=== design 1 ===
==> design_1/final_congestion.png <==
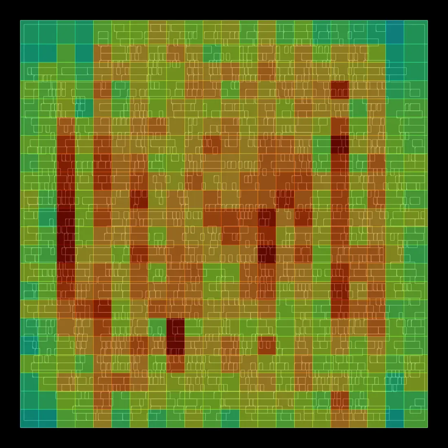
==> design_1/met4.png <==
Drawn at 3 px/um. Supply wires on this layer in gray.
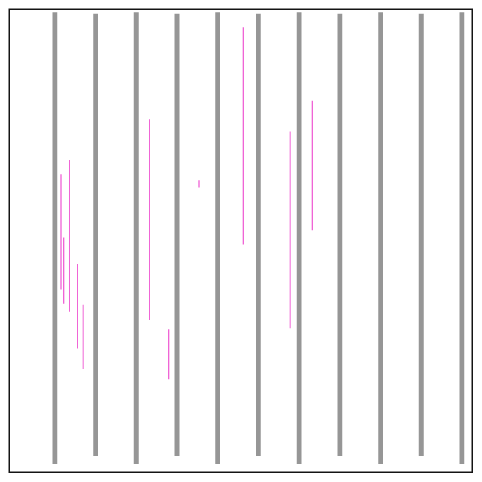
<file path="src/rtl/core_local_int_if.sv">
// Word-wide single-master slave bus used by core_local_int.
interface core_local_int_if;
    logic        cyc_i;
    logic        stb_i;
    logic        we_i;
    logic [15:0] addr_i;
    logic [31:0] dat_i;
    logic [3:0]  sel_i;
    logic [31:0] dat_o;
    logic        ack_o;

    modport master (
        output cyc_i, stb_i, we_i, addr_i, dat_i, sel_i,
        input  dat_o, ack_o
    );

    modport slave (
        input  cyc_i, stb_i, we_i, addr_i, dat_i, sel_i,
        output dat_o, ack_o
    );
endinterface

</file>
<file path="src/rtl/core_local_int.sv">
// Machine timer (mtime/mtimecmp) and software interrupt (msip) unit.
// Define CLINT_MTIME_WR_EN to make the mtime words writable from the bus.
module core_local_int #(
    parameter int unsigned TICK_DIV = 1
) (
    input  logic            clk_i,
    input  logic            rst_i,
    core_local_int_if.slave bus,
    output logic            xint_mtip_o,
    output logic            xint_msip_o
);
    localparam int unsigned PW = (TICK_DIV > 1) ? $clog2(TICK_DIV) : 1;

    typedef enum logic {S_IDLE = 1'b0, S_ACK = 1'b1} state_t;

    state_t        state_q, state_d;
    logic          serve;
    logic          wr;
    logic [15:0]   waddr;
    logic          hit_msip, hit_cmp_lo, hit_cmp_hi, hit_time_lo, hit_time_hi;
    logic [PW-1:0] pre_q;
    logic          tick;
    logic [63:0]   mtime_q, mtime_inc, mtime_d;
    logic [63:0]   mtimecmp_q;
    logic          msip_q;
    logic [31:0]   rdata;
    logic          unused_addr;

    function automatic logic [31:0] merge_bytes(input logic [31:0] old,
                                                input logic [31:0] wd,
                                                input logic [3:0]  sel);
        logic [31:0] r;
        for (int b = 0; b < 4; b++)
            r[8*b +: 8] = sel[b] ? wd[8*b +: 8] : old[8*b +: 8];
        return r;
    endfunction

    // Bus FSM: one access per IDLE cycle, ACK always returns to IDLE.
    always_ff @(posedge clk_i or negedge rst_i) begin
        if (!rst_i) state_q <= S_IDLE;
        else        state_q <= state_d;
    end

    always_comb begin
        state_d = state_q;
        serve   = 1'b0;
        case (state_q)
            S_IDLE: if (bus.cyc_i && bus.stb_i) begin
                serve   = 1'b1;
                state_d = S_ACK;
            end
            S_ACK:  state_d = S_IDLE;
            default: state_d = S_IDLE;
        endcase
    end

    assign wr          = serve & bus.we_i;
    assign waddr       = {bus.addr_i[15:2], 2'b00};
    assign unused_addr = ^bus.addr_i[1:0];
    assign hit_msip    = (waddr == 16'h0000);
    assign hit_cmp_lo  = (waddr == 16'h4000);
    assign hit_cmp_hi  = (waddr == 16'h4004);
    assign hit_time_lo = (waddr == 16'hBFF8);
    assign hit_time_hi = (waddr == 16'hBFFC);

    assign tick      = (pre_q == PW'(TICK_DIV - 1));
    assign mtime_inc = tick ? mtime_q + 64'd1 : mtime_q;

`ifdef CLINT_MTIME_WR_EN
    // Written bytes override the incremented value; everything else keeps counting.
    always_comb begin
        mtime_d = mtime_inc;
        if (wr && hit_time_lo) mtime_d[31:0]  = merge_bytes(mtime_inc[31:0],  bus.dat_i, bus.sel_i);
        if (wr && hit_time_hi) mtime_d[63:32] = merge_bytes(mtime_inc[63:32], bus.dat_i, bus.sel_i);
    end
`else
    assign mtime_d = mtime_inc;
`endif

    always_comb begin
        rdata = '0;
        if (hit_msip)         rdata = {31'd0, msip_q};
        else if (hit_cmp_lo)  rdata = mtimecmp_q[31:0];
        else if (hit_cmp_hi)  rdata = mtimecmp_q[63:32];
        else if (hit_time_lo) rdata = mtime_q[31:0];
        else if (hit_time_hi) rdata = mtime_q[63:32];
    end

    always_ff @(posedge clk_i or negedge rst_i) begin
        if (!rst_i) begin
            pre_q       <= '0;
            mtime_q     <= '0;
            mtimecmp_q  <= '1;
            msip_q      <= 1'b0;
            bus.ack_o   <= 1'b0;
            bus.dat_o   <= '0;
            xint_mtip_o <= 1'b0;
            xint_msip_o <= 1'b0;
        end else begin
            pre_q   <= tick ? '0 : pre_q + 1'b1;
            mtime_q <= mtime_d;
            if (wr && hit_cmp_lo) mtimecmp_q[31:0]  <= merge_bytes(mtimecmp_q[31:0],  bus.dat_i, bus.sel_i);
            if (wr && hit_cmp_hi) mtimecmp_q[63:32] <= merge_bytes(mtimecmp_q[63:32], bus.dat_i, bus.sel_i);
            if (wr && hit_msip && bus.sel_i[0]) msip_q <= bus.dat_i[0];
            bus.ack_o   <= serve;
            bus.dat_o   <= (serve && !bus.we_i) ? rdata : '0;
            // Interrupt lines come from pre-edge register values, hence one cycle of lag.
            xint_mtip_o <= (mtime_q >= mtimecmp_q);
            xint_msip_o <= msip_q;
        end
    end
endmodule

</file>
<file path="src/flat_wrapper.sv">
// flat-port wrapper written by rule: the top's interface ports become plain ports
module core_local_int_flat 
#(
    parameter int unsigned TICK_DIV = 1
)
  (clk_i, rst_i, xint_mtip_o, xint_msip_o, bus_cyc_i, bus_stb_i, bus_we_i, bus_addr_i, bus_dat_i, bus_sel_i, bus_dat_o, bus_ack_o);
  core_local_int_if bus_i ();
  input  logic clk_i;
  input  logic rst_i;
  output logic xint_mtip_o;
  output logic xint_msip_o;
  input wire logic [$bits(bus_i.cyc_i)-1:0] bus_cyc_i;
  input wire logic [$bits(bus_i.stb_i)-1:0] bus_stb_i;
  input wire logic [$bits(bus_i.we_i)-1:0] bus_we_i;
  input wire logic [$bits(bus_i.addr_i)-1:0] bus_addr_i;
  input wire logic [$bits(bus_i.dat_i)-1:0] bus_dat_i;
  input wire logic [$bits(bus_i.sel_i)-1:0] bus_sel_i;
  output wire logic [$bits(bus_i.dat_o)-1:0] bus_dat_o;
  output wire logic [$bits(bus_i.ack_o)-1:0] bus_ack_o;
  assign bus_i.cyc_i = bus_cyc_i;
  assign bus_i.stb_i = bus_stb_i;
  assign bus_i.we_i = bus_we_i;
  assign bus_i.addr_i = bus_addr_i;
  assign bus_i.dat_i = bus_dat_i;
  assign bus_i.sel_i = bus_sel_i;
  assign bus_dat_o = bus_i.dat_o;
  assign bus_ack_o = bus_i.ack_o;
  core_local_int #(.TICK_DIV(TICK_DIV)) u_core (.clk_i(clk_i), .rst_i(rst_i), .bus(bus_i), .xint_mtip_o(xint_mtip_o), .xint_msip_o(xint_msip_o));
endmodule
</file>
<file path="config.mk">
export PLATFORM = sky130hd
export DESIGN_NAME = core_local_int_flat
export DESIGN_NICKNAME = d
export VERILOG_FILES = /design/src/rtl/core_local_int_if.sv /design/src/rtl/core_local_int.sv /design/src/flat_wrapper.sv
export SDC_FILE = /design/constraint.sdc
export NUM_CORES = 1
export LEC_CHECK = 0
export ABC_AREA = 1
export CORE_UTILIZATION = 44
export CTS_BUF_LIST = sky130_fd_sc_hd__clkbuf_4 sky130_fd_sc_hd__clkbuf_8 sky130_fd_sc_hd__clkbuf_16
export DETAILED_ROUTE_END_ITERATION = 8
export SKIP_LAST_GASP = 1
export SLEW_MARGIN = 20
export SYNTH_ARGS = -nofsm -noshare
export SYNTH_HDL_FRONTEND = slang
export SYNTH_SLANG_ARGS = --single-unit
</file>
<file path="constraint.sdc">
create_clock -name clk_i -period 2.2 [get_ports clk_i]
set_input_delay 0.44 -clock clk_i [delete_from_list [all_inputs] [get_ports clk_i]]
set_output_delay 0.44 -clock clk_i [all_outputs]
set_load 0.005 [all_outputs]
</file>
==> results.sh <==
# implementation run metrics
export IMPL_p_comb_uw=265
export IMPL_rr_worst_depth=10
export IMPL_worstSkewPairLatency_ns=0.43
export IMPL_nonClkBufAreaFrac_pct=13.0
export IMPL_regToRegEndpoint="u_core.xint_mtip_o$_DFF_PN0_"
export IMPL_hpwlAfterDp_um=24300
export IMPL_grt_pass1_vias=8826
export IMPL_cp_max_fo=2
export IMPL_worstReg2RegStart="u_core.mtimecmp_q[63]$_DFFE_PN1P_"
export IMPL_warning_count=28
export IMPL_synthArstFlopShare_pct=100
export IMPL_synthesis_area_per_instance_um2=7.93
export IMPL_crit_path_start_kind="flop"
export IMPL_clock_tree_area_fraction_pct=5.00
export IMPL_slew_headroom_pct=64.2
export IMPL_report_final_hold_viol_count=0
export IMPL_power_leader="the clock network"
export IMPL_fp_util_pct=44.8
export IMPL_ctsLongestPathBuffers=2
export IMPL_status="finished, final reports clean"
export IMPL_detail_route_first_pass_iterations=6
export IMPL_placement_setup_worst_slack_ns=-0.0398
export IMPL_antenna_diode_count=0
export IMPL_grt_start_max_net_pins=51
export IMPL_timing_hold_ws_ns=0.392
export IMPL_routedLengthMet1_um=14000
export IMPL_rows=55
export IMPL_antenna_found_initial=0
export IMPL_finalWorstPathRequiredPeriod_ns=2.07
export IMPL_synthToLayoutAreaGrowth_pct=24.1
export IMPL_period_used_pct=94.2
export IMPL_yosysCellCount=1279
export IMPL_worst_ep_arrival_time_ns=2.41
export IMPL_sh_comb_area_pct=40.9
export IMPL_fin_worst_skew_ns=0.0127
export IMPL_timing_hold_worst_endpoint="u_core.xint_msip_o$_DFF_PN0_"
export IMPL_placed_cells=1686
export IMPL_mostFrequentLayoutCell="nand2_1"
export IMPL_detailed_place_area_um2=11900
export IMPL_final_cell_mix="nand2_1 (295), inv_1 (162), nand3_1 (149)"
export IMPL_grt_use_met3_pct=4.00
export IMPL_largest_registers="u_core.mtime_q (64), u_core.mtimecmp_q (64), u_core.bus.dat_o (32)"
export IMPL_maxClockFrequency_ghz=0.483
export IMPL_cts_resized=0
export IMPL_top_area_cell_class="multi-input combinational cells"
export IMPL_post_synth_top_area_cell="dfrtp_1"
export IMPL_globalRouteMet2Util_pct=44.6
export IMPL_non_filler_instances=1719
export IMPL_post_synth_num_cell_types=37
export IMPL_top_usage_layer="met2"
export IMPL_grt_usage_pct=26.9
export IMPL_clk_transition_reported_paths_ns=0.07
About design_1/final_congestion.png:
routed wire length per instance: 17.4 um
final core occ: 55.6%

About design_1/met4.png:
- longest straight run: 72.1 um
- share of all routed wire: 1.4%
- nets with wire on the layer: 10

-- critical path, stage by stage, from the launching register on --
cell and delay [ns]:
dfstp_2 0.53, inv_1 0.05, ha_1 0.31, nand2_1 0.08, nor3_1 0.21, buf_4 0.17, nand3_1 0.07, buf_4 0.15
nor3b_2 0.19, nand2_1 0.07, nand3_1 0.15
-- how the worst max path moves through the flow --
stage / startpoint / to / slack [ns] / cells past startpoint
after floorplan: u_core.mtimecmp_q[63]$_DFFE_PN1P_ / u_core.xint_mtip_o$_DFF_PN0_ / 0.53 / 8
after global placement: bus_addr_i[13] / u_core.bus.dat_o[16]$_DFF_PN0_ / -0.003 / 11
after detailed placement: bus_addr_i[13] / u_core.mtimecmp_q[35]$_DFFE_PN1P_ / -0.04 / 10
after CTS: u_core.mtimecmp_q[63]$_DFFE_PN1P_ / u_core.xint_mtip_o$_DFF_PN0_ / 0.10 / 10
after global routing: u_core.mtimecmp_q[22]$_DFFE_PN1P_ / u_core.xint_mtip_o$_DFF_PN0_ / 0.002 / 9
final: u_core.mtimecmp_q[63]$_DFFE_PN1P_ / u_core.xint_mtip_o$_DFF_PN0_ / 0.13 / 10

=== design 2 ===
===== src/rtl/fix_pkg.sv =====
// Shared fixed-point definitions for the fix_* blocks: fixu function codes,
// unity code derived from the fixnum fractional width, and FIR sequencer states.
`ifndef FIXWID
`define FIXWID 16
`endif
`ifndef FIXFRAC
`define FIXFRAC 12
`endif

package fix_pkg;

  localparam int unsigned FIX_W    = `FIXWID;
  localparam int unsigned FIX_FRAC = `FIXFRAC;

  localparam logic FN_MAC = 1'b0;
  localparam logic FN_SDC = 1'b1;

  localparam logic [FIX_W-1:0] FIX_ONE = FIX_W'(1 << FIX_FRAC);

  typedef enum logic [1:0] {
    IDLE  = 2'd0,
    ISSUE = 2'd1,
    WAIT  = 2'd2,
    OUT   = 2'd3
  } fir_state_e;

endpackage


===== src/rtl/fix_fir_seq_if.sv =====
// Sample-in / result-out streams plus coefficient write port of fix_fir_seq.
// slave = the sequencer, master = upstream/downstream/host side.
interface fix_fir_seq_if #(
  parameter int unsigned W  = 16,
  parameter int unsigned AW = 3
);

  logic          in_valid;
  logic          in_ready;
  logic [W-1:0]  in_data;

  logic          out_valid;
  logic          out_ready;
  logic [W-1:0]  out_data;
  logic          out_ovf;

  logic          coef_we;
  logic [AW-1:0] coef_addr;
  logic [W-1:0]  coef_wdata;
  logic          coef_ready;

  modport slave (
    input  in_valid, in_data, out_ready, coef_we, coef_addr, coef_wdata,
    output in_ready, out_valid, out_data, out_ovf, coef_ready
  );

  modport master (
    output in_valid, in_data, out_ready, coef_we, coef_addr, coef_wdata,
    input  in_ready, out_valid, out_data, out_ovf, coef_ready
  );

endinterface


===== src/rtl/fix_toggle_req.sv =====
// Toggle req/ack handshake initiator: flips req on each issue and tracks the
// last ack phase seen, flagging an ack whenever the ack line differs from it.
module fix_toggle_req (
  input  logic clk,
  input  logic rstn,
  input  logic enable,
  input  logic issue_i,
  input  logic ack_i,
  output logic req_o,
  output logic ack_pulse_o
);

  logic req_q;
  logic ack_seen_q;

  // Every ack edge is absorbed, so stray toggles simply resync the phase.
  always_ff @(posedge clk or negedge rstn) begin
    if (!rstn) begin
      req_q      <= 1'b0;
      ack_seen_q <= 1'b0;
    end else if (enable) begin
      if (issue_i) req_q <= ~req_q;
      ack_seen_q <= ack_i;
    end
  end

  assign req_o       = req_q;
  assign ack_pulse_o = ack_i ^ ack_seen_q;

endmodule


===== src/rtl/fix_fir_seq.sv =====
// Sample-rate FIR sequencer driving fixu with one MAC per tap.
// Optional watchdog on the fixu ack enabled by defining FIX_FIR_SEQ_TIMEOUT_EN.
module fix_fir_seq
  import fix_pkg::*;
#(
  parameter int unsigned TAPS = 8,
  parameter int unsigned W    = FIX_W
`ifdef FIX_FIR_SEQ_TIMEOUT_EN
  , parameter int unsigned TMO = 1023
`endif
) (
  input  logic                clk,
  input  logic                rstn,
  input  logic                enable,
  fix_fir_seq_if.slave        bus,
  output logic                fixu_req,
  input  logic                fixu_ack,
  output logic                fixu_fn,
  output logic [W-1:0]        fixu_a,
  output logic [W-1:0]        fixu_b,
  output logic [W-1:0]        fixu_c,
  input  logic [W-1:0]        fixu_z,
  input  logic                fixu_overflow
`ifdef FIX_FIR_SEQ_TIMEOUT_EN
  , output logic              tmo_err
`endif
);

  localparam int unsigned    AW     = $clog2(TAPS);
  localparam logic [AW-1:0]  K_LAST = AW'(TAPS - 1);
  localparam logic [AW:0]    TAPS_C = (AW + 1)'(TAPS);

  fir_state_e     state_q;
  logic [W-1:0]   x_q [TAPS];
  logic [W-1:0]   h_q [TAPS];
  logic [AW-1:0]  k_q;
  logic [W-1:0]   acc_q;
  logic           ovf_q;
  logic [W-1:0]   a_q, b_q, c_q;
  logic           out_valid_q;
  logic [W-1:0]   out_data_q;
  logic           out_ovf_q;
  logic           ack_pulse;
  logic           coef_wr;

`ifdef FIX_FIR_SEQ_TIMEOUT_EN
  localparam logic [15:0] TMO_LAST = 16'(TMO - 1);
  logic [15:0] wdog_q;
  logic        tmo_err_q;
`endif

  fix_toggle_req u_req (
    .clk         (clk),
    .rstn        (rstn),
    .enable      (enable),
    .issue_i     (state_q == ISSUE),
    .ack_i       (fixu_ack),
    .req_o       (fixu_req),
    .ack_pulse_o (ack_pulse)
  );

  assign coef_wr = bus.coef_we && ({1'b0, bus.coef_addr} < TAPS_C);

  always_ff @(posedge clk or negedge rstn) begin
    if (!rstn) begin
      state_q     <= IDLE;
      for (int unsigned i = 0; i < TAPS; i++) begin
        x_q[i] <= '0;
        h_q[i] <= '0;
      end
      k_q         <= '0;
      acc_q       <= '0;
      ovf_q       <= 1'b0;
      a_q         <= '0;
      b_q         <= '0;
      c_q         <= '0;
      out_valid_q <= 1'b0;
      out_data_q  <= '0;
      out_ovf_q   <= 1'b0;
`ifdef FIX_FIR_SEQ_TIMEOUT_EN
      wdog_q      <= '0;
      tmo_err_q   <= 1'b0;
`endif
    end else if (enable) begin
`ifdef FIX_FIR_SEQ_TIMEOUT_EN
      tmo_err_q <= 1'b0;
`endif
      unique case (state_q)
        IDLE: begin
          // Coefficients are only read from ISSUE on, so a write in the same
          // cycle as the sample transfer already applies to that sample.
          if (coef_wr) h_q[bus.coef_addr] <= bus.coef_wdata;
          if (bus.in_valid) begin
            for (int unsigned i = 1; i < TAPS; i++) x_q[i] <= x_q[i-1];
            x_q[0]  <= bus.in_data;
            acc_q   <= '0;
            ovf_q   <= 1'b0;
            k_q     <= '0;
            state_q <= ISSUE;
`ifdef FIX_FIR_SEQ_TIMEOUT_EN
            wdog_q  <= '0;
`endif
          end
        end
        ISSUE: begin
          a_q     <= x_q[k_q];
          b_q     <= h_q[k_q];
          c_q     <= acc_q;
          state_q <= WAIT;
        end
        WAIT: begin
          if (ack_pulse) begin
            acc_q <= fixu_z;
            ovf_q <= ovf_q | fixu_overflow;
`ifdef FIX_FIR_SEQ_TIMEOUT_EN
            wdog_q <= '0;
`endif
            if (k_q == K_LAST) begin
              out_valid_q <= 1'b1;
              out_data_q  <= fixu_z;
              out_ovf_q   <= ovf_q | fixu_overflow;
              state_q     <= OUT;
            end else begin
              k_q     <= k_q + 1'b1;
              state_q <= ISSUE;
            end
          end
`ifdef FIX_FIR_SEQ_TIMEOUT_EN
          else if (wdog_q == TMO_LAST) begin
            wdog_q      <= '0;
            tmo_err_q   <= 1'b1;
            out_valid_q <= 1'b1;
            out_data_q  <= '0;
            out_ovf_q   <= 1'b1;
            state_q     <= OUT;
          end else begin
            wdog_q <= wdog_q + 16'd1;
          end
`endif
        end
        OUT: begin
          if (bus.out_ready) begin
            out_valid_q <= 1'b0;
            out_data_q  <= '0;
            out_ovf_q   <= 1'b0;
            state_q     <= IDLE;
          end
        end
      endcase
    end
  end

  assign bus.in_ready   = (state_q == IDLE) & enable;
  assign bus.coef_ready = (state_q == IDLE) & enable;
  assign bus.out_valid  = out_valid_q;
  assign bus.out_data   = out_data_q;
  assign bus.out_ovf    = out_ovf_q;

  assign fixu_fn = FN_MAC;
  assign fixu_a  = a_q;
  assign fixu_b  = b_q;
  assign fixu_c  = c_q;

`ifdef FIX_FIR_SEQ_TIMEOUT_EN
  assign tmo_err = tmo_err_q;
`endif

endmodule


===== src/flat_wrapper.sv =====
// flat-port wrapper written by rule: the top's interface ports become plain ports
module fix_fir_seq_flat import fix_pkg::*;
#(
  parameter int unsigned TAPS = 8,
  parameter int unsigned W    = FIX_W

)
  (clk, rstn, enable, fixu_req, fixu_ack, fixu_fn, fixu_a, fixu_b, fixu_c, fixu_z, fixu_overflow, bus_in_valid, bus_in_data, bus_out_ready, bus_coef_we, bus_coef_addr, bus_coef_wdata, bus_in_ready, bus_out_valid, bus_out_data, bus_out_ovf, bus_coef_ready);
  fix_fir_seq_if #(.W(W), .AW((2))) bus_i ();
  input  logic clk;
  input  logic rstn;
  input  logic enable;
  output logic fixu_req;
  input  logic fixu_ack;
  output logic fixu_fn;
  output logic [W-1:0] fixu_a;
  output logic [W-1:0] fixu_b;
  output logic [W-1:0] fixu_c;
  input  logic [W-1:0] fixu_z;
  input  logic fixu_overflow;
  input wire logic [$bits(bus_i.in_valid)-1:0] bus_in_valid;
  input wire logic [$bits(bus_i.in_data)-1:0] bus_in_data;
  input wire logic [$bits(bus_i.out_ready)-1:0] bus_out_ready;
  input wire logic [$bits(bus_i.coef_we)-1:0] bus_coef_we;
  input wire logic [$bits(bus_i.coef_addr)-1:0] bus_coef_addr;
  input wire logic [$bits(bus_i.coef_wdata)-1:0] bus_coef_wdata;
  output wire logic [$bits(bus_i.in_ready)-1:0] bus_in_ready;
  output wire logic [$bits(bus_i.out_valid)-1:0] bus_out_valid;
  output wire logic [$bits(bus_i.out_data)-1:0] bus_out_data;
  output wire logic [$bits(bus_i.out_ovf)-1:0] bus_out_ovf;
  output wire logic [$bits(bus_i.coef_ready)-1:0] bus_coef_ready;
  assign bus_i.in_valid = bus_in_valid;
  assign bus_i.in_data = bus_in_data;
  assign bus_i.out_ready = bus_out_ready;
  assign bus_i.coef_we = bus_coef_we;
  assign bus_i.coef_addr = bus_coef_addr;
  assign bus_i.coef_wdata = bus_coef_wdata;
  assign bus_in_ready = bus_i.in_ready;
  assign bus_out_valid = bus_i.out_valid;
  assign bus_out_data = bus_i.out_data;
  assign bus_out_ovf = bus_i.out_ovf;
  assign bus_coef_ready = bus_i.coef_ready;
  fix_fir_seq #(.TAPS(TAPS), .W(W)) u_core (.clk(clk), .rstn(rstn), .enable(enable), .bus(bus_i), .fixu_req(fixu_req), .fixu_ack(fixu_ack), .fixu_fn(fixu_fn), .fixu_a(fixu_a), .fixu_b(fixu_b), .fixu_c(fixu_c), .fixu_z(fixu_z), .fixu_overflow(fixu_overflow));
endmodule

===== config.mk =====
export PLATFORM = sky130hd
export DESIGN_NAME = fix_fir_seq_flat
export DESIGN_NICKNAME = d
export VERILOG_FILES = /design/src/rtl/fix_pkg.sv /design/src/rtl/fix_fir_seq_if.sv /design/src/rtl/fix_toggle_req.sv /design/src/rtl/fix_fir_seq.sv /design/src/flat_wrapper.sv
export SDC_FILE = /design/constraint.sdc
export NUM_CORES = 1
export LEC_CHECK = 0
export CAP_MARGIN = 20
export CORE_MARGIN = 2
export CORE_UTILIZATION = 51
export CTS_CLUSTER_DIAMETER = 60
export DETAILED_ROUTE_END_ITERATION = 10
export PLACE_DENSITY = 0.77
export SYNTH_ARGS = -nofsm -noshare
export SYNTH_HDL_FRONTEND = slang
export SYNTH_SLANG_ARGS = --single-unit

===== constraint.sdc =====
create_clock -name clk -period 1.65 [get_ports clk]
set_input_delay 0.33 -clock clk [delete_from_list [all_inputs] [get_ports clk]]
set_output_delay 0.33 -clock clk [all_outputs]
set_load 0.05 [all_outputs]

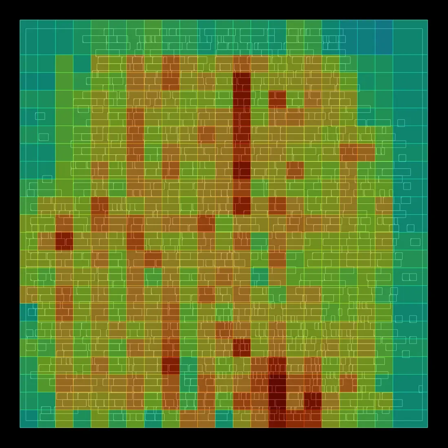
(design_2/final_congestion.png)
met1 capacity usage during global routing: 28.4%
routed wire length per instance: 19.0 um

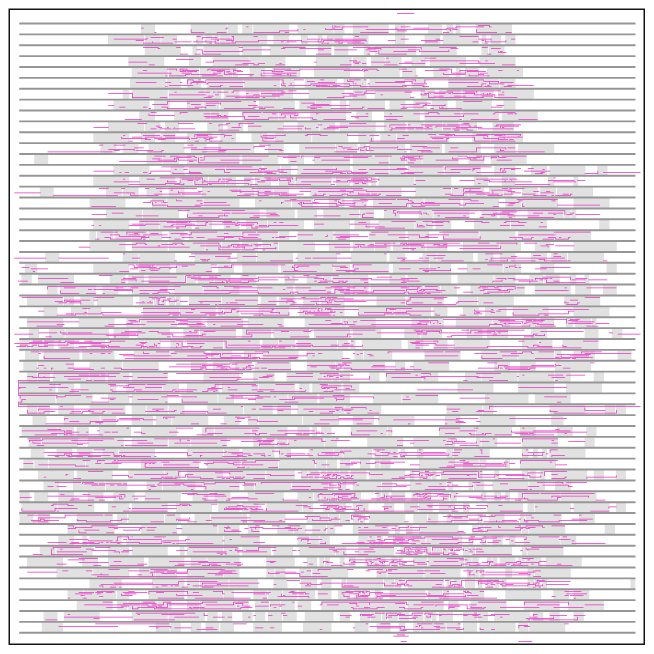
(design_2/met1.png)
Drawn at 4 px/um. Supply wires on this layer in gray.
- main direction: horizontal
- nets with wire on the layer: 992
- share of all routed wire: 44%
- longest straight run: 43.2 um
- wire length on this layer: 11,300 um

==> results.sh <==
# implementation run metrics
export IMPL_status="finished, violations left"
export IMPL_failing_checks="setup timing"
export IMPL_num_nets_final=1078
export IMPL_h_tree_depth=1
export IMPL_setup_violations=130
export IMPL_setup_ws_ns=-0.0861
export IMPL_num_tap_cells=319
export IMPL_placement_io_buffers=126
export IMPL_ctsLongestPathBuffers=3
export IMPL_wire_length_on_met2_um=12800
export IMPL_placement_setup_worst_slack_ns=-0.284
export IMPL_synth_edff_count=0
export IMPL_dominantRegCellSynth="dfrtp_1"
export IMPL_number_of_max_capacitance_violations_reported=0
export IMPL_period_used_pct=105
export IMPL_power_sequential_total_uw=11700
[state kept, by name, summed over array words and instances (netlist names)]
name / flops
u_core.x_q: 128
u_core.h_q: 64
u_core.acc_q: 16
u_core.bus.out_data: 16
u_core.fixu_a: 16
u_core.fixu_b: 16
u_core.fixu_c: 16
u_core.k_q: 3
u_core.state_q: 2
u_core.bus.out_ovf: 1
u_core.bus.out_valid: 1
u_core.ovf_q: 1
u_core.u_req.ack_seen_q: 1
u_core.u_req.req_o: 1
[cell families (layout without fill, tap and decap cells)]
logic type | Yosys count | in the layout
compound gates | 110 | 110
mux | 290 | 290
flops | 282 | 282
simple gates | 107 | 107
xor+xnor | 2 | 2
other cells | 1 | 1
fa+ha+maj | 2 | 2
buf+inv | 58 | 248
[repair_timing]
action,4_1_cts,5_1_grt
cloned,1,8
pin swaps,1,9
hold endpoints to repair,188,0
hold buffers,1,0
buffers inserted,2,3
gates resized,27,47
setup endpoints to repair,31,193

=== design 3 ===
==> design_3/met1.png <==
Drawn at 10 px/um. Supply wires on this layer in gray.
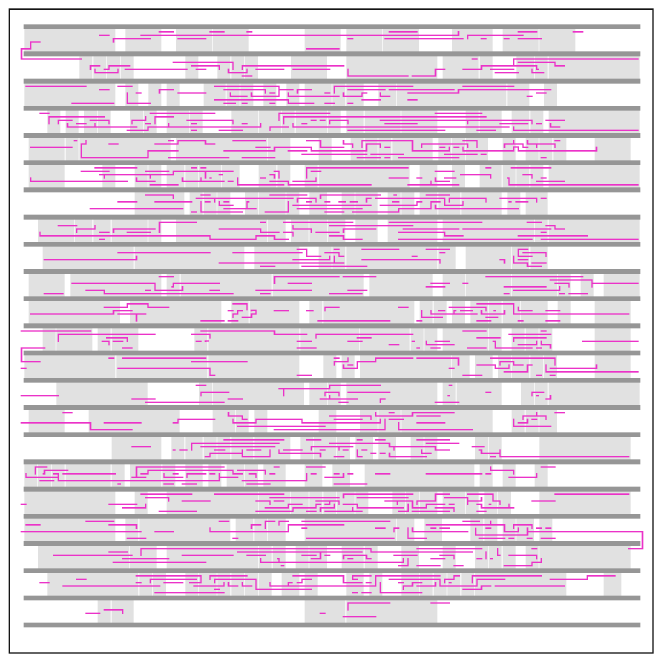
==> config.mk <==
export PLATFORM = sky130hd
export DESIGN_NAME = clk_step_ctrl
export DESIGN_NICKNAME = d
export VERILOG_FILES = /design/src/rtl/clk_step_ctrl.sv
export SDC_FILE = /design/constraint.sdc
export NUM_CORES = 1
export LEC_CHECK = 0
export ABC_AREA = 1
export CORE_UTILIZATION = 60
export DETAILED_ROUTE_END_ITERATION = 8
export PLACE_DENSITY = 0.81
export SYNTH_ARGS = -nofsm -noshare
export SYNTH_HDL_FRONTEND = slang
export SYNTH_SLANG_ARGS = --single-unit
==> constraint.sdc <==
create_clock -name Clk -period 4.95 [get_ports Clk]
set_clock_uncertainty 0.1 [all_clocks]
set_input_delay 0.495 -clock Clk [delete_from_list [all_inputs] [get_ports Clk]]
set_output_delay 0.495 -clock Clk [all_outputs]
set_load 0.01 [all_outputs]
==> src/rtl/clk_step_ctrl.sv <==
`default_nettype none
// +----------------------------------------------------------------------+
// | Module      : clk_step_ctrl                                          |
// | Description : Free-run / single-step clock-enable controller with    |
// |               ClkDiv tick detection and a debounced step button.     |
// | Revision    : 1.0 - initial release                                  |
// +----------------------------------------------------------------------+
module clk_step_ctrl #(
  parameter logic [15:0] DebounceCycles = 16'd1000
) (
  input  logic        Clk,
  input  logic        Rst_n,
  input  logic        ClkDiv,
  input  logic        RunReq,
  input  logic        StepBtn,
  input  logic        HaltReq,
  input  logic        CountClr,
  output logic        ClkEn,
  output logic [1:0]  State,
  output logic [15:0] StepCount
);

  typedef enum logic [1:0] {
    IDLE   = 2'b00,
    RUN    = 2'b01,
    STEP   = 2'b10,
    HALTED = 2'b11
  } state_t;

  localparam logic [15:0] c_db_last = DebounceCycles - 16'd1;

  state_t      r_state;
  logic        r_clk_en;
  logic [15:0] r_step_count;

  logic        r_div_s1;
  logic        r_div_s2;
  logic        r_div_d;
  logic        r_div_s1_vld;
  logic        r_div_armed;

  logic        r_btn_s1;
  logic        r_btn_s2;
  logic        r_btn_lvl;
  logic        r_btn_lvl_d;
  logic [15:0] r_db_cnt;

  logic        w_tick;
  logic        w_press;
  logic        w_issue;

  // Tick only once ClkDiv has really been seen low since reset.
  assign w_tick  = r_div_s2 & ~r_div_d & r_div_armed;
  assign w_press = r_btn_lvl & ~r_btn_lvl_d;
  assign w_issue = w_tick & ~r_clk_en & ~HaltReq &
                   ((r_state == RUN) || (r_state == STEP));

  always_ff @(posedge Clk or negedge Rst_n) begin
    if (!Rst_n) begin
      r_div_s1     <= 1'b0;
      r_div_s2     <= 1'b0;
      r_div_d      <= 1'b0;
      r_div_s1_vld <= 1'b0;
      r_div_armed  <= 1'b0;
      r_btn_s1     <= 1'b0;
      r_btn_s2     <= 1'b0;
    end else begin
      r_div_s1     <= ClkDiv;
      r_div_s2     <= r_div_s1;
      r_div_d      <= r_div_s2;
      r_div_s1_vld <= 1'b1;
      r_div_armed  <= r_div_armed | (r_div_s1_vld & ~r_div_s1);
      r_btn_s1     <= StepBtn;
      r_btn_s2     <= r_btn_s1;
    end
  end

  always_ff @(posedge Clk or negedge Rst_n) begin
    if (!Rst_n) begin
      r_btn_lvl   <= 1'b0;
      r_btn_lvl_d <= 1'b0;
      r_db_cnt    <= 16'd0;
    end else begin
      r_btn_lvl_d <= r_btn_lvl;
      if (r_btn_s2 != r_btn_lvl) begin
        if (r_db_cnt == c_db_last) begin
          r_btn_lvl <= r_btn_s2;
          r_db_cnt  <= 16'd0;
        end else begin
          r_db_cnt  <= r_db_cnt + 16'd1;
        end
      end else begin
        r_db_cnt <= 16'd0;
      end
    end
  end

  always_ff @(posedge Clk or negedge Rst_n) begin
    if (!Rst_n) begin
      r_state      <= IDLE;
      r_clk_en     <= 1'b0;
      r_step_count <= 16'd0;
    end else begin
      r_clk_en <= w_issue;

      if (CountClr) begin
        r_step_count <= 16'd0;
      end else if (w_issue) begin
        r_step_count <= r_step_count + 16'd1;
      end

      case (r_state)
        IDLE: begin
          if (RunReq) begin
            r_state <= RUN;
          end else if (w_press) begin
            r_state <= STEP;
          end
        end
        RUN: begin
          if (HaltReq) begin
            r_state <= HALTED;
          end else if (!RunReq) begin
            r_state <= IDLE;
          end
        end
        STEP: begin
          if (HaltReq) begin
            r_state <= HALTED;
          end else if (w_issue) begin
            r_state <= IDLE;
          end
        end
        HALTED: begin
          if (!RunReq) begin
            r_state <= IDLE;
          end
        end
        default: r_state <= IDLE;
      endcase
    end
  end

  assign ClkEn     = r_clk_en;
  assign State     = r_state;
  assign StepCount = r_step_count;

endmodule
`default_nettype wire

==> results.sh <==
# implementation run metrics
export IMPL_report_final_hold_viol_count=0
export IMPL_setup_violations=0
export IMPL_share_of_cell_area_taken_by_muxes_after_synthesis_pct=0
export IMPL_yosys_stat_seqShare_pct=47.4
export IMPL_wire_length_on_met2_um=2050
export IMPL_power_density_nw_per_um2=327
export IMPL_detail_route_iter0_violations=105
export IMPL_numCtsBuffers=5
export IMPL_post_synth_num_cell_types=27
export IMPL_post_synth_top_area_cell="dfrtp_1"
export IMPL_dominantRegCellSynth="dfrtp_1"
export IMPL_worst_path_buf_inv=1
export IMPL_detailed_place_area_um2=2620
export IMPL_warning_count=30
export IMPL_post_cts_setup_buffers=0
export IMPL_status="finished, final reports clean"
Notes on design_3/met1.png above:
- share of all routed wire: 49%
- wire length on this layer: 2,240 um
- longest straight run: 31.7 um

-- how the worst max path moves through the flow --
stage	end	slack, ns	cells after the start
6_report	StepCount[4]	2.98	1
5_1_grt	StepCount[4]$_DFFE_PN0P_	2.85	9
4_1_cts	StepCount[4]	2.98	1
3_5_place_dp	StepCount[4]$_DFFE_PN0P_	2.90	6
3_3_place_gp	StepCount[4]$_DFFE_PN0P_	2.95	7
2_1_floorplan	StepCount[4]$_DFFE_PN0P_	3.21	9
-- flip-flops by register name, summed over array words and instances, names as in the netlist --
| signal | count |
|---|---|
| StepCount | 16 |
| State | 2 |
| r_btn_s2 | 1 |
| ClkEn | 1 |
| r_div_s2 | 1 |
| r_div_s1 | 1 |
| r_div_armed | 1 |
| r_db_cnt | 16 |
| r_btn_lvl | 1 |
| r_btn_s1 | 1 |
| r_btn_lvl_d | 1 |
| r_div_d | 1 |
| r_div_s1_vld | 1 |
-- layout make-up --
cell class	count	area share, %
Sequential cell	44	39.6
Timing Repair Buffer	25	8.82
Inverter	38	5.13
Clock inverter	3	3.24
Tap cell	48	2.16
Clock buffer	5	2.48
Multi-Input combinational cell	211	38.6

=== design 4 ===
==> design_4/final_congestion.png <==
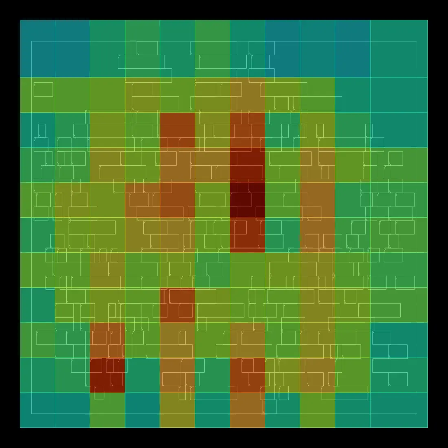
==> design_4/metal_stack.png <==
Drawn at 6 px/um. Only two layers are drawn.
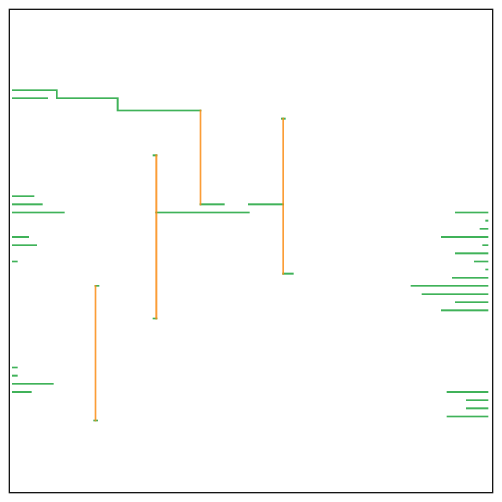
### src/rtl/axi_inter_arb_route_pkg.sv
// Shared types and helpers for the AXI channel-pair arbiter/router.
package axi_inter_arb_route_pkg;

  localparam int unsigned NMST   = 4;
  localparam int unsigned MIDX_W = 2;

  typedef enum logic {
    IDLE  = 1'b0,
    GRANT = 1'b1
  } state_e;

  typedef logic [MIDX_W-1:0] midx_t;

  // Round-robin pick: first requester searching upward from last+1, wrapping.
  // Offsets are scanned high to low so the nearest requester is written last.
  function automatic midx_t rr_pick(input logic [NMST-1:0] req, input midx_t last);
    midx_t pick;
    midx_t idx;
    pick = last;
    for (int unsigned i = NMST; i >= 1; i--) begin
      idx = last + midx_t'(i);
      if (req[idx]) pick = idx;
    end
    return pick;
  endfunction

endpackage

### src/rtl/axi_inter_arb_route_if.sv
// Handshake/select bundle between the masters, the slave and the arbiter/router.
interface axi_inter_arb_route_if #(
  parameter int unsigned CNT_W = 4
);
  import axi_inter_arb_route_pkg::*;

  logic [NMST-1:0] req_valid;
  logic [NMST-1:0] req_ready;
  logic            slv_req_valid;
  logic            slv_req_ready;
  midx_t           req_sel;
  logic            slv_rsp_valid;
  logic            slv_rsp_last;
  logic            slv_rsp_ready;
  logic [NMST-1:0] rsp_valid;
  logic [NMST-1:0] rsp_ready;
  midx_t           rsp_sel;
  logic [CNT_W-1:0] outstanding;

  // Environment side: masters and slave driving the arbiter.
  modport master (
    output req_valid, slv_req_ready, slv_rsp_valid, slv_rsp_last, rsp_ready,
    input  req_ready, slv_req_valid, req_sel, slv_rsp_ready, rsp_valid, rsp_sel,
           outstanding
  );

  // Arbiter/router side.
  modport slave (
    input  req_valid, slv_req_ready, slv_rsp_valid, slv_rsp_last, rsp_ready,
    output req_ready, slv_req_valid, req_sel, slv_rsp_ready, rsp_valid, rsp_sel,
           outstanding
  );

endinterface

### src/rtl/axi_inter_ord_fifo.sv
// Order FIFO holding the granted master index of every accepted request.
module axi_inter_ord_fifo
  import axi_inter_arb_route_pkg::*;
#(
  parameter int unsigned DEPTH = 8,
  parameter int unsigned CNT_W = 4
) (
  input  logic             clk,
  input  logic             rst,
  input  logic             push,
  input  midx_t            wdata,
  input  logic             pop,
  output midx_t            head,
  output logic             full,
  output logic             empty,
  output logic [CNT_W-1:0] count
);

  localparam int unsigned PTR_W = $clog2(DEPTH);

  midx_t            mem_q [DEPTH];
  midx_t            mem_d [DEPTH];
  logic [PTR_W-1:0] wr_ptr_q, wr_ptr_d;
  logic [PTR_W-1:0] rd_ptr_q, rd_ptr_d;
  logic [CNT_W-1:0] cnt_q, cnt_d;
  logic             do_push;
  logic             do_pop;

  assign full    = (cnt_q == CNT_W'(DEPTH));
  assign empty   = (cnt_q == '0);
  assign do_push = push & ~full;
  assign do_pop  = pop & ~empty;
  assign head    = mem_q[rd_ptr_q];
  assign count   = cnt_q;

  always_comb begin
    mem_d    = mem_q;
    wr_ptr_d = wr_ptr_q;
    rd_ptr_d = rd_ptr_q;
    cnt_d    = cnt_q;
    if (do_push) begin
      mem_d[wr_ptr_q] = wdata;
      wr_ptr_d        = wr_ptr_q + PTR_W'(1);
    end
    if (do_pop) begin
      rd_ptr_d = rd_ptr_q + PTR_W'(1);
    end
    case ({do_push, do_pop})
      2'b10:   cnt_d = cnt_q + CNT_W'(1);
      2'b01:   cnt_d = cnt_q - CNT_W'(1);
      default: cnt_d = cnt_q;
    endcase
  end

  always_ff @(posedge clk or posedge rst) begin
    if (rst) begin
      mem_q    <= '{default: '0};
      wr_ptr_q <= '0;
      rd_ptr_q <= '0;
      cnt_q    <= '0;
    end else begin
      mem_q    <= mem_d;
      wr_ptr_q <= wr_ptr_d;
      rd_ptr_q <= rd_ptr_d;
      cnt_q    <= cnt_d;
    end
  end

endmodule

### src/rtl/axi_inter_arb_route.sv
// Round-robin request arbiter plus in-order response router for one AXI
// channel pair (AW/B or AR/R) between four masters and a single slave.
module axi_inter_arb_route
  import axi_inter_arb_route_pkg::*;
#(
  parameter int unsigned DEPTH = 8,
  parameter int unsigned CNT_W = 4
) (
  input logic                  clk,
  input logic                  rst,
  axi_inter_arb_route_if.slave bus
);

  state_e           state_q, state_d;
  midx_t            req_sel_q, req_sel_d;
  midx_t            last_grant_q, last_grant_d;

  logic             slv_req_valid;
  logic [NMST-1:0]  req_ready;
  logic             push;
  logic             pop;
  logic             full;
  logic             empty;
  midx_t            head;
  logic [CNT_W-1:0] count;

  logic             slv_rsp_ready;
  logic [NMST-1:0]  rsp_valid;
  midx_t            rsp_sel;

  // Grant is held until the slave accepts, so a pending valid never loses its path.
  always_comb begin
    state_d       = state_q;
    req_sel_d     = req_sel_q;
    last_grant_d  = last_grant_q;
    slv_req_valid = 1'b0;
    req_ready     = '0;
    push          = 1'b0;
    case (state_q)
      IDLE: begin
        if (|bus.req_valid) begin
          req_sel_d = rr_pick(bus.req_valid, last_grant_q);
          state_d   = GRANT;
        end
      end
      GRANT: begin
        slv_req_valid        = bus.req_valid[req_sel_q] & ~full;
        req_ready[req_sel_q] = bus.slv_req_ready & ~full;
        if (slv_req_valid && bus.slv_req_ready) begin
          push         = 1'b1;
          last_grant_d = req_sel_q;
          state_d      = IDLE;
        end
      end
      default: state_d = IDLE;
    endcase
  end

  always_ff @(posedge clk or posedge rst) begin
    if (rst) begin
      state_q      <= IDLE;
      req_sel_q    <= '0;
      last_grant_q <= '1;
    end else begin
      state_q      <= state_d;
      req_sel_q    <= req_sel_d;
      last_grant_q <= last_grant_d;
    end
  end

  // Responses follow the FIFO head; with nothing outstanding the slave is stalled.
  always_comb begin
    slv_rsp_ready = 1'b0;
    rsp_valid     = '0;
    rsp_sel       = '0;
    pop           = 1'b0;
    if (!empty) begin
      rsp_sel         = head;
      rsp_valid[head] = bus.slv_rsp_valid;
      slv_rsp_ready   = bus.rsp_ready[head];
      pop             = bus.slv_rsp_valid & bus.rsp_ready[head] & bus.slv_rsp_last;
    end
  end

  axi_inter_ord_fifo #(
    .DEPTH (DEPTH),
    .CNT_W (CNT_W)
  ) u_ord_fifo (
    .clk   (clk),
    .rst   (rst),
    .push  (push),
    .wdata (req_sel_q),
    .pop   (pop),
    .head  (head),
    .full  (full),
    .empty (empty),
    .count (count)
  );

  assign bus.req_ready     = req_ready;
  assign bus.slv_req_valid = slv_req_valid;
  assign bus.req_sel       = req_sel_q;
  assign bus.slv_rsp_ready = slv_rsp_ready;
  assign bus.rsp_valid     = rsp_valid;
  assign bus.rsp_sel       = rsp_sel;
  assign bus.outstanding   = count;

endmodule

### src/flat_wrapper.sv
// flat-port wrapper written by rule: the top's interface ports become plain ports
module axi_inter_arb_route_flat import axi_inter_arb_route_pkg::*;
#(
  parameter int unsigned DEPTH = 8,
  parameter int unsigned CNT_W = 4
)
  (clk, rst, bus_req_valid, bus_slv_req_ready, bus_slv_rsp_valid, bus_slv_rsp_last, bus_rsp_ready, bus_req_ready, bus_slv_req_valid, bus_req_sel, bus_slv_rsp_ready, bus_rsp_valid, bus_rsp_sel, bus_outstanding);
  axi_inter_arb_route_if #(.CNT_W(CNT_W)) bus_i ();
  input logic clk;
  input logic rst;
  input wire logic [$bits(bus_i.req_valid)-1:0] bus_req_valid;
  input wire logic [$bits(bus_i.slv_req_ready)-1:0] bus_slv_req_ready;
  input wire logic [$bits(bus_i.slv_rsp_valid)-1:0] bus_slv_rsp_valid;
  input wire logic [$bits(bus_i.slv_rsp_last)-1:0] bus_slv_rsp_last;
  input wire logic [$bits(bus_i.rsp_ready)-1:0] bus_rsp_ready;
  output wire logic [$bits(bus_i.req_ready)-1:0] bus_req_ready;
  output wire logic [$bits(bus_i.slv_req_valid)-1:0] bus_slv_req_valid;
  output wire logic [$bits(bus_i.req_sel)-1:0] bus_req_sel;
  output wire logic [$bits(bus_i.slv_rsp_ready)-1:0] bus_slv_rsp_ready;
  output wire logic [$bits(bus_i.rsp_valid)-1:0] bus_rsp_valid;
  output wire logic [$bits(bus_i.rsp_sel)-1:0] bus_rsp_sel;
  output wire logic [$bits(bus_i.outstanding)-1:0] bus_outstanding;
  assign bus_i.req_valid = bus_req_valid;
  assign bus_i.slv_req_ready = bus_slv_req_ready;
  assign bus_i.slv_rsp_valid = bus_slv_rsp_valid;
  assign bus_i.slv_rsp_last = bus_slv_rsp_last;
  assign bus_i.rsp_ready = bus_rsp_ready;
  assign bus_req_ready = bus_i.req_ready;
  assign bus_slv_req_valid = bus_i.slv_req_valid;
  assign bus_req_sel = bus_i.req_sel;
  assign bus_slv_rsp_ready = bus_i.slv_rsp_ready;
  assign bus_rsp_valid = bus_i.rsp_valid;
  assign bus_rsp_sel = bus_i.rsp_sel;
  assign bus_outstanding = bus_i.outstanding;
  axi_inter_arb_route #(.DEPTH(DEPTH), .CNT_W(CNT_W)) u_core (.clk(clk), .rst(rst), .bus(bus_i));
endmodule
### config.mk
export PLATFORM = sky130hd
export DESIGN_NAME = axi_inter_arb_route_flat
export DESIGN_NICKNAME = d
export VERILOG_FILES = /design/src/rtl/axi_inter_arb_route_pkg.sv /design/src/rtl/axi_inter_arb_route_if.sv /design/src/rtl/axi_inter_ord_fifo.sv /design/src/rtl/axi_inter_arb_route.sv /design/src/flat_wrapper.sv
export SDC_FILE = /design/constraint.sdc
export NUM_CORES = 1
export LEC_CHECK = 0
export ABC_AREA = 0
export ABC_CLOCK_PERIOD_IN_PS = 3500
export CELL_PAD_IN_SITES_DETAIL_PLACEMENT = 1
export CELL_PAD_IN_SITES_GLOBAL_PLACEMENT = 2
export CORE_MARGIN = 2
export CORE_UTILIZATION = 32
export CTS_BUF_LIST = sky130_fd_sc_hd__clkbuf_4 sky130_fd_sc_hd__clkbuf_8
export CTS_CLUSTER_SIZE = 28
export DETAILED_ROUTE_END_ITERATION = 6
export PLACE_DENSITY = 0.76
export SLEW_MARGIN = 15
export SYNTH_ARGS = -nofsm -noshare
export SYNTH_HDL_FRONTEND = slang
export SYNTH_HIERARCHICAL = 1
export SYNTH_SLANG_ARGS = --single-unit
### constraint.sdc
create_clock -name clk -period 3.5 [get_ports clk]
set_input_delay 1.05 -clock clk [delete_from_list [all_inputs] [get_ports clk]]
set_output_delay 1.05 -clock clk [all_outputs]
set_load 0.03 [all_outputs]
==> results.sh <==
# implementation run metrics
export IMPL_rr_worst_depth=11
export IMPL_yosys_stat_seqShare_pct=41.7
export IMPL_grt_usage_pct=16.3
export IMPL_syn_num_nets=183
export IMPL_clk_transition_reported_paths_ns=0.07
export IMPL_postRouteAntennaNets=0
export IMPL_worst_path_buf_inv=1
export IMPL_detail_route_iter0_violations=53
export IMPL_wire_length_on_met2_um=2440
export IMPL_chipHeight_um=80.3
export IMPL_core_area_um2=5570
export IMPL_rows=27
export IMPL_yosysCellCount=164
export IMPL_timing_hold_worst_class="flop to flop"
export IMPL_synthesis_yosys_warnings=6
export IMPL_mostFrequentLayoutCell="buf_4"
export IMPL_stdcell_area_um2=2540
export IMPL_clock_tree_root_cell="clkbuf_8"
export IMPL_grt_start_max_net_pins=27
export IMPL_post_cts_setup_buffers=1
export IMPL_placer_congestion_estimate=0.717
export IMPL_grt_overflow_total=0
export IMPL_worstReg2RegStart="u_core/u_ord_fifo/rd_ptr_q[0]$_DFFE_PP0P_"
export IMPL_xor_share_synth_pct=2.82
export IMPL_cellLeakagePower_uw=0.00112
export IMPL_cts_tree="yes"
export IMPL_period_used_pct=96.6
export IMPL_status="finished, final reports clean"
export IMPL_setup_violations=0
export IMPL_non_filler_instances=293
export IMPL_cts_hold_fix_buffers=0
export IMPL_routedLengthMet1_um=1930
export IMPL_maxClockFrequency_ghz=0.296
export IMPL_hold_path_depth=1
export IMPL_h_tree_depth=2
export IMPL_timing_critical_path_max_delay_family="multiplexers"
export IMPL_fin_worst_skew_ns=0.00907
export IMPL_ys_sh_adder_pct=4.43
export IMPL_worstSetupPathDepth=5
export IMPL_numCtsBuffers=5
export IMPL_cpPeakStageDelay_ns=0.53
export IMPL_yosys_stat_area_um2=1860
export IMPL_worst_setup_path_type="flop to output pin"
export IMPL_slew_viol_final=0
export IMPL_grt_pass1_wl_um=8020
export IMPL_report_final_hold_viol_count=0
export IMPL_synthesis_instances=164
export IMPL_synthesis_area_per_instance_um2=11.4
export IMPL_placement_io_buffers=30
export IMPL_worst_slew_pin_slew_ns=0.513
export IMPL_rsz0062_at_grt="false"
export IMPL_area_combinational_um2=1060
export IMPL_main_area_contributors="dfrtp_1 (39%), mux2_2 (11%), mux4_2 (6.0%)"
Notes on design_4/final_congestion.png above:
most utilized layer in the global route result: met2
routed wire length per instance: 15.8 um
GR met2 Demand/Resource: 29.0%

Notes on design_4/metal_stack.png above:
- orange: met4 (wire length 91.1 um)
- green: met3 (wire length 188 um)

==> state kept, by name, summed over array words and instances, names as in the netlist <==
signal / cells
u_core/last_grant_q: 2
u_core/u_ord_fifo/wr_ptr_q: 3
u_core/u_ord_fifo/rd_ptr_q: 3
u_core/state_q: 1
u_core/u_ord_fifo/count: 4
u_core/bus.req_sel: 2
u_core/u_ord_fifo/mem_q: 16
==> layout make-up <==
cell class	instances	share of cell area, %
repair buffers	55	18.2
multi-input cells	117	41.8
flip-flops and latches	31	30.7
clock inverters	1	0.295
clock buffers	7	3.79
inverters	10	1.67
well taps	72	3.55
==> cells in the mapped netlist, drive strengths merged <==
cell    number
a2111o       1
a21boi       1
a21oi        4
a31oi        1
and3         3
and3b        1
buf          4
clkbuf       2
clkinv       1
dfrtp       29
dfstp        2
fa           1
ha           5
inv          9
mux2        23
mux2i        3
mux4         5
nand2       12
nand2b       2
nand3        2
nand3b       1
nand4        2
nand4b       2
nor2         9
nor2b        7
nor3         3
nor3b        4
nor4         3
nor4b        3
o211ai       1
o21ai        7
o311ai       1
o41ai        1
or2          1
or4b         2
xnor2        5
xor2         1
==> power breakdown <==
part | switching (uW) | internal (uW)
clock | 143 | 179
sequential | 214 | 543
combinational | 729 | 751

=== design 5 ===
[src/rtl/uart_pkg.sv]
// Shared types and constants for the multi-rate UART receiver.
package uart_pkg;

   localparam int CNT_W = 20;

   localparam int BAUD_TAB [8] = '{9600, 19200, 38400, 57600,
                                   115200, 230400, 460800, 921600};

   typedef enum logic [2:0] {
      S_IDLE,
      S_START,
      S_DATA,
      S_PARITY,
      S_STOP,
      S_CLEANUP
   } rx_state_t;

   // Clocks per bit for table entry idx, truncated; only ever evaluated on constants.
   function automatic logic [CNT_W-1:0] clks_per_bit(input int clk_hz, input int idx);
      return CNT_W'(clk_hz / BAUD_TAB[idx[2:0]]);
   endfunction

endpackage

[src/rtl/uart_rx_core.sv]
// Serial frame decoder: line synchroniser, bit-timing FSM and shift register.
// Build option: UART_RX_PARITY_EN adds an even-parity bit after the data bits.
module uart_rx_core
   import uart_pkg::*;
#(
   parameter int DATA_BITS = 8
) (
   input  logic             i_Clk,
   input  logic             i_Rst_L,
   input  logic             i_UART_RX,
   input  logic [CNT_W-1:0] i_CPB,
   output logic             o_Idle,
   output logic             o_Busy,
   output logic             o_RX_DV,
   output logic             o_Frame_Err,
   output logic             o_Parity_Err,
   output logic [7:0]       o_RX_Byte
);

   localparam logic [2:0] LAST_BIT = 3'(DATA_BITS - 1);

   rx_state_t              state;
   logic [1:0]             sync;
   logic                   rx_s;
   logic [CNT_W-1:0]       cnt;
   logic [CNT_W-1:0]       half_m1;
   logic [CNT_W-1:0]       cpb_m1;
   logic [2:0]             bit_idx;
   logic [DATA_BITS-1:0]   sr;
   logic                   brk;
`ifdef UART_RX_PARITY_EN
   logic                   par_bad;
`endif

   assign rx_s    = sync[1];
   assign half_m1 = (i_CPB >> 1) - CNT_W'(1);
   assign cpb_m1  = i_CPB - CNT_W'(1);
   assign o_Idle  = (state == S_IDLE);

   // Two-flop synchroniser for the asynchronous line; resets to idle-high.
   always_ff @(posedge i_Clk or negedge i_Rst_L) begin
      if (!i_Rst_L) sync <= 2'b11;
      else          sync <= {sync[0], i_UART_RX};
   end

   // Frame FSM: centre-samples each bit and raises the one-cycle result strobes.
   always_ff @(posedge i_Clk or negedge i_Rst_L) begin
      if (!i_Rst_L) begin
         state       <= S_IDLE;
         cnt         <= '0;
         bit_idx     <= '0;
         sr          <= '0;
         brk         <= 1'b0;
         o_Busy      <= 1'b0;
         o_RX_DV     <= 1'b0;
         o_Frame_Err <= 1'b0;
         o_RX_Byte   <= '0;
`ifdef UART_RX_PARITY_EN
         par_bad      <= 1'b0;
         o_Parity_Err <= 1'b0;
`endif
      end else begin
         o_RX_DV     <= 1'b0;
         o_Frame_Err <= 1'b0;
`ifdef UART_RX_PARITY_EN
         o_Parity_Err <= 1'b0;
`endif
         case (state)
            S_IDLE: begin
               cnt     <= '0;
               bit_idx <= '0;
               brk     <= 1'b0;
               if (!rx_s) begin
                  state  <= S_START;
                  o_Busy <= 1'b1;
               end
            end
            S_START: begin
               if (cnt == half_m1) begin
                  // A start bit that is high again at mid-bit was a glitch.
                  cnt    <= '0;
                  state  <= rx_s ? S_IDLE : S_DATA;
                  o_Busy <= !rx_s;
               end else cnt <= cnt + CNT_W'(1);
            end
            S_DATA: begin
               if (cnt == cpb_m1) begin
                  cnt     <= '0;
                  sr      <= {rx_s, sr[DATA_BITS-1:1]};
                  bit_idx <= bit_idx + 3'd1;
`ifdef UART_RX_PARITY_EN
                  if (bit_idx == LAST_BIT) state <= S_PARITY;
`else
                  if (bit_idx == LAST_BIT) state <= S_STOP;
`endif
               end else cnt <= cnt + CNT_W'(1);
            end
`ifdef UART_RX_PARITY_EN
            S_PARITY: begin
               if (cnt == cpb_m1) begin
                  cnt     <= '0;
                  par_bad <= ^{sr, rx_s};
                  state   <= S_STOP;
               end else cnt <= cnt + CNT_W'(1);
            end
`endif
            S_STOP: begin
               if (cnt == cpb_m1) begin
                  cnt   <= '0;
                  state <= S_CLEANUP;
`ifdef UART_RX_PARITY_EN
                  o_Parity_Err <= par_bad;
                  if (rx_s && !par_bad) begin
`else
                  if (rx_s) begin
`endif
                     o_RX_DV   <= 1'b1;
                     o_RX_Byte <= 8'(sr);
                  end
                  if (!rx_s) begin
                     o_Frame_Err <= 1'b1;
                     brk         <= 1'b1;
                  end
               end else cnt <= cnt + CNT_W'(1);
            end
            S_CLEANUP: begin
               // After a framing error wait out a held-low (break) line.
               if (!brk || rx_s) begin
                  state  <= S_IDLE;
                  o_Busy <= 1'b0;
                  brk    <= 1'b0;
               end
            end
            default: begin
               state  <= S_IDLE;
               o_Busy <= 1'b0;
            end
         endcase
      end
   end

`ifndef UART_RX_PARITY_EN
   assign o_Parity_Err = 1'b0;
`endif

endmodule

[src/rtl/uart_rx_multibaud.sv]
// UART receiver with run-time baud selection from a fixed rate table.
// Build option: UART_RX_PARITY_EN enables even-parity checking in the core.
module uart_rx_multibaud
   import uart_pkg::*;
#(
   parameter int CLK_HZ      = 25000000,
   parameter int NUM_RATES   = 8,
   parameter int DATA_BITS   = 8,
   parameter int DEFAULT_IDX = 4
) (
   input  logic       i_Clk,
   input  logic       i_Rst_L,
   input  logic       i_UART_RX,
   input  logic       i_Rate_Next,
   input  logic       i_Rate_Prev,
   output logic       o_RX_DV,
   output logic [7:0] o_RX_Byte,
   output logic       o_Frame_Err,
   output logic       o_Parity_Err,
   output logic [2:0] o_Rate_Idx,
   output logic       o_Busy
);

   localparam logic [2:0] LAST_IDX = 3'(NUM_RATES - 1);

   logic [7:0][CNT_W-1:0] cpb_tab;
   logic [CNT_W-1:0]      cpb;
   logic [2:0]            rate_idx;
   logic                  pend_vld;
   logic                  pend_up;
   logic                  idle;
   logic                  step;

   for (genvar g = 0; g < 8; g++) begin : g_tab
      assign cpb_tab[g] = clks_per_bit(CLK_HZ, g);
   end

   assign cpb        = cpb_tab[rate_idx];
   assign step       = i_Rate_Next ^ i_Rate_Prev;
   assign o_Rate_Idx = rate_idx;

   function automatic logic [2:0] stepped(input logic [2:0] idx, input logic up);
      if (up) return (idx == LAST_IDX) ? 3'd0 : idx + 3'd1;
      else    return (idx == 3'd0) ? LAST_IDX : idx - 3'd1;
   endfunction

   // Rate index: steps immediately while idle, otherwise parks the latest request until idle.
   always_ff @(posedge i_Clk or negedge i_Rst_L) begin
      if (!i_Rst_L) begin
         rate_idx <= 3'(DEFAULT_IDX);
         pend_vld <= 1'b0;
         pend_up  <= 1'b0;
      end else if (idle) begin
         if (step)          rate_idx <= stepped(rate_idx, i_Rate_Next);
         else if (pend_vld) rate_idx <= stepped(rate_idx, pend_up);
         pend_vld <= 1'b0;
      end else if (step) begin
         pend_vld <= 1'b1;
         pend_up  <= i_Rate_Next;
      end
   end

   uart_rx_core #(
      .DATA_BITS (DATA_BITS)
   ) u_core (
      .i_Clk        (i_Clk),
      .i_Rst_L      (i_Rst_L),
      .i_UART_RX    (i_UART_RX),
      .i_CPB        (cpb),
      .o_Idle       (idle),
      .o_Busy       (o_Busy),
      .o_RX_DV      (o_RX_DV),
      .o_Frame_Err  (o_Frame_Err),
      .o_Parity_Err (o_Parity_Err),
      .o_RX_Byte    (o_RX_Byte)
   );

endmodule

[config.mk]
export PLATFORM = sky130hd
export DESIGN_NAME = uart_rx_multibaud
export DESIGN_NICKNAME = d
export VERILOG_FILES = /design/src/rtl/uart_pkg.sv /design/src/rtl/uart_rx_core.sv /design/src/rtl/uart_rx_multibaud.sv
export SDC_FILE = /design/constraint.sdc
export NUM_CORES = 1
export LEC_CHECK = 0
export ABC_AREA = 1
export CAP_MARGIN = 20
export CORE_UTILIZATION = 30
export DETAILED_ROUTE_END_ITERATION = 8
export PLACE_DENSITY = 0.43
export RECOVER_POWER = 100
export SYNTH_ARGS = -nofsm -noshare
export SYNTH_HDL_FRONTEND = slang
export SYNTH_HIERARCHICAL = 1
export SYNTH_SLANG_ARGS = --single-unit
[constraint.sdc]
create_clock -name i_Clk -period 5.3 [get_ports i_Clk]
set_clock_uncertainty 0.2 [all_clocks]
set_input_delay 0.795 -clock i_Clk [delete_from_list [all_inputs] [get_ports i_Clk]]
set_output_delay 0.795 -clock i_Clk [all_outputs]
set_load 0.03 [all_outputs]
==> results.sh <==
# implementation run metrics
export IMPL_status="finished, violations left"
export IMPL_failing_checks="capacitance limit, slew limit"
export IMPL_synthAoiAreaFrac_pct=7.82
export IMPL_crit_path_start_kind="flop"
export IMPL_logic_gates=632
export IMPL_worst_path_buf_inv=4
export IMPL_p_clk_uw=376
export IMPL_slew_viol_final=54
export IMPL_number_of_max_capacitance_violations_reported=1
export IMPL_synth_edff_count=0
export IMPL_timing_hold_ws_ns=0.161
export IMPL_post_drt_via_cell_ratio=4.54
export IMPL_internal_power_uw=646
export IMPL_slew_headroom_pct=-92.1
export IMPL_num_tap_cells=216
export IMPL_layout_area_seq_um2=1330
export IMPL_post_synth_num_cell_types=41
export IMPL_routedLengthMet1_um=6510
export IMPL_cts_hold_fix_buffers=0
export IMPL_grt_use_met3_pct=2.01
export IMPL_numCtsBuffers=5
export IMPL_required_ns=5.26
export IMPL_placement_setup_worst_slack_ns=0.988
export IMPL_seq_power_share_pct=48.9
export IMPL_nonClkBufAreaFrac_pct=3.67
export IMPL_ff_count=53
export IMPL_grt_overflow_total=0
export IMPL_report_final_hold_viol_count=0
export IMPL_dr_wl_met3_um=572
export IMPL_nonClockInverterCount=103
export IMPL_rr_worst_depth=20
export IMPL_setup_ws_ns=0.831
[final timing paths]
path | endpoint | start | slack [ns]
min in group asynchronous | u_core/o_RX_Byte[4]$_DFFE_PN0P_ | i_Rst_L | 1.31
max reg2reg | u_core/o_RX_Byte[1]$_DFFE_PN0P_ | o_Rate_Idx[1]$_DFFE_PN0P_ | 0.83
max in group asynchronous | o_Rate_Idx[0]$_DFFE_PN0P_ | i_Rst_L | 1.95
min | u_core/sync[1]$_DFF_PN1_ | u_core/sync[0]$_DFF_PN1_ | 0.16
max | u_core/o_RX_Byte[1]$_DFFE_PN0P_ | o_Rate_Idx[1]$_DFFE_PN0P_ | 0.83
min reg2reg | u_core/sync[1]$_DFF_PN1_ | u_core/sync[0]$_DFF_PN1_ | 0.16
[flip-flops by register name, summed over array words and instances, names as in the netlist]
register            count
u_core/sr               8
u_core/o_RX_DV          1
u_core/state            3
pend_vld                1
u_core/bit_idx          3
u_core/cnt             20
o_Rate_Idx              3
u_core/o_Frame_Err      1
u_core/brk              1
u_core/o_RX_Byte        8
pend_up                 1
u_core/sync             2
u_core/o_Busy           1
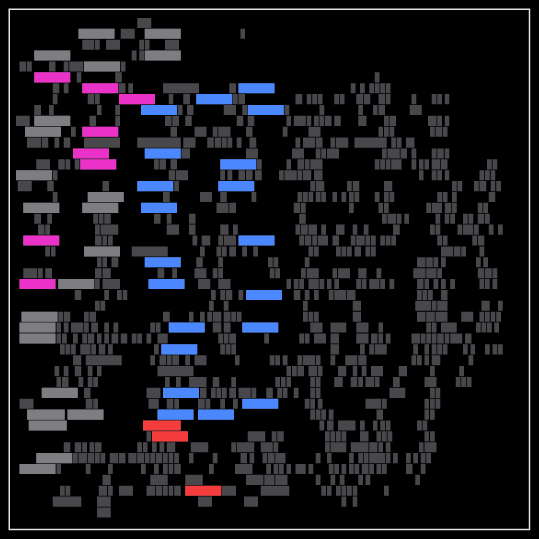
(design_5/registers.png)
Drawn at 4 px/um. Other sequential cells in the stronger gray, the rest of the logic in the fainter gray.
- magenta: `u_core/sr` (placed flops 8)
- blue: `u_core/cnt` (placed flops 20)
- red: `o_Rate_Idx` (placed flops 3)

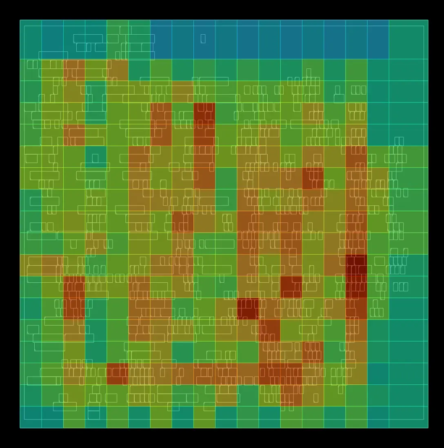
(design_5/final_congestion.png)
all-layer global routing usage: 17.3%
routed wire length per instance: 13.2 um
most utilized layer in the global route result: met2
final core occ: 34.6%
met1 capacity usage during global routing: 23.7%


=== design 6 ===
`src/rtl/dbg_uart_bridge.sv`:
```
// dbg_uart_bridge
//   Byte-oriented debug monitor sitting between a UART byte interface and the
//   b16 system bus. The host sets an address pointer, reads/writes 16-bit
//   words or single bytes, and reads an 8-bit status byte. While bus_req is
//   high the top-level mux hands addr/rd/wr/wdata to this block and stalls
//   the CPU.
//
//   Optional build macro: DBG_UART_ACK_EN -- when defined, SETADDR, WRITE and
//   WRBYTE each answer with one ack byte (0x06) through the TX state.
//
// Handshake: rx_valid and tx_valid are single-cycle strobes with no back
//   pressure. rx_data is taken in the cycle rx_valid is high; tx_data is
//   valid only in the cycle tx_valid is high. Successive tx strobes are
//   spaced TX_GAP clocks apart (one UART frame time).
//
// Ports:
//   clk, nreset      clock (rising edge), async active-low reset
//   rx_valid/rx_data received byte strobe and data
//   tx_valid/tx_data byte-to-send strobe and data
//   bus_req          debugger owns the bus
//   addr, rd, wr     byte address, read strobe, byte-lane write strobes
//   wdata, rdata     bus write / read data
//   status           byte returned by the STATUS command
module dbg_uart_bridge #(
  parameter int TX_GAP     = 5000,
  parameter int RX_TIMEOUT = 1000000
) (
  input  logic        clk,
  input  logic        nreset,
  input  logic        rx_valid,
  input  logic [7:0]  rx_data,
  output logic        tx_valid,
  output logic [7:0]  tx_data,
  output logic        bus_req,
  output logic [15:0] addr,
  output logic        rd,
  output logic [1:0]  wr,
  input  logic [15:0] rdata,
  output logic [15:0] wdata,
  input  logic [7:0]  status
);

  localparam logic [2:0] S_IDLE   = 3'd0;
  localparam logic [2:0] S_ARG1   = 3'd1;
  localparam logic [2:0] S_ARG2   = 3'd2;
  localparam logic [2:0] S_ACCESS = 3'd3;
  localparam logic [2:0] S_TX     = 3'd4;

  localparam logic [7:0] OP_SETADDR = 8'h01;
  localparam logic [7:0] OP_READ    = 8'h02;
  localparam logic [7:0] OP_WRITE   = 8'h03;
  localparam logic [7:0] OP_WRBYTE  = 8'h04;
  localparam logic [7:0] OP_STATUS  = 8'h05;
  localparam logic [7:0] ACK_BYTE   = 8'h06;

`ifdef DBG_UART_ACK_EN
  localparam bit ACK_EN = 1'b1;
`else
  localparam bit ACK_EN = 1'b0;
`endif

  // Counters only ever hold 0..N-1, so clog2(N) bits suffice.
  localparam int GAP_W = (TX_GAP > 1) ? $clog2(TX_GAP) : 1;
  localparam int TO_W  = (RX_TIMEOUT > 1) ? $clog2(RX_TIMEOUT) : 1;
  localparam logic [GAP_W-1:0] GAP_RELOAD = GAP_W'(TX_GAP - 1);
  localparam logic [TO_W-1:0]  TO_LAST    = TO_W'(RX_TIMEOUT - 1);

  logic [2:0]       state_q, state_d;
  logic [7:0]       op_q, op_d;
  logic [7:0]       hi_q, hi_d;
  logic [15:0]      addr_q, addr_d;
  logic [15:0]      wdata_q, wdata_d;
  logic             rd_q, rd_d;
  logic [1:0]       wr_q, wr_d;
  logic             bus_req_q, bus_req_d;
  logic             acc_last_q, acc_last_d;
  logic             tx_valid_q, tx_valid_d;
  logic [7:0]       tx_data_q, tx_data_d;
  logic [7:0]       tx_lo_q, tx_lo_d;
  logic             tx_more_q, tx_more_d;
  logic [GAP_W-1:0] gap_q, gap_d;
  logic [TO_W-1:0]  to_q, to_d;

  always_comb begin
    state_d    = state_q;
    op_d       = op_q;
    hi_d       = hi_q;
    addr_d     = addr_q;
    wdata_d    = wdata_q;
    rd_d       = rd_q;
    wr_d       = wr_q;
    bus_req_d  = bus_req_q;
    acc_last_d = acc_last_q;
    tx_valid_d = 1'b0;
    tx_data_d  = tx_data_q;
    tx_lo_d    = tx_lo_q;
    tx_more_d  = tx_more_q;
    gap_d      = gap_q;
    to_d       = to_q;

    case (state_q)
      S_IDLE: begin
        if (rx_valid) begin
          case (rx_data)
            OP_SETADDR, OP_WRITE, OP_WRBYTE: begin
              op_d    = rx_data;
              to_d    = '0;
              state_d = S_ARG1;
            end
            OP_READ: begin
              op_d       = rx_data;
              bus_req_d  = 1'b1;
              rd_d       = 1'b1;
              acc_last_d = 1'b0;
              state_d    = S_ACCESS;
            end
            OP_STATUS: begin
              op_d       = rx_data;
              tx_valid_d = 1'b1;
              tx_data_d  = status;
              tx_more_d  = 1'b0;
              gap_d      = GAP_RELOAD;
              state_d    = S_TX;
            end
            default: ; // unknown opcode: stay in IDLE
          endcase
        end
      end

      S_ARG1, S_ARG2: begin
        if (rx_valid) begin
          to_d = '0;
          if (state_q == S_ARG1 && op_q == OP_WRBYTE) begin
            // Single-byte write: replicate onto both lanes, strobe the one
            // the pointer's low bit selects.
            wdata_d    = {rx_data, rx_data};
            wr_d       = addr_q[0] ? 2'b10 : 2'b01;
            bus_req_d  = 1'b1;
            acc_last_d = 1'b0;
            state_d    = S_ACCESS;
          end else if (state_q == S_ARG1) begin
            hi_d    = rx_data;
            state_d = S_ARG2;
          end else if (op_q == OP_SETADDR) begin
            addr_d = {hi_q, rx_data};
            if (ACK_EN) begin
              tx_valid_d = 1'b1;
              tx_data_d  = ACK_BYTE;
              tx_more_d  = 1'b0;
              gap_d      = GAP_RELOAD;
              state_d    = S_TX;
            end else begin
              state_d = S_IDLE;
            end
          end else begin
            wdata_d    = {hi_q, rx_data};
            wr_d       = 2'b11;
            bus_req_d  = 1'b1;
            acc_last_d = 1'b0;
            state_d    = S_ACCESS;
          end
        end else if (to_q == TO_LAST) begin
          // Host went quiet mid-command: drop the partial argument.
          state_d = S_IDLE;
        end else begin
          to_d = to_q + 1'b1;
        end
      end

      S_ACCESS: begin
        if (!acc_last_q) begin
          acc_last_d = 1'b1;
        end else begin
          // End of the 2nd bus clock: rdata is sampled here and the pointer
          // advances in the same edge that releases the bus.
          bus_req_d = 1'b0;
          rd_d      = 1'b0;
          wr_d      = 2'b00;
          addr_d    = (op_q == OP_WRBYTE) ? addr_q + 16'd1 : addr_q + 16'd2;
          if (op_q == OP_READ) begin
            tx_valid_d = 1'b1;
            tx_data_d  = rdata[15:8];
            tx_lo_d    = rdata[7:0];
            tx_more_d  = 1'b1;
            gap_d      = GAP_RELOAD;
            state_d    = S_TX;
          end else if (ACK_EN) begin
            tx_valid_d = 1'b1;
            tx_data_d  = ACK_BYTE;
            tx_more_d  = 1'b0;
            gap_d      = GAP_RELOAD;
            state_d    = S_TX;
          end else begin
            state_d = S_IDLE;
          end
        end
      end

      S_TX: begin
        // gap_q counts down from TX_GAP-1 starting in the pulse cycle, so the
        // next pulse (or the return to IDLE) lands exactly TX_GAP clocks later.
        if (gap_q != '0) begin
          gap_d = gap_q - 1'b1;
        end else if (tx_more_q) begin
          tx_valid_d = 1'b1;
          tx_data_d  = tx_lo_q;
          tx_more_d  = 1'b0;
          gap_d      = GAP_RELOAD;
        end else begin
          state_d = S_IDLE;
        end
      end

      default: state_d = S_IDLE;
    endcase
  end

  always_ff @(posedge clk or negedge nreset) begin
    if (!nreset) begin
      state_q    <= S_IDLE;
      op_q       <= '0;
      hi_q       <= '0;
      addr_q     <= '0;
      wdata_q    <= '0;
      rd_q       <= 1'b0;
      wr_q       <= 2'b00;
      bus_req_q  <= 1'b0;
      acc_last_q <= 1'b0;
      tx_valid_q <= 1'b0;
      tx_data_q  <= '0;
      tx_lo_q    <= '0;
      tx_more_q  <= 1'b0;
      gap_q      <= '0;
      to_q       <= '0;
    end else begin
      state_q    <= state_d;
      op_q       <= op_d;
      hi_q       <= hi_d;
      addr_q     <= addr_d;
      wdata_q    <= wdata_d;
      rd_q       <= rd_d;
      wr_q       <= wr_d;
      bus_req_q  <= bus_req_d;
      acc_last_q <= acc_last_d;
      tx_valid_q <= tx_valid_d;
      tx_data_q  <= tx_data_d;
      tx_lo_q    <= tx_lo_d;
      tx_more_q  <= tx_more_d;
      gap_q      <= gap_d;
      to_q       <= to_d;
    end
  end

  assign tx_valid = tx_valid_q;
  assign tx_data  = tx_data_q;
  assign bus_req  = bus_req_q;
  assign rd       = rd_q;
  assign wr       = wr_q;
  assign wdata    = wdata_q;
  // Word reads go out aligned; the pointer itself keeps its low bit.
  assign addr     = (state_q == S_ACCESS && op_q == OP_READ) ? {addr_q[15:1], 1'b0} : addr_q;

endmodule

```
`config.mk`:
```
export PLATFORM = sky130hd
export DESIGN_NAME = dbg_uart_bridge
export DESIGN_NICKNAME = d
export VERILOG_FILES = /design/src/rtl/dbg_uart_bridge.sv
export SDC_FILE = /design/constraint.sdc
export NUM_CORES = 1
export LEC_CHECK = 0
export CAP_MARGIN = 20
export CORE_MARGIN = 3
export CORE_UTILIZATION = 55
export DETAILED_ROUTE_END_ITERATION = 8
export HOLD_SLACK_MARGIN = 0.08
export PLACE_DENSITY = 0.91
export SYNTH_ARGS = -nofsm -noshare
export SYNTH_HDL_FRONTEND = slang
export SYNTH_SLANG_ARGS = --single-unit
```
`constraint.sdc`:
```
create_clock -name clk -period 3.16 [get_ports clk]
set_clock_uncertainty 0.05 [all_clocks]
set_input_delay 0.632 -clock clk [delete_from_list [all_inputs] [get_ports clk]]
set_output_delay 0.632 -clock clk [all_outputs]
set_load 0.01 [all_outputs]
```
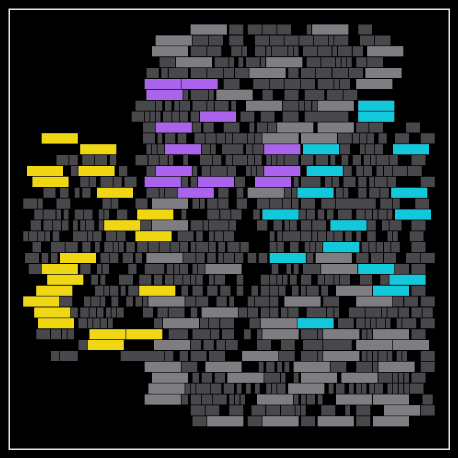
(design_6/registers.png)
Drawn at 4 px/um. Other sequential cells in the stronger gray, the rest of the logic in the fainter gray.
- cyan: `addr_q` (placed flops 16; where east)
- purple: `gap_q` (placed flops 13)
- yellow: `to_q` (placed flops 20)
- not colored: 58

==> results.sh <==
# implementation run metrics
export IMPL_status="finished, final reports clean"
export IMPL_number_of_max_capacitance_violations_reported=0
export IMPL_cellLeakagePower_uw=0.00304
export IMPL_synthesis_area_per_instance_um2=9.18
export IMPL_yosys_cell_count_top_type="dfrtp_1"
export IMPL_clkbuf_count=9
export IMPL_max_ffs_per_register=20
export IMPL_synthesis_instances=643
export IMPL_totalWireLength_um=15500
export IMPL_detailed_place_area_um2=6830
export IMPL_timing_hold_ws_ns=0.223
export IMPL_top_signal_layer_used="met4"
export IMPL_cpPeakStageDelay_ns=0.53
export IMPL_synthAoiAreaFrac_pct=18.2
export IMPL_grt_usage_pct=26.6
export IMPL_seq_area_share_pct=37.9
export IMPL_chipHeight_um=110
export IMPL_yosys_stat_seqShare_pct=45.3
export IMPL_postRouteAntennaNets=0
export IMPL_slew_viol_final=0
export IMPL_fillCellCount=753
export IMPL_critical_path_cell_by_cell="or4_1 > nor4_1 > buf_4 > a21boi_0 > clkdlybuf4s50_1"
export IMPL_route_vias_total=5511
export IMPL_main_area_contributors="dfrtp_1 (45%), nand2_1 (6.3%), mux2_2 (5.3%)"
export IMPL_antenna_diode_count=0
export IMPL_syn_num_nets=682
export IMPL_placer_congestion_estimate=0.913
export IMPL_top_register="to_q"
export IMPL_final_core_util_pct=68.1
export IMPL_routedWlPerCell_um=18.2
export IMPL_setup_violations=0
export IMPL_finalWorstPathRequiredPeriod_ns=3.04
export IMPL_post_cts_setup_buffers=0
export IMPL_syn_cell_area_um2=5900
export IMPL_nonClkBufAreaFrac_pct=14.3
export IMPL_num_tap_cells=136
export IMPL_cts_hold_fix_buffers=0
export IMPL_top_area_cell_class="multi-input combinational cells"
export IMPL_post_synth_most_frequent_cells="dfrtp_1 (107), nand2_1 (99), nor2_1 (35)"
[layout by cell type (no fill, tap or decap), types with 3 or more instances in the layout]
master           count
a211o_1              9
a21oi_1             31
a221o_1              3
a22o_1              10
a22oi_1             10
a2bb2oi_1            6
a31oi_1             19
and2_1               8
and3_1              16
buf_4               28
clkbuf_8             9
clkdlybuf4s50_1     78
dfrtp_1            107
ha_1                 4
inv_1               13
mux2_2              28
mux2i_1              4
nand2_1             99
nand2b_1             6
nand3_1             21
nand4_1             21
nor2_1              35
nor2b_1              5
nor3_1              19
nor3b_1              5
nor4_1               8
o211ai_1             6
o21ai_0             25
o21ai_1              3
o22ai_1             10
o31ai_1              8
or2_2                3
or3_1                5
or4_1                5
xnor2_1              3
[power breakdown]
part	switching (uW)	internal, uW
sequential	495	1810
combinational	1330	1230
clock	504	461
[final timing paths]
kind	to	slack, ns
worst max-delay path	addr[0]	0.12
worst min-delay path	wdata[5]$_DFFE_PN0P_	0.22
worst max register to register	state_q[0]$_DFFE_PN0P_	0.46
worst min register to register	wdata[4]$_DFFE_PN0P_	0.44
max in group asynchronous	to_q[3]$_DFFE_PN0P_	2.11
min in group clk	wdata[4]$_DFFE_PN0P_	0.44

=== design 7 ===
**src/rtl/pc_sequencer_pkg.sv**
```systemverilog
// pc_sequencer_pkg
// Shared definitions for the program-counter sequencer: default address
// width and vectors, the sequencer state encoding, fault codes and the
// per-cycle action chosen by the next-PC decode.
// No ports (package).

package pc_sequencer_pkg;

  // Default PC / stack data width and the fixed vectors the PC is loaded with
  localparam int                        SEQ_ADDR_WIDTH   = 12;
  localparam logic [SEQ_ADDR_WIDTH-1:0] SEQ_RESET_VECTOR = 12'h000;
  localparam logic [SEQ_ADDR_WIDTH-1:0] SEQ_INTR_VECTOR  = 12'h004;

  // Sequencer states: normal execution, the single interrupt-entry bubble,
  // and the sticky fault state left only through reset
  typedef enum logic [1:0] {
    ST_RUN    = 2'd0,
    ST_VECTOR = 2'd1,
    ST_FAULT  = 2'd2
  } seq_state_t;

  // Fault codes as seen on the fault_code port
  typedef enum logic [1:0] {
    FAULT_NONE      = 2'b00,
    FAULT_OVERFLOW  = 2'b01,
    FAULT_UNDERFLOW = 2'b10
  } fault_code_t;

  // What the sequencer does in the current cycle; decided combinationally
  // so the stack commands and the registered update share one decision
  typedef enum logic [2:0] {
    ACT_HOLD      = 3'd0,
    ACT_IRQ       = 3'd1,
    ACT_RETURN    = 3'd2,
    ACT_CALL      = 3'd3,
    ACT_JUMP      = 3'd4,
    ACT_STEP      = 3'd5,
    ACT_OVERFLOW  = 3'd6,
    ACT_UNDERFLOW = 3'd7
  } seq_action_t;

endpackage

```
**src/rtl/pc_sequencer.sv**
```systemverilog
// pc_sequencer
// Owns the program counter and the interrupt-enable flag. Converts decoded
// call/ret/reti/jump and interrupt events into single-cycle push/pop
// commands for the external call/return stack and selects the next PC.
// Stack overflow (call while full) or underflow (ret/reti while empty)
// parks the sequencer in a sticky fault state until reset.
//
// Ports:
//   clk, reset        rising-edge clock, asynchronous active-high reset
//   stall             freeze PC, suppress stack ops and interrupt entry
//   call/ret/reti/jump decoded instruction class (normally one-hot)
//   target            call/jump destination
//   irq               level-sensitive interrupt request
//   ie_set/ie_clr     interrupt-enable control (clear wins)
//   stack_readdata    top of stack (combinational from the stack)
//   stack_empty/full  stack status flags
//   stack_push/pop    combinational stack commands, never both high
//   stack_writedata   value to push (return address)
//   pc                registered program counter
//   flush             registered, high the cycle after a redirect
//   irq_taken         registered one-cycle pulse on interrupt entry
//   int_enabled       interrupt-enable flag
//   fault, fault_code sticky fault flag and cause (01 over, 10 under)

module pc_sequencer
  import pc_sequencer_pkg::*;
#(
  parameter int                    ADDR_WIDTH   = SEQ_ADDR_WIDTH,
  parameter logic [ADDR_WIDTH-1:0] RESET_VECTOR = SEQ_RESET_VECTOR,
  parameter logic [ADDR_WIDTH-1:0] INTR_VECTOR  = SEQ_INTR_VECTOR
) (
  input  logic                  clk,
  input  logic                  reset,
  input  logic                  stall,
  input  logic                  call,
  input  logic                  ret,
  input  logic                  reti,
  input  logic                  jump,
  input  logic [ADDR_WIDTH-1:0] target,
  input  logic                  irq,
  input  logic                  ie_set,
  input  logic                  ie_clr,
  input  logic [ADDR_WIDTH-1:0] stack_readdata,
  input  logic                  stack_empty,
  input  logic                  stack_full,
  output logic                  stack_push,
  output logic                  stack_pop,
  output logic [ADDR_WIDTH-1:0] stack_writedata,
  output logic [ADDR_WIDTH-1:0] pc,
  output logic                  flush,
  output logic                  irq_taken,
  output logic                  int_enabled,
  output logic                  fault,
  output logic [1:0]            fault_code
);

  seq_state_t            state;
  seq_action_t           action;
  fault_code_t           fault_code_q;
  logic                  ie;
  logic                  ie_from_ctrl;
  logic [ADDR_WIDTH-1:0] pc_plus_one;

  // Wraps from all-ones back to zero, for both sequential fetch and the
  // return address pushed by a call
  assign pc_plus_one = pc + ADDR_WIDTH'(1);

  // Plain ie_set/ie_clr update; interrupt entry and reti override it below
  assign ie_from_ctrl = ie_clr ? 1'b0 : (ie_set ? 1'b1 : ie);

  // Per-cycle decision in strict priority order. Only RUN does anything;
  // VECTOR and FAULT always hold. An error (empty on return, full on call)
  // becomes a fault action so no stack command is issued on that cycle.
  always_comb begin
    action = ACT_HOLD;
    if (state == ST_RUN && !stall) begin
      if (irq && ie && !stack_full) begin
        action = ACT_IRQ;
      end else if (reti || ret) begin
        action = stack_empty ? ACT_UNDERFLOW : ACT_RETURN;
      end else if (call) begin
        action = stack_full ? ACT_OVERFLOW : ACT_CALL;
      end else if (jump) begin
        action = ACT_JUMP;
      end else begin
        action = ACT_STEP;
      end
    end
  end

  // Stack commands are gated by reset so nothing reaches the stack while
  // the sequencer is being reset; interrupt entry saves the address of the
  // discarded instruction, a call saves the following one
  assign stack_push      = !reset && (action == ACT_IRQ || action == ACT_CALL);
  assign stack_pop       = !reset && (action == ACT_RETURN);
  assign stack_writedata = (action == ACT_IRQ) ? pc : pc_plus_one;

  // FSM and all registered outputs; flush and irq_taken are one-cycle
  // pulses re-derived from the action every cycle
  always_ff @(posedge clk or posedge reset) begin
    if (reset) begin
      state        <= ST_RUN;
      pc           <= RESET_VECTOR;
      ie           <= 1'b0;
      flush        <= 1'b0;
      irq_taken    <= 1'b0;
      fault        <= 1'b0;
      fault_code_q <= FAULT_NONE;
    end else begin
      flush     <= 1'b0;
      irq_taken <= 1'b0;
      ie        <= ie_from_ctrl;
      case (state)
        ST_RUN: begin
          case (action)
            ACT_IRQ: begin
              pc        <= INTR_VECTOR;
              ie        <= 1'b0;
              irq_taken <= 1'b1;
              flush     <= 1'b1;
              state     <= ST_VECTOR;
            end
            ACT_RETURN: begin
              pc    <= stack_readdata;
              flush <= 1'b1;
              if (reti) begin
                ie <= 1'b1;
              end
            end
            ACT_CALL, ACT_JUMP: begin
              pc    <= target;
              flush <= 1'b1;
            end
            ACT_STEP: begin
              pc <= pc_plus_one;
            end
            ACT_OVERFLOW: begin
              fault        <= 1'b1;
              fault_code_q <= FAULT_OVERFLOW;
              state        <= ST_FAULT;
            end
            ACT_UNDERFLOW: begin
              fault        <= 1'b1;
              fault_code_q <= FAULT_UNDERFLOW;
              state        <= ST_FAULT;
            end
            default: begin
              pc <= pc;
            end
          endcase
        end
        ST_VECTOR: begin
          state <= ST_RUN;
        end
        ST_FAULT: begin
          state <= ST_FAULT;
        end
        default: begin
          state <= ST_RUN;
        end
      endcase
    end
  end

  assign int_enabled = ie;
  assign fault_code  = fault_code_q;

endmodule

```
**config.mk**
```make
export PLATFORM = sky130hd
export DESIGN_NAME = pc_sequencer
export DESIGN_NICKNAME = d
export VERILOG_FILES = /design/src/rtl/pc_sequencer_pkg.sv /design/src/rtl/pc_sequencer.sv
export SDC_FILE = /design/constraint.sdc
export NUM_CORES = 1
export LEC_CHECK = 0
export ABC_CLOCK_PERIOD_IN_PS = 2000
export CAP_MARGIN = 10
export CORE_UTILIZATION = 41
export CTS_CLUSTER_SIZE = 28
export DETAILED_ROUTE_END_ITERATION = 8
export GPL_TIMING_DRIVEN = 0
export PLACE_DENSITY = 0.84
export REMOVE_ABC_BUFFERS = 1
export SYNTH_ARGS = -nofsm -noshare
export SYNTH_HDL_FRONTEND = slang
export SYNTH_SLANG_ARGS = --single-unit
```
**constraint.sdc**
```tcl
create_clock -name clk -period 2 [get_ports clk]
set_clock_uncertainty 0.15 [all_clocks]
set_input_delay 0.4 -clock clk [delete_from_list [all_inputs] [get_ports clk]]
set_output_delay 0.4 -clock clk [all_outputs]
set_load 0.02 [all_outputs]
```
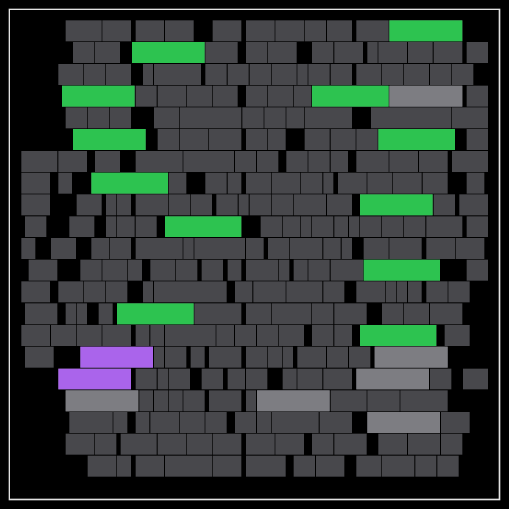
(design_7/registers.png)
Drawn at 8 px/um. Other sequential cells in the stronger gray, the rest of the logic in the fainter gray.
- green: `pc` (placed flops 12)
- purple: `fault_code` (placed flops 2)
- not colored: 6

==> results.sh <==
# implementation run metrics
export IMPL_status="finished, violations left"
export IMPL_failing_checks="setup timing"
export IMPL_placement_setup_worst_slack_ns=-1.68
export IMPL_drcViolationCount=0
export IMPL_post_synth_top_area_cell="dfrtp_1"
export IMPL_cellLeakagePower_uw=0.00128
export IMPL_postRouteAntennaNets=0
export IMPL_dr_wl_met3_um=928
export IMPL_hpwlAfterDp_um=3210
export IMPL_top_signal_layer_used="met4"
export IMPL_share_of_cell_area_taken_by_muxes_after_synthesis_pct=0
export IMPL_critPathCaptureType="output pin"
export IMPL_placed_cells=274
export IMPL_non_filler_instances=331
export IMPL_placer_congestion_estimate=0.848
export IMPL_layout_area_seq_um2=509
export IMPL_detail_route_first_pass_iterations=5
export IMPL_seq_area_share_pct=17.9
export IMPL_synthToLayoutAreaGrowth_pct=99.0
export IMPL_warning_count=27
export IMPL_cp_common_cell="buf_4"
export IMPL_post_synth_most_frequent_cells="dfrtp_1 (20), nand2_1 (20), nor2_1 (11)"
export IMPL_maxClockFrequency_ghz=0.429
export IMPL_cpPeakStageDelay_ns=0.44
export IMPL_logic_gates=135
export IMPL_required_ns=1.45
export IMPL_seq_power_share_pct=23.3
export IMPL_numClockSinks=20
export IMPL_main_area_contributors="dfrtp_1 (35%), xnor2_1 (6.1%), nand2_1 (5.2%)"
export IMPL_nonClkBufAreaFrac_pct=37.0
export IMPL_fillCellCount=150
export IMPL_crit_path_top_delay_cell="dfrtp_2"
export IMPL_setup_violations=21
export IMPL_grt_pass1_vias=2007
export IMPL_rsz0062_at_grt="true"
export IMPL_setup_ws_ns=-0.333
export IMPL_io_pin_count=68
export IMPL_yosys_stat_seqShare_pct=35.0
export IMPL_detailed_place_area_um2=2150
export IMPL_dominantRegCellSynth="dfrtp_1"
export IMPL_fin_tns_setup_ns=-4.20
export IMPL_ys_sh_adder_pct=0.874
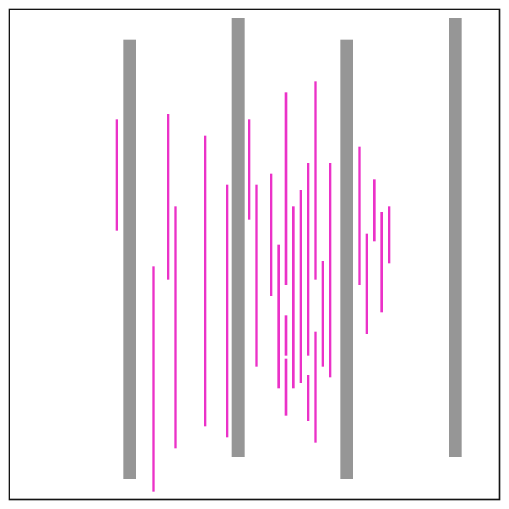
(design_7/met4.png)
Drawn at 8 px/um. Supply wires on this layer in gray.
- wire length on this layer: 471 um
- main direction: vertical
- nets with wire on the layer: 25
- share of all routed wire: 6.2%
- longest straight run: 36.0 um

final timing paths:
| check | start | to | cells past startpoint |
|---|---|---|---|
| max reg2reg | state[0]$_DFFE_PP0P_ | pc[3]$_DFFE_PP0P_ | 7 |
| max | pc[4]$_DFFE_PP0P_ | stack_writedata[8] | 7 |
| min reg2reg | fault$_DFFE_PP0P_ | fault$_DFFE_PP0P_ | 1 |
| min | stack_full | fault_code[0]$_DFFE_PP0P_ | 3 |
| max in group asynchronous | reset | pc[1]$_DFFE_PP0P_ | 2 |
| min in group asynchronous | reset | pc[3]$_DFFE_PP0P_ | 3 |
power by group through the flow:
| stage | Combinational (uW) | Sequential [uW] | Clock, uW |
|---|---|---|---|
| after floorplan | 637 | 907 | 0 |
| after global placement | 1490 | 777 | 0 |
| after detailed placement | 1520 | 783 | 0 |
| after CTS | 1980 | 714 | 243 |
| after global routing | 2310 | 759 | 270 |
| final | 2190 | 747 | 263 |
per-layer routing:
metal | up-vias | GRT usage, %
met1 | 1035 | 50.5
li1 | 873 | -
met3 | 59 | 10.9
met5 | - | 0
met2 | 228 | 58.4
met4 | 0 | 23.7

=== design 8 ===
==> design_8/met3.png <==
Drawn at 4 px/um.
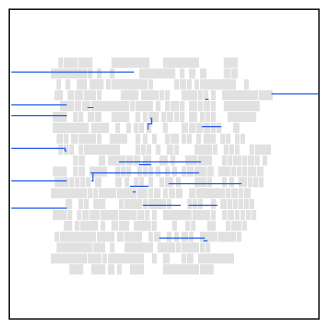
==> design_8/registers.png <==
Drawn at 6 px/um. Other sequential cells in the stronger gray, the rest of the logic in the fainter gray.
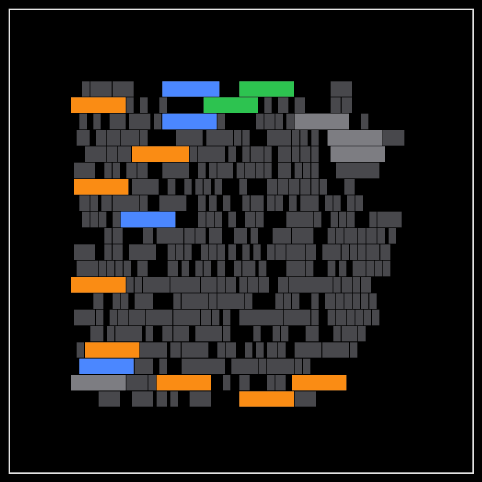
## src/rtl/hsv_ctrl_pkg.sv

```systemverilog
// Shared definitions for the HSV adjust control path: default word widths
// (also used by the HSV gain multiplier) and the gain ramp state encoding.
package hsv_ctrl_pkg;

  localparam int GAIN_W_DEF = 8;
  localparam int SEL_W_DEF  = 3;

  typedef enum logic [1:0] {
    IDLE,
    WAIT,
    STEP
  } ramp_state_e;

endpackage

```

## src/rtl/frame_tick.sv

```systemverilog
// Frame-start detector and divider. A rising edge on vsync is one frame start.
// step_tick fires on the frame start that completes FRAMES_PER_STEP frames
// since the last clear.
module frame_tick #(
  parameter int FRAMES_PER_STEP = 2
) (
  input  logic clk,
  input  logic rst_n,
  input  logic vsync,
  input  logic clr,
  output logic step_tick
);

  localparam int CNT_W = (FRAMES_PER_STEP > 1) ? $clog2(FRAMES_PER_STEP) : 1;
  localparam logic [CNT_W-1:0] CNT_LAST = CNT_W'(FRAMES_PER_STEP - 1);

  logic             vsync_d;
  logic [CNT_W-1:0] frame_cnt;
  logic             frame_start;

  // A level held high only produces one frame start.
  assign frame_start = vsync & ~vsync_d;
  assign step_tick   = frame_start && (frame_cnt == CNT_LAST);

  // Delayed vsync for edge detection, and the frame counter.
  // NOTE: sequential state uses non-blocking assignments so every register
  // samples pre-edge values regardless of statement order.
  always_ff @(posedge clk or negedge rst_n) begin
    if (!rst_n) begin
      vsync_d   <= 1'b0;
      frame_cnt <= '0;
    end else begin
      vsync_d <= vsync;
      if (clr) begin
        frame_cnt <= '0;
      end else if (frame_start) begin
        frame_cnt <= (frame_cnt == CNT_LAST) ? '0 : frame_cnt + 1'b1;
      end
    end
  end

endmodule

```

## src/rtl/hsv_gain_ramp.sv

```systemverilog
// Turns the button-counter mode index into a gain word for the HSV S/V
// multiplier. The gain moves toward its target only at frame boundaries and
// by at most RAMP_STEP per step, so a mode change never causes a visible jump.
module hsv_gain_ramp
  import hsv_ctrl_pkg::*;
#(
  parameter int SEL_W           = SEL_W_DEF,
  parameter int SEL_MAX         = 5,
  parameter int GAIN_W          = GAIN_W_DEF,
  parameter int GAIN_BASE       = 64,
  parameter int GAIN_INC        = 32,
  parameter int GAIN_MAX        = 255,
  parameter int RAMP_STEP       = 4,
  parameter int FRAMES_PER_STEP = 2
) (
  input  logic              clk,
  input  logic              rst_n,
  input  logic [SEL_W-1:0]  sel,
  input  logic              vsync,
  output logic [GAIN_W-1:0] gain,
  output logic              gain_upd,
  output logic              busy
);

  // Wide enough that base + max_sel * inc cannot wrap before saturation.
  localparam int CALC_W = GAIN_W + SEL_W + 1;

  ramp_state_e       state;
  logic [GAIN_W-1:0] target_r;
  logic [SEL_W-1:0]  sel_clamped;
  logic [CALC_W-1:0] target_full;
  logic [GAIN_W-1:0] target_next;
  logic [GAIN_W-1:0] diff;
  logic [GAIN_W-1:0] step_mag;
  logic [GAIN_W-1:0] gain_next;
  logic              step_tick;
  logic              cnt_clr;

  // Target gain from the mode index, clamped in sel and saturated in gain.
  // NOTE: every always_comb output gets a value on every path, so no latch
  // is inferred.
  always_comb begin
    sel_clamped = (sel > SEL_W'(SEL_MAX)) ? SEL_W'(SEL_MAX) : sel;
    target_full = CALC_W'(GAIN_BASE) + CALC_W'(sel_clamped) * CALC_W'(GAIN_INC);
    target_next = (target_full > CALC_W'(GAIN_MAX)) ? GAIN_W'(GAIN_MAX)
                                                    : target_full[GAIN_W-1:0];
  end

  // Next gain: one bounded step toward the target that never overshoots it.
  always_comb begin
    diff      = (target_r > gain) ? target_r - gain : gain - target_r;
    step_mag  = (diff < GAIN_W'(RAMP_STEP)) ? diff : GAIN_W'(RAMP_STEP);
    gain_next = (target_r > gain) ? gain + step_mag : gain - step_mag;
  end

  // The frame counter restarts when a ramp begins and after every step;
  // a target change in the middle of a ramp leaves it running.
  assign cnt_clr = ((state == IDLE) && (target_r != gain)) || (state == STEP);

  frame_tick #(
    .FRAMES_PER_STEP(FRAMES_PER_STEP)
  ) u_frame_tick (
    .clk      (clk),
    .rst_n    (rst_n),
    .vsync    (vsync),
    .clr      (cnt_clr),
    .step_tick(step_tick)
  );

  // Registered target and busy flag (busy lags target by one cycle).
  // NOTE: reset returns the gain path to its power-up values immediately,
  // dropping any ramp in progress.
  always_ff @(posedge clk or negedge rst_n) begin
    if (!rst_n) begin
      target_r <= GAIN_W'(GAIN_BASE);
      busy     <= 1'b0;
    end else begin
      target_r <= target_next;
      busy     <= (gain != target_r);
    end
  end

  // Ramp FSM; gain and its update pulse change together on entry to STEP,
  // using the target as registered in the frame-start cycle.
  always_ff @(posedge clk or negedge rst_n) begin
    if (!rst_n) begin
      state    <= IDLE;
      gain     <= GAIN_W'(GAIN_BASE);
      gain_upd <= 1'b0;
    end else begin
      gain_upd <= 1'b0;
      case (state)
        IDLE: begin
          if (target_r != gain) state <= WAIT;
        end
        WAIT: begin
          if (target_r == gain) begin
            state <= IDLE;
          end else if (step_tick) begin
            state    <= STEP;
            gain     <= gain_next;
            gain_upd <= 1'b1;
          end
        end
        STEP: begin
          state <= (gain == target_r) ? IDLE : WAIT;
        end
        default: state <= IDLE;
      endcase
    end
  end

endmodule
```

## config.mk

```make
export PLATFORM = sky130hd
export DESIGN_NAME = hsv_gain_ramp
export DESIGN_NICKNAME = d
export VERILOG_FILES = /design/src/rtl/hsv_ctrl_pkg.sv /design/src/rtl/frame_tick.sv /design/src/rtl/hsv_gain_ramp.sv
export SDC_FILE = /design/constraint.sdc
export NUM_CORES = 1
export LEC_CHECK = 0
export ABC_AREA = 1
export CAP_MARGIN = 20
export CORE_MARGIN = 10
export CORE_UTILIZATION = 58
export CTS_CLUSTER_SIZE = 10
export DETAILED_ROUTE_END_ITERATION = 16
export GPL_TIMING_DRIVEN = 0
export PLACE_DENSITY = 0.8
export SLEW_MARGIN = 20
export SYNTH_ARGS = -nofsm -noshare
export SYNTH_HDL_FRONTEND = slang
export SYNTH_SLANG_ARGS = --single-unit
```

## constraint.sdc

```tcl
create_clock -name clk -period 5.9 [get_ports clk]
set_clock_uncertainty 0.05 [all_clocks]
set_input_delay 0.59 -clock clk [delete_from_list [all_inputs] [get_ports clk]]
set_output_delay 0.59 -clock clk [all_outputs]
set_load 0.05 [all_outputs]
```

==> results.sh <==
# implementation run metrics
export IMPL_synthesis_instances=282
export IMPL_post_synth_num_cell_types=32
export IMPL_core_area_um2=3080
export IMPL_detailed_place_area_um2=2090
export IMPL_yosys_stat_area_um2=1890
export IMPL_syn_num_nets=314
export IMPL_fin_tns_setup_ns=0
export IMPL_non_filler_instances=345
export IMPL_period_used_pct=86.6
export IMPL_yosys_stat_seqShare_pct=24.0
export IMPL_numCtsBuffers=3
export IMPL_antenna_found_initial=0
export IMPL_slew_headroom_pct=44.9
export IMPL_number_of_max_capacitance_violations_reported=0
export IMPL_ys_sh_adder_pct=18.4
export IMPL_post_synth_most_frequent_cells="nand2_1 (87), inv_1 (52), ha_1 (23)"
export IMPL_simple_gate_share_pct=32.3
export IMPL_synth_edff_count=0
export IMPL_rows=20
export IMPL_cellLeakagePower_uw=0.00118
export IMPL_synthArstFlopShare_pct=100
export IMPL_antenna_diode_count=0
export IMPL_top_area_cell_class="multi-input combinational cells"
export IMPL_num_tap_cells=44
export IMPL_logic_gate_share_of_total_power_pct=76.7
export IMPL_buffers_excl_clock=19
export IMPL_hpwlAfterDp_um=3210
export IMPL_sh_comb_area_pct=55.8
export IMPL_area_combinational_um2=1190
export IMPL_worst_setup_path_type="flop to flop"
export IMPL_share_clk_of_total_power_pct=6.7
export IMPL_clock_tree_area_fraction_pct=1.70
export IMPL_internal_power_uw=536
export IMPL_netlist_area_leader_share_pct=21.2
export IMPL_status="finished, final reports clean"
export IMPL_main_area_contributors="dfrtp_1 (21%), nand2_1 (17%), ha_1 (15%)"
export IMPL_grt_pass1_wl_um=7240
export IMPL_netSwitchingFraction_pct=55.5
export IMPL_worst_slew_pin_slew_ns=0.824
export IMPL_crit_path_start_kind="flop"
export IMPL_grt_pass1_vias=1696
export IMPL_rsz0062_at_grt="false"
export IMPL_post_drt_via_cell_ratio=4.93
export IMPL_report_final_hold_viol_count=0
export IMPL_grt_usage_pct=14.3
export IMPL_share_of_cell_area_taken_by_muxes_after_synthesis_pct=0
export IMPL_placed_cells=341
export IMPL_synthesis_area_per_instance_um2=6.70
export IMPL_max_ffs_per_register=8
export IMPL_largest_registers="gain (8), target_r (4), state (2)"
export IMPL_seq_power_share_pct=16.6
export IMPL_synthesis_yosys_warnings=0
## Picture notes: design_8/met3.png
- longest straight run: 30.4 um
- wire length on this layer: 222 um

## Picture notes: design_8/registers.png
- blue: `target_r` (placed flops 4)
- orange: `gain` (placed flops 8)
- green: `state` (placed flops 2)
- not colored: 4

-- final timing paths --
| check | from | to | slack [ns] | depth (start not counted) |
|---|---|---|---|---|
| max in group asynchronous | rst_n | u_frame_tick.vsync_d$_DFF_PN0_ | 4.59 | 1 |
| min | gain[7]$_DFFE_PN0P_ | gain[7]$_DFFE_PN0P_ | 0.47 | 2 |
| max reg2reg | target_r[4]$_DFF_PN0_ | gain[7]$_DFFE_PN0P_ | 0.79 | 33 |
| min in group asynchronous | rst_n | gain_upd$_DFF_PN0_ | 0.69 | 1 |
| max | target_r[4]$_DFF_PN0_ | gain[7]$_DFFE_PN0P_ | 0.79 | 33 |
| min reg2reg | gain[7]$_DFFE_PN0P_ | gain[7]$_DFFE_PN0P_ | 0.47 | 2 |
-- layer usage --
layer	up-vias	track usage (%)	part of all wire [%]
li1	907	-	-
met1	758	17.5	48
met2	29	23.2	44
met3	8	3.50	5.6
met4	0	5.84	2.4
met5	-	0	0
-- power by group through the flow --
stage          Sequential, uW  Clock [uW]  Combinational [uW]
6_report                  200        81.1                 924
5_1_grt                   207        87.2                1050
4_1_cts                   201        82.6                 922
3_5_place_dp              203           0                 918
3_3_place_gp              201           0                 904
2_1_floorplan             287           0                 639

=== design 9 ===
==> design_9/registers.png <==
Drawn at 4 px/um. Other sequential cells in the stronger gray, the rest of the logic in the fainter gray.
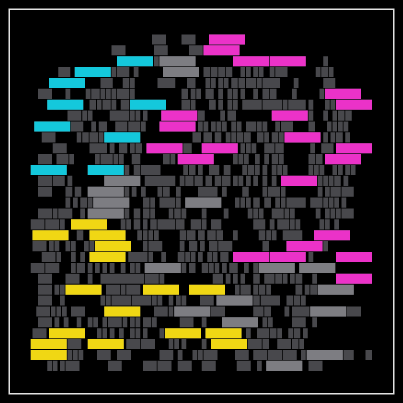
==> design_9/metal_stack.png <==
Drawn at 4 px/um. Only two layers are drawn.
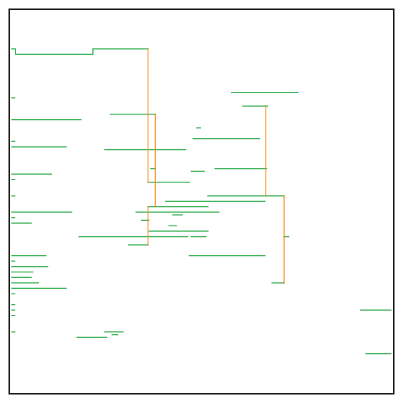
**src/rtl/ov7670_reg_sequencer.sv**
```systemverilog
// OV7670 register-table sequencer: walks one profile of a register table held
// in an external synchronous ROM and hands {reg, value} words to an SCCB master.
// Table words 16'hFFFF end the profile and 16'hFFF0 insert a DELAY_CYCLES pause.
module ov7670_reg_sequencer #(
  parameter int unsigned DEPTH        = 128,
  parameter int unsigned PROF_W       = 2,
  parameter int unsigned DELAY_CYCLES = 2_500_000,
  parameter int unsigned AW           = PROF_W + $clog2(DEPTH)
) (
  input  logic                     clk,
  input  logic                     rst_n,
  input  logic                     start,
  input  logic                     resend,
  input  logic [PROF_W-1:0]        profile,
  output logic [AW-1:0]            rom_addr,
  input  logic [15:0]              rom_data,
  output logic                     cmd_valid,
  input  logic                     cmd_ready,
  output logic [15:0]              cmd_data,
  output logic                     busy,
  output logic                     done,
  output logic                     error,
  output logic [$clog2(DEPTH):0]   cmd_count
);

  localparam int unsigned IW    = $clog2(DEPTH);
  localparam int unsigned CNT_W = IW + 1;
  localparam int unsigned DLY_W = (DELAY_CYCLES > 1) ? $clog2(DELAY_CYCLES) : 1;

  localparam logic [15:0] END_MARK   = 16'hFFFF;
  localparam logic [15:0] DELAY_MARK = 16'hFFF0;

  typedef enum logic [2:0] {
    S_IDLE, S_FETCH, S_DECODE, S_SEND, S_DELAY, S_DONE
  } state_t;

  state_t             state, state_next;
  logic [IW-1:0]      idx, idx_d, idx_inc;
  logic [PROF_W-1:0]  prof_l, prof_d;
  logic [DLY_W-1:0]   dly_cnt, dly_d;
  logic [AW-1:0]      addr_d;
  logic [15:0]        data_d;
  logic [CNT_W-1:0]   cnt_d;
  logic               done_d, err_d, valid_d, busy_d;
  logic               last_entry, restart;

  assign idx_inc    = IW'(idx + 1'b1);
  assign last_entry = (idx == IW'(DEPTH - 1));
  // resend is meaningless before a profile has ever been latched
  assign restart    = resend && (state != S_IDLE);

  // State register
  always_ff @(posedge clk or negedge rst_n) begin
    if (!rst_n) state <= S_IDLE;
    else        state <= state_next;
  end

  // Next-state logic; resend overrides every other transition
  always_comb begin
    state_next = state;
    unique case (state)
      S_IDLE:   if (start) state_next = S_FETCH;
      S_FETCH:  state_next = S_DECODE;
      S_DECODE: begin
        if (rom_data == END_MARK)        state_next = S_DONE;
        else if (rom_data == DELAY_MARK) state_next = S_DELAY;
        else                             state_next = S_SEND;
      end
      S_SEND:   if (cmd_ready) state_next = last_entry ? S_DONE : S_FETCH;
      S_DELAY:  if (dly_cnt == '0) state_next = last_entry ? S_DONE : S_FETCH;
      S_DONE:   if (start) state_next = S_FETCH;
      default:  state_next = S_IDLE;
    endcase
    if (restart) state_next = S_FETCH;
  end

  // Output / datapath next values; the ROM address is set on entry to FETCH
  always_comb begin
    idx_d  = idx;
    prof_d = prof_l;
    dly_d  = dly_cnt;
    addr_d = rom_addr;
    data_d = cmd_data;
    cnt_d  = cmd_count;
    done_d = done;
    err_d  = error;
    unique case (state)
      S_IDLE, S_DONE: begin
        if (start) begin
          prof_d = profile;
          idx_d  = '0;
          cnt_d  = '0;
          done_d = 1'b0;
          err_d  = 1'b0;
          addr_d = {profile, IW'(0)};
        end
      end
      S_DECODE: begin
        if (rom_data == END_MARK) begin
          done_d = 1'b1;
          err_d  = 1'b0;
        end else if (rom_data == DELAY_MARK) begin
          dly_d = DLY_W'(DELAY_CYCLES - 1);
        end else begin
          data_d = rom_data;
        end
      end
      S_SEND: begin
        if (cmd_ready) begin
          cnt_d = CNT_W'(cmd_count + 1'b1);
          if (last_entry) begin
            done_d = 1'b1;
            err_d  = 1'b1;
          end else begin
            idx_d  = idx_inc;
            addr_d = {prof_l, idx_inc};
          end
        end
      end
      S_DELAY: begin
        if (dly_cnt == '0) begin
          if (last_entry) begin
            done_d = 1'b1;
            err_d  = 1'b1;
          end else begin
            idx_d  = idx_inc;
            addr_d = {prof_l, idx_inc};
          end
        end else begin
          dly_d = DLY_W'(dly_cnt - 1'b1);
        end
      end
      default: ;
    endcase
    if (restart) begin
      prof_d = prof_l;
      idx_d  = '0;
      cnt_d  = '0;
      dly_d  = '0;
      done_d = 1'b0;
      err_d  = 1'b0;
      addr_d = {prof_l, IW'(0)};
    end
    valid_d = (state_next == S_SEND);
    busy_d  = (state_next == S_FETCH) || (state_next == S_DECODE) ||
              (state_next == S_SEND)  || (state_next == S_DELAY);
  end

  // Datapath and output registers
  always_ff @(posedge clk or negedge rst_n) begin
    if (!rst_n) begin
      idx       <= '0;
      prof_l    <= '0;
      dly_cnt   <= '0;
      rom_addr  <= '0;
      cmd_data  <= '0;
      cmd_count <= '0;
      cmd_valid <= 1'b0;
      busy      <= 1'b0;
      done      <= 1'b0;
      error     <= 1'b0;
    end else begin
      idx       <= idx_d;
      prof_l    <= prof_d;
      dly_cnt   <= dly_d;
      rom_addr  <= addr_d;
      cmd_data  <= data_d;
      cmd_count <= cnt_d;
      cmd_valid <= valid_d;
      busy      <= busy_d;
      done      <= done_d;
      error     <= err_d;
    end
  end

endmodule
```
**config.mk**
```make
export PLATFORM = sky130hd
export DESIGN_NAME = ov7670_reg_sequencer
export DESIGN_NICKNAME = d
export VERILOG_FILES = /design/src/rtl/ov7670_reg_sequencer.sv
export SDC_FILE = /design/constraint.sdc
export NUM_CORES = 1
export LEC_CHECK = 0
export ABC_AREA = 1
export CAP_MARGIN = 20
export CORE_MARGIN = 5
export CORE_UTILIZATION = 50
export DETAILED_ROUTE_END_ITERATION = 16
export PLACE_DENSITY_LB_ADDON = 0.2
export SYNTH_ARGS = -nofsm -noshare
export SYNTH_HDL_FRONTEND = slang
export SYNTH_SLANG_ARGS = --single-unit
```
**constraint.sdc**
```tcl
create_clock -name clk -period 3.1 [get_ports clk]
set_input_delay 0.31 -clock clk [delete_from_list [all_inputs] [get_ports clk]]
set_output_delay 0.31 -clock clk [all_outputs]
set_load 0.02 [all_outputs]
```
==> results.sh <==
# implementation run metrics
export IMPL_status="finished, final reports clean"
export IMPL_syn_cell_area_um2=3680
export IMPL_rows=31
export IMPL_critical_path_cell_by_cell="nor2_2 > nand2_2 > inv_4 > nand4_1 > nand2_1 > nand2_1 > nand2_2 > inv_2 > nand2_1 > o21ai_2"
export IMPL_core_area_um2=7210
export IMPL_antenna_found_initial=0
export IMPL_synthesis_yosys_warnings=0
export IMPL_synthesis_instances=500
export IMPL_report_final_hold_viol_count=0
export IMPL_worstReg2RegStart="state[1]$_DFF_PN0_"
export IMPL_totalWireLength_um=8800
export IMPL_globalRouteMet2Util_pct=33.3
export IMPL_synthesis_area_per_instance_um2=7.35
export IMPL_setup_ws_ns=0.853
export IMPL_yosysCellCount=500
export IMPL_finalWorstPathRequiredPeriod_ns=2.25
export IMPL_grt_use_met1_pct=27.4
export IMPL_maxClockFrequency_ghz=0.445
export IMPL_clock_tree_root_cell="clkbuf_8"
export IMPL_share_of_final_layout_standard_cells_stronger_than_drive_strength_1_pct=9.36
export IMPL_worst_ep_arrival_time_ns=2.48
export IMPL_clk_transition_reported_paths_ns=0.07
export IMPL_drcViolationCount=0
export IMPL_final_core_util_pct=62.6
export IMPL_worstSkewPairLatency_ns=0.35
export IMPL_placement_io_buffers=59
export IMPL_dieArea_um2=9170
export IMPL_grt_pass1_vias=3305
export IMPL_worst_ir_drop_vdd_mv=0.498
Notes on design_9/registers.png above:
- magenta: `dly_cnt` (placed flops 22)
- cyan: `rom_addr` (placed flops 9; where north-west)
- yellow: `cmd_data` (placed flops 16)
- not colored: 17

Notes on design_9/metal_stack.png above:
- orange: met4 (wire length 110 um)
- green: met3 (wire length 438 um)

==> state kept, by name, indices dropped and copies added (netlist names) <==
signal     cells
dly_cnt       22
cmd_data      16
rom_addr       9
cmd_count      8
state          3
prof_l         2
busy           1
cmd_valid      1
done           1
error          1
==> layout make-up <==
| type | count | area, um^2 |
|---|---|---|
| clock buffer | 11 | 151 |
| clock inverter | 5 | 55.1 |
| fill | 646 | 2700 |
| inverter | 45 | 171 |
| multi-input combinational | 381 | 1820 |
| sequential | 64 | 1600 |
| tap | 99 | 124 |
| timing repair buffer | 60 | 593 |
==> cell usage in the layout (no fill, tap or decap), types with 2 or more instances in the layout <==
master / n
a21oi_1: 12
clkbuf_8: 11
clkdlybuf4s50_1: 58
clkinv_2: 2
clkinvlp_4: 2
dfrtp_1: 64
ha_1: 4
inv_1: 41
inv_2: 3
nand2_1: 175
nand2_2: 4
nand3_1: 23
nand3b_1: 2
nand4_1: 14
nand4_2: 2
nor2_1: 68
nor2_2: 3
nor3_1: 6
o211ai_1: 2
o21a_1: 2
o21ai_0: 29
o21ai_2: 14
or2_2: 4
xor2_1: 7
==> where the power goes <==
group	total, uW	internal [uW]	switching (uW)
Clock	746	412	334
Sequential	1270	1080	192
Combinational	1700	608	1090

=== design 10 ===
## src/rtl/img_pkg.sv

```systemverilog
// img_pkg: shared definitions for the image-sharpening front end and the
// Laplacian stage that consumes its windows.
//   - default frame geometry and pixel width
//   - streamer FSM state encoding
//   - cross window tap order and a default-width window struct
package img_pkg;

  localparam int IMG_W_DEF = 128;
  localparam int IMG_H_DEF = 128;
  localparam int PIX_W_DEF = 8;

  // FILL   : loading row 0, no windows yet
  // STREAM : each accepted pixel (r+1,c) releases window (r,c)
  // FLUSH  : input closed, last row drained with S padded to 0
  typedef enum logic [1:0] {
    S_FILL   = 2'd0,
    S_STREAM = 2'd1,
    S_FLUSH  = 2'd2
  } state_t;

  // Tap order of a packed window, most significant first.
  typedef enum logic [2:0] {
    TAP_N = 3'd0,
    TAP_W = 3'd1,
    TAP_C = 3'd2,
    TAP_E = 3'd3,
    TAP_S = 3'd4
  } tap_e;

  typedef struct packed {
    logic [PIX_W_DEF-1:0] n;
    logic [PIX_W_DEF-1:0] w;
    logic [PIX_W_DEF-1:0] c;
    logic [PIX_W_DEF-1:0] e;
    logic [PIX_W_DEF-1:0] s;
  } win8_t;

endpackage

```

## src/rtl/line_buffer.sv

```systemverilog
// line_buffer: one image row of storage, one write port and one read port,
// read data registered (one cycle from raddr to rdata). Contents are not reset.
//   clk   : clock
//   we    : write enable
//   waddr : write column
//   wdata : write pixel
//   raddr : read column, sampled every cycle
//   rdata : mem[raddr] from the previous cycle (old data on same-address write)
module line_buffer #(
  parameter  int DEPTH = 128,
  parameter  int WIDTH = 8,
  localparam int AW    = $clog2(DEPTH)
) (
  input  logic             clk,
  input  logic             we,
  input  logic [AW-1:0]    waddr,
  input  logic [WIDTH-1:0] wdata,
  input  logic [AW-1:0]    raddr,
  output logic [WIDTH-1:0] rdata
);

  logic [WIDTH-1:0] mem [DEPTH];

  always_ff @(posedge clk) begin
    if (we) mem[waddr] <= wdata;
    rdata <= mem[raddr];
  end

endmodule

```

## src/rtl/cross_window_streamer.sv

```systemverilog
// cross_window_streamer: raster pixel stream in, 5-point cross window
// (N,W,C,E,S) out, zero padded at the image border, built on two line buffers.
//   clk, rst          : clock, synchronous active-high reset
//   in_pixel/in_valid : raster-order input pixel
//   in_ready          : low only while the last row is being flushed
//   win_n..win_s      : registered window taps, hold when out_valid=0
//   out_valid         : one window this cycle, no backpressure
//   frame_done        : pulse with window (IMG_H-1,IMG_W-1)
//
// The two buffers swap roles at every row end: the "north" buffer holds row
// r-1 and is overwritten in place by the incoming row r+1; the "centre"
// buffer holds row r. The centre buffer is read one column ahead (E tap),
// the centre pixel itself rides in c_reg and the W tap in prev_c. Both
// buffers are addressed from next-cycle state so the registered read data is
// already valid on the cycle a pixel can be accepted.
module cross_window_streamer
  import img_pkg::*;
#(
  parameter int IMG_W = IMG_W_DEF,
  parameter int IMG_H = IMG_H_DEF,
  parameter int PIX_W = PIX_W_DEF
) (
  input  logic             clk,
  input  logic             rst,
  input  logic [PIX_W-1:0] in_pixel,
  input  logic             in_valid,
  output logic             in_ready,
  output logic [PIX_W-1:0] win_n,
  output logic [PIX_W-1:0] win_w,
  output logic [PIX_W-1:0] win_c,
  output logic [PIX_W-1:0] win_e,
  output logic [PIX_W-1:0] win_s,
  output logic             out_valid,
  output logic             frame_done
);

  localparam int CW = $clog2(IMG_W);
  localparam int RW = $clog2(IMG_H);

  typedef struct packed {
    logic [PIX_W-1:0] n;
    logic [PIX_W-1:0] w;
    logic [PIX_W-1:0] c;
    logic [PIX_W-1:0] e;
    logic [PIX_W-1:0] s;
  } win_t;

  state_t        state, state_nxt;
  logic [CW-1:0] col, col_nxt, col_la;
  logic [RW-1:0] row, row_nxt;
  logic          sel, sel_nxt;     // 0: buf0 is north, 1: buf1 is north
  logic          xfer, advance, row_end;

  logic [CW-1:0]    raddr0, raddr1;
  logic [PIX_W-1:0] rd0, rd1, rd_north, rd_centre;
  logic [PIX_W-1:0] c_reg, prev_c, first_pix;
  win_t             win_q;

  // ---------------------------------------------------------------- FSM
  always_ff @(posedge clk) begin
    if (rst) begin
      state <= S_FILL;
      col   <= '0;
      row   <= '0;
      sel   <= 1'b0;
    end else begin
      state <= state_nxt;
      col   <= col_nxt;
      row   <= row_nxt;
      sel   <= sel_nxt;
    end
  end

  always_comb begin
    in_ready  = (state != S_FLUSH);
    xfer      = in_valid & in_ready;
    // FLUSH steps one column per cycle on its own; otherwise a transfer steps.
    advance   = (state == S_FLUSH) | xfer;
    row_end   = advance & (col == CW'(IMG_W - 1));
    state_nxt = state;
    col_nxt   = col;
    row_nxt   = row;
    sel_nxt   = sel;
    if (advance) col_nxt = row_end ? '0 : col + CW'(1);
    if (row_end) sel_nxt = ~sel;
    case (state)
      S_FILL: if (row_end) begin
        state_nxt = S_STREAM;
        row_nxt   = RW'(1);
      end
      S_STREAM: if (row_end) begin
        if (row == RW'(IMG_H - 1)) state_nxt = S_FLUSH;
        else                       row_nxt   = row + RW'(1);
      end
      S_FLUSH: if (row_end) begin
        state_nxt = S_FILL;
        row_nxt   = '0;
      end
      default: state_nxt = S_FILL;
    endcase
  end

  // --------------------------------------------------------- line buffers
  always_comb begin
    col_la = (col_nxt == CW'(IMG_W - 1)) ? '0 : col_nxt + CW'(1);
    raddr0 = sel_nxt ? col_la  : col_nxt;
    raddr1 = sel_nxt ? col_nxt : col_la;
    rd_north  = sel ? rd1 : rd0;
    rd_centre = sel ? rd0 : rd1;
  end

  line_buffer #(.DEPTH(IMG_W), .WIDTH(PIX_W)) u_lb0 (
    .clk   (clk),
    .we    (xfer & ~sel),
    .waddr (col),
    .wdata (in_pixel),
    .raddr (raddr0),
    .rdata (rd0)
  );

  line_buffer #(.DEPTH(IMG_W), .WIDTH(PIX_W)) u_lb1 (
    .clk   (clk),
    .we    (xfer & sel),
    .waddr (col),
    .wdata (in_pixel),
    .raddr (raddr1),
    .rdata (rd1)
  );

  // ------------------------------------------------------ window assembly
  always_ff @(posedge clk) begin
    if (rst) begin
      c_reg      <= '0;
      prev_c     <= '0;
      first_pix  <= '0;
      win_q      <= '0;
      out_valid  <= 1'b0;
      frame_done <= 1'b0;
    end else begin
      out_valid  <= advance & (state != S_FILL);
      frame_done <= (state == S_FLUSH) & row_end;
      // Column 0 of the row being written is the first centre pixel of the
      // next row; it cannot be read back from the buffer in time.
      if (xfer && col == '0) first_pix <= in_pixel;
      if (advance) begin
        prev_c <= c_reg;
        c_reg  <= row_end ? first_pix : rd_centre;
      end
      if (advance && state != S_FILL) begin
        win_q.n <= (state == S_STREAM && row == RW'(1)) ? '0 : rd_north;
        win_q.w <= (col == '0) ? '0 : prev_c;
        win_q.c <= c_reg;
        win_q.e <= (col == CW'(IMG_W - 1)) ? '0 : rd_centre;
        win_q.s <= (state == S_FLUSH) ? '0 : in_pixel;
      end
    end
  end

  assign win_n = win_q.n;
  assign win_w = win_q.w;
  assign win_c = win_q.c;
  assign win_e = win_q.e;
  assign win_s = win_q.s;

endmodule

```

## config.mk

```make
export PLATFORM = sky130hd
export DESIGN_NAME = cross_window_streamer
export DESIGN_NICKNAME = d
export VERILOG_FILES = /design/src/rtl/img_pkg.sv /design/src/rtl/line_buffer.sv /design/src/rtl/cross_window_streamer.sv
export SDC_FILE = /design/constraint.sdc
export NUM_CORES = 2
export LEC_CHECK = 0
export ABC_AREA = 1
export ABC_CLOCK_PERIOD_IN_PS = 2700
export CORE_ASPECT_RATIO = 2
export CORE_MARGIN = 1
export CORE_UTILIZATION = 40
export CTS_CLUSTER_SIZE = 16
export DETAILED_ROUTE_END_ITERATION = 8
export PLACE_DENSITY = 0.67
export SETUP_SLACK_MARGIN = 0.05
export SYNTH_ARGS = -nofsm -noshare
export SYNTH_HDL_FRONTEND = slang
export SYNTH_SLANG_ARGS = --single-unit
```

## constraint.sdc

```tcl
create_clock -name clk -period 2.7 [get_ports clk]
set_input_delay 0.54 -clock clk [delete_from_list [all_inputs] [get_ports clk]]
set_output_delay 0.54 -clock clk [all_outputs]
set_load 0.01 [all_outputs]
```

==> results.sh <==
# implementation run metrics
export IMPL_dominantRegCellSynth="edfxtp_1"
export IMPL_placement_setup_worst_slack_ns=-1.30
export IMPL_setup_ws_ns=-0.452
export IMPL_wire_length_on_met2_um=157000
export IMPL_netlist_area_leader_share_pct=70.0
export IMPL_share_of_final_layout_standard_cells_stronger_than_drive_strength_1_pct=19.5
export IMPL_syn_num_nets=7629
export IMPL_dr_wl_met3_um=23600
export IMPL_detail_route_first_pass_iterations=9
export IMPL_synthesis_yosys_warnings=0
export IMPL_yosys_dominant_comb_family="simple AND/OR/NAND/NOR gates"
export IMPL_hpwlAfterDp_um=195000
export IMPL_crit_path_start_kind="flop"
export IMPL_rsz0062_at_grt="true"
export IMPL_main_area_contributors="edfxtp_1 (70%), nand3_1 (13%), nand2_1 (9.0%)"
export IMPL_numCtsBuffers=176
export IMPL_slew_headroom_pct=42.2
export IMPL_synthArstFlopShare_pct=0
export IMPL_grt_usage_pct=26.9
export IMPL_grt_use_met3_pct=3.78
export IMPL_detail_route_iter0_violations=7708
export IMPL_cp_common_cell="nand3_2"
export IMPL_worst_setup_path_type="flop to flop"
export IMPL_required_ns=3.42
export IMPL_warning_count=33
export IMPL_share_of_cell_area_taken_by_muxes_after_synthesis_pct=0
export IMPL_numClockSinks=2147
export IMPL_timing_critical_path_max_delay_family="buffers and inverters"
export IMPL_critical_path_cell_by_cell="inv_2 > ha_4 > nor2_4 > buf_6 > nor2_4 > nand2_2 > nand2_2 > ha_4 > buf_6 > o21ai_4 > buf_6 > clkbuf_16 > clkbuf_16 > buf_12 > nand3_1 > nand3_1 > nand3_2 > nand3_2 > nand3_2 > nand3_2 > nand2_1"
export IMPL_grt_pass1_vias=64200
export IMPL_setup_violations=16
export IMPL_h_tree_depth=4
export IMPL_yosysCellCount=7610
export IMPL_totalWireLength_um=313000
export IMPL_clock_tree_root_cell="clkbuf_16"
export IMPL_grt_overflow_total=0
export IMPL_mostFrequentLayoutCell="nand2_1"
export IMPL_power_density_nw_per_um2=680
export IMPL_grt_use_met1_pct=26.5
export IMPL_maxClockFrequency_ghz=0.317
export IMPL_drcViolationCount=10
export IMPL_fillCellCount=18200
export IMPL_clk_transition_reported_paths_ns=0.07
export IMPL_syn_cell_area_um2=87900
export IMPL_placement_io_buffers=53
export IMPL_simple_gate_share_pct=23.5
export IMPL_worst_ir_drop_vdd_mv=0.427
export IMPL_post_synth_num_cell_types=39
export IMPL_largest_registers="u_lb0.mem (1024), u_lb1.mem (1024)"
export IMPL_worstSkewPairLatency_ns=0.85
export IMPL_yosys_stat_seqShare_pct=72.2
export IMPL_failing_checks="DRC, setup timing"
export IMPL_finalWorstPathRequiredPeriod_ns=3.15
export IMPL_status="finished, violations left"
export IMPL_route_vias_total=65800
export IMPL_dieArea_um2=222000
## power by group
| group | leakage (uW) | internal [uW] | switching (uW) | total (uW) |
|---|---|---|---|---|
| Clock | 0.00260 | 13100 | 11800 | 25000 |
| Combinational | 0.0177 | 4700 | 7940 | 12600 |
| Sequential | 0.0192 | 36600 | 199 | 36800 |
| Total | 0.0395 | 54400 | 20000 | 74400 |
## timing repair
action / 4_1_cts / 5_1_grt
endpoints found under the setup margin: 17 / 102
hold buffers: 0 / 0
gates resized: 413 / 323
gates cloned: 51 / 34
setup buffers: 70 / 23
pin swaps: 58 / 88
## final timing paths
kind / slack, ns / endpoint / cells past startpoint
worst max register to register: -0.45 / u_lb1.rdata[4]$_DFF_P_ / 21
worst min register to register: 0.44 / win_w[7]$_SDFFE_PP0P_ / 2
worst min-delay path: 0.11 / u_lb1.mem[45][2]$_DFFE_PP_ / 1
worst max-delay path: -0.45 / u_lb1.rdata[4]$_DFF_P_ / 21
## cell type report
type                       count  area [um^2]  area share, %
sequential                  2147        63500           58.1
multi-input combinational   4867        24300           22.2
timing repair buffer         986        12400           11.4
clock buffer                 215         4630           4.24
tap                         2817         3520           3.22
clock inverter                81          661          0.604
inverter                      73          297          0.271
antenna                        5         12.5         0.0114
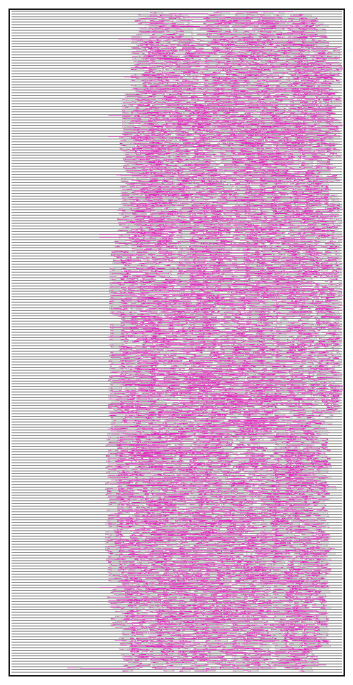
(design_10/met1.png)
Drawn at 1 px/um. Supply wires on this layer in gray.
- nets with wire on the layer: 7,689
- share of all routed wire: 30%
- wire length on this layer: 94.8 mm
- longest straight run: 98.9 um

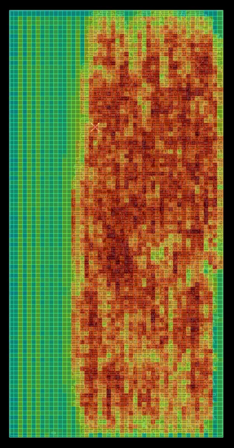
(design_10/final_congestion.png)
GR met2 Demand/Resource: 47.7%
final core occ: 50.0%
most utilized layer in the global route result: met2
routed wire length per instance: 28.0 um

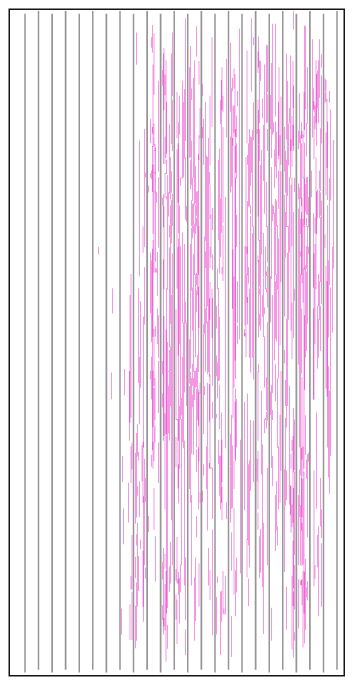
(design_10/met4.png)
Drawn at 1 px/um. Supply wires on this layer in gray.
- nets with wire on the layer: 440
- wire length on this layer: 37.9 mm
- longest straight run: 311 um
- main direction: vertical
- share of all routed wire: 12%


=== design 11 ===
==> design_11/registers.png <==
Drawn at 1.5 px/um. Other sequential cells in the stronger gray, the rest of the logic in the fainter gray.
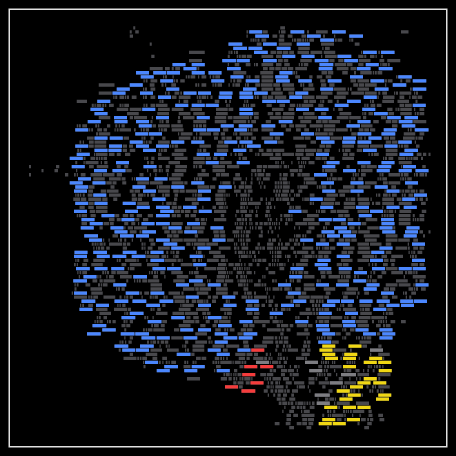
==> design_11/metal_stack.png <==
Drawn at 1.5 px/um. Only two layers are drawn.
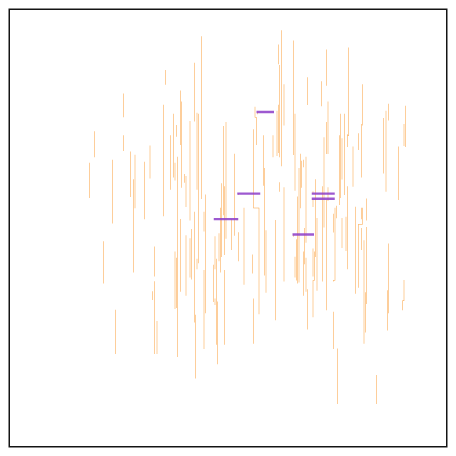
### src/rtl/rename_free_list.sv
`default_nettype none
// ============================================================================
// Module      : rename_free_list
// Description : Multi-port circular free list of physical register tags for
//               the out-of-order rename stage. Up to ALLOC_W tags are handed
//               out per cycle (zero latency) and up to FREE_W tags are taken
//               back per cycle from commit. NUM_CKPT head-pointer checkpoints
//               allow one-cycle recovery of the allocation state on a branch
//               mispredict.
// Options     : FREE_LIST_BYPASS_EN - when defined, tags released this cycle
//               are also offered to allocation after the stored tags.
// Revision    : 1.0 - initial release
// ============================================================================
module rename_free_list #(
    parameter int TAG_W      = 6,
    parameter int DEPTH      = 64,
    parameter int ALLOC_W    = 2,
    parameter int FREE_W     = 2,
    parameter int NUM_CKPT   = 4,
    parameter int INIT_COUNT = 32,
    parameter int INIT_BASE  = 32
) (
    input  logic                        clk,
    input  logic                        rst_n,
    input  logic [ALLOC_W-1:0]          alloc_req,
    output logic                        alloc_ok,
    output logic [ALLOC_W*TAG_W-1:0]    alloc_tag,
    input  logic [FREE_W-1:0]           free_en,
    input  logic [FREE_W*TAG_W-1:0]     free_tag,
    input  logic                        ckpt_save,
    input  logic [$clog2(NUM_CKPT)-1:0] ckpt_id,
    input  logic                        restore,
    input  logic [$clog2(NUM_CKPT)-1:0] restore_id,
    output logic [$clog2(DEPTH):0]      count,
    output logic                        empty,
    output logic                        full,
    output logic                        err_ovf
);

    localparam int IDX_W = $clog2(DEPTH);
    localparam int PTR_W = IDX_W + 1;

    // Pointers carry one extra wrap bit so that full and empty are distinct.
    typedef logic [PTR_W-1:0] ptr_t;

    localparam ptr_t c_depth      = ptr_t'(DEPTH);
    localparam ptr_t c_init_count = ptr_t'(INIT_COUNT);

    // ------------------------------------------------------------------------
    // State
    // ------------------------------------------------------------------------
    logic [TAG_W-1:0] r_fifo [DEPTH];
    ptr_t             r_head;
    ptr_t             r_tail;
    ptr_t             r_ckpt [NUM_CKPT];
    logic             r_err_ovf;

    // ------------------------------------------------------------------------
    // Combinational signals
    // ------------------------------------------------------------------------
    ptr_t             w_count;
    ptr_t             w_alloc_rank [ALLOC_W];
    ptr_t             w_alloc_n;
    ptr_t             w_free_rank [FREE_W];
    ptr_t             w_free_m;
    ptr_t             w_take;       // tags taken from storage this cycle
    ptr_t             w_byp;        // released tags consumed directly by allocation
    ptr_t             w_rel_left;   // released tags that still need a slot
    ptr_t             w_space;      // free slots left after this cycle's allocation
    ptr_t             w_wr_n;       // released tags actually written
    logic             w_drop;
    logic [FREE_W-1:0] w_wr_en;
    logic [IDX_W-1:0] w_wr_idx [FREE_W];
    logic [IDX_W-1:0] w_rd_idx [ALLOC_W];
    ptr_t             w_head_nxt;
    ptr_t             w_tail_nxt;

    // Occupancy is always derived from the registered pointers.
    assign w_count = r_tail - r_head;
    assign count   = w_count;
    assign empty   = (w_count == '0);
    assign full    = (w_count == c_depth);
    assign err_ovf = r_err_ovf;

    // Rank of each requesting lane among the requesting lanes below it, and the total.
    always_comb begin : p_alloc_rank
        ptr_t w_run;
        w_run = '0;
        for (int k = 0; k < ALLOC_W; k++) begin
            w_alloc_rank[k] = w_run;
            if (alloc_req[k]) begin
                w_run = w_run + ptr_t'(1);
            end
        end
        w_alloc_n = w_run;
    end

    // Compaction rank of each releasing lane, and the number of releases.
    always_comb begin : p_free_rank
        ptr_t w_run;
        w_run = '0;
        for (int l = 0; l < FREE_W; l++) begin
            w_free_rank[l] = w_run;
            if (free_en[l]) begin
                w_run = w_run + ptr_t'(1);
            end
        end
        w_free_m = w_run;
    end

`ifdef FREE_LIST_BYPASS_EN
    logic [TAG_W-1:0] w_rel_tag [FREE_W];

    // Released tags packed in lane order so allocation can index them by rank.
    always_comb begin : p_rel_compact
        for (int j = 0; j < FREE_W; j++) begin
            w_rel_tag[j] = '0;
        end
        for (int l = 0; l < FREE_W; l++) begin
            for (int j = 0; j < FREE_W; j++) begin
                if (free_en[l] && (w_free_rank[l] == ptr_t'(j))) begin
                    w_rel_tag[j] = free_tag[l*TAG_W +: TAG_W];
                end
            end
        end
    end

    // All-or-nothing grant; stored tags are used first, then this cycle's releases.
    always_comb begin : p_alloc_ctl
        alloc_ok = (({1'b0, w_count} + {1'b0, w_free_m}) >= {1'b0, w_alloc_n}) && !restore;
        w_take   = '0;
        w_byp    = '0;
        if (alloc_ok) begin
            if (w_alloc_n > w_count) begin
                w_take = w_count;
                w_byp  = w_alloc_n - w_count;
            end else begin
                w_take = w_alloc_n;
            end
        end
    end
`else
    // All-or-nothing grant from stored tags only; releases are not visible yet.
    always_comb begin : p_alloc_ctl
        alloc_ok = (w_count >= w_alloc_n) && !restore;
        w_take   = alloc_ok ? w_alloc_n : '0;
        w_byp    = '0;
    end
`endif

    // Per-lane tag lookup at head + rank (plus the bypass path when enabled).
    always_comb begin : p_alloc_tag
        alloc_tag = '0;
        for (int k = 0; k < ALLOC_W; k++) begin
            w_rd_idx[k] = IDX_W'(r_head + w_alloc_rank[k]);
            alloc_tag[k*TAG_W +: TAG_W] = r_fifo[w_rd_idx[k]];
`ifdef FREE_LIST_BYPASS_EN
            if (w_alloc_rank[k] >= w_count) begin
                for (int j = 0; j < FREE_W; j++) begin
                    if ((w_alloc_rank[k] - w_count) == ptr_t'(j)) begin
                        alloc_tag[k*TAG_W +: TAG_W] = w_rel_tag[j];
                    end
                end
            end
`endif
        end
    end

    // Limit writes to the space left after allocation; excess high lanes are dropped.
    always_comb begin : p_release_ctl
        w_rel_left = w_free_m - w_byp;
        w_space    = c_depth - (w_count - w_take);
        if (w_rel_left > w_space) begin
            w_wr_n = w_space;
            w_drop = 1'b1;
        end else begin
            w_wr_n = w_rel_left;
            w_drop = 1'b0;
        end
    end

    // Per-lane write enable and slot, skipping bypassed ranks and dropped ranks.
    always_comb begin : p_release_lane
        for (int l = 0; l < FREE_W; l++) begin
            w_wr_en[l]  = free_en[l]
                        && (w_free_rank[l] >= w_byp)
                        && (w_free_rank[l] < (w_byp + w_wr_n));
            w_wr_idx[l] = IDX_W'(r_tail + w_free_rank[l] - w_byp);
        end
    end

    // Next pointers: restore overrides allocation; tail is never checkpointed.
    always_comb begin : p_ptr_nxt
        w_head_nxt = restore ? r_ckpt[restore_id] : (r_head + w_take);
        w_tail_nxt = r_tail + w_wr_n;
    end

    // Pointer, checkpoint and sticky overflow state.
    always_ff @(posedge clk or negedge rst_n) begin : p_ctl_regs
        if (!rst_n) begin
            r_head    <= '0;
            r_tail    <= c_init_count;
            r_err_ovf <= 1'b0;
            for (int i = 0; i < NUM_CKPT; i++) begin
                r_ckpt[i] <= '0;
            end
        end else begin
            r_head <= w_head_nxt;
            r_tail <= w_tail_nxt;
            // A save alongside a restore captures the restored head.
            if (ckpt_save) begin
                r_ckpt[ckpt_id] <= w_head_nxt;
            end
            if (w_drop) begin
                r_err_ovf <= 1'b1;
            end
        end
    end

    // Tag storage: preloaded with the initial free tags, then written by releases.
    always_ff @(posedge clk or negedge rst_n) begin : p_fifo
        if (!rst_n) begin
            for (int i = 0; i < DEPTH; i++) begin
                r_fifo[i] <= (i < INIT_COUNT) ? TAG_W'(INIT_BASE + i) : '0;
            end
        end else begin
            for (int l = 0; l < FREE_W; l++) begin
                if (w_wr_en[l]) begin
                    r_fifo[w_wr_idx[l]] <= free_tag[l*TAG_W +: TAG_W];
                end
            end
        end
    end

endmodule
`default_nettype wire

### config.mk
export PLATFORM = sky130hd
export DESIGN_NAME = rename_free_list
export DESIGN_NICKNAME = d
export VERILOG_FILES = /design/src/rtl/rename_free_list.sv
export SDC_FILE = /design/constraint.sdc
export NUM_CORES = 1
export LEC_CHECK = 0
export CORE_MARGIN = 10
export CORE_UTILIZATION = 40
export DETAILED_ROUTE_END_ITERATION = 8
export GPL_ROUTABILITY_DRIVEN = 0
export PLACE_DENSITY = 0.6
export SLEW_MARGIN = 20
export SYNTH_ARGS = -nofsm -noshare
export SYNTH_HDL_FRONTEND = slang
export SYNTH_SLANG_ARGS = --single-unit
export TNS_END_PERCENT = 1
### constraint.sdc
create_clock -name clk -period 9.7 [get_ports clk]
set_clock_uncertainty 0.05 [all_clocks]
set_input_delay 1.94 -clock clk [delete_from_list [all_inputs] [get_ports clk]]
set_output_delay 1.94 -clock clk [all_outputs]
set_load 0.01 [all_outputs]
==> results.sh <==
# implementation run metrics
export IMPL_worst_ep_arrival_time_ns=5.96
export IMPL_syn_cell_area_um2=29300
export IMPL_yosys_stat_area_um2=29300
export IMPL_synthesis_yosys_warnings=0
export IMPL_rows=99
export IMPL_synth_edff_count=0
export IMPL_clk_transition_reported_paths_ns=0.06
export IMPL_mostFrequentLayoutCell="dfrtp_1"
export IMPL_cp_common_cell="mux4_2"
export IMPL_finalWorstPathRequiredPeriod_ns=7.95
export IMPL_rrSetupSlack_ns=2.00
export IMPL_worst_ir_drop_vdd_mv=0.252
export IMPL_h_tree_depth=2
export IMPL_rr_worst_depth=24
export IMPL_cp_max_fo=48
export IMPL_warning_count=35
export IMPL_cellLeakagePower_uw=0.0123
export IMPL_post_drt_via_cell_ratio=6.50
export IMPL_status="finished, final reports clean"
export IMPL_hold_path_depth=2
export IMPL_synthesis_area_per_instance_um2=11.3
export IMPL_hpwlAfterDp_um=68800
export IMPL_clock_tree_root_cell="clkbuf_16"
export IMPL_antenna_found_initial=8
export IMPL_yosys_cell_count_top_type="dfrtp_1"
export IMPL_main_area_contributors="dfrtp_1 (27%), mux4_2 (20%), dfstp_2 (10%)"
export IMPL_routedWlPerCell_um=29.4
export IMPL_slew_headroom_pct=21.7
export IMPL_required_ns=7.71
export IMPL_critPathCaptureType="output pin"
export IMPL_chipHeight_um=291
export IMPL_yosysCellCount=2596
export IMPL_core_area_um2=72800
export IMPL_post_synth_most_frequent_cells="dfrtp_1 (314), nor2_1 (296), mux2i_1 (260)"
export IMPL_rsz0062_at_grt="false"
export IMPL_grt_pass1_vias=22800
export IMPL_final_core_util_pct=44.5
export IMPL_share_of_cell_area_taken_by_muxes_after_synthesis_pct=36.0
export IMPL_crit_path_start_kind="input pin"
export IMPL_slew_viol_final=0
export IMPL_totalWireLength_um=103000
export IMPL_worst_slew_pin_slew_ns=1.17
export IMPL_post_synth_top_area_cell="dfrtp_1"
export IMPL_grt_usage_pct=23.7
export IMPL_power_density_nw_per_um2=340
export IMPL_fin_tns_setup_ns=0
export IMPL_cts_hold_fix_buffers=0
export IMPL_synthArstFlopShare_pct=100
export IMPL_num_nets_final=2572
export IMPL_ys_ff=427
export IMPL_simple_gate_share_pct=12.4
export IMPL_worstSetupPathDepth=7
export IMPL_dieArea_um2=84500
export IMPL_synthesis_instances=2596
export IMPL_report_final_hold_viol_count=0
export IMPL_cpPeakStageDelay_ns=0.72
export IMPL_numClockSinks=427
export IMPL_number_of_max_capacitance_violations_reported=0
export IMPL_maxClockFrequency_ghz=0.126
Notes on design_11/registers.png above:
- red: `r_tail` (placed flops 7; where south)
- yellow: `r_ckpt` (placed flops 28; where south-east)
- blue: `r_fifo` (placed flops 384)
- not colored: 8

Notes on design_11/metal_stack.png above:
- purple: met5 (wire length 79.1 um)
- orange: met4 (wire length 5,290 um)

through the flow:
step                instance area, um^2  setup WS [ns]  total power, uW  instances  hold WS [ns]
finish                            32400           1.75            11000       3520         0.428
global route                      32400           1.65            11400       3519         0.456
CTS                               32300           1.75            10900       3519         0.434
detailed placement                30600           1.63             8830       3424         0.420
global placement                  30500           1.63             8660       3424         0.406
floorplan                         29300           2.53             6850       2599         0.395
report_power, final:
| group | total [uW] | internal, uW | switching, uW |
|---|---|---|---|
| Combinational | 5660 | 2610 | 3050 |
| Sequential | 3300 | 2610 | 691 |
| Clock | 2050 | 1230 | 821 |
metal layers:
metal | track usage [%] | wire, um
met5 | 0 | 79
met4 | 10.8 | 5290
met3 | 5.78 | 10600
met2 | 37.0 | 47400
met1 | 30.8 | 40100
flip-flops by register name (all words and copies together), names as in the netlist:
signal   flops
err_ovf      1
r_ckpt      28
r_fifo     384
r_head       7
r_tail       7
final cells by class:
class,count,area (um^2),share of cell area (%)
diodes,1,2.50,0.00772
clock buffers,77,1550,4.77
clock inverters,18,238,0.733
inverters,31,116,0.359
multi-input cells,1904,17600,54.3
flip-flops and latches,427,10800,33.4
well taps,959,1200,3.70
repair buffers,103,883,2.72

=== design 12 ===
--- config.mk ---
export PLATFORM = sky130hd
export DESIGN_NAME = csa_resolve_seq
export DESIGN_NICKNAME = d
export VERILOG_FILES = /design/src/rtl/csa_resolve_seq.sv
export SDC_FILE = /design/constraint.sdc
export NUM_CORES = 1
export LEC_CHECK = 0
export ABC_AREA = 0
export CAP_MARGIN = 15
export CORE_MARGIN = 2
export CORE_UTILIZATION = 52
export CTS_BUF_LIST = sky130_fd_sc_hd__clkbuf_2 sky130_fd_sc_hd__clkbuf_4 sky130_fd_sc_hd__clkbuf_8
export DETAILED_ROUTE_END_ITERATION = 10
export GPL_TIMING_DRIVEN = 0
export PLACE_DENSITY_LB_ADDON = 0.08
export SYNTH_ARGS = -nofsm -noshare
export SYNTH_HDL_FRONTEND = slang
export SYNTH_SLANG_ARGS = --single-unit
--- constraint.sdc ---
create_clock -name clk -period 3.99 [get_ports clk]
set_input_delay 0.798 -clock clk [delete_from_list [all_inputs] [get_ports clk]]
set_output_delay 0.798 -clock clk [all_outputs]
set_load 0.02 [all_outputs]
--- src/rtl/csa_resolve_seq.sv ---
// Carry-save resolver: adds a sum/carry vector pair plus carry-in, CHUNK bits per
// cycle through a parallel-prefix slice, with the inter-slice carry held in a register.
module csa_resolve_seq #(
    parameter int WIDTH = 64,
    parameter int CHUNK = 16
) (
    input  logic             clk,
    input  logic             rst,
    input  logic             in_valid,
    output logic             in_ready,
    input  logic [WIDTH-1:0] sum_i,
    input  logic [WIDTH-1:0] carry_i,
    input  logic             cin_i,
    output logic             out_valid,
    input  logic             out_ready,
    output logic [WIDTH-1:0] result_o,
    output logic             cout_o
);
    localparam int N    = WIDTH / CHUNK;
    localparam int IDXW = (N > 1) ? $clog2(N) : 1;

    typedef enum logic [1:0] {IDLE, ADD, DONE} state_t;

    state_t            state_reg, state_next;
    logic [WIDTH-1:0]  sum_reg, sum_next;
    logic [WIDTH-1:0]  carry_vec_reg, carry_vec_next;
    logic              carry_reg, carry_next;
    logic [IDXW-1:0]   idx_reg, idx_next;
    logic [WIDTH-1:0]  result_reg, result_next;
    logic              cout_reg, cout_next;

    logic [CHUNK-1:0]  slice_a, slice_b, slice_half, slice_r;
    logic [CHUNK-1:0]  grp_g, grp_p, prev_g, prev_p;
    logic [CHUNK:0]    slice_c;
    logic              accept;

    assign slice_a = sum_reg[idx_reg*CHUNK +: CHUNK];
    assign slice_b = carry_vec_reg[idx_reg*CHUNK +: CHUNK];
    assign slice_half = slice_a ^ slice_b;

    // Kogge-Stone prefix: grp_g/grp_p[i] are group generate/propagate over bits [i:0].
    always_comb begin
        grp_g  = slice_a & slice_b;
        grp_p  = slice_half;
        prev_g = '0;
        prev_p = '0;
        for (int d = 1; d < CHUNK; d = d * 2) begin
            prev_g = grp_g;
            prev_p = grp_p;
            for (int i = d; i < CHUNK; i++) begin
                grp_g[i] = prev_g[i] | (prev_p[i] & prev_g[i-d]);
                grp_p[i] = prev_p[i] & prev_p[i-d];
            end
        end
    end

    assign slice_c[0] = carry_reg;
    generate
        for (genvar gi = 0; gi < CHUNK; gi++) begin : g_bit
            assign slice_c[gi+1] = grp_g[gi] | (grp_p[gi] & carry_reg);
            assign slice_r[gi]   = slice_half[gi] ^ slice_c[gi];
        end
    endgenerate

    assign in_ready  = (state_reg == IDLE) || ((state_reg == DONE) && out_ready);
    assign out_valid = (state_reg == DONE);
    assign result_o  = result_reg;
    assign cout_o    = cout_reg;
    assign accept    = in_valid && in_ready;

    always_comb begin
        state_next     = state_reg;
        sum_next       = sum_reg;
        carry_vec_next = carry_vec_reg;
        carry_next     = carry_reg;
        idx_next       = idx_reg;
        result_next    = result_reg;
        cout_next      = cout_reg;
        case (state_reg)
            IDLE: begin
                if (accept) begin
                    state_next = ADD;
                end
            end
            ADD: begin
                result_next[idx_reg*CHUNK +: CHUNK] = slice_r;
                carry_next = slice_c[CHUNK];
                idx_next   = idx_reg + 1'b1;
                if (idx_reg == IDXW'(N - 1)) begin
                    cout_next  = slice_c[CHUNK];
                    state_next = DONE;
                end
            end
            DONE: begin
                // Zero-bubble restart: a new pair is taken in the same cycle the result leaves.
                if (out_ready) begin
                    state_next = in_valid ? ADD : IDLE;
                end
            end
            default: state_next = IDLE;
        endcase
        if (accept) begin
            sum_next       = sum_i;
            carry_vec_next = carry_i;
            carry_next     = cin_i;
            idx_next       = '0;
        end
    end

    always_ff @(posedge clk) begin
        if (rst) begin
            state_reg     <= IDLE;
            sum_reg       <= '0;
            carry_vec_reg <= '0;
            carry_reg     <= 1'b0;
            idx_reg       <= '0;
            result_reg    <= '0;
            cout_reg      <= 1'b0;
        end else begin
            state_reg     <= state_next;
            sum_reg       <= sum_next;
            carry_vec_reg <= carry_vec_next;
            carry_reg     <= carry_next;
            idx_reg       <= idx_next;
            result_reg    <= result_next;
            cout_reg      <= cout_next;
        end
    end
endmodule

==> results.sh <==
# implementation run metrics
export IMPL_timing_hold_ws_ns=0.454
export IMPL_rr_worst_depth=11
export IMPL_internal_power_uw=2950
export IMPL_cts_resized=2
export IMPL_totalPowerFinal_uw=4130
export IMPL_post_cts_setup_buffers=0
export IMPL_routedLengthMet1_um=10500
export IMPL_simple_gate_share_pct=18.4
export IMPL_stdcell_area_um2=11100
export IMPL_status="finished, final reports clean"
export IMPL_seq_area_share_pct=35.8
export IMPL_holdCritStartpoint="result_o[62]$_SDFFE_PP0P_"
export IMPL_detail_route_first_pass_iterations=5
export IMPL_detail_route_iter0_violations=699
export IMPL_rsz0062_at_grt="false"
export IMPL_num_tap_cells=216
export IMPL_layout_area_seq_um2=3960
export IMPL_placement_setup_worst_slack_ns=-0.295
export IMPL_nonClockInverterCount=8
export IMPL_cellLeakagePower_uw=0.00402
export IMPL_grt_overflow_total=0
export IMPL_synthesis_area_per_instance_um2=8.74
export IMPL_setup_violations=0
export IMPL_num_nets_final=1336
export IMPL_synthesis_yosys_warnings=0
export IMPL_seq_power_share_pct=51.5
export IMPL_rows=46
export IMPL_main_area_contributors="dfxtp_1 (47%), nand2_1 (13%), a21oi_1 (9.3%)"
export IMPL_crit_path_start_kind="flop"
export IMPL_h_tree_depth=4
export IMPL_postRouteAntennaNets=0
export IMPL_logic_gates=696
export IMPL_detailed_place_area_um2=10700
export IMPL_fillCellCount=1290
export IMPL_syn_cell_area_um2=8400
export IMPL_drcViolationCount=0
export IMPL_clock_tree_area_fraction_pct=3.67
export IMPL_grt_start_max_net_pins=19
export IMPL_ff_count=198
export IMPL_setup_ws_ns=0.275
export IMPL_fin_tns_setup_ns=0
export IMPL_power_sequential_total_uw=2130
export IMPL_ys_ff=198
export IMPL_slew_viol_final=0
export IMPL_hold_path_depth=2
export IMPL_timing_hold_worst_endpoint="result_o[62]$_SDFFE_PP0P_"
export IMPL_placed_cells=1376
export IMPL_sh_comb_area_pct=37.6
export IMPL_share_clk_of_total_power_pct=31.9
export IMPL_regToRegEndpoint="result_o[29]$_SDFFE_PP0P_"
export IMPL_cp_common_cell="clkbuf_4"
export IMPL_worstSkewPairLatency_ns=0.48
export IMPL_p_clk_uw=1320
export IMPL_netlist_area_leader_share_pct=47.2
export IMPL_rrSetupSlack_ns=0.27
export IMPL_cts_hold_fix_buffers=0
export IMPL_chipHeight_um=131
export IMPL_critPathCaptureType="flop"
export IMPL_ys_sh_adder_pct=3.66
export IMPL_area_combinational_um2=4170
export IMPL_top_usage_layer="met2"
## kinds of logic after synthesis
logic type,count (synthesis)
and+or+nand+nor,374
adders and majority gates,24
xor gates and xnor gates,12
buffers and inverters,68
AOI/OAI and AO/OA,253
DFF,198
muxes,33
## cell usage in the layout, fill, tap and decap left out, drive strengths merged, types with 4 or more instances in the layout
master         Yosys  final
xor2               5      5
nor2b              5      5
a32oi              5      5
a21oi            156    156
or3                4      4
ha                23     23
inv                8     13
clkinv             0      4
a22o              20     20
dfxtp            198    198
nand2b             6      6
nand3              5      5
o21ai             34     34
nor4b              4      4
mux4              32     32
xnor2              7      7
clkdlybuf4s50      0    198
buf               15     13
a22oi             25     25
nor2              38     38
nand2            295    295
nor3               8      8
clkbuf            45     65
## worst register-to-register path: stages, from the launching register on
cell and delay [ns]:
dfxtp_1 0.40, clkbuf_4 0.28, clkbuf_4 0.30, buf_2 0.32, mux4_2 0.39, ha_1 0.43
nand2_2 0.11, or3_1 0.40, o31ai_4 0.27, nor3_1 0.14, nor4b_4 0.45, o21ai_1 0.12
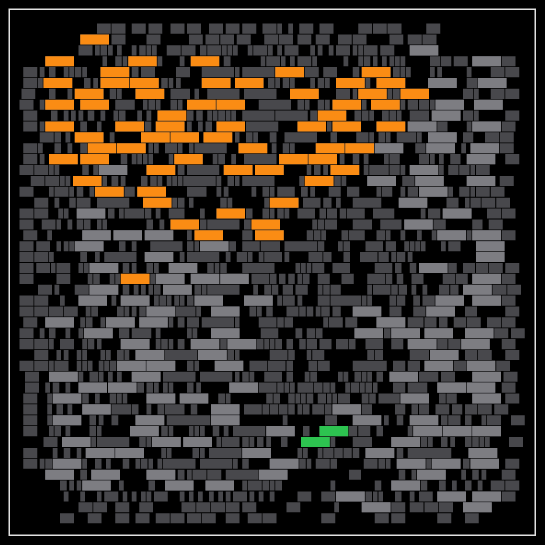
(design_12/registers.png)
Drawn at 4 px/um. Other sequential cells in the stronger gray, the rest of the logic in the fainter gray.
- orange: `carry_vec_reg` (placed flops 64)
- green: `state_reg` (placed flops 2)

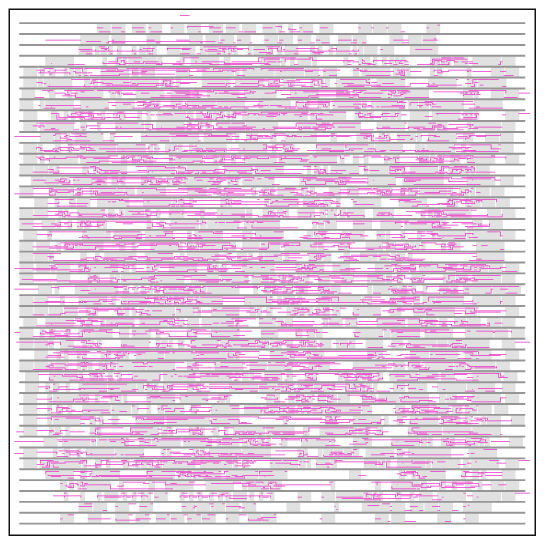
(design_12/met1.png)
Drawn at 4 px/um. Supply wires on this layer in gray.
- main direction: horizontal
- longest straight run: 46.9 um
- wire length on this layer: 10,500 um
- share of all routed wire: 43%


=== design 13 ===
==> design_13/metal_stack.png <==
Drawn at 4 px/um. Only two layers are drawn.
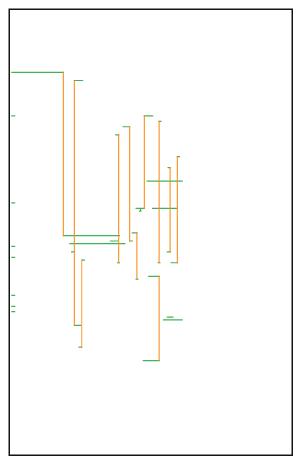
==> design_13/met1.png <==
Drawn at 4 px/um. Supply wires on this layer in gray.
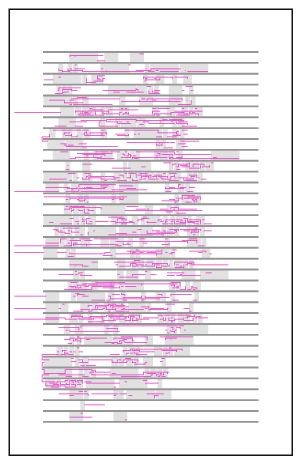
**src/rtl/turn_sequencer_if.sv**
```systemverilog
// Command handshake bundle between the driving FSM (master) and the turn
// sequencer (slave).
interface turn_sequencer_if;
  logic       cmd_valid;
  logic       cmd_ready;
  logic [1:0] cmd;

  modport master (
    output cmd_valid,
    output cmd,
    input  cmd_ready
  );

  modport slave (
    input  cmd_valid,
    input  cmd,
    output cmd_ready
  );
endinterface

```
**src/rtl/turn_sequencer.sv**
```systemverilog
// turn_sequencer: command-driven turn controller. A taken command drives
// turn_left/turn_right for the command's on-time, waits out the settle
// interval, then pulses done. One command can be buffered while busy.
//
// state  | meaning
// -------+------------------------------------------------------------
// IDLE   | nothing active, waiting for a command
// TURN   | turn output high, cnt counts the on-time
// SETTLE | turn outputs low, cnt continues up to the total length
// DONE   | single cycle with done=1; launches pending/offered command
module turn_sequencer #(
  parameter int CNT_W      = 12,
  parameter int T90_ON     = 750,
  parameter int T90_TOTAL  = 1000,
  parameter int T180_ON    = 1700,
  parameter int T180_TOTAL = 2000
) (
  input  logic            clk_ms,
  input  logic            rst,
  turn_sequencer_if.slave cmd_if,
  input  logic            pause,
  input  logic            abort,
  output logic            turn_left,
  output logic            turn_right,
  output logic            busy,
  output logic            done,
  output logic            aborted
);

  typedef enum logic [1:0] {
    IDLE   = 2'd0,
    TURN   = 2'd1,
    SETTLE = 2'd2,
    DONE   = 2'd3
  } state_t;

  // Phase limits are stored as "last count" so each phase ends on an
  // equality compare against the running up-counter.
  localparam logic [CNT_W-1:0] ON90_LAST     = CNT_W'(T90_ON - 1);
  localparam logic [CNT_W-1:0] TOTAL90_LAST  = CNT_W'(T90_TOTAL - 1);
  localparam logic [CNT_W-1:0] ON180_LAST    = CNT_W'(T180_ON - 1);
  localparam logic [CNT_W-1:0] TOTAL180_LAST = CNT_W'(T180_TOTAL - 1);
  localparam logic [CNT_W-1:0] CNT_ONE       = CNT_W'(1);

  state_t           state;
  logic [CNT_W-1:0] cnt;
  logic [1:0]       cur_cmd;
  logic [1:0]       pend_cmd;
  logic             pend_valid;
  logic             handshake;
  logic [CNT_W-1:0] on_last;
  logic [CNT_W-1:0] total_last;

  // Ready drops as soon as the buffer is full or an abort is asserted, so
  // an abort can never coincide with a taken command.
  assign cmd_if.cmd_ready = ~pend_valid & ~abort;
  assign handshake        = cmd_if.cmd_valid & cmd_if.cmd_ready;

  // Bit 1 of the command selects the 180 degree timing set.
  assign on_last    = cur_cmd[1] ? ON180_LAST    : ON90_LAST;
  assign total_last = cur_cmd[1] ? TOTAL180_LAST : TOTAL90_LAST;

  // Sequencing FSM with registered outputs; priority rst > abort > pause.
  always_ff @(posedge clk_ms) begin
    if (rst) begin
      state      <= IDLE;
      cnt        <= '0;
      cur_cmd    <= 2'b00;
      pend_cmd   <= 2'b00;
      pend_valid <= 1'b0;
      turn_left  <= 1'b0;
      turn_right <= 1'b0;
      busy       <= 1'b0;
      done       <= 1'b0;
      aborted    <= 1'b0;
    end else if (abort) begin
      // Kill everything; only a sequencer that was doing work reports it.
      state      <= IDLE;
      cnt        <= '0;
      pend_valid <= 1'b0;
      turn_left  <= 1'b0;
      turn_right <= 1'b0;
      busy       <= 1'b0;
      done       <= 1'b0;
      aborted    <= (state != IDLE);
    end else begin
      done    <= 1'b0;
      aborted <= 1'b0;
      unique case (state)
        IDLE: begin
          if (handshake) begin
            state      <= TURN;
            cur_cmd    <= cmd_if.cmd;
            cnt        <= '0;
            turn_left  <= ~cmd_if.cmd[0];
            turn_right <= cmd_if.cmd[0];
            busy       <= 1'b1;
          end
        end

        TURN: begin
          if (handshake) begin
            pend_cmd   <= cmd_if.cmd;
            pend_valid <= 1'b1;
          end
          if (pause) begin
            // Count frozen; output dropped but remaining on-time kept.
            turn_left  <= 1'b0;
            turn_right <= 1'b0;
          end else if (cnt == on_last) begin
            state      <= SETTLE;
            cnt        <= cnt + CNT_ONE;
            turn_left  <= 1'b0;
            turn_right <= 1'b0;
          end else begin
            cnt        <= cnt + CNT_ONE;
            turn_left  <= ~cur_cmd[0];
            turn_right <= cur_cmd[0];
          end
        end

        SETTLE: begin
          if (handshake) begin
            pend_cmd   <= cmd_if.cmd;
            pend_valid <= 1'b1;
          end
          if (!pause) begin
            if (cnt == total_last) begin
              state <= DONE;
              done  <= 1'b1;
            end else begin
              cnt <= cnt + CNT_ONE;
            end
          end
        end

        DONE: begin
          // Buffered command wins; ready is low while it is held, so a
          // fresh offer can only be taken when the buffer is empty.
          if (pend_valid) begin
            state      <= TURN;
            cur_cmd    <= pend_cmd;
            pend_valid <= 1'b0;
            cnt        <= '0;
            turn_left  <= ~pend_cmd[0];
            turn_right <= pend_cmd[0];
          end else if (handshake) begin
            state      <= TURN;
            cur_cmd    <= cmd_if.cmd;
            cnt        <= '0;
            turn_left  <= ~cmd_if.cmd[0];
            turn_right <= cmd_if.cmd[0];
          end else begin
            state <= IDLE;
            busy  <= 1'b0;
          end
        end

        default: begin
          state <= IDLE;
          busy  <= 1'b0;
        end
      endcase
    end
  end

  // The motor mux must never see both directions requested at once.
  assert property (@(posedge clk_ms) !(turn_left && turn_right));

endmodule

```
**src/flat_wrapper.sv**
```systemverilog
// flat-port wrapper written by rule: the top's interface ports become plain ports
module turn_sequencer_flat 
#(
  parameter int CNT_W      = 12,
  parameter int T90_ON     = 750,
  parameter int T90_TOTAL  = 1000,
  parameter int T180_ON    = 1700,
  parameter int T180_TOTAL = 2000
)
  (clk_ms, rst, pause, abort, turn_left, turn_right, busy, done, aborted, cmd_if_cmd_valid, cmd_if_cmd, cmd_if_cmd_ready);
  turn_sequencer_if cmd_if_i ();
  input  logic clk_ms;
  input  logic rst;
  input  logic pause;
  input  logic abort;
  output logic turn_left;
  output logic turn_right;
  output logic busy;
  output logic done;
  output logic aborted;
  input wire logic [$bits(cmd_if_i.cmd_valid)-1:0] cmd_if_cmd_valid;
  input wire logic [$bits(cmd_if_i.cmd)-1:0] cmd_if_cmd;
  output wire logic [$bits(cmd_if_i.cmd_ready)-1:0] cmd_if_cmd_ready;
  assign cmd_if_i.cmd_valid = cmd_if_cmd_valid;
  assign cmd_if_i.cmd = cmd_if_cmd;
  assign cmd_if_cmd_ready = cmd_if_i.cmd_ready;
  turn_sequencer #(.CNT_W(CNT_W), .T90_ON(T90_ON), .T90_TOTAL(T90_TOTAL), .T180_ON(T180_ON), .T180_TOTAL(T180_TOTAL)) u_core (.clk_ms(clk_ms), .rst(rst), .cmd_if(cmd_if_i), .pause(pause), .abort(abort), .turn_left(turn_left), .turn_right(turn_right), .busy(busy), .done(done), .aborted(aborted));
endmodule
```
**config.mk**
```make
export PLATFORM = sky130hd
export DESIGN_NAME = turn_sequencer_flat
export DESIGN_NICKNAME = d
export VERILOG_FILES = /design/src/rtl/turn_sequencer_if.sv /design/src/rtl/turn_sequencer.sv /design/src/flat_wrapper.sv
export SDC_FILE = /design/constraint.sdc
export NUM_CORES = 1
export LEC_CHECK = 0
export ABC_AREA = 1
export CORE_ASPECT_RATIO = 1.75
export CORE_MARGIN = 8
export CORE_UTILIZATION = 36
export DETAILED_ROUTE_END_ITERATION = 12
export GPL_TIMING_DRIVEN = 0
export SYNTH_ARGS = -nofsm -noshare
export SYNTH_HDL_FRONTEND = slang
export SYNTH_SLANG_ARGS = --single-unit
```
**constraint.sdc**
```tcl
create_clock -name clk_ms -period 4.19 [get_ports clk_ms]
set_input_delay 0.6285 -clock clk_ms [delete_from_list [all_inputs] [get_ports clk_ms]]
set_output_delay 0.6285 -clock clk_ms [all_outputs]
set_load 0.005 [all_outputs]
```
==> results.sh <==
# implementation run metrics
export IMPL_rows=34
export IMPL_status="finished, final reports clean"
export IMPL_worst_slew_pin_slew_ns=0.575
export IMPL_post_cts_setup_buffers=0
export IMPL_placement_setup_worst_slack_ns=1.77
export IMPL_top_area_cell_class="multi-input combinational cells"
export IMPL_logic_gates=221
export IMPL_num_nets_final=327
export IMPL_mostFrequentLayoutCell="nand2_1"
export IMPL_placed_cells=364
export IMPL_final_core_util_pct=42.3
export IMPL_grt_overflow_total=0
export IMPL_stdcell_area_um2=2100
export IMPL_setup_worst_path_start="abort"
export IMPL_critPathCaptureType="output pin"
export IMPL_totalWireLength_um=4980
export IMPL_slew_headroom_pct=61.7
export IMPL_sh_comb_area_pct=54.5
export IMPL_antenna_diode_count=0
export IMPL_drcViolationCount=0
export IMPL_area_combinational_um2=1150
export IMPL_numCtsBuffers=3
export IMPL_placement_io_buffers=12
export IMPL_hpwlAfterDp_um=3990
export IMPL_placer_congestion_estimate=0.865
export IMPL_syn_cell_area_um2=1860
export IMPL_synth_edff_count=0
export IMPL_route_vias_total=1893
export IMPL_holdCritStartpoint="u_core.pend_cmd[1]$_SDFFE_PP0P_"
export IMPL_ys_sh_adder_pct=3.36
export IMPL_postRouteAntennaNets=0
export IMPL_num_tap_cells=54
export IMPL_timing_hold_ws_ns=0.471
export IMPL_buffers_excl_clock=22
export IMPL_post_synth_most_frequent_cells="nand2_1 (89), inv_1 (28), nor2_1 (25)"
export IMPL_detailed_place_area_um2=2050
export IMPL_synthesis_yosys_warnings=0
export IMPL_synthesis_instances=298
export IMPL_nonClkBufAreaFrac_pct=8.92
export IMPL_fin_tns_setup_ns=0
export IMPL_io_pin_count=13
export IMPL_clock_tree_root_cell="clkbuf_8"
export IMPL_fp_util_pct=37.4
export IMPL_post_synth_top_area_cell="dfxtp_1"
export IMPL_final_cell_mix="nand2_1 (89), inv_1 (28), nor2_1 (25)"
export IMPL_totalPowerFinal_uw=512
export IMPL_dominantRegCellSynth="dfxtp_1"
export IMPL_cts_tree="yes"
export IMPL_crit_path_start_kind="input pin"
export IMPL_netlist_area_leader_share_pct=25.8
export IMPL_maxClockFrequency_ghz=0.414
export IMPL_rsz0062_at_grt="false"
export IMPL_slew_viol_final=0
export IMPL_cts_hold_fix_buffers=0
export IMPL_h_tree_depth=1
export IMPL_worst_setup_path_type="input pin to output pin"
export IMPL_setup_violations=0
export IMPL_top_register="u_core.cnt"
export IMPL_finalWorstPathRequiredPeriod_ns=2.42
export IMPL_warning_count=29
export IMPL_yosys_cell_count_top_type="nand2_1"
export IMPL_synthAoiAreaFrac_pct=11.6
export IMPL_clock_tree_area_fraction_pct=2.62
export IMPL_grt_pass1_wl_um=8620
About design_13/metal_stack.png:
- orange: met4 (wire length 323 um)
- green: met3 (wire length 93.1 um)

About design_13/met1.png:
- longest straight run: 25.8 um
- main direction: horizontal
- wire length on this layer: 1,900 um
- share of all routed wire: 38%

routing by layer:
| layer | up-vias | track usage, % | part of all wire, % |
|---|---|---|---|
| met5 | - | 0 | 0 |
| met3 | 23 | 1.70 | 1.9 |
| met1 | 843 | 12.6 | 38 |
| met4 | 0 | 10.2 | 6.5 |
| met2 | 42 | 24.0 | 53 |
| li1 | 985 | - | - |
report_power, final:
group	switching, uW	leakage, uW	total [uW]	internal, uW
Clock	79.5	0.0000288	164	84.0
Sequential	3.87	0.000194	237	234
Combinational	72.0	0.000636	111	38.7
worst max-delay path: stages:
cell and delay [ns]:
clkdlybuf4s50_1 0.49, nor2_2 0.15, clkdlybuf4s50_1 0.52
cell families after synthesis:
| kind of cell | after synthesis |
|---|---|
| compound gates | 35 |
| buf+inv | 53 |
| xor+xnor | 1 |
| fa+ha+maj | 5 |
| flops | 24 |
| simple gates | 180 |
worst paths after layout:
kind | to | slack (ns) | cells after the start
min reg2reg | u_core.pend_cmd[1]$_SDFFE_PP0P_ | 0.47 | 2
min | u_core.pend_cmd[1]$_SDFFE_PP0P_ | 0.47 | 2
max reg2reg | u_core.cnt[10]$_SDFFE_PP0P_ | 2.17 | 10
max | cmd_if_cmd_ready | 1.77 | 3

=== design 14 ===
==> design_14/met3.png <==
Drawn at 6 px/um.
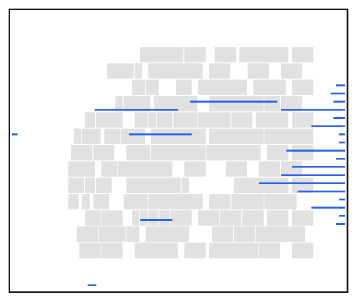
==> design_14/final_congestion.png <==
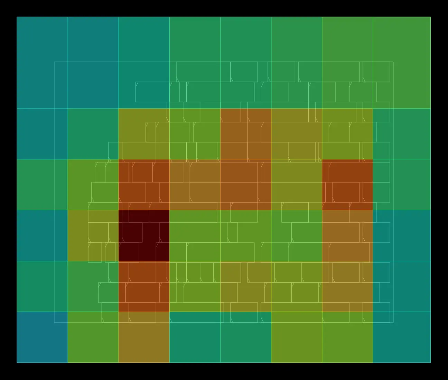
==> design_14/met1.png <==
Drawn at 10 px/um. Supply wires on this layer in gray.
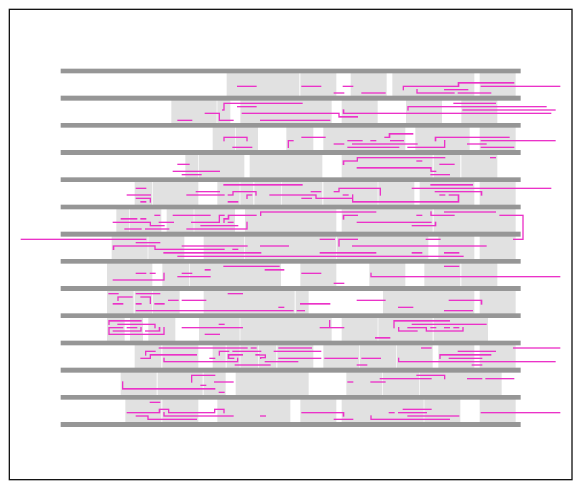
**config.mk**
```make
export PLATFORM = sky130hd
export DESIGN_NAME = iconn_arbiter
export DESIGN_NICKNAME = d
export VERILOG_FILES = /design/src/rtl/iconn_pkg.sv /design/src/rtl/iconn_rr_pick.sv /design/src/rtl/iconn_arbiter.sv
export SDC_FILE = /design/constraint.sdc
export NUM_CORES = 1
export LEC_CHECK = 0
export CAP_MARGIN = 5
export CORE_ASPECT_RATIO = 0.8
export CORE_MARGIN = 5
export CORE_UTILIZATION = 40
export DETAILED_ROUTE_END_ITERATION = 12
export MAX_ROUTING_LAYER = met4
export PLACE_DENSITY = 0.9
export SYNTH_ARGS = -nofsm -noshare
export SYNTH_HDL_FRONTEND = slang
export SYNTH_HIERARCHICAL = 1
export SYNTH_SLANG_ARGS = --single-unit
export TNS_END_PERCENT = 20
```
**constraint.sdc**
```tcl
create_clock -name clk -period 4.7 [get_ports clk]
set_input_delay 0.94 -clock clk [delete_from_list [all_inputs] [get_ports clk]]
set_output_delay 0.94 -clock clk [all_outputs]
set_load 0.05 [all_outputs]
```
**src/rtl/iconn_pkg.sv**
```systemverilog
// Shared types and helpers for the interconnect arbiter slice.
package iconn_pkg;

    typedef enum logic {
        ARB_FIXED,
        ARB_RR
    } arb_mode_e;

    // Index width for n ports, never narrower than one bit.
    function automatic int idx_width(input int n);
        return (n > 1) ? $clog2(n) : 1;
    endfunction

endpackage

```
**src/rtl/iconn_rr_pick.sv**
```systemverilog
// Combinational winner search: first valid port at or above start, wrapping to port 0.
module iconn_rr_pick #(
    parameter int PORT_NUM = 4,
    parameter int IDX_W    = 2
) (
    input  logic [PORT_NUM-1:0] valid,
    input  logic [IDX_W-1:0]    start,
    output logic [IDX_W-1:0]    winner,
    output logic                any_valid
);

    logic [IDX_W-1:0] hi_win;
    logic [IDX_W-1:0] lo_win;
    logic             hi_hit;

    // Descending scans let the lowest qualifying index overwrite the rest, so the
    // upper segment [start..PORT_NUM-1] takes precedence over the wrapped one.
    // NOTE: every comb output gets a default before the loop so no latch is inferred.
    always_comb begin
        hi_win = '0;
        lo_win = '0;
        hi_hit = 1'b0;
        for (int i = PORT_NUM - 1; i >= 0; i--) begin
            if (valid[i]) begin
                lo_win = IDX_W'(i);
                if (i >= int'(start)) begin
                    hi_win = IDX_W'(i);
                    hi_hit = 1'b1;
                end
            end
        end
    end

    assign winner    = hi_hit ? hi_win : lo_win;
    assign any_valid = |valid;

endmodule

```
**src/rtl/iconn_arbiter.sv**
```systemverilog
// N-to-1 address arbiter with fixed or round-robin priority and one registered output stage.
module iconn_arbiter
    import iconn_pkg::*;
#(
    parameter int        PORT_NUM        = 4,
    parameter int        NODE_ADDR_WIDTH = 5,
    parameter arb_mode_e ARB_MODE        = ARB_RR,
    localparam int       IDX_W           = idx_width(PORT_NUM)
) (
    input  logic                                     clk,
    input  logic                                     rst_n,
    input  logic [PORT_NUM-1:0][NODE_ADDR_WIDTH-1:0] ain,
    input  logic [PORT_NUM-1:0]                      ain_valid,
    output logic [PORT_NUM-1:0]                      ain_ready,
    output logic [NODE_ADDR_WIDTH-1:0]               aout,
    output logic                                     aout_valid,
    input  logic                                     aout_ready,
    output logic [IDX_W-1:0]                         port_index
);

    logic [IDX_W-1:0] rr_ptr;
    logic [IDX_W-1:0] start;
    logic [IDX_W-1:0] winner;
    logic [IDX_W-1:0] rr_next;
    logic             any_valid;
    logic             load;
    logic             xfer;

    assign start = (ARB_MODE == ARB_FIXED) ? '0 : rr_ptr;

    iconn_rr_pick #(
        .PORT_NUM (PORT_NUM),
        .IDX_W    (IDX_W)
    ) u_pick (
        .valid     (ain_valid),
        .start     (start),
        .winner    (winner),
        .any_valid (any_valid)
    );

    // The register can accept whenever it is empty or being drained this cycle.
    // rst_n gates the handshake so no port sees ready while reset is held.
    assign load    = !aout_valid || aout_ready;
    assign xfer    = load && any_valid && rst_n;
    assign rr_next = (winner == IDX_W'(PORT_NUM - 1)) ? '0 : winner + IDX_W'(1);

    always_comb begin
        ain_ready = '0;
        if (xfer) ain_ready[winner] = 1'b1;
    end

    // NOTE: sequential state uses non-blocking assignments so every register samples pre-edge values.
    always_ff @(posedge clk or negedge rst_n) begin
        if (!rst_n) begin
            aout       <= '0;
            port_index <= '0;
            aout_valid <= 1'b0;
            rr_ptr     <= '0;
        end else begin
            if (xfer) begin
                aout       <= ain[winner];
                port_index <= winner;
                aout_valid <= 1'b1;
                rr_ptr     <= rr_next;
            end else if (aout_ready) begin
                aout_valid <= 1'b0;
            end
        end
    end

endmodule

```
==> results.sh <==
# implementation run metrics
export IMPL_worstSkewPairLatency_ns=0.26
export IMPL_post_synth_top_area_cell="dfrtp_1"
export IMPL_cts_hold_fix_buffers=0
export IMPL_final_core_util_pct=71.3
export IMPL_area_combinational_um2=398
export IMPL_placement_io_buffers=38
export IMPL_dominantRegCellSynth="dfrtp_1"
export IMPL_worst_path_buf_inv=2
export IMPL_yosys_dominant_comb_family="multiplexers"
export IMPL_die_w_um=56.1
export IMPL_hpwlAfterDp_um=1500
export IMPL_setup_violations=0
export IMPL_netlist_area_leader_share_pct=36.8
export IMPL_final_cell_mix="clkdlybuf4s50_1 (34), dfrtp_1 (10), inv_1 (5), mux4_2 (5), mux2_4 (5)"
export IMPL_nonClockInverterCount=5
export IMPL_clock_tree_area_fraction_pct=1.94
export IMPL_postRouteAntennaNets=0
export IMPL_seq_area_share_pct=21.6
export IMPL_synthesis_instances=53
export IMPL_h_tree_depth=1
export IMPL_crit_path_start_kind="input pin"
export IMPL_cts_tree="yes"
export IMPL_setup_ws_ns=1.06
export IMPL_finalWorstPathRequiredPeriod_ns=3.64
export IMPL_num_tap_cells=22
export IMPL_grt_usage_pct=17.7
export IMPL_stdcell_area_um2=1160
export IMPL_critical_path_cell_by_cell="clkdlybuf4s50_1 > nand2_1 > a21oi_1 > and2_1 > buf_12"
export IMPL_rsz0062_at_grt="false"
export IMPL_status="finished, final reports clean"
export IMPL_route_vias_total=585
export IMPL_synthToLayoutAreaGrowth_pct=70.4
export IMPL_numClockSinks=10
export IMPL_critPathCaptureType="output pin"
export IMPL_logic_gates=36
export IMPL_non_filler_instances=117
export IMPL_slew_headroom_pct=65.6
export IMPL_chipHeight_um=46.9
export IMPL_clk_transition_reported_paths_ns=0.06
export IMPL_synthesis_area_per_instance_um2=12.8
export IMPL_syn_cell_area_um2=681
export IMPL_io_pin_count=39
export IMPL_totalWireLength_um=1890
export IMPL_detailed_place_area_um2=1140
export IMPL_detail_route_first_pass_iterations=4
export IMPL_synthAoiAreaFrac_pct=6.07
export IMPL_dieArea_um2=2630
export IMPL_post_synth_num_cell_types=19
export IMPL_layout_area_seq_um2=250
export IMPL_yosys_stat_seqShare_pct=36.8
export IMPL_fin_tns_setup_ns=0
export IMPL_post_drt_via_cell_ratio=5.00
export IMPL_share_of_cell_area_taken_by_muxes_after_synthesis_pct=35.7
export IMPL_yosysCellCount=53
export IMPL_grt_pass1_wl_um=3240
export IMPL_synthArstFlopShare_pct=100
export IMPL_timing_critical_path_max_delay_family="buffers and inverters"
export IMPL_antenna_found_initial=0
export IMPL_post_synth_most_frequent_cells="dfrtp_1 (10), inv_1 (5), mux2_4 (5), mux4_2 (5)"
export IMPL_ff_count=10
About design_14/met3.png:
- wire length on this layer: 127 um
- longest straight run: 14.3 um
- share of all routed wire: 6.8%
- main direction: horizontal
- nets with wire on the layer: 22

About design_14/final_congestion.png:
GR met2 Demand/Resource: 29.4%
GR met3 Demand/Resource: 7.42%

About design_14/met1.png:
- longest straight run: 28.5 um
- wire length on this layer: 776 um
- main direction: horizontal
- nets with wire on the layer: 109

-- final timing paths --
kind,slack [ns],to,startpoint,depth (start not counted)
worst max register to register,2.73,aout[1]$_DFFE_PN0P_,rr_ptr[1]$_DFFE_PN0P_,5
worst min-delay path,0.51,aout[0]$_DFFE_PN0P_,aout[0]$_DFFE_PN0P_,1
min in group asynchronous,0.99,aout[4]$_DFFE_PN0P_,rst_n,1
worst min register to register,0.51,aout[0]$_DFFE_PN0P_,aout[0]$_DFFE_PN0P_,1
worst max-delay path,1.06,ain_ready[1],rst_n,5
max in group asynchronous,3.39,aout[0]$_DFFE_PN0P_,rst_n,1
-- layer usage --
metal  track usage (%)  share of wire (%)
met2              29.4                 51
met5                 -                  0
met3              7.42                6.7
met1              19.2                 41
met4              7.58                1.5
-- registers in the layout (all words and copies together) (netlist names) --
name / cells
port_index: 2
rr_ptr: 2
aout_valid: 1
aout: 5
-- report_power, final --
part	internal (uW)	total (uW)	switching, uW
Combinational	197	425	228
Clock	29.6	57.7	28.1
Sequential	126	157	30.8
Total	353	640	287

=== design 15 ===
==> design_15/met1.png <==
Drawn at 4 px/um. Supply wires on this layer in gray.
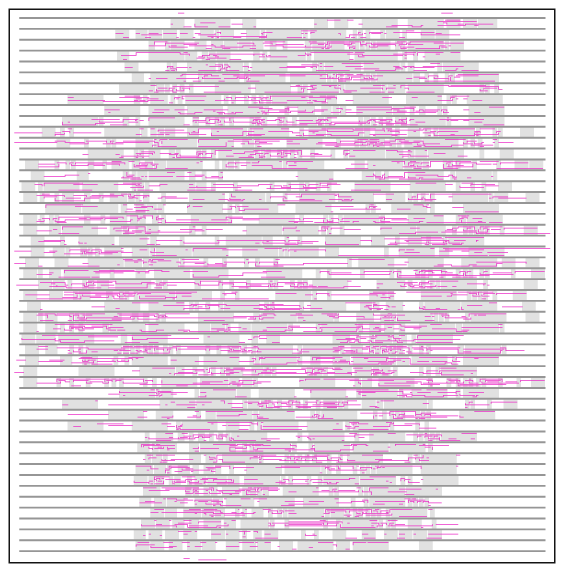
==> design_15/final_congestion.png <==
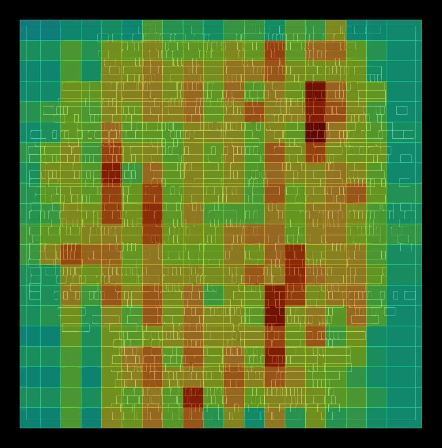
==> design_15/metal_stack.png <==
Drawn at 3 px/um. Only two layers are drawn.
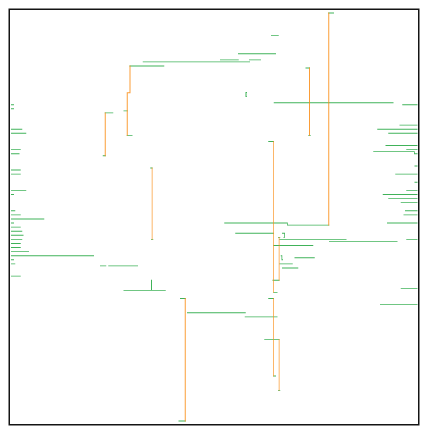
### src/rtl/adder_pkg.sv
// adder_pkg
//   Shared definitions for the arithmetic blocks.
//   op_t            : operation select (OP_ADD / OP_SUB).
//   signed_overflow : two's-complement overflow rule, given the sign bits of
//                     operand A, the effective operand B (already inverted for
//                     subtraction) and the result.
package adder_pkg;

  typedef enum logic {
    OP_ADD = 1'b0,
    OP_SUB = 1'b1
  } op_t;

  // Overflow happens only when both addends carry the same sign and the
  // result's sign differs from it.
  function automatic logic signed_overflow(
    input logic a_msb,
    input logic b_eff_msb,
    input logic sum_msb
  );
    return (a_msb == b_eff_msb) && (sum_msb != a_msb);
  endfunction

endpackage

### src/rtl/adder_slice.sv
// adder_slice
//   Purely combinational CHUNK-bit adder used as one stage of the pipelined
//   adder.
//   Ports:
//     a, b  : CHUNK-bit addends
//     cin   : carry into bit 0
//     sum   : CHUNK-bit result
//     cout  : carry out of bit CHUNK-1
module adder_slice #(
  parameter int CHUNK = 8
) (
  input  logic [CHUNK-1:0] a,
  input  logic [CHUNK-1:0] b,
  input  logic             cin,
  output logic [CHUNK-1:0] sum,
  output logic             cout
);

  logic [CHUNK:0] total;

  // One bit wider than the operands so the carry is never lost.
  assign total = {1'b0, a} + {1'b0, b} + {{CHUNK{1'b0}}, cin};
  assign sum   = total[CHUNK-1:0];
  assign cout  = total[CHUNK];

endmodule

### src/rtl/pipelined_adder.sv
// pipelined_adder
//   Pipelined two's-complement add/subtract unit. The WIDTH-bit operands are
//   cut into STAGES slices of CHUNK = WIDTH/STAGES bits; stage k adds slice k
//   and hands its carry to stage k+1 through a register. Result latency is
//   STAGES register stages, throughput one operation per cycle.
//
//   Ports:
//     clk, rst_n        : rising-edge clock, asynchronous active-low reset
//     in_valid/in_ready : input handshake for a, b, op, carry_in
//     a, b              : WIDTH-bit operands
//     op                : OP_ADD (a+b+carry_in) or OP_SUB (a+~b+1)
//     carry_in          : carry into bit 0, used by OP_ADD only
//     out_valid/out_ready : output handshake for sum, carry_out, overflow
//     sum               : WIDTH-bit result
//     carry_out         : carry out of the MSB (for OP_SUB: 1 = no borrow)
//     overflow          : signed overflow of the operation
//
//   Handshake: a transfer happens on a rising edge where valid && ready are
//   both high. The whole pipeline moves as one (adv = !out_valid ||
//   out_ready); in_ready equals adv and depends only on out_valid and
//   out_ready, never on in_valid. While out_valid && !out_ready every stage,
//   valid bits included, holds, so the result fields stay stable and no new
//   input is taken even if bubbles are in flight.
module pipelined_adder
  import adder_pkg::*;
#(
  parameter int WIDTH  = 32,
  parameter int STAGES = 4
) (
  input  logic             clk,
  input  logic             rst_n,
  input  logic             in_valid,
  output logic             in_ready,
  input  logic [WIDTH-1:0] a,
  input  logic [WIDTH-1:0] b,
  input  op_t              op,
  input  logic             carry_in,
  output logic             out_valid,
  input  logic             out_ready,
  output logic [WIDTH-1:0] sum,
  output logic             carry_out,
  output logic             overflow
);

  localparam int CHUNK = WIDTH / STAGES;

  if ((STAGES < 1) || (STAGES > WIDTH)) begin : g_bad_stages
    $error("pipelined_adder: STAGES (%0d) must lie in 1..WIDTH (%0d)", STAGES, WIDTH);
  end
  if ((WIDTH % STAGES) != 0) begin : g_bad_width
    $error("pipelined_adder: WIDTH (%0d) must be a multiple of STAGES (%0d)", WIDTH, STAGES);
  end

  logic             adv;
  logic [WIDTH-1:0] b_eff;
  logic             cin0;

  assign adv      = !out_valid || out_ready;
  assign in_ready = adv;

  // Subtraction is a + ~b + 1: invert B once at the input and force the
  // initial carry; the slices themselves only ever add.
  assign b_eff = (op == OP_SUB) ? ~b : b;
  assign cin0  = (op == OP_SUB) ? 1'b1 : carry_in;

  // Stage k registers:
  //   valid_q  - the operation in this stage is real (not a bubble)
  //   carry_q  - carry out of slice k, feeding slice k+1
  //   sum_q    - completed low slices 0..k of the result
  //   g_rem.*  - not-yet-added slices k+1..STAGES-1 of a and b_eff, shifted
  //              down so the next stage always finds its slice at bit 0
  //   g_last.ovf_q - overflow, computed where the sign bits are summed
  for (genvar k = 0; k < STAGES; k++) begin : g_stage
    localparam int DONE = (k + 1) * CHUNK;
    localparam bit LAST = (k == STAGES - 1);

    logic             v_d;
    logic             c_d;
    logic [CHUNK-1:0] sa;
    logic [CHUNK-1:0] sb;
    logic [CHUNK-1:0] s_sum;
    logic             s_cout;
    logic [DONE-1:0]  sum_d;

    logic             valid_q;
    logic             carry_q;
    logic [DONE-1:0]  sum_q;

    if (k == 0) begin : g_src
      assign v_d   = in_valid;
      assign c_d   = cin0;
      assign sa    = a[CHUNK-1:0];
      assign sb    = b_eff[CHUNK-1:0];
      assign sum_d = s_sum;
    end else begin : g_src
      assign v_d   = g_stage[k-1].valid_q;
      assign c_d   = g_stage[k-1].carry_q;
      assign sa    = g_stage[k-1].g_rem.rem_a_q[CHUNK-1:0];
      assign sb    = g_stage[k-1].g_rem.rem_b_q[CHUNK-1:0];
      assign sum_d = {s_sum, g_stage[k-1].sum_q};
    end

    adder_slice #(
      .CHUNK (CHUNK)
    ) u_slice (
      .a    (sa),
      .b    (sb),
      .cin  (c_d),
      .sum  (s_sum),
      .cout (s_cout)
    );

    always_ff @(posedge clk or negedge rst_n) begin
      if (!rst_n) begin
        valid_q <= 1'b0;
        carry_q <= 1'b0;
        sum_q   <= '0;
      end else if (adv) begin
        valid_q <= v_d;
        carry_q <= s_cout;
        sum_q   <= sum_d;
      end
    end

    if (!LAST) begin : g_rem
      localparam int REM = WIDTH - DONE;

      logic [REM-1:0] rem_a_d;
      logic [REM-1:0] rem_b_d;
      logic [REM-1:0] rem_a_q;
      logic [REM-1:0] rem_b_q;

      if (k == 0) begin : g_from
        assign rem_a_d = a[WIDTH-1:CHUNK];
        assign rem_b_d = b_eff[WIDTH-1:CHUNK];
      end else begin : g_from
        assign rem_a_d = g_stage[k-1].g_rem.rem_a_q[REM+CHUNK-1:CHUNK];
        assign rem_b_d = g_stage[k-1].g_rem.rem_b_q[REM+CHUNK-1:CHUNK];
      end

      always_ff @(posedge clk or negedge rst_n) begin
        if (!rst_n) begin
          rem_a_q <= '0;
          rem_b_q <= '0;
        end else if (adv) begin
          rem_a_q <= rem_a_d;
          rem_b_q <= rem_b_d;
        end
      end
    end else begin : g_last
      logic ovf_q;

      // The top slice holds the sign bits of a, b_eff and the result.
      always_ff @(posedge clk or negedge rst_n) begin
        if (!rst_n) begin
          ovf_q <= 1'b0;
        end else if (adv) begin
          ovf_q <= signed_overflow(sa[CHUNK-1], sb[CHUNK-1], s_sum[CHUNK-1]);
        end
      end
    end
  end

  assign out_valid = g_stage[STAGES-1].valid_q;
  assign sum       = g_stage[STAGES-1].sum_q;
  assign carry_out = g_stage[STAGES-1].carry_q;
  assign overflow  = g_stage[STAGES-1].g_last.ovf_q;

endmodule
### config.mk
export PLATFORM = sky130hd
export DESIGN_NAME = pipelined_adder
export DESIGN_NICKNAME = d
export VERILOG_FILES = /design/src/rtl/adder_pkg.sv /design/src/rtl/adder_slice.sv /design/src/rtl/pipelined_adder.sv
export SDC_FILE = /design/constraint.sdc
export NUM_CORES = 1
export LEC_CHECK = 0
export CAP_MARGIN = 20
export CORE_AREA = 2 2 134 136
export CTS_CLUSTER_SIZE = 28
export DETAILED_ROUTE_END_ITERATION = 10
export DIE_AREA = 0 0 136 138
export PLACE_DENSITY = 0.81
export SYNTH_ARGS = -nofsm -noshare
export SYNTH_HDL_FRONTEND = slang
export SYNTH_SLANG_ARGS = --single-unit
### constraint.sdc
create_clock -name clk -period 3.2 [get_ports clk]
set_clock_uncertainty 0.05 [all_clocks]
set_input_delay 0.64 -clock clk [delete_from_list [all_inputs] [get_ports clk]]
set_output_delay 0.64 -clock clk [all_outputs]
set_load 0.005 [all_outputs]
==> results.sh <==
# implementation run metrics
export IMPL_status="finished, final reports clean"
export IMPL_power_density_nw_per_um2=957
export IMPL_h_tree_depth=4
export IMPL_grt_start_max_net_pins=222
export IMPL_syn_cell_area_um2=8400
export IMPL_cp_common_cell="fa_1"
export IMPL_ctsLongestPathBuffers=2
export IMPL_nonClkBufAreaFrac_pct=11.2
export IMPL_nonClockInverterCount=12
export IMPL_logic_gate_share_of_total_power_pct=37.9
export IMPL_required_ns=3.42
export IMPL_drcViolationCount=0
export IMPL_numCtsBuffers=17
export IMPL_dieArea_um2=18800
export IMPL_clock_tree_root_cell="clkbuf_16"
export IMPL_worst_slew_pin_slew_ns=0.879
export IMPL_maxClockFrequency_ghz=0.382
export IMPL_top_usage_layer="met2"
export IMPL_rows=49
export IMPL_grt_overflow_total=0
export IMPL_ys_ff=185
export IMPL_netSwitchingPower_uw=3500
export IMPL_placement_setup_worst_slack_ns=0.145
export IMPL_seq_area_share_pct=45.6
export IMPL_numClockSinks=185
export IMPL_cellLeakagePower_uw=0.00489
export IMPL_slew_viol_final=0
export IMPL_syn_num_nets=1026
export IMPL_fillCellCount=1602
export IMPL_warning_count=30
export IMPL_postRouteAntennaNets=0
export IMPL_chipHeight_um=138
export IMPL_main_area_contributors="dfrtp_1 (55%), nand2_1 (20%), ha_1 (4.2%)"
export IMPL_clock_tree_area_fraction_pct=5.66
export IMPL_seq_power_share_pct=41.3
export IMPL_placed_cells=1215
export IMPL_yosysCellCount=920
export IMPL_synth_edff_count=0
export IMPL_top_area_cell_class="registers"
export IMPL_num_nets_final=1111
export IMPL_share_of_final_layout_standard_cells_stronger_than_drive_strength_1_pct=4.72
export IMPL_setup_worst_path_start="carry_in"
export IMPL_fin_tns_setup_ns=0
export IMPL_critical_path_cell_by_cell="clkdlybuf4s50_1 > or2_2 > fa_1 > inv_1 > fa_1 > nor2b_4 > o31a_1 > o21ai_2 > nor3b_2 > o31ai_2"
export IMPL_timing_hold_worst_class="input pin to asynchronous set/reset pin"
export IMPL_report_final_hold_viol_count=0
export IMPL_synthToLayoutAreaGrowth_pct=20.9
export IMPL_die_w_um=136
export IMPL_buffers_excl_clock=111
export IMPL_netSwitchingFraction_pct=36.0
export IMPL_core_area_um2=17500
export IMPL_clkbuf_count=22
export IMPL_hpwlAfterDp_um=10700
export IMPL_critPathCaptureType="flop"
export IMPL_logic_gates=678
export IMPL_area_combinational_um2=3480
export IMPL_number_of_max_capacitance_violations_reported=0
export IMPL_internal_power_uw=6220
export IMPL_num_tap_cells=229
export IMPL_sh_comb_area_pct=34.3
export IMPL_final_core_util_pct=57.9
export IMPL_detail_route_first_pass_iterations=4
export IMPL_dominantRegCellSynth="dfrtp_1"
export IMPL_placer_congestion_estimate=0.856
export IMPL_synthesis_yosys_warnings=0
export IMPL_yosys_stat_seqShare_pct=55.1
About design_15/met1.png:
- main direction: horizontal
- nets with wire on the layer: 985
- share of all routed wire: 48%
- wire length on this layer: 7,930 um

About design_15/final_congestion.png:
all-layer global routing usage: 18.6%
met1 capacity usage during global routing: 27.0%
routed wire length per instance: 13.3 um
GR met2 Demand/Resource: 28.2%

About design_15/metal_stack.png:
- orange: met4 (wire length 304 um)
- green: met3 (wire length 561 um)

[synth_stat cells, types with 6 or more instances]
master	instances
nand2_1	442
dfrtp_1	185
o21ai_0	40
xnor2_1	29
ha_1	28
buf_2	27
o21ai_1	22
xor2_1	21
a21oi_1	19
nor2_1	15
buf_4	12
inv_1	11
nor3_1	10
fa_1	8
clkbuf_1	6
[cell usage in the layout, fill, tap and decap left out, drive strengths merged, types with 4 or more instances in the layout]
cell	count
nand2	442
dfrtp	185
clkdlybuf4s50	103
o21ai	63
xnor2	29
ha	28
clkbuf	23
xor2	21
a21oi	19
nor2	15
inv	13
nor3	10
a211oi	9
fa	8
buf	7
a31oi	6
a21o	5
clkinvlp	5
o211ai	4
[power groups by stage]
stage / clock (uW) / combinational [uW] / sequential, uW
after detailed placement: 0 / 3660 / 4040
final: 2030 / 3680 / 4010
after floorplan: 0 / 2570 / 3880
after global placement: 0 / 3520 / 4000
after CTS: 2080 / 3710 / 4020
after global routing: 2180 / 4190 / 4140
[cells by family after synthesis]
kind of cell    after synthesis  share of synthesized area, %
fa+ha+maj                    36                          6.08
flops                       185                          55.1
compound gates              114                          8.11
buf+inv                      57                          3.49
simple gates                478                          22.0
xor+xnor                     50                          5.21

=== design 16 ===
==> design_16/final_congestion.png <==
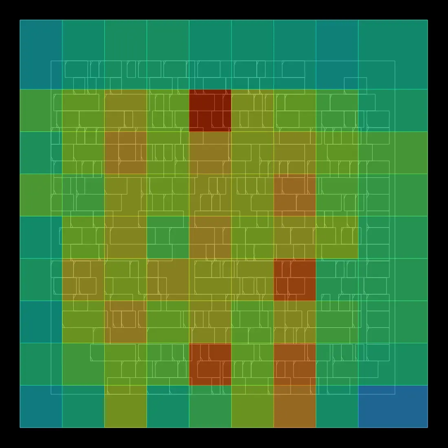
==> design_16/met1.png <==
Drawn at 8 px/um. Supply wires on this layer in gray.
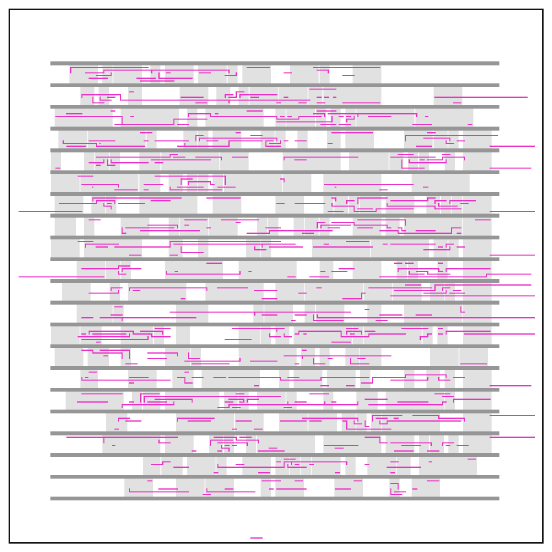
### src/rtl/imem_fetch_ctrl.sv
`default_nettype none
// ============================================================================
// Module   : imem_fetch_ctrl
// Purpose  : Instruction-memory fetch controller placed directly upstream of
//            the IF stage. It converts a one-cycle fetch strobe plus the
//            current PC into a level req/ack transaction with a
//            variable-latency instruction memory. The fetched word is
//            delivered with a one-cycle valid pulse. A redirect flush discards
//            an in-flight fetch.
// Option   : IFETCH_TIMEOUT_EN - when defined, a wait counter aborts a
//            request that goes unacknowledged for too long. An abort from REQ
//            substitutes NOP_INSTR. fetch_err is set and stays set until rst.
// Ports    :
//   clk          in   system clock, rising-edge
//   rst          in   synchronous active-high reset
//   fetch_req    in   one-cycle fetch strobe from the stage sequencer
//   pc           in   fetch address, sampled when fetch_req is accepted
//   flush        in   branch/jump redirect, discards the in-flight fetch
//   imem_req     out  memory request level, held until ack/abort
//   imem_addr    out  registered fetch address
//   imem_ack     in   memory acknowledge (meaningful while imem_req=1)
//   imem_rdata   in   instruction word, valid with imem_ack
//   instr        out  last delivered instruction
//   instr_valid  out  one-cycle pulse, instr is new
//   busy         out  transaction in flight
//   stall        out  fetch_req ignored because busy (combinational)
//   fetch_err    out  sticky timeout flag
// Revision : 1.0 - initial release
// ============================================================================
module imem_fetch_ctrl #(
    parameter int                ADDR_W    = 16,
    parameter int                DATA_W    = 16,
    parameter int                TIMEOUT   = 15,
    parameter logic [DATA_W-1:0] NOP_INSTR = {DATA_W{1'b0}}
) (
    input  logic              clk,
    input  logic              rst,
    input  logic              fetch_req,
    input  logic [ADDR_W-1:0] pc,
    input  logic              flush,
    output logic              imem_req,
    output logic [ADDR_W-1:0] imem_addr,
    input  logic              imem_ack,
    input  logic [DATA_W-1:0] imem_rdata,
    output logic [DATA_W-1:0] instr,
    output logic              instr_valid,
    output logic              busy,
    output logic              stall,
    output logic              fetch_err
);

    // ------------------------------------------------------------------------
    // State encoding
    // ------------------------------------------------------------------------
    localparam logic [1:0] c_ST_IDLE  = 2'd0;
    localparam logic [1:0] c_ST_REQ   = 2'd1;
    localparam logic [1:0] c_ST_DRAIN = 2'd2;

    // ------------------------------------------------------------------------
    // Flops and their next-state values
    // ------------------------------------------------------------------------
    logic [1:0]        state_q, state_d;
    logic [ADDR_W-1:0] addr_q,  addr_d;
    logic [DATA_W-1:0] instr_q, instr_d;
    logic              valid_q, valid_d;
    // Separate request flop (rather than a decode of state_q) keeps imem_req
    // and busy glitch-free registered outputs.
    logic              req_q,   req_d;

`ifdef IFETCH_TIMEOUT_EN
    localparam logic [7:0] c_TO_LIMIT = 8'(TIMEOUT - 1);

    logic [7:0] cnt_q, cnt_d;
    logic       err_q, err_d;
    logic       w_timeout;

    // Abort fires on the edge following the cycle in which the counter sits
    // at TIMEOUT-1, so imem_req is high for exactly TIMEOUT cycles.
    assign w_timeout = (state_q != c_ST_IDLE) && (cnt_q >= c_TO_LIMIT);

    // Wait counter: cleared on entry to REQ, carried across REQ->DRAIN,
    // incremented on every waiting cycle without ack, saturating at 255.
    always_comb begin
        cnt_d = cnt_q;
        if (state_q == c_ST_IDLE) begin
            if (fetch_req) begin
                cnt_d = 8'd0;
            end
        end else if (!imem_ack && (cnt_q != 8'hFF)) begin
            cnt_d = cnt_q + 8'd1;
        end
    end
`endif

    // ------------------------------------------------------------------------
    // Next-state logic
    // ------------------------------------------------------------------------
    always_comb begin
        state_d = state_q;
        addr_d  = addr_q;
        instr_d = instr_q;
        valid_d = 1'b0;
`ifdef IFETCH_TIMEOUT_EN
        err_d   = err_q;
`endif
        case (state_q)
            c_ST_IDLE: begin
                // A flush in IDLE has nothing to discard, so a fetch_req in
                // the same cycle is still accepted.
                if (fetch_req) begin
                    addr_d  = pc;
                    state_d = c_ST_REQ;
                end
            end

            c_ST_REQ: begin
                if (imem_ack) begin
                    // Ack wins over any abort; a same-cycle flush drops data.
                    if (!flush) begin
                        instr_d = imem_rdata;
                        valid_d = 1'b1;
                    end
                    state_d = c_ST_IDLE;
                end
`ifdef IFETCH_TIMEOUT_EN
                else if (w_timeout) begin
                    instr_d = NOP_INSTR;
                    valid_d = 1'b1;
                    err_d   = 1'b1;
                    state_d = c_ST_IDLE;
                end
`endif
                else if (flush) begin
                    // The request cannot be withdrawn; wait for the
                    // memory to answer and throw the word away.
                    state_d = c_ST_DRAIN;
                end
            end

            c_ST_DRAIN: begin
                if (imem_ack) begin
                    state_d = c_ST_IDLE;
                end
`ifdef IFETCH_TIMEOUT_EN
                else if (w_timeout) begin
                    err_d   = 1'b1;
                    state_d = c_ST_IDLE;
                end
`endif
            end

            default: begin
                state_d = c_ST_IDLE;
            end
        endcase

        req_d = (state_d != c_ST_IDLE);
    end

    // ------------------------------------------------------------------------
    // Registers
    // ------------------------------------------------------------------------
    always_ff @(posedge clk) begin
        if (rst) begin
            state_q <= c_ST_IDLE;
            addr_q  <= {ADDR_W{1'b0}};
            instr_q <= {DATA_W{1'b0}};
            valid_q <= 1'b0;
            req_q   <= 1'b0;
        end else begin
            state_q <= state_d;
            addr_q  <= addr_d;
            instr_q <= instr_d;
            valid_q <= valid_d;
            req_q   <= req_d;
        end
    end

`ifdef IFETCH_TIMEOUT_EN
    always_ff @(posedge clk) begin
        if (rst) begin
            cnt_q <= 8'd0;
            err_q <= 1'b0;
        end else begin
            cnt_q <= cnt_d;
            err_q <= err_d;
        end
    end

    assign fetch_err = err_q;
`else
    assign fetch_err = 1'b0;
`endif

    // ------------------------------------------------------------------------
    // Outputs
    // ------------------------------------------------------------------------
    assign imem_req    = req_q;
    assign imem_addr   = addr_q;
    assign instr       = instr_q;
    assign instr_valid = valid_q;
    assign busy        = req_q;
    assign stall       = fetch_req & req_q;

endmodule
`default_nettype wire

### config.mk
export PLATFORM = sky130hd
export DESIGN_NAME = imem_fetch_ctrl
export DESIGN_NICKNAME = d
export VERILOG_FILES = /design/src/rtl/imem_fetch_ctrl.sv
export SDC_FILE = /design/constraint.sdc
export NUM_CORES = 1
export LEC_CHECK = 0
export ABC_AREA = 0
export CORE_MARGIN = 5
export CORE_UTILIZATION = 42
export CTS_BUF_LIST = sky130_fd_sc_hd__clkbuf_2 sky130_fd_sc_hd__clkbuf_4 sky130_fd_sc_hd__clkbuf_8
export DETAILED_ROUTE_END_ITERATION = 16
export GPL_TIMING_DRIVEN = 0
export PLACE_DENSITY = 0.83
export RECOVER_POWER = 100
export SYNTH_ARGS = -nofsm -noshare
export SYNTH_HDL_FRONTEND = slang
export SYNTH_SLANG_ARGS = --single-unit
### constraint.sdc
create_clock -name clk -period 3.4 [get_ports clk]
set_input_delay 0.68 -clock clk [delete_from_list [all_inputs] [get_ports clk]]
set_output_delay 0.68 -clock clk [all_outputs]
set_load 0.02 [all_outputs]
==> results.sh <==
# implementation run metrics
export IMPL_rsz0062_at_grt="false"
export IMPL_crit_path_top_delay_cell="dlygate4sd3_1"
export IMPL_globalRouteMet2Util_pct=28.5
export IMPL_post_synth_most_frequent_cells="nand2_1 (64), dfxtp_1 (36), a21oi_1 (32)"
export IMPL_clock_tree_root_cell="clkbuf_4"
export IMPL_required_ns=2.72
export IMPL_syn_cell_area_um2=1340
export IMPL_detail_route_iter0_violations=45
export IMPL_fin_worst_skew_ns=0.00605
export IMPL_synth_edff_count=0
export IMPL_cellLeakagePower_uw=0.000882
export IMPL_synthesis_instances=161
export IMPL_cp_endpoint="stall"
export IMPL_cts_hold_fix_buffers=0
export IMPL_slew_viol_final=0
export IMPL_crit_path_start_kind="input pin"
export IMPL_synthesis_area_per_instance_um2=8.33
export IMPL_internal_power_uw=618
export IMPL_finalWorstPathRequiredPeriod_ns=2.74
export IMPL_post_synth_num_cell_types=21
export IMPL_dieArea_um2=4420
export IMPL_worstSkewPairLatency_ns=0.33
export IMPL_share_of_final_layout_standard_cells_stronger_than_drive_strength_1_pct=5.83
export IMPL_rr_worst_depth=5
export IMPL_placement_setup_worst_slack_ns=0.783
export IMPL_timing_hold_worst_endpoint="imem_addr[10]$_SDFFE_PP0P_"
export IMPL_worst_setup_path_type="input pin to output pin"
export IMPL_fin_tns_setup_ns=0
export IMPL_ctsLongestPathBuffers=2
export IMPL_critical_path_cell_by_cell="dlygate4sd3_1 > and2_1 > dlygate4sd3_1"
export IMPL_antenna_diode_count=0
export IMPL_cts_tree="yes"
export IMPL_placer_congestion_estimate=0.702
export IMPL_synthToLayoutAreaGrowth_pct=59.6
export IMPL_yosys_dominant_comb_family="simple AND/OR/NAND/NOR gates"
export IMPL_detailed_place_area_um2=2110
export IMPL_share_of_cell_area_taken_by_muxes_after_synthesis_pct=0.746
export IMPL_core_area_um2=3050
export IMPL_ys_sh_adder_pct=0
export IMPL_post_synth_top_area_cell="dfxtp_1"
export IMPL_placed_cells=276
export IMPL_report_final_hold_viol_count=0
export IMPL_yosys_stat_area_um2=1340
export IMPL_holdCritStartpoint="imem_addr[10]$_SDFFE_PP0P_"
export IMPL_grt_pass1_vias=1214
export IMPL_netlist_area_leader_share_pct=53.7
export IMPL_status="finished, final reports clean"
export IMPL_io_pin_count=74
export IMPL_grt_pass1_wl_um=5560
export IMPL_post_drt_via_cell_ratio=4.48
export IMPL_yosys_stat_seqShare_pct=53.7
export IMPL_num_nets_final=276
export IMPL_hold_path_depth=2
export IMPL_share_clk_of_total_power_pct=28.3
export IMPL_worst_ep_arrival_time_ns=2.06
export IMPL_totalPowerFinal_uw=835
export IMPL_rrSetupSlack_ns=1.78
export IMPL_post_cts_setup_buffers=0
export IMPL_numCtsBuffers=5
export IMPL_drcViolationCount=0
export IMPL_non_filler_instances=284
export IMPL_setup_ws_ns=0.662
export IMPL_yosysCellCount=161
export IMPL_cts_resized=0
export IMPL_warning_count=26
export IMPL_synthAoiAreaFrac_pct=13.1
export IMPL_setup_worst_path_start="fetch_req"
export IMPL_cp_max_fo=4
Notes on design_16/final_congestion.png above:
final core occ: 70.1%
most utilized layer in the global route result: met2
routed wire length per instance: 11.9 um
all-layer global routing usage: 16.6%
met1 capacity usage during global routing: 19.2%

Notes on design_16/met1.png above:
- nets with wire on the layer: 250
- share of all routed wire: 43%
- main direction: horizontal

==> flip-flops by register name, summed over array words and instances (netlist names) <==
register and flops:
busy 1, instr_valid 1, imem_addr 16, state_q 2
instr 16
==> critical path: cells and delay by family <==
family	cells	cell delay, ns
buffers and inverters	2	1.24
and+or+nand+nor	1	0.13
==> power by group through the flow <==
stage	Sequential (uW)	Combinational (uW)	Clock, uW
2_1_floorplan	479	54.3	0
6_report	447	151	236
3_5_place_dp	458	164	0
4_1_cts	448	165	244
3_3_place_gp	458	163	0
5_1_grt	450	165	265
==> placed cells by master, fill, tap and decap left out, types with 2 or more instances in the layout <==
cell type	n
clkbuf_4	5
clkbuf_1	9
nor2_1	3
dfxtp_1	36
buf_4	4
dlygate4sd3_1	38
nand2_1	64
a21oi_1	32
clkdlybuf4s50_1	33
clkinv_2	2
==> area by class of cell <==
class / count / area (um^2)
flip-flops and latches: 36 / 721
fillers: 268 / 912
clock inverters: 2 / 10.0
plain buffers: 14 / 75.1
clock buffers: 6 / 51.3
multi-input cells: 111 / 518
repair buffers: 71 / 711
well taps: 44 / 55.1
==> layer usage <==
layer	up-vias	share of wire, %
met5	-	0
met4	0	1.3
met3	7	6.0
met2	43	49
met1	551	43
li1	671	-

=== design 17 ===
**config.mk**
```make
export PLATFORM = sky130hd
export DESIGN_NAME = dec_secded_pipe_flat
export DESIGN_NICKNAME = d
export VERILOG_FILES = /design/src/rtl/dec_secded_pipe_pkg.sv /design/src/rtl/dec_secded_pipe_if.sv /design/src/rtl/dec_syndrome_calc.sv /design/src/rtl/dec_secded_pipe.sv /design/src/flat_wrapper.sv
export SDC_FILE = /design/constraint.sdc
export NUM_CORES = 1
export LEC_CHECK = 0
export ABC_AREA = 1
export CORE_ASPECT_RATIO = 1.75
export CORE_MARGIN = 8
export CORE_UTILIZATION = 28
export CTS_CLUSTER_DIAMETER = 200
export DETAILED_ROUTE_END_ITERATION = 8
export PLACE_DENSITY_LB_ADDON = 0.05
export SYNTH_ARGS = -nofsm -noshare
export SYNTH_HDL_FRONTEND = slang
export SYNTH_HIERARCHICAL = 1
export SYNTH_SLANG_ARGS = --single-unit
```
**constraint.sdc**
```tcl
create_clock -name clk -period 1.7 [get_ports clk]
set_input_delay 0.34 -clock clk [delete_from_list [all_inputs] [get_ports clk]]
set_output_delay 0.34 -clock clk [all_outputs]
set_load 0.02 [all_outputs]
```
**src/rtl/dec_secded_pipe_pkg.sv**
```systemverilog
// rtl/dec_secded_pipe_pkg.sv - shared types and helpers for the SEC-DED decoder (package enc_dec_pkg)
package enc_dec_pkg;

  typedef enum logic [1:0] {
    CLEAN         = 2'd0,
    CORRECTED     = 2'd1,
    UNCORRECTABLE = 2'd2
  } status_e;

  // Widest supported configuration (M=6): 64-bit codeword, 57 data bits.
  localparam int MAX_CW_W   = 64;
  localparam int MAX_DATA_W = 57;

  function automatic int cw_width(input int m);
    return 1 << m;
  endfunction

  function automatic int data_width(input int m);
    return (1 << m) - m - 1;
  endfunction

  function automatic logic is_pow2(input int x);
    return (x > 0) && ((x & (x - 1)) == 0);
  endfunction

  // Data bits occupy the non-power-of-two positions above bit 0, LSB lowest.
  function automatic logic [MAX_DATA_W-1:0] extract_data(input logic [MAX_CW_W-1:0] cw,
                                                         input int m);
    logic [MAX_DATA_W-1:0] d;
    int k;
    d = '0;
    k = 0;
    for (int i = 1; i < MAX_CW_W; i++) begin
      if ((i < (1 << m)) && !is_pow2(i)) begin
        d[k] = cw[i];
        k++;
      end
    end
    return d;
  endfunction

endpackage

```
**src/rtl/dec_secded_pipe_if.sv**
```systemverilog
// rtl/dec_secded_pipe_if.sv - codeword-in / decoded-result-out handshake bundle
interface dec_secded_pipe_if #(
  parameter int M = 3
);
  import enc_dec_pkg::*;

  localparam int CW_W   = cw_width(M);
  localparam int DATA_W = data_width(M);

  logic              in_valid;
  logic              in_ready;
  logic [CW_W-1:0]   codeword_with_errors;
  logic              out_valid;
  logic              out_ready;
  logic [DATA_W-1:0] mul_result;
  status_e           status;
  logic [M:0]        err_pos;

  modport master (
    output in_valid, codeword_with_errors, out_ready,
    input  in_ready, out_valid, mul_result, status, err_pos
  );

  modport slave (
    input  in_valid, codeword_with_errors, out_ready,
    output in_ready, out_valid, mul_result, status, err_pos
  );

endinterface

```
**src/rtl/dec_syndrome_calc.sv**
```systemverilog
// rtl/dec_syndrome_calc.sv - combinational Hamming syndrome and overall parity of a codeword
module dec_syndrome_calc #(
  parameter int M = 3
) (
  input  logic [(1<<M)-1:0] codeword_i,
  output logic [M-1:0]      syndrome_o,
  output logic              parity_o
);

  // Syndrome is the XOR of the indices of every set Hamming-position bit.
  always_comb begin
    syndrome_o = '0;
    for (int i = 1; i < (1 << M); i++) begin
      if (codeword_i[i]) begin
        syndrome_o = syndrome_o ^ i[M-1:0];
      end
    end
    parity_o = ^codeword_i;
  end

endmodule

```
**src/rtl/dec_secded_pipe.sv**
```systemverilog
// rtl/dec_secded_pipe.sv - two-stage SEC-DED decoder; optional error counters under DEC_ERR_CNT_EN
module dec_secded_pipe
  import enc_dec_pkg::*;
#(
  parameter int M     = 3,
  parameter int CNT_W = 16
) (
  input  logic              clk,
  input  logic              rst,
  dec_secded_pipe_if.slave  bus,
  input  logic              cnt_clear,
  output logic [CNT_W-1:0]  corr_cnt,
  output logic [CNT_W-1:0]  uncorr_cnt
);

  localparam int CW_W   = cw_width(M);
  localparam int DATA_W = data_width(M);

  logic              adv1, adv2;
  logic [M-1:0]      syn_d;
  logic              par_d;

  logic              s1_valid_q;
  logic [CW_W-1:0]   s1_cw_q;
  logic [M-1:0]      s1_syn_q;
  logic              s1_par_q;

  logic [CW_W-1:0]   fixed_cw;
  logic [DATA_W-1:0] data_d;
  status_e           status_d;
  logic [M:0]        pos_d;

  logic              out_valid_q;
  logic [DATA_W-1:0] data_q;
  status_e           status_q;
  logic [M:0]        pos_q;

  // A stage advances when it is empty or its consumer takes its word this cycle.
  assign adv2         = !out_valid_q || bus.out_ready;
  assign adv1         = !s1_valid_q || adv2;
  assign bus.in_ready = adv1;

  dec_syndrome_calc #(.M(M)) u_syndrome (
    .codeword_i (bus.codeword_with_errors),
    .syndrome_o (syn_d),
    .parity_o   (par_d)
  );

  always_ff @(posedge clk or negedge rst) begin
    if (!rst) begin
      s1_valid_q <= 1'b0;
      s1_cw_q    <= '0;
      s1_syn_q   <= '0;
      s1_par_q   <= 1'b0;
    end else if (adv1) begin
      s1_valid_q <= bus.in_valid;
      if (bus.in_valid) begin
        s1_cw_q  <= bus.codeword_with_errors;
        s1_syn_q <= syn_d;
        s1_par_q <= par_d;
      end
    end
  end

  // Odd overall parity means a single flip at position s (s=0 is the parity bit itself).
  always_comb begin
    fixed_cw = s1_cw_q;
    status_d = CLEAN;
    pos_d    = '0;
    if (s1_par_q) begin
      fixed_cw[s1_syn_q] = ~s1_cw_q[s1_syn_q];
      status_d           = CORRECTED;
      pos_d              = {1'b0, s1_syn_q};
    end else if (s1_syn_q != '0) begin
      status_d = UNCORRECTABLE;
    end
    data_d = DATA_W'(extract_data(MAX_CW_W'(fixed_cw), M));
  end

  always_ff @(posedge clk or negedge rst) begin
    if (!rst) begin
      out_valid_q <= 1'b0;
      data_q      <= '0;
      status_q    <= CLEAN;
      pos_q       <= '0;
    end else if (adv2) begin
      out_valid_q <= s1_valid_q;
      if (s1_valid_q) begin
        data_q   <= data_d;
        status_q <= status_d;
        pos_q    <= pos_d;
      end
    end
  end

  assign bus.out_valid  = out_valid_q;
  assign bus.mul_result = data_q;
  assign bus.status     = status_q;
  assign bus.err_pos    = pos_q;

`ifdef DEC_ERR_CNT_EN
  localparam logic [CNT_W-1:0] CNT_MAX = '1;

  logic             out_fire;
  logic [CNT_W-1:0] corr_cnt_q, corr_cnt_d;
  logic [CNT_W-1:0] uncorr_cnt_q, uncorr_cnt_d;

  assign out_fire = out_valid_q && bus.out_ready;

  // Clear wins over a same-cycle increment; counts stick at all-ones.
  always_comb begin
    corr_cnt_d   = corr_cnt_q;
    uncorr_cnt_d = uncorr_cnt_q;
    if (cnt_clear) begin
      corr_cnt_d   = '0;
      uncorr_cnt_d = '0;
    end else if (out_fire) begin
      if ((status_q == CORRECTED) && (corr_cnt_q != CNT_MAX)) begin
        corr_cnt_d = corr_cnt_q + CNT_W'(1);
      end
      if ((status_q == UNCORRECTABLE) && (uncorr_cnt_q != CNT_MAX)) begin
        uncorr_cnt_d = uncorr_cnt_q + CNT_W'(1);
      end
    end
  end

  always_ff @(posedge clk or negedge rst) begin
    if (!rst) begin
      corr_cnt_q   <= '0;
      uncorr_cnt_q <= '0;
    end else begin
      corr_cnt_q   <= corr_cnt_d;
      uncorr_cnt_q <= uncorr_cnt_d;
    end
  end

  assign corr_cnt   = corr_cnt_q;
  assign uncorr_cnt = uncorr_cnt_q;
`else
  logic unused_cnt_clear;
  assign unused_cnt_clear = cnt_clear;
  assign corr_cnt         = '0;
  assign uncorr_cnt       = '0;
`endif

endmodule

```
**src/flat_wrapper.sv**
```systemverilog
// flat-port wrapper written by rule: the top's interface ports become plain ports
module dec_secded_pipe_flat import enc_dec_pkg::*;
#(
  parameter int M     = 3,
  parameter int CNT_W = 16
)
  (clk, rst, cnt_clear, corr_cnt, uncorr_cnt, bus_in_valid, bus_codeword_with_errors, bus_out_ready, bus_in_ready, bus_out_valid, bus_mul_result, bus_status, bus_err_pos);
  dec_secded_pipe_if #(.M(M)) bus_i ();
  input  logic clk;
  input  logic rst;
  input  logic cnt_clear;
  output logic [CNT_W-1:0] corr_cnt;
  output logic [CNT_W-1:0] uncorr_cnt;
  input wire logic [$bits(bus_i.in_valid)-1:0] bus_in_valid;
  input wire logic [$bits(bus_i.codeword_with_errors)-1:0] bus_codeword_with_errors;
  input wire logic [$bits(bus_i.out_ready)-1:0] bus_out_ready;
  output wire logic [$bits(bus_i.in_ready)-1:0] bus_in_ready;
  output wire logic [$bits(bus_i.out_valid)-1:0] bus_out_valid;
  output wire logic [$bits(bus_i.mul_result)-1:0] bus_mul_result;
  output wire logic [$bits(bus_i.status)-1:0] bus_status;
  output wire logic [$bits(bus_i.err_pos)-1:0] bus_err_pos;
  assign bus_i.in_valid = bus_in_valid;
  assign bus_i.codeword_with_errors = bus_codeword_with_errors;
  assign bus_i.out_ready = bus_out_ready;
  assign bus_in_ready = bus_i.in_ready;
  assign bus_out_valid = bus_i.out_valid;
  assign bus_mul_result = bus_i.mul_result;
  assign bus_status = bus_i.status;
  assign bus_err_pos = bus_i.err_pos;
  dec_secded_pipe #(.M(M), .CNT_W(CNT_W)) u_core (.clk(clk), .rst(rst), .bus(bus_i), .cnt_clear(cnt_clear), .corr_cnt(corr_cnt), .uncorr_cnt(uncorr_cnt));
endmodule
```
==> results.sh <==
# implementation run metrics
export IMPL_timing_hold_worst_class="input pin to asynchronous set/reset pin"
export IMPL_worstSkewPairLatency_ns=0.26
export IMPL_synth_edff_count=0
export IMPL_chipHeight_um=114
export IMPL_yosys_cell_count_top_type="nand2_1"
export IMPL_totalWireLength_um=3360
export IMPL_seq_power_share_pct=41.4
export IMPL_share_of_final_layout_standard_cells_stronger_than_drive_strength_1_pct=11.9
export IMPL_ys_ff=23
export IMPL_grt_use_met1_pct=7.25
export IMPL_grt_pass1_wl_um=5580
export IMPL_placed_cells=278
export IMPL_warning_count=27
export IMPL_yosysCellCount=197
export IMPL_simple_gate_share_pct=27.6
export IMPL_grt_pass1_vias=1280
export IMPL_finalWorstPathRequiredPeriod_ns=1.62
export IMPL_synthToLayoutAreaGrowth_pct=15.2
export IMPL_p_clk_uw=342
export IMPL_netSwitchingPower_uw=720
export IMPL_cp_max_fo=3
export IMPL_logic_gate_share_of_total_power_pct=40.4
export IMPL_share_clk_of_total_power_pct=18.1
export IMPL_rows=35
export IMPL_die_w_um=71.7
export IMPL_slew_viol_final=0
export IMPL_timing_hold_ws_ns=0.433
export IMPL_cts_tree="yes"
export IMPL_fillCellCount=581
export IMPL_dominantRegCellSynth="dfrtp_1"
export IMPL_syn_cell_area_um2=1520
export IMPL_fin_worst_skew_ns=0.00125
export IMPL_detail_route_iter0_violations=21
export IMPL_post_drt_via_cell_ratio=4.33
export IMPL_yosys_stat_seqShare_pct=37.8
export IMPL_crit_path_top_delay_cell="clkdlybuf4s50_1"
export IMPL_worst_path_buf_inv=1
export IMPL_placement_setup_worst_slack_ns=-0.164
export IMPL_antenna_diode_count=0
export IMPL_main_area_contributors="dfrtp_1 (38%), buf_4 (17%), nand2_1 (17%)"
export IMPL_final_cell_mix="nand2_1 (67), conb_1 (33), dfrtp_1 (23)"
export IMPL_status="finished, final reports clean"
export IMPL_period_used_pct=95.2
export IMPL_setup_violations=0
export IMPL_fp_util_pct=29.0
export IMPL_max_ffs_per_register=8
export IMPL_top_signal_layer_used="met4"
export IMPL_stdcell_area_um2=1750
export IMPL_h_tree_depth=1
export IMPL_crit_path_start_kind="flop"
export IMPL_ys_sh_adder_pct=0
export IMPL_cts_hold_fix_buffers=0
export IMPL_rsz0062_at_grt="false"
export IMPL_dr_wl_met3_um=213
export IMPL_post_cts_setup_buffers=0
export IMPL_synthAoiAreaFrac_pct=2.80
export IMPL_detail_route_first_pass_iterations=4
export IMPL_area_combinational_um2=724
export IMPL_required_ns=1.36
export IMPL_numClockSinks=23
export IMPL_detailed_place_area_um2=1710
export IMPL_drcViolationCount=0
export IMPL_dieArea_um2=8140
export IMPL_number_of_max_capacitance_violations_reported=0
export IMPL_share_of_cell_area_taken_by_muxes_after_synthesis_pct=6.17
## path summary, 6_finish.rpt
| kind | startpoint | end | slack (ns) | cells past startpoint |
|---|---|---|---|---|
| worst max register to register | u_core/s1_syn_q[0]$_DFFE_PN0P_ | u_core/bus.mul_result[2]$_DFFE_PN0P_ | 0.44 | 8 |
| min in group clk | u_core/bus.status[0]$_DFFE_PN0P_ | u_core/bus.status[0]$_DFFE_PN0P_ | 0.48 | 2 |
| worst min-delay path | rst | u_core/s1_cw_q[0]$_DFFE_PN0P_ | 0.43 | 2 |
| max in group asynchronous | rst | u_core/bus.mul_result[2]$_DFFE_PN0P_ | 1.04 | 2 |
| worst min register to register | u_core/bus.status[0]$_DFFE_PN0P_ | u_core/bus.status[0]$_DFFE_PN0P_ | 0.48 | 2 |
| worst max-delay path | u_core/bus.out_valid$_DFFE_PN0P_ | bus_out_valid | 0.08 | 1 |
## area by class of cell
type                            instances  share of cell area (%)
Tap cell                               55                    3.93
Inverter                               16                    3.43
Clock buffer                            4                    2.57
Multi-Input combinational cell        154                    41.3
Sequential cell                        23                    32.8
Timing Repair Buffer                   30                    15.9
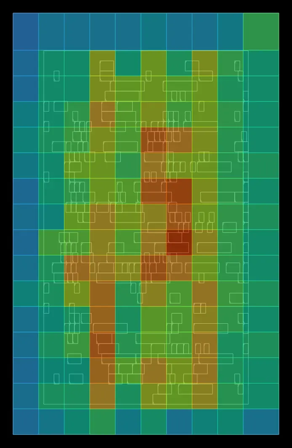
(design_17/final_congestion.png)
GR met3 Demand/Resource: 1.49%
routed wire length per instance: 11.9 um
final core occ: 33.4%
most utilized layer in the global route result: met2
all-layer global routing usage: 8.59%

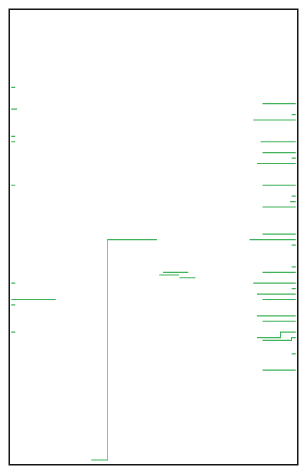
(design_17/metal_stack.png)
Drawn at 4 px/um. Only two layers are drawn.
- green: met3 (wire length 214 um)
- orange: met4 (wire length 55.1 um)


=== design 18 ===
==> design_18/met4.png <==
Drawn at 3 px/um. Supply wires on this layer in gray.
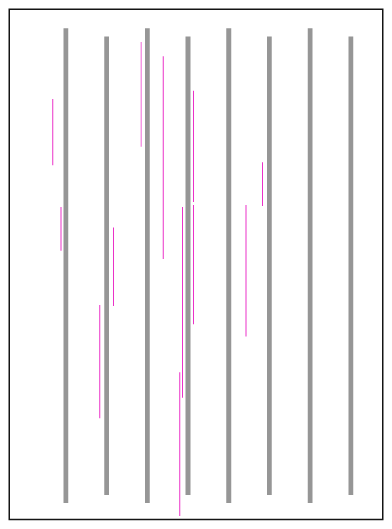
==> design_18/metal_stack.png <==
Drawn at 3 px/um. Only two layers are drawn.
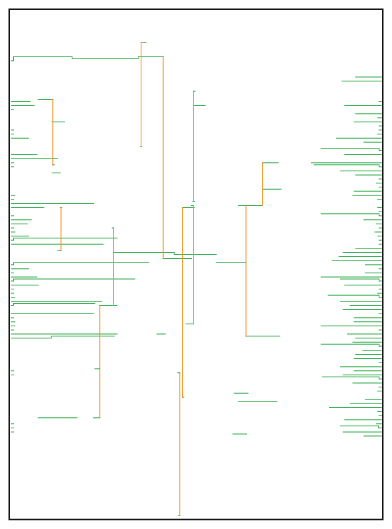
==> design_18/met1.png <==
Drawn at 3 px/um. Supply wires on this layer in gray.
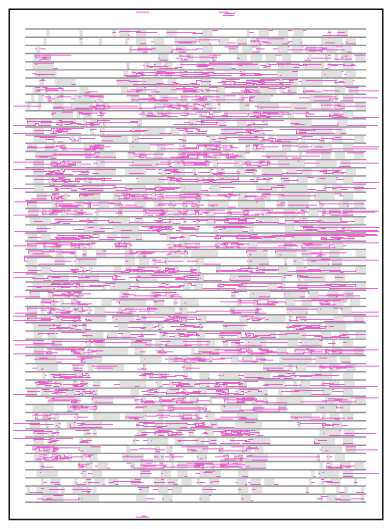
File: src/rtl/fetch_stage_pkg.sv
// Shared constants and types for the instruction fetch stage: NOP encoding,
// default reset PC, base opcode constants, FSM states and the IF/ID record.
package fetch_stage_pkg;

  localparam logic [31:0] NOP_INSTR        = 32'h0000_0000;
  localparam logic [31:0] DEFAULT_RESET_PC = 32'h0000_0000;

  localparam logic [6:0] OPC_LOAD   = 7'b0000011;
  localparam logic [6:0] OPC_OP_IMM = 7'b0010011;
  localparam logic [6:0] OPC_STORE  = 7'b0100011;
  localparam logic [6:0] OPC_OP     = 7'b0110011;
  localparam logic [6:0] OPC_BRANCH = 7'b1100011;
  localparam logic [6:0] OPC_JALR   = 7'b1100111;
  localparam logic [6:0] OPC_JAL    = 7'b1101111;

  typedef enum logic {
    FETCH = 1'b0,
    WAIT  = 1'b1
  } fetch_state_e;

  typedef struct packed {
    logic [31:0] instr;
    logic [31:0] pc4;
    logic        valid;
  } ifid_t;

endpackage

File: src/rtl/fetch_stage_ifid_reg.sv
// IF/ID pipeline register: bubble beats load, otherwise holds.
module ifid_reg
  import fetch_stage_pkg::*;
(
  input  logic        clock,
  input  logic        reset,
  input  logic        load,
  input  logic        bubble,
  input  logic [31:0] instr,
  input  logic [31:0] pc4,
  output logic [31:0] ifid_instr,
  output logic [31:0] ifid_pc4,
  output logic        ifid_valid
);

  ifid_t r;

  always_ff @(posedge clock) begin
    if (reset) begin
      r <= '0;
    end else if (bubble) begin
      r <= '{instr: NOP_INSTR, pc4: pc4, valid: 1'b0};
    end else if (load) begin
      r <= '{instr: instr, pc4: pc4, valid: 1'b1};
    end
  end

  assign ifid_instr = r.instr;
  assign ifid_pc4   = r.pc4;
  assign ifid_valid = r.valid;

endmodule

File: src/rtl/fetch_stage.sv
// Instruction fetch stage: PC, fetch FSM, stall/flush counters, IF/ID register.
// Define IFID_FLUSH_EN to flush IF/ID on redirect; otherwise a branch delay slot remains.
module fetch_stage
  import fetch_stage_pkg::*;
#(
  parameter logic [31:0] RESET_PC = DEFAULT_RESET_PC
) (
  input  logic        clock,
  input  logic        reset,
  input  logic        pc_write,
  input  logic        ifid_write,
  input  logic        branch_taken,
  input  logic [31:0] branch_target,
  output logic        imem_req,
  output logic [31:0] imem_addr,
  input  logic        imem_ready,
  input  logic [31:0] imem_rdata,
  output logic [31:0] ifid_instr,
  output logic [31:0] ifid_pc4,
  output logic        ifid_valid,
  output logic [31:0] stall_count,
  output logic [31:0] flush_count
);

  fetch_state_e state, state_next;
  logic [31:0]  pc, pc_next, pc_plus4;
  logic         stall_evt;
  logic         flush;
  logic         ifid_load, ifid_bubble;
  logic [1:0]   unused_tgt_lsbs;

  assign unused_tgt_lsbs = branch_target[1:0];
  assign pc_plus4        = pc + 32'd4;
  assign imem_req        = ~reset;
  assign imem_addr       = pc;

`ifdef IFID_FLUSH_EN
  assign flush = branch_taken;
`else
  assign flush = 1'b0;
`endif

  always_comb begin
    state_next = state;
    case (state)
      FETCH: if (!branch_taken && !imem_ready) state_next = WAIT;
      WAIT:  if (branch_taken || imem_ready)   state_next = FETCH;
      default: state_next = FETCH;
    endcase
  end

  // Redirect wins over every hold reason; otherwise advance only on a completed fetch.
  always_comb begin
    pc_next = pc;
    if (branch_taken)
      pc_next = {branch_target[31:2], 2'b00};
    else if (pc_write && imem_ready)
      pc_next = pc_plus4;
  end

  assign stall_evt   = !branch_taken && (!pc_write || !imem_ready);
  assign ifid_load   = ifid_write && imem_ready;
  assign ifid_bubble = flush || (ifid_write && !imem_ready);

  always_ff @(posedge clock) begin
    if (reset) begin
      state       <= FETCH;
      pc          <= RESET_PC;
      stall_count <= '0;
    end else begin
      state <= state_next;
      pc    <= pc_next;
      if (stall_evt && stall_count != '1)
        stall_count <= stall_count + 32'd1;
    end
  end

`ifdef IFID_FLUSH_EN
  always_ff @(posedge clock) begin
    if (reset)
      flush_count <= '0;
    else if (flush && flush_count != '1)
      flush_count <= flush_count + 32'd1;
  end
`else
  always_ff @(posedge clock) begin
    flush_count <= '0;
  end
`endif

  ifid_reg u_ifid_reg (
    .clock      (clock),
    .reset      (reset),
    .load       (ifid_load),
    .bubble     (ifid_bubble),
    .instr      (imem_rdata),
    .pc4        (pc_plus4),
    .ifid_instr (ifid_instr),
    .ifid_pc4   (ifid_pc4),
    .ifid_valid (ifid_valid)
  );

endmodule

File: config.mk
export PLATFORM = sky130hd
export DESIGN_NAME = fetch_stage
export DESIGN_NICKNAME = d
export VERILOG_FILES = /design/src/rtl/fetch_stage_pkg.sv /design/src/rtl/fetch_stage_ifid_reg.sv /design/src/rtl/fetch_stage.sv
export SDC_FILE = /design/constraint.sdc
export NUM_CORES = 1
export LEC_CHECK = 0
export CAP_MARGIN = 15
export CELL_PAD_IN_SITES_DETAIL_PLACEMENT = 1
export CELL_PAD_IN_SITES_GLOBAL_PLACEMENT = 1
export CORE_ASPECT_RATIO = 1.4
export CORE_MARGIN = 5
export CORE_UTILIZATION = 36
export DETAILED_ROUTE_END_ITERATION = 7
export HOLD_SLACK_MARGIN = 0.08
export PLACE_DENSITY_LB_ADDON = 0.1
export SLEW_MARGIN = 30
export SYNTH_ARGS = -nofsm -noshare
export SYNTH_HDL_FRONTEND = slang
export SYNTH_HIERARCHICAL = 1
export SYNTH_SLANG_ARGS = --single-unit
File: constraint.sdc
create_clock -name clock -period 5.9 [get_ports clock]
set_clock_uncertainty 0.2 [all_clocks]
set_input_delay 1.18 -clock clock [delete_from_list [all_inputs] [get_ports clock]]
set_output_delay 1.18 -clock clock [all_outputs]
set_load 0.005 [all_outputs]
==> results.sh <==
# implementation run metrics
export IMPL_top_usage_layer="met2"
export IMPL_ctsLongestPathBuffers=2
export IMPL_placement_io_buffers=195
export IMPL_non_filler_instances=1181
export IMPL_grt_pass1_vias=6214
export IMPL_number_of_max_capacitance_violations_reported=0
export IMPL_fin_tns_setup_ns=0
export IMPL_required_ns=6.04
export IMPL_placement_setup_worst_slack_ns=1.76
export IMPL_critical_path_cell_by_cell="clkdlybuf4s50_1 > buf_4 > a21o_1 > nor4_2 > o2111ai_1 > or3_1 > a21oi_1"
export IMPL_ys_sh_adder_pct=0.382
export IMPL_grt_start_max_net_pins=91
export IMPL_hold_path_depth=2
export IMPL_grt_pass1_wl_um=32100
export IMPL_simple_gate_share_pct=23.5
export IMPL_period_used_pct=62.6
export IMPL_detailed_place_area_um2=8420
export IMPL_regToRegEndpoint="u_ifid_reg/ifid_pc4[26]$_SDFFE_PP0P_"
export IMPL_dr_wl_met3_um=1330
export IMPL_hpwlAfterDp_um=15300
export IMPL_status="finished, final reports clean"
export IMPL_dominantRegCellSynth="dfxtp_1"
export IMPL_totalPowerFinal_uw=2270
export IMPL_post_synth_num_cell_types=54
export IMPL_io_pin_count=232
export IMPL_syn_cell_area_um2=6550
export IMPL_rr_worst_depth=8
export IMPL_post_cts_setup_buffers=0
export IMPL_yosysCellCount=761
export IMPL_worstSetupPathDepth=7
export IMPL_yosys_stat_area_um2=6550
export IMPL_stdcell_area_um2=9040
export IMPL_numCtsBuffers=17
export IMPL_grt_usage_pct=19.2
export IMPL_crit_path_start_kind="input pin"
export IMPL_cp_max_fo=44
export IMPL_synthesis_yosys_warnings=6
export IMPL_worstReg2RegStart="imem_addr[2]$_SDFFE_PP0N_"
export IMPL_share_of_cell_area_taken_by_muxes_after_synthesis_pct=6.14
export IMPL_worst_setup_path_type="input pin to flop"
export IMPL_final_core_util_pct=50.4
export IMPL_timing_hold_ws_ns=0.294
export IMPL_rrSetupSlack_ns=2.54
About design_18/met4.png:
- nets with wire on the layer: 9
- longest straight run: 67.3 um
- wire length on this layer: 446 um

About design_18/metal_stack.png:
- orange: met4 (wire length 446 um)
- green: met3 (wire length 1,330 um)

About design_18/met1.png:
- wire length on this layer: 8,420 um
- nets with wire on the layer: 911

==> cell type report <==
type / instances / share of cell area [%]
tap: 240 / 3.32
inverter: 18 / 0.748
sequential: 127 / 28.1
clock buffer: 17 / 4.71
clock inverter: 15 / 2.04
multi-input combinational: 565 / 39.0
timing repair buffer: 199 / 22.1
==> report_power, final <==
part	switching (uW)	total, uW	internal [uW]
clock network	415	1090	671
registers	37.5	928	891
logic	112	257	144
total	565	2270	1710
==> Yosys cell counts (all sizes together), types with 8 or more instances <==
library cell	number	area share, %
clkbuf	29	1.7
nand2	29	1.7
dfxtp	127	39
o21a	13	1.5
nand3	26	2.2
a21oi	59	4.5
nor2	91	5.2
nand4	18	1.8
or3b	32	4.3
o21ai	46	3.5
inv	17	0.97
and4	12	1.6
nor4	13	1.3
mux2i	39	6.0
xor2	31	4.1
or3	13	1.3
xnor2	39	5.2
a211oi	8	0.92
and2	10	0.96
nor3	17	1.3
buf	57	6.8
==> cells by family after synthesis <==
group / after synthesis
and+or+nand+nor: 277
AOI/OAI and AO/OA: 140
DFF: 127
buffers and inverters: 104
xor gates and xnor gates: 70
muxes: 40
adders and majority gates: 2
other: 1

=== design 19 ===
`src/rtl/stdp_pkg.sv`:
```
// Shared defaults, types and the update-kind encoding for the STDP synapse bank.
package stdp_pkg;
  localparam int N_SYN_D        = 4;
  localparam int W_WIDTH_D      = 8;
  localparam int CNT_WIDTH_D    = 4;
  localparam int WINDOW_D       = 10;
  localparam int INIT_WEIGHT_D  = 100;
  localparam int POS_DELTA_D    = 10;
  localparam int NEG_DELTA_D    = 5;
  localparam int W_MIN_D        = 0;
  localparam int W_MAX_D        = 255;
  localparam int DECAY_PERIOD_D = 64;

  typedef logic [CNT_WIDTH_D-1:0] trace_t;
  typedef logic [W_WIDTH_D-1:0]   weight_t;

  typedef enum logic [2:0] {NONE, LTP, LTD, WRITE, DECAY} upd_kind_e;
endpackage

```
`src/rtl/stdp_trace.sv`:
```
// STDP timing trace: reloads WINDOW on a spike, otherwise counts down and holds at 0.
module stdp_trace
  import stdp_pkg::*;
#(
  parameter int CNT_WIDTH = CNT_WIDTH_D,
  parameter int WINDOW    = WINDOW_D
) (
  input  logic                 clk,
  input  logic                 reset_n,
  input  logic                 spike,
  output logic [CNT_WIDTH-1:0] count,
  output logic                 near
);
  always_ff @(posedge clk or negedge reset_n) begin
    if (!reset_n)
      count <= '0;
    else if (spike)
      count <= CNT_WIDTH'(WINDOW);
    else if (count != '0)
      count <= count - 1'b1;
  end

  assign near = (count > CNT_WIDTH'(WINDOW / 2));
endmodule

```
`src/rtl/stdp_synapse_array.sv`:
```
// N_SYN plastic synapses onto one post neuron: per-channel STDP, host access, weighted-sum PSC.
// Optional weight decay toward INIT_WEIGHT is enabled with the STDP_DECAY_EN macro.
module stdp_synapse_array
  import stdp_pkg::*;
#(
  parameter int N_SYN        = N_SYN_D,
  parameter int W_WIDTH      = W_WIDTH_D,
  parameter int CNT_WIDTH    = CNT_WIDTH_D,
  parameter int WINDOW       = WINDOW_D,
  parameter int INIT_WEIGHT  = INIT_WEIGHT_D,
  parameter int POS_DELTA    = POS_DELTA_D,
  parameter int NEG_DELTA    = NEG_DELTA_D,
  parameter int W_MIN        = W_MIN_D,
  parameter int W_MAX        = W_MAX_D,
  parameter int DECAY_PERIOD = DECAY_PERIOD_D
) (
  input  logic                                clk,
  input  logic                                reset_n,
  input  logic [N_SYN-1:0]                    pre_spike,
  input  logic                                post_spike,
  input  logic                                learn_en,
  input  logic                                wr_en,
  input  logic [$clog2(N_SYN)-1:0]            wr_addr,
  input  logic [W_WIDTH-1:0]                  wr_data,
  input  logic [$clog2(N_SYN)-1:0]            rd_addr,
  output logic [W_WIDTH-1:0]                  rd_data,
  output logic [N_SYN*W_WIDTH-1:0]            weights,
  output logic [W_WIDTH+$clog2(N_SYN)-1:0]    psc,
  output logic [15:0]                         update_cnt
);
  localparam int AW = $clog2(N_SYN);
  localparam int SW = W_WIDTH + AW;
  localparam int XW = W_WIDTH + 1;
  localparam int PW = $clog2(N_SYN + 1);

  localparam logic [XW-1:0]      MIN_X    = XW'(W_MIN);
  localparam logic [XW-1:0]      MAX_X    = XW'(W_MAX);
  localparam logic [XW-1:0]      POS_FULL = XW'(POS_DELTA);
  localparam logic [XW-1:0]      POS_HALF = XW'(POS_DELTA >> 1);
  localparam logic [XW-1:0]      NEG_FULL = XW'(NEG_DELTA);
  localparam logic [XW-1:0]      NEG_HALF = XW'(NEG_DELTA >> 1);
  localparam logic [W_WIDTH-1:0] INIT_W   = W_WIDTH'(INIT_WEIGHT);

  logic [W_WIDTH-1:0]   weight [N_SYN];
  logic [CNT_WIDTH-1:0] pre_cnt [N_SYN];
  logic [N_SYN-1:0]     pre_near;
  logic [CNT_WIDTH-1:0] post_cnt;
  logic                 post_near;
  logic [N_SYN-1:0]     stdp_chg;
  logic [W_WIDTH-1:0]   wr_clamped;

  stdp_trace #(.CNT_WIDTH(CNT_WIDTH), .WINDOW(WINDOW)) u_post_trace (
    .clk(clk), .reset_n(reset_n), .spike(post_spike), .count(post_cnt), .near(post_near)
  );

`ifdef STDP_DECAY_EN
  localparam int PRW = (DECAY_PERIOD > 1) ? $clog2(DECAY_PERIOD) : 1;
  logic [PRW-1:0] presc;
  logic           decay_tick;

  always_ff @(posedge clk or negedge reset_n) begin
    if (!reset_n)
      presc <= '0;
    else if (presc == PRW'(DECAY_PERIOD - 1))
      presc <= '0;
    else
      presc <= presc + 1'b1;
  end

  assign decay_tick = learn_en && (presc == PRW'(DECAY_PERIOD - 1));
`endif

  always_comb begin
    wr_clamped = wr_data;
    if ({1'b0, wr_data} < MIN_X)
      wr_clamped = W_WIDTH'(W_MIN);
    else if ({1'b0, wr_data} > MAX_X)
      wr_clamped = W_WIDTH'(W_MAX);
  end

  for (genvar gi = 0; gi < N_SYN; gi++) begin : g_ch
    logic               ltp, ltd, wr_hit;
    logic [XW-1:0]      w_x, step, up_x, dn_x;
    logic [W_WIDTH-1:0] w_next;
    upd_kind_e          kind;

    stdp_trace #(.CNT_WIDTH(CNT_WIDTH), .WINDOW(WINDOW)) u_pre_trace (
      .clk(clk), .reset_n(reset_n), .spike(pre_spike[gi]),
      .count(pre_cnt[gi]), .near(pre_near[gi])
    );

    assign w_x    = {1'b0, weight[gi]};
    assign wr_hit = wr_en && (wr_addr == AW'(gi));
    assign ltp    = learn_en && post_spike && (pre_cnt[gi] != '0) && !pre_spike[gi];
    assign ltd    = learn_en && pre_spike[gi] && (post_cnt != '0) && !post_spike;

    // One extra bit of headroom so the add/subtract can be clamped rather than wrap.
    always_comb begin
      step = '0;
      if (ltp)
        step = pre_near[gi] ? POS_FULL : POS_HALF;
      else if (ltd)
        step = post_near ? NEG_FULL : NEG_HALF;

      up_x = w_x + step;
      if (up_x > MAX_X)
        up_x = MAX_X;
      dn_x = (step > w_x) ? MIN_X : (w_x - step);
      if (dn_x < MIN_X)
        dn_x = MIN_X;

      kind   = NONE;
      w_next = weight[gi];
      if (wr_hit) begin
        kind   = WRITE;
        w_next = wr_clamped;
      end else if (ltp) begin
        kind   = LTP;
        w_next = up_x[W_WIDTH-1:0];
      end else if (ltd) begin
        kind   = LTD;
        w_next = dn_x[W_WIDTH-1:0];
      end
`ifdef STDP_DECAY_EN
      else if (decay_tick && (weight[gi] != INIT_W)) begin
        kind   = DECAY;
        w_next = (weight[gi] > INIT_W) ? (weight[gi] - 1'b1) : (weight[gi] + 1'b1);
      end
`endif
    end

    assign stdp_chg[gi] = ((kind == LTP) || (kind == LTD)) && (w_next != weight[gi]);

    always_ff @(posedge clk or negedge reset_n) begin
      if (!reset_n)
        weight[gi] <= INIT_W;
      else if (kind != NONE)
        weight[gi] <= w_next;
    end

    assign weights[gi*W_WIDTH +: W_WIDTH] = weight[gi];
  end

  logic [SW-1:0]      psc_sum;
  logic [PW-1:0]      chg_pop;
  logic [16:0]        cnt_sum;
  logic [W_WIDTH-1:0] rd_sel;

  // Out-of-range rd_addr matches no channel and therefore reads 0.
  always_comb begin
    psc_sum = '0;
    chg_pop = '0;
    rd_sel  = '0;
    for (int i = 0; i < N_SYN; i++) begin
      if (pre_spike[i])
        psc_sum = psc_sum + SW'(weight[i]);
      chg_pop = chg_pop + PW'(stdp_chg[i]);
      if (rd_addr == AW'(i))
        rd_sel = weight[i];
    end
    cnt_sum = {1'b0, update_cnt} + 17'(chg_pop);
  end

  always_ff @(posedge clk or negedge reset_n) begin
    if (!reset_n) begin
      psc        <= '0;
      rd_data    <= INIT_W;
      update_cnt <= '0;
    end else begin
      psc        <= psc_sum;
      rd_data    <= rd_sel;
      update_cnt <= cnt_sum[16] ? 16'hFFFF : cnt_sum[15:0];
    end
  end
endmodule

```
`config.mk`:
```
export PLATFORM = sky130hd
export DESIGN_NAME = stdp_synapse_array
export DESIGN_NICKNAME = d
export VERILOG_FILES = /design/src/rtl/stdp_pkg.sv /design/src/rtl/stdp_trace.sv /design/src/rtl/stdp_synapse_array.sv
export SDC_FILE = /design/constraint.sdc
export NUM_CORES = 1
export LEC_CHECK = 0
export ABC_CLOCK_PERIOD_IN_PS = 11400
export CORE_UTILIZATION = 50
export CTS_CLUSTER_SIZE = 8
export DETAILED_ROUTE_END_ITERATION = 8
export GPL_TIMING_DRIVEN = 1
export PLACE_DENSITY = 0.71
export SKIP_CTS_REPAIR_TIMING = 1
export SLEW_MARGIN = 10
export SYNTH_ARGS = -nofsm -noshare
export SYNTH_HDL_FRONTEND = slang
export SYNTH_SLANG_ARGS = --single-unit
```
`constraint.sdc`:
```
create_clock -name clk -period 11.4 [get_ports clk]
set_input_delay 3.42 -clock clk [delete_from_list [all_inputs] [get_ports clk]]
set_output_delay 3.42 -clock clk [all_outputs]
set_load 0.005 [all_outputs]
```
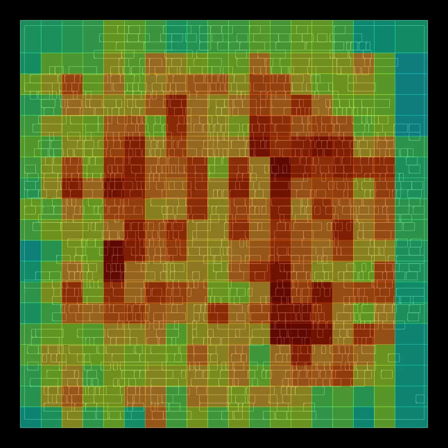
(design_19/final_congestion.png)
GR met2 Demand/Resource: 46.8%
all-layer global routing usage: 29.2%

==> results.sh <==
# implementation run metrics
export IMPL_status="finished, final reports clean"
export IMPL_holdCritStartpoint="u_post_trace.count[1]$_DFFE_PN0P_"
export IMPL_area_combinational_um2=6240
export IMPL_required_ns=11.68
export IMPL_placement_setup_worst_slack_ns=0.969
export IMPL_cp_common_cell="fa_1"
export IMPL_detail_route_first_pass_iterations=6
export IMPL_dominantRegCellSynth="dfrtp_1"
export IMPL_worst_setup_path_type="input pin to flop"
export IMPL_rr_worst_depth=26
export IMPL_postRouteAntennaNets=0
export IMPL_syn_cell_area_um2=8840
export IMPL_warning_count=56
export IMPL_timing_hold_worst_endpoint="u_post_trace.count[1]$_DFFE_PN0P_"
export IMPL_wire_length_on_met2_um=11600
export IMPL_fillCellCount=1593
export IMPL_syn_num_nets=1162
export IMPL_setup_worst_path_start="post_spike"
export IMPL_logic_gates=852
export IMPL_routedWlPerCell_um=19.4
export IMPL_synthArstFlopShare_pct=100
export IMPL_core_area_um2=17300
export IMPL_cpPeakStageDelay_ns=0.56
export IMPL_crit_path_top_delay_cell="clkdlybuf4s50_1"
export IMPL_totalPowerFinal_uw=2500
export IMPL_chipHeight_um=135
export IMPL_mostFrequentLayoutCell="nor2_1"
export IMPL_clock_tree_root_cell="clkbuf_16"
-- cell usage after synthesis, types with 5 or more instances --
cell type and count:
and3_1 9, a22oi_1 5, a31oi_1 6, a21boi_0 5, or2_2 8, nor2b_1 11, nand3_1 33, mux2i_1 10
o21bai_1 8, nand2_1 80, o21a_1 14, o22ai_1 5, xnor2_1 40, o211ai_1 12, xor2_1 31, nand4_1 6
a211oi_1 11, nor3_1 14, clkbuf_1 35, dfstp_2 15, nor2_1 87, a21oi_1 80, and2_1 7, mux4_2 8
a21o_1 13, ha_1 80, nor4_1 7, dfrtp_1 71, nand2b_1 32, a211o_1 12, or3_1 11, a2bb2oi_1 5
inv_1 62, mux2_2 23, o31ai_1 17, fa_1 14, nand3b_1 11, o21ai_0 62
-- where the power goes --
group | internal (uW) | switching [uW]
sequential | 436 | 246
combinational | 767 | 731
clock | 173 | 147
-- logic make-up (layout without fill, tap and decap cells) --
kind of cell,count (synthesis),in the layout,synth area share [%]
AND-OR/OR-AND,304,304,23.0
buffers and inverters,109,171,4.85
multiplexers,41,41,6.10
adder cells (fa/ha/maj),94,94,14.5
flip-flops,86,86,24.6
XOR/XNOR,71,71,7.03
AND/OR/NAND/NOR,342,342,20.0

=== design 20 ===
==> design_20/metal_stack.png <==
Drawn at 3 px/um. Only two layers are drawn.
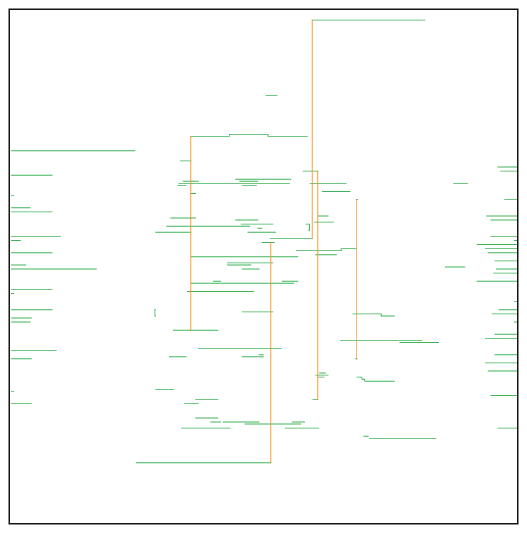
File: config.mk
export PLATFORM = sky130hd
export DESIGN_NAME = stream_burst_host
export DESIGN_NICKNAME = d
export VERILOG_FILES = /design/src/rtl/stream_burst_host.sv
export SDC_FILE = /design/constraint.sdc
export NUM_CORES = 1
export LEC_CHECK = 0
export ABC_AREA = 1
export CAP_MARGIN = 40
export CORE_AREA = 3 3 166 168
export CTS_BUF_LIST = sky130_fd_sc_hd__clkbuf_8 sky130_fd_sc_hd__clkbuf_16
export CTS_CLUSTER_SIZE = 24
export DETAILED_ROUTE_END_ITERATION = 7
export DIE_AREA = 0 0 169 171
export PLACE_DENSITY = 0.56
export SLEW_MARGIN = 20
export SYNTH_ARGS = -nofsm -noshare
export SYNTH_HDL_FRONTEND = slang
export SYNTH_SLANG_ARGS = --single-unit
File: constraint.sdc
create_clock -name clk -period 3.3 [get_ports clk]
set_clock_uncertainty 0.05 [all_clocks]
set_input_delay 0.99 -clock clk [delete_from_list [all_inputs] [get_ports clk]]
set_output_delay 0.99 -clock clk [all_outputs]
set_load 0.02 [all_outputs]
File: src/rtl/stream_burst_host.sv
`default_nettype none
// ============================================================================
// Module   : stream_burst_host
// Function : Sends one TX-buffer burst to the core, captures the returned
//            burst into an RX buffer and checks its length and data.
// Revision : 1.0 - initial release
// ============================================================================
module stream_burst_host #(
    parameter int DW      = 16,
    parameter int AW      = 2,
    parameter int TIMEOUT = 16,
    parameter int TW      = 5
) (
    input  logic          clk,
    input  logic          rst_n,
    input  logic          ld_en,
    input  logic [AW-1:0] ld_addr,
    input  logic [DW-1:0] ld_data,
    input  logic          start,
    input  logic [AW:0]   len,
    output logic          tx_valid,
    output logic [DW-1:0] tx_data,
    input  logic          rx_valid,
    input  logic [DW-1:0] rx_data,
    input  logic [AW-1:0] rd_addr,
    output logic [DW-1:0] rd_data,
    output logic          busy,
    output logic          done,
    output logic [AW:0]   rx_count,
    output logic          err_data,
    output logic          err_len,
    output logic          err_to
);

    localparam int          DEPTH   = 1 << AW;
    localparam logic [AW:0] C_DEPTH = {1'b1, {AW{1'b0}}};
    localparam logic [TW-1:0] C_TMO = TW'(TIMEOUT);

    typedef enum logic [2:0] {
        S_IDLE = 3'd0,
        S_SEND = 3'd1,
        S_WAIT = 3'd2,
        S_RECV = 3'd3,
        S_DONE = 3'd4
    } state_t;

    state_t          state_q, state_d;
    logic [DW-1:0]   tx_buf_q [DEPTH];
    logic [DW-1:0]   tx_buf_d [DEPTH];
    logic [DW-1:0]   rx_buf_q [DEPTH];
    logic [DW-1:0]   rx_buf_d [DEPTH];
    logic [AW:0]     len_q, len_d;
    logic [AW:0]     tx_idx_q, tx_idx_d;
    logic [TW-1:0]   tmo_q, tmo_d;
    logic [AW:0]     rx_count_q, rx_count_d;
    logic            tx_valid_q, tx_valid_d;
    logic [DW-1:0]   tx_data_q, tx_data_d;
    logic            busy_q, busy_d;
    logic            done_q, done_d;
    logic            err_data_q, err_data_d;
    logic            err_len_q, err_len_d;
    logic            err_to_q, err_to_d;

    always_comb begin
        state_d    = state_q;
        tx_buf_d   = tx_buf_q;
        rx_buf_d   = rx_buf_q;
        len_d      = len_q;
        tx_idx_d   = tx_idx_q;
        tmo_d      = tmo_q;
        rx_count_d = rx_count_q;
        tx_valid_d = 1'b0;
        tx_data_d  = '0;
        done_d     = 1'b0;
        err_data_d = err_data_q;
        err_len_d  = err_len_q;
        err_to_d   = err_to_q;

        case (state_q)
            S_IDLE: begin
                if (ld_en) begin
                    tx_buf_d[ld_addr] = ld_data;
                end
                if (start && (len != '0)) begin
                    len_d      = (len > C_DEPTH) ? C_DEPTH : len;
                    tx_idx_d   = {{AW{1'b0}}, 1'b1};
                    tx_valid_d = 1'b1;
                    // Read the post-write buffer so a same-cycle load of word 0 is sent.
                    tx_data_d  = tx_buf_d[0];
                    rx_count_d = '0;
                    err_data_d = 1'b0;
                    err_len_d  = 1'b0;
                    err_to_d   = 1'b0;
                    state_d    = S_SEND;
                end
            end

            S_SEND: begin
                if (tx_idx_q == len_q) begin
                    tmo_d   = '0;
                    state_d = S_WAIT;
                end else begin
                    tx_valid_d = 1'b1;
                    tx_data_d  = tx_buf_q[tx_idx_q[AW-1:0]];
                    tx_idx_d   = tx_idx_q + 1'b1;
                end
            end

            S_WAIT: begin
                if (rx_valid) begin
                    rx_buf_d[0] = rx_data;
                    rx_count_d  = {{AW{1'b0}}, 1'b1};
                    if (rx_data != tx_buf_q[0]) begin
                        err_data_d = 1'b1;
                    end
                    state_d = S_RECV;
                end else if ((tmo_q + 1'b1) == C_TMO) begin
                    err_to_d  = 1'b1;
                    err_len_d = 1'b1;
                    done_d    = 1'b1;
                    state_d   = S_DONE;
                end else begin
                    tmo_d = tmo_q + 1'b1;
                end
            end

            S_RECV: begin
                if (rx_valid) begin
                    if (rx_count_q < C_DEPTH) begin
                        rx_buf_d[rx_count_q[AW-1:0]] = rx_data;
                        rx_count_d = rx_count_q + 1'b1;
                        if ((rx_count_q < len_q) && (rx_data != tx_buf_q[rx_count_q[AW-1:0]])) begin
                            err_data_d = 1'b1;
                        end
                    end else begin
                        err_len_d = 1'b1;
                    end
                end else begin
                    // Length is final here, so flag it together with the done pulse.
                    if (rx_count_q != len_q) begin
                        err_len_d = 1'b1;
                    end
                    done_d  = 1'b1;
                    state_d = S_DONE;
                end
            end

            S_DONE: begin
                state_d = S_IDLE;
            end

            default: begin
                state_d = S_IDLE;
            end
        endcase

        busy_d = (state_d != S_IDLE);
    end

    always_ff @(posedge clk) begin
        tx_buf_q <= tx_buf_d;
        rx_buf_q <= rx_buf_d;
        if (!rst_n) begin
            state_q    <= S_IDLE;
            len_q      <= '0;
            tx_idx_q   <= '0;
            tmo_q      <= '0;
            rx_count_q <= '0;
            tx_valid_q <= 1'b0;
            tx_data_q  <= '0;
            busy_q     <= 1'b0;
            done_q     <= 1'b0;
            err_data_q <= 1'b0;
            err_len_q  <= 1'b0;
            err_to_q   <= 1'b0;
        end else begin
            state_q    <= state_d;
            len_q      <= len_d;
            tx_idx_q   <= tx_idx_d;
            tmo_q      <= tmo_d;
            rx_count_q <= rx_count_d;
            tx_valid_q <= tx_valid_d;
            tx_data_q  <= tx_data_d;
            busy_q     <= busy_d;
            done_q     <= done_d;
            err_data_q <= err_data_d;
            err_len_q  <= err_len_d;
            err_to_q   <= err_to_d;
        end
    end

    assign tx_valid = tx_valid_q;
    assign tx_data  = tx_data_q;
    assign busy     = busy_q;
    assign done     = done_q;
    assign rx_count = rx_count_q;
    assign err_data = err_data_q;
    assign err_len  = err_len_q;
    assign err_to   = err_to_q;
    assign rd_data  = rx_buf_q[rd_addr];

endmodule
`default_nettype wire
==> results.sh <==
# implementation run metrics
export IMPL_status="finished, final reports clean"
export IMPL_rr_worst_depth=13
export IMPL_netSwitchingPower_uw=2340
export IMPL_share_of_final_layout_standard_cells_stronger_than_drive_strength_1_pct=10.3
export IMPL_detailed_place_area_um2=9170
export IMPL_synthesis_yosys_warnings=0
export IMPL_placed_cells=1261
export IMPL_fin_tns_setup_ns=0
export IMPL_post_synth_top_area_cell="edfxtp_1"
export IMPL_yosys_stat_area_um2=7830
export IMPL_rows=59
export IMPL_grt_usage_pct=14.4
export IMPL_warning_count=29
export IMPL_ys_ff=167
export IMPL_area_combinational_um2=2810
export IMPL_cp_endpoint="rd_data[15]"
export IMPL_worst_ir_drop_vdd_mv=0.421
export IMPL_cellLeakagePower_uw=0.00373
export IMPL_sh_comb_area_pct=28.9
export IMPL_netlist_area_leader_share_pct=49.1
export IMPL_num_nets_final=998
About design_20/metal_stack.png:
- green: met3 (wire length 1,160 um)
- orange: met4 (wire length 340 um)

cell families (layout without fill, tap and decap cells):
family / Yosys count / after routing / synth area share [%]
simple gates: 384 / 384 / 20.4
compound gates: 178 / 178 / 12.2
flops: 167 / 167 / 59.1
buf+inv: 100 / 206 / 5.28
xor+xnor: 14 / 14 / 1.66
fa+ha+maj: 9 / 9 / 1.44
timing repair:
action	CTS	global route
hold buffers	0	0
resized	56	8
setup endpoints to repair	16	8
power groups by stage:
stage               Combinational (uW)  Clock [uW]  Sequential (uW)
global route                      2270        2130             2770
CTS                               2040        2050             2740
finish                            2030        1990             2740
global placement                  2010           0             2780
detailed placement                2030           0             2780
floorplan                         1320           0             2800
registers in the layout, summed over array words and instances, names as in the netlist:
| name | flops |
|---|---|
| tx_idx_q | 3 |
| err_data | 1 |
| err_to | 1 |
| len_q | 3 |
| done | 1 |
| rx_buf_q | 64 |
| rx_count | 3 |
| tx_buf_q | 64 |
| state_q | 3 |
| busy | 1 |
| err_len | 1 |
| tmo_q | 5 |
| tx_data | 16 |
| tx_valid | 1 |
worst max-delay path, stage by stage:
cell             delay, ns
clkdlybuf4s50_1       0.50
buf_4                 0.19
o21ai_0               0.10
o22ai_1               0.16
clkdlybuf4s15_2       0.28

=== design 21 ===
==> design_21/registers.png <==
Drawn at 3 px/um. Other sequential cells in the stronger gray, the rest of the logic in the fainter gray.
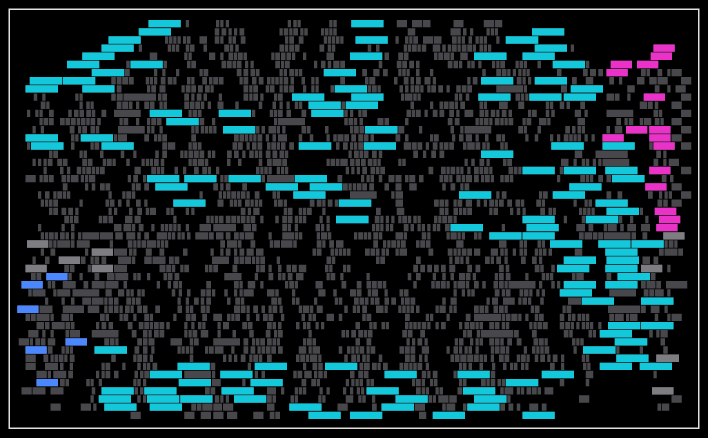
==> design_21/final_congestion.png <==
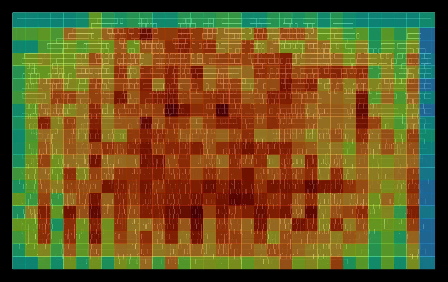
[src/rtl/gearbox_20to16.sv]
// 20-bit to 16-bit width converter over a 32-nibble circular buffer.
// Nibble order is preserved; data_in[3:0] and data_out[3:0] are oldest.
module gearbox_20to16 (
  input  logic        clk,
  input  logic        res,
  input  logic        shift_in,
  input  logic [19:0] data_in,
  input  logic        shift_out,
  output logic        full,
  output logic [5:0]  fill,
  output logic        valid_out,
  output logic [15:0] data_out
);

  logic [3:0]  mem_q [32];
  logic [4:0]  wr_ptr_q, wr_ptr_d;
  logic [4:0]  rd_ptr_q, rd_ptr_d;
  logic [5:0]  fill_q, fill_d;
  logic        valid_q, valid_d;
  logic [15:0] dout_q, dout_d;
  logic        wr_acc, rd_acc;

  assign full   = fill_q > 6'd27;
  assign wr_acc = shift_in & ~full;
  assign rd_acc = shift_out & (fill_q >= 6'd4);

  always_comb begin
    wr_ptr_d = wr_ptr_q;
    rd_ptr_d = rd_ptr_q;
    fill_d   = fill_q;
    valid_d  = rd_acc;
    dout_d   = dout_q;
    if (wr_acc) begin
      wr_ptr_d = wr_ptr_q + 5'd5;
    end
    if (rd_acc) begin
      rd_ptr_d = rd_ptr_q + 5'd4;
      for (int k = 0; k < 4; k++) begin
        dout_d[4*k +: 4] = mem_q[rd_ptr_q + 5'(k)];
      end
    end
    // Gating keeps this within 0..32, so 6 bits never wrap.
    fill_d = fill_q
           + (wr_acc ? 6'd5 : 6'd0)
           - (rd_acc ? 6'd4 : 6'd0);
  end

  always_ff @(posedge clk) begin
    if (res) begin
      wr_ptr_q <= '0;
      rd_ptr_q <= '0;
      fill_q   <= '0;
      valid_q  <= 1'b0;
      dout_q   <= '0;
    end else begin
      wr_ptr_q <= wr_ptr_d;
      rd_ptr_q <= rd_ptr_d;
      fill_q   <= fill_d;
      valid_q  <= valid_d;
      dout_q   <= dout_d;
    end
  end

  // Storage is not reset; fill gating hides stale entries.
  always_ff @(posedge clk) begin
    if (!res && wr_acc) begin
      for (int k = 0; k < 5; k++) begin
        mem_q[wr_ptr_q + 5'(k)] <= data_in[4*k +: 4];
      end
    end
  end

  assign fill      = fill_q;
  assign valid_out = valid_q;
  assign data_out  = dout_q;

endmodule

[config.mk]
export PLATFORM = sky130hd
export DESIGN_NAME = gearbox_20to16
export DESIGN_NICKNAME = d
export VERILOG_FILES = /design/src/rtl/gearbox_20to16.sv
export SDC_FILE = /design/constraint.sdc
export NUM_CORES = 1
export LEC_CHECK = 0
export ABC_AREA = 1
export ABC_CLOCK_PERIOD_IN_PS = 4900
export CAP_MARGIN = 15
export CORE_ASPECT_RATIO = 0.6
export CORE_MARGIN = 2
export CORE_UTILIZATION = 45
export CTS_CLUSTER_DIAMETER = 100
export DETAILED_ROUTE_END_ITERATION = 10
export PLACE_DENSITY = 0.64
export SLEW_MARGIN = 10
export SYNTH_ARGS = -nofsm -noshare
export SYNTH_HDL_FRONTEND = slang
export SYNTH_SLANG_ARGS = --single-unit
[constraint.sdc]
create_clock -name clk -period 4.9 [get_ports clk]
set_clock_uncertainty 0.1 [all_clocks]
set_input_delay 0.49 -clock clk [delete_from_list [all_inputs] [get_ports clk]]
set_output_delay 0.49 -clock clk [all_outputs]
set_load 0.01 [all_outputs]
==> results.sh <==
# implementation run metrics
export IMPL_period_used_pct=80.1
export IMPL_worst_setup_path_type="input pin to flop"
export IMPL_netSwitchingPower_uw=2450
export IMPL_slew_headroom_pct=16.6
export IMPL_dr_wl_met3_um=13300
export IMPL_main_area_contributors="edfxtp_1 (28%), nand2_1 (20%), nand3_1 (11%)"
export IMPL_p_comb_uw=2280
export IMPL_hold_path_depth=2
export IMPL_p_clk_uw=1510
export IMPL_dieArea_um2=31900
export IMPL_h_tree_depth=4
export IMPL_yosysCellCount=2200
export IMPL_dominantRegCellSynth="edfxtp_1"
export IMPL_post_synth_most_frequent_cells="nand2_1 (744), nand3_1 (313), inv_1 (188)"
export IMPL_numClockSinks=159
export IMPL_placed_cells=2584
export IMPL_yosys_stat_area_um2=13700
export IMPL_cpPeakStageDelay_ns=0.90
export IMPL_post_synth_top_area_cell="edfxtp_1"
export IMPL_nonClockInverterCount=198
export IMPL_fp_util_pct=45.7
export IMPL_route_vias_total=16500
export IMPL_logic_gates=1732
export IMPL_timing_hold_worst_endpoint="data_out[8]$_SDFFE_PP0P_"
export IMPL_layout_area_seq_um2=4470
export IMPL_status="finished, final reports clean"
export IMPL_clock_tree_root_cell="clkbuf_16"
export IMPL_post_cts_setup_buffers=0
export IMPL_globalRouteMet2Util_pct=50.3
export IMPL_worst_ep_arrival_time_ns=4.04
export IMPL_finalWorstPathRequiredPeriod_ns=3.92
export IMPL_post_synth_num_cell_types=39
export IMPL_yosys_stat_seqShare_pct=32.6
export IMPL_maxClockFrequency_ghz=0.255
export IMPL_share_clk_of_total_power_pct=27.3
export IMPL_totalWireLength_um=65300
export IMPL_detailed_place_area_um2=14500
export IMPL_final_cell_mix="nand2_1 (744), nand3_1 (313), inv_1 (188)"
export IMPL_netlist_area_leader_share_pct=28.0
export IMPL_die_w_um=229
export IMPL_top_signal_layer_used="met4"
export IMPL_yosys_dominant_comb_family="simple AND/OR/NAND/NOR gates"
export IMPL_warning_count=38
export IMPL_hpwlAfterDp_um=45500
export IMPL_rrSetupSlack_ns=1.10
export IMPL_number_of_max_capacitance_violations_reported=0
export IMPL_top_area_cell_class="multi-input combinational cells"
export IMPL_seq_area_share_pct=29.4
export IMPL_share_of_cell_area_taken_by_muxes_after_synthesis_pct=0
export IMPL_power_density_nw_per_um2=365
export IMPL_grt_overflow_total=0
export IMPL_clk_transition_reported_paths_ns=0.07
export IMPL_placement_io_buffers=47
export IMPL_power_leader="combinational cells"
export IMPL_synthAoiAreaFrac_pct=16.2
export IMPL_postRouteAntennaNets=0
export IMPL_worst_ir_drop_vdd_mv=0.287
export IMPL_grt_use_met1_pct=57.5
## Picture notes: design_21/registers.png
- magenta: `data_out` (placed flops 16)
- blue: `fill` (placed flops 6; where south-west)
- cyan: `mem_q` (placed flops 128; where widely spread)
- not colored: 9

## Picture notes: design_21/final_congestion.png
routed wire length per instance: 24.9 um
final core occ: 50.6%
all-layer global routing usage: 40.3%

registers in the layout, summed over array words and instances (netlist names):
| signal | flops |
|---|---|
| wr_ptr_q | 5 |
| fill | 6 |
| data_out | 16 |
| valid_out | 1 |
| rd_ptr_q | 3 |
| mem_q | 128 |
critical path: cells and delay by family:
kind	cells	cell delay [ns]
and+or+nand+nor	6	2.54
buffers and inverters	1	0.90
AOI/OAI and AO/OA	1	0.09
worst max path at each step:
stage / slack (ns) / start / to / cells past startpoint
2_1_floorplan: 2.22 / fill[4]$_SDFF_PP0_ / fill[5]$_SDFF_PP0_ / 15
3_3_place_gp: 0.92 / shift_in / mem_q[1][1]$_DFFE_PP_ / 8
3_5_place_dp: 0.94 / shift_in / mem_q[13][0]$_DFFE_PP_ / 10
4_1_cts: 1.40 / wr_ptr_q[2]$_SDFFE_PP0N_ / mem_q[8][2]$_DFFE_PP_ / 9
5_1_grt: 1.02 / wr_ptr_q[2]$_SDFFE_PP0N_ / mem_q[8][0]$_DFFE_PP_ / 9
6_report: 0.98 / shift_in / mem_q[1][1]$_DFFE_PP_ / 8


==> notes/layouts.md <==
Pictures saved along the way, in no particular order.

Metal 4.
image #1
Drawn at 4 px/um. Supply wires on this layer in gray.
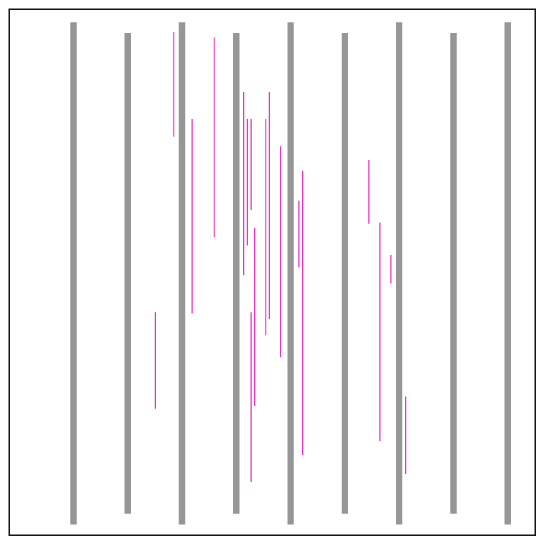
image #2
Drawn at 4 px/um. Supply wires on this layer in gray.
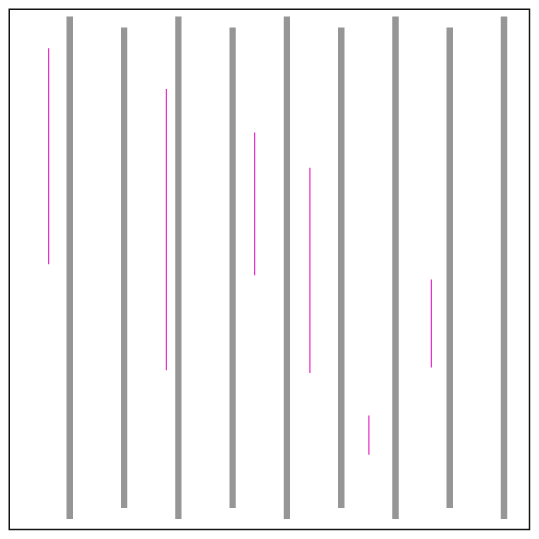
image #3
Drawn at 1.5 px/um. Supply wires on this layer in gray.
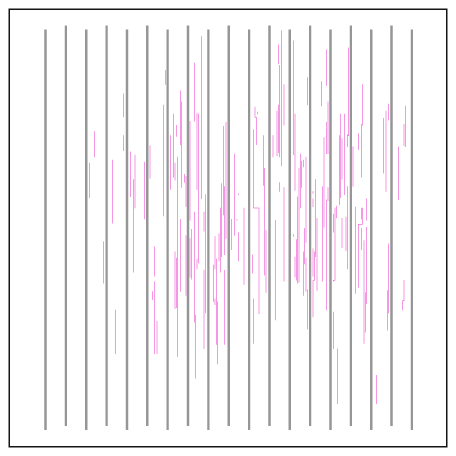
image #4
Drawn at 3 px/um. Supply wires on this layer in gray.
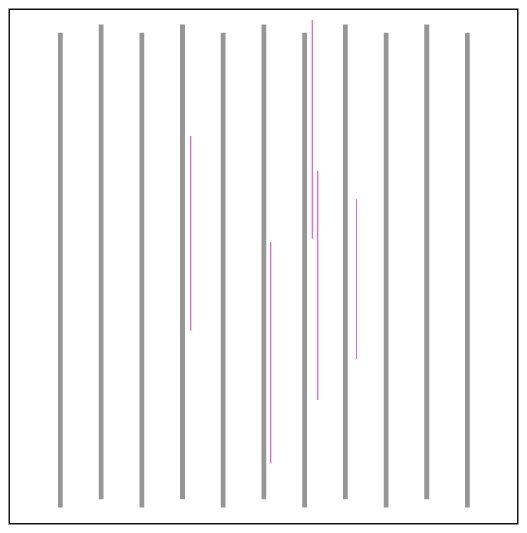
image #5
Drawn at 3 px/um. Supply wires on this layer in gray.
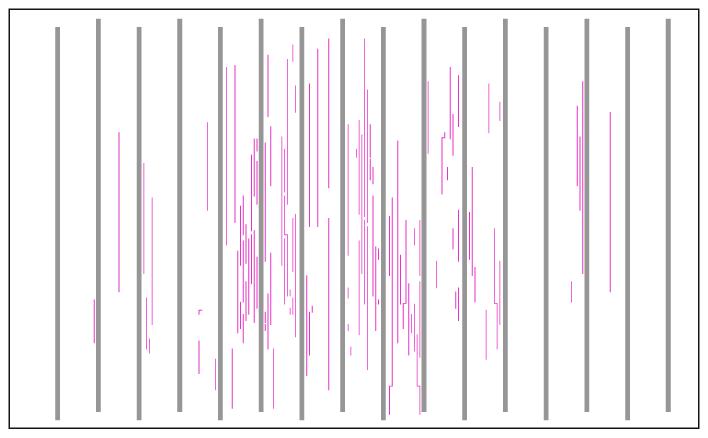
image #6
Drawn at 4 px/um. Supply wires on this layer in gray.
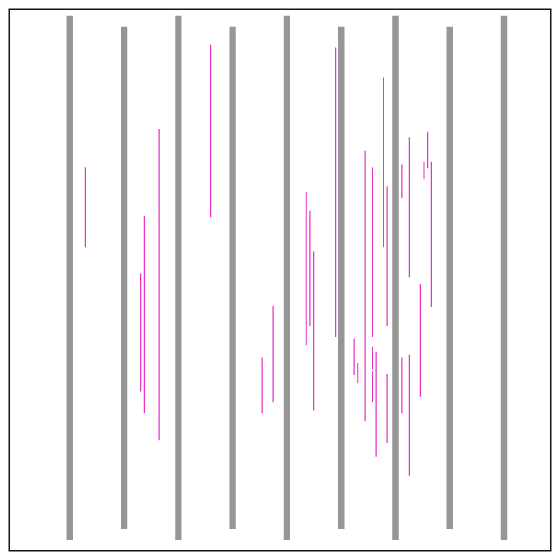
design 20: image #4
design 12: image #1
design 19: image #6
design 21: image #5
design 5: image #2
design 11: image #3


==> gallery <==
Met1 routing.
panel A
Drawn at 6 px/um. Supply wires on this layer in gray.
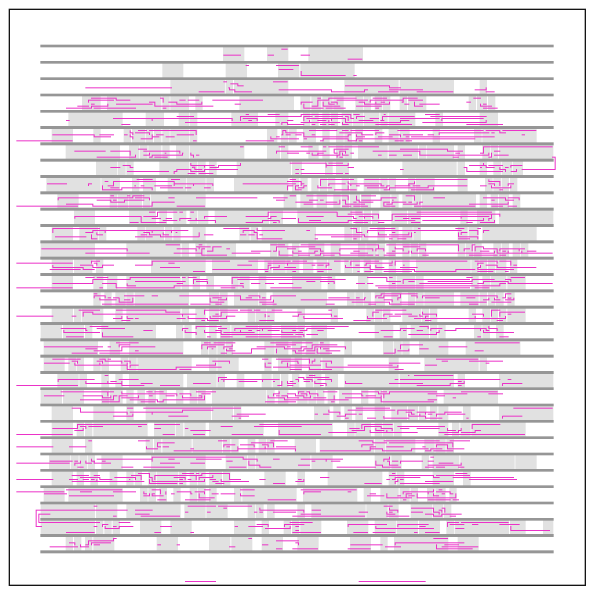
panel B
Drawn at 2 px/um. Supply wires on this layer in gray.
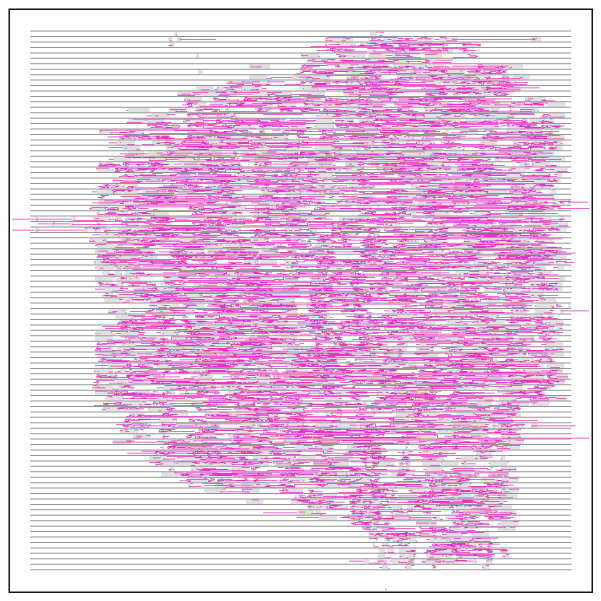
panel C
Drawn at 10 px/um. Supply wires on this layer in gray.
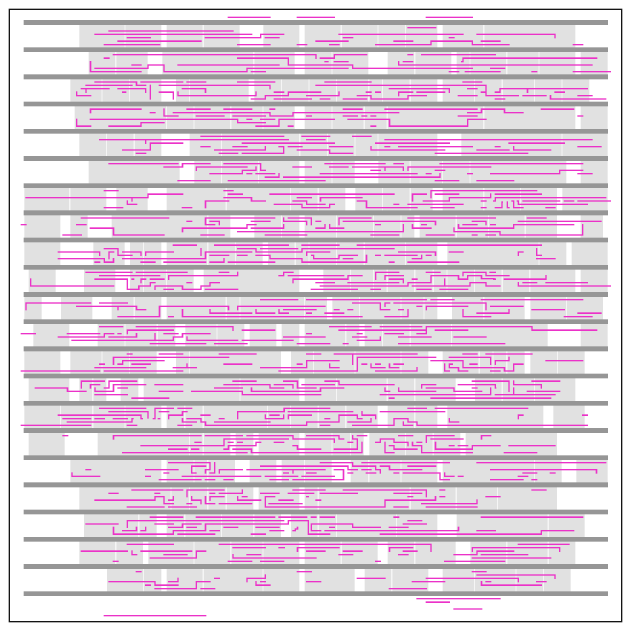
The one with the smallest die is panel C.
The one with the largest die is panel B.
design 9: panel A
design 11: panel B
design 7: panel C

Power and IR drop assume default switching activity.
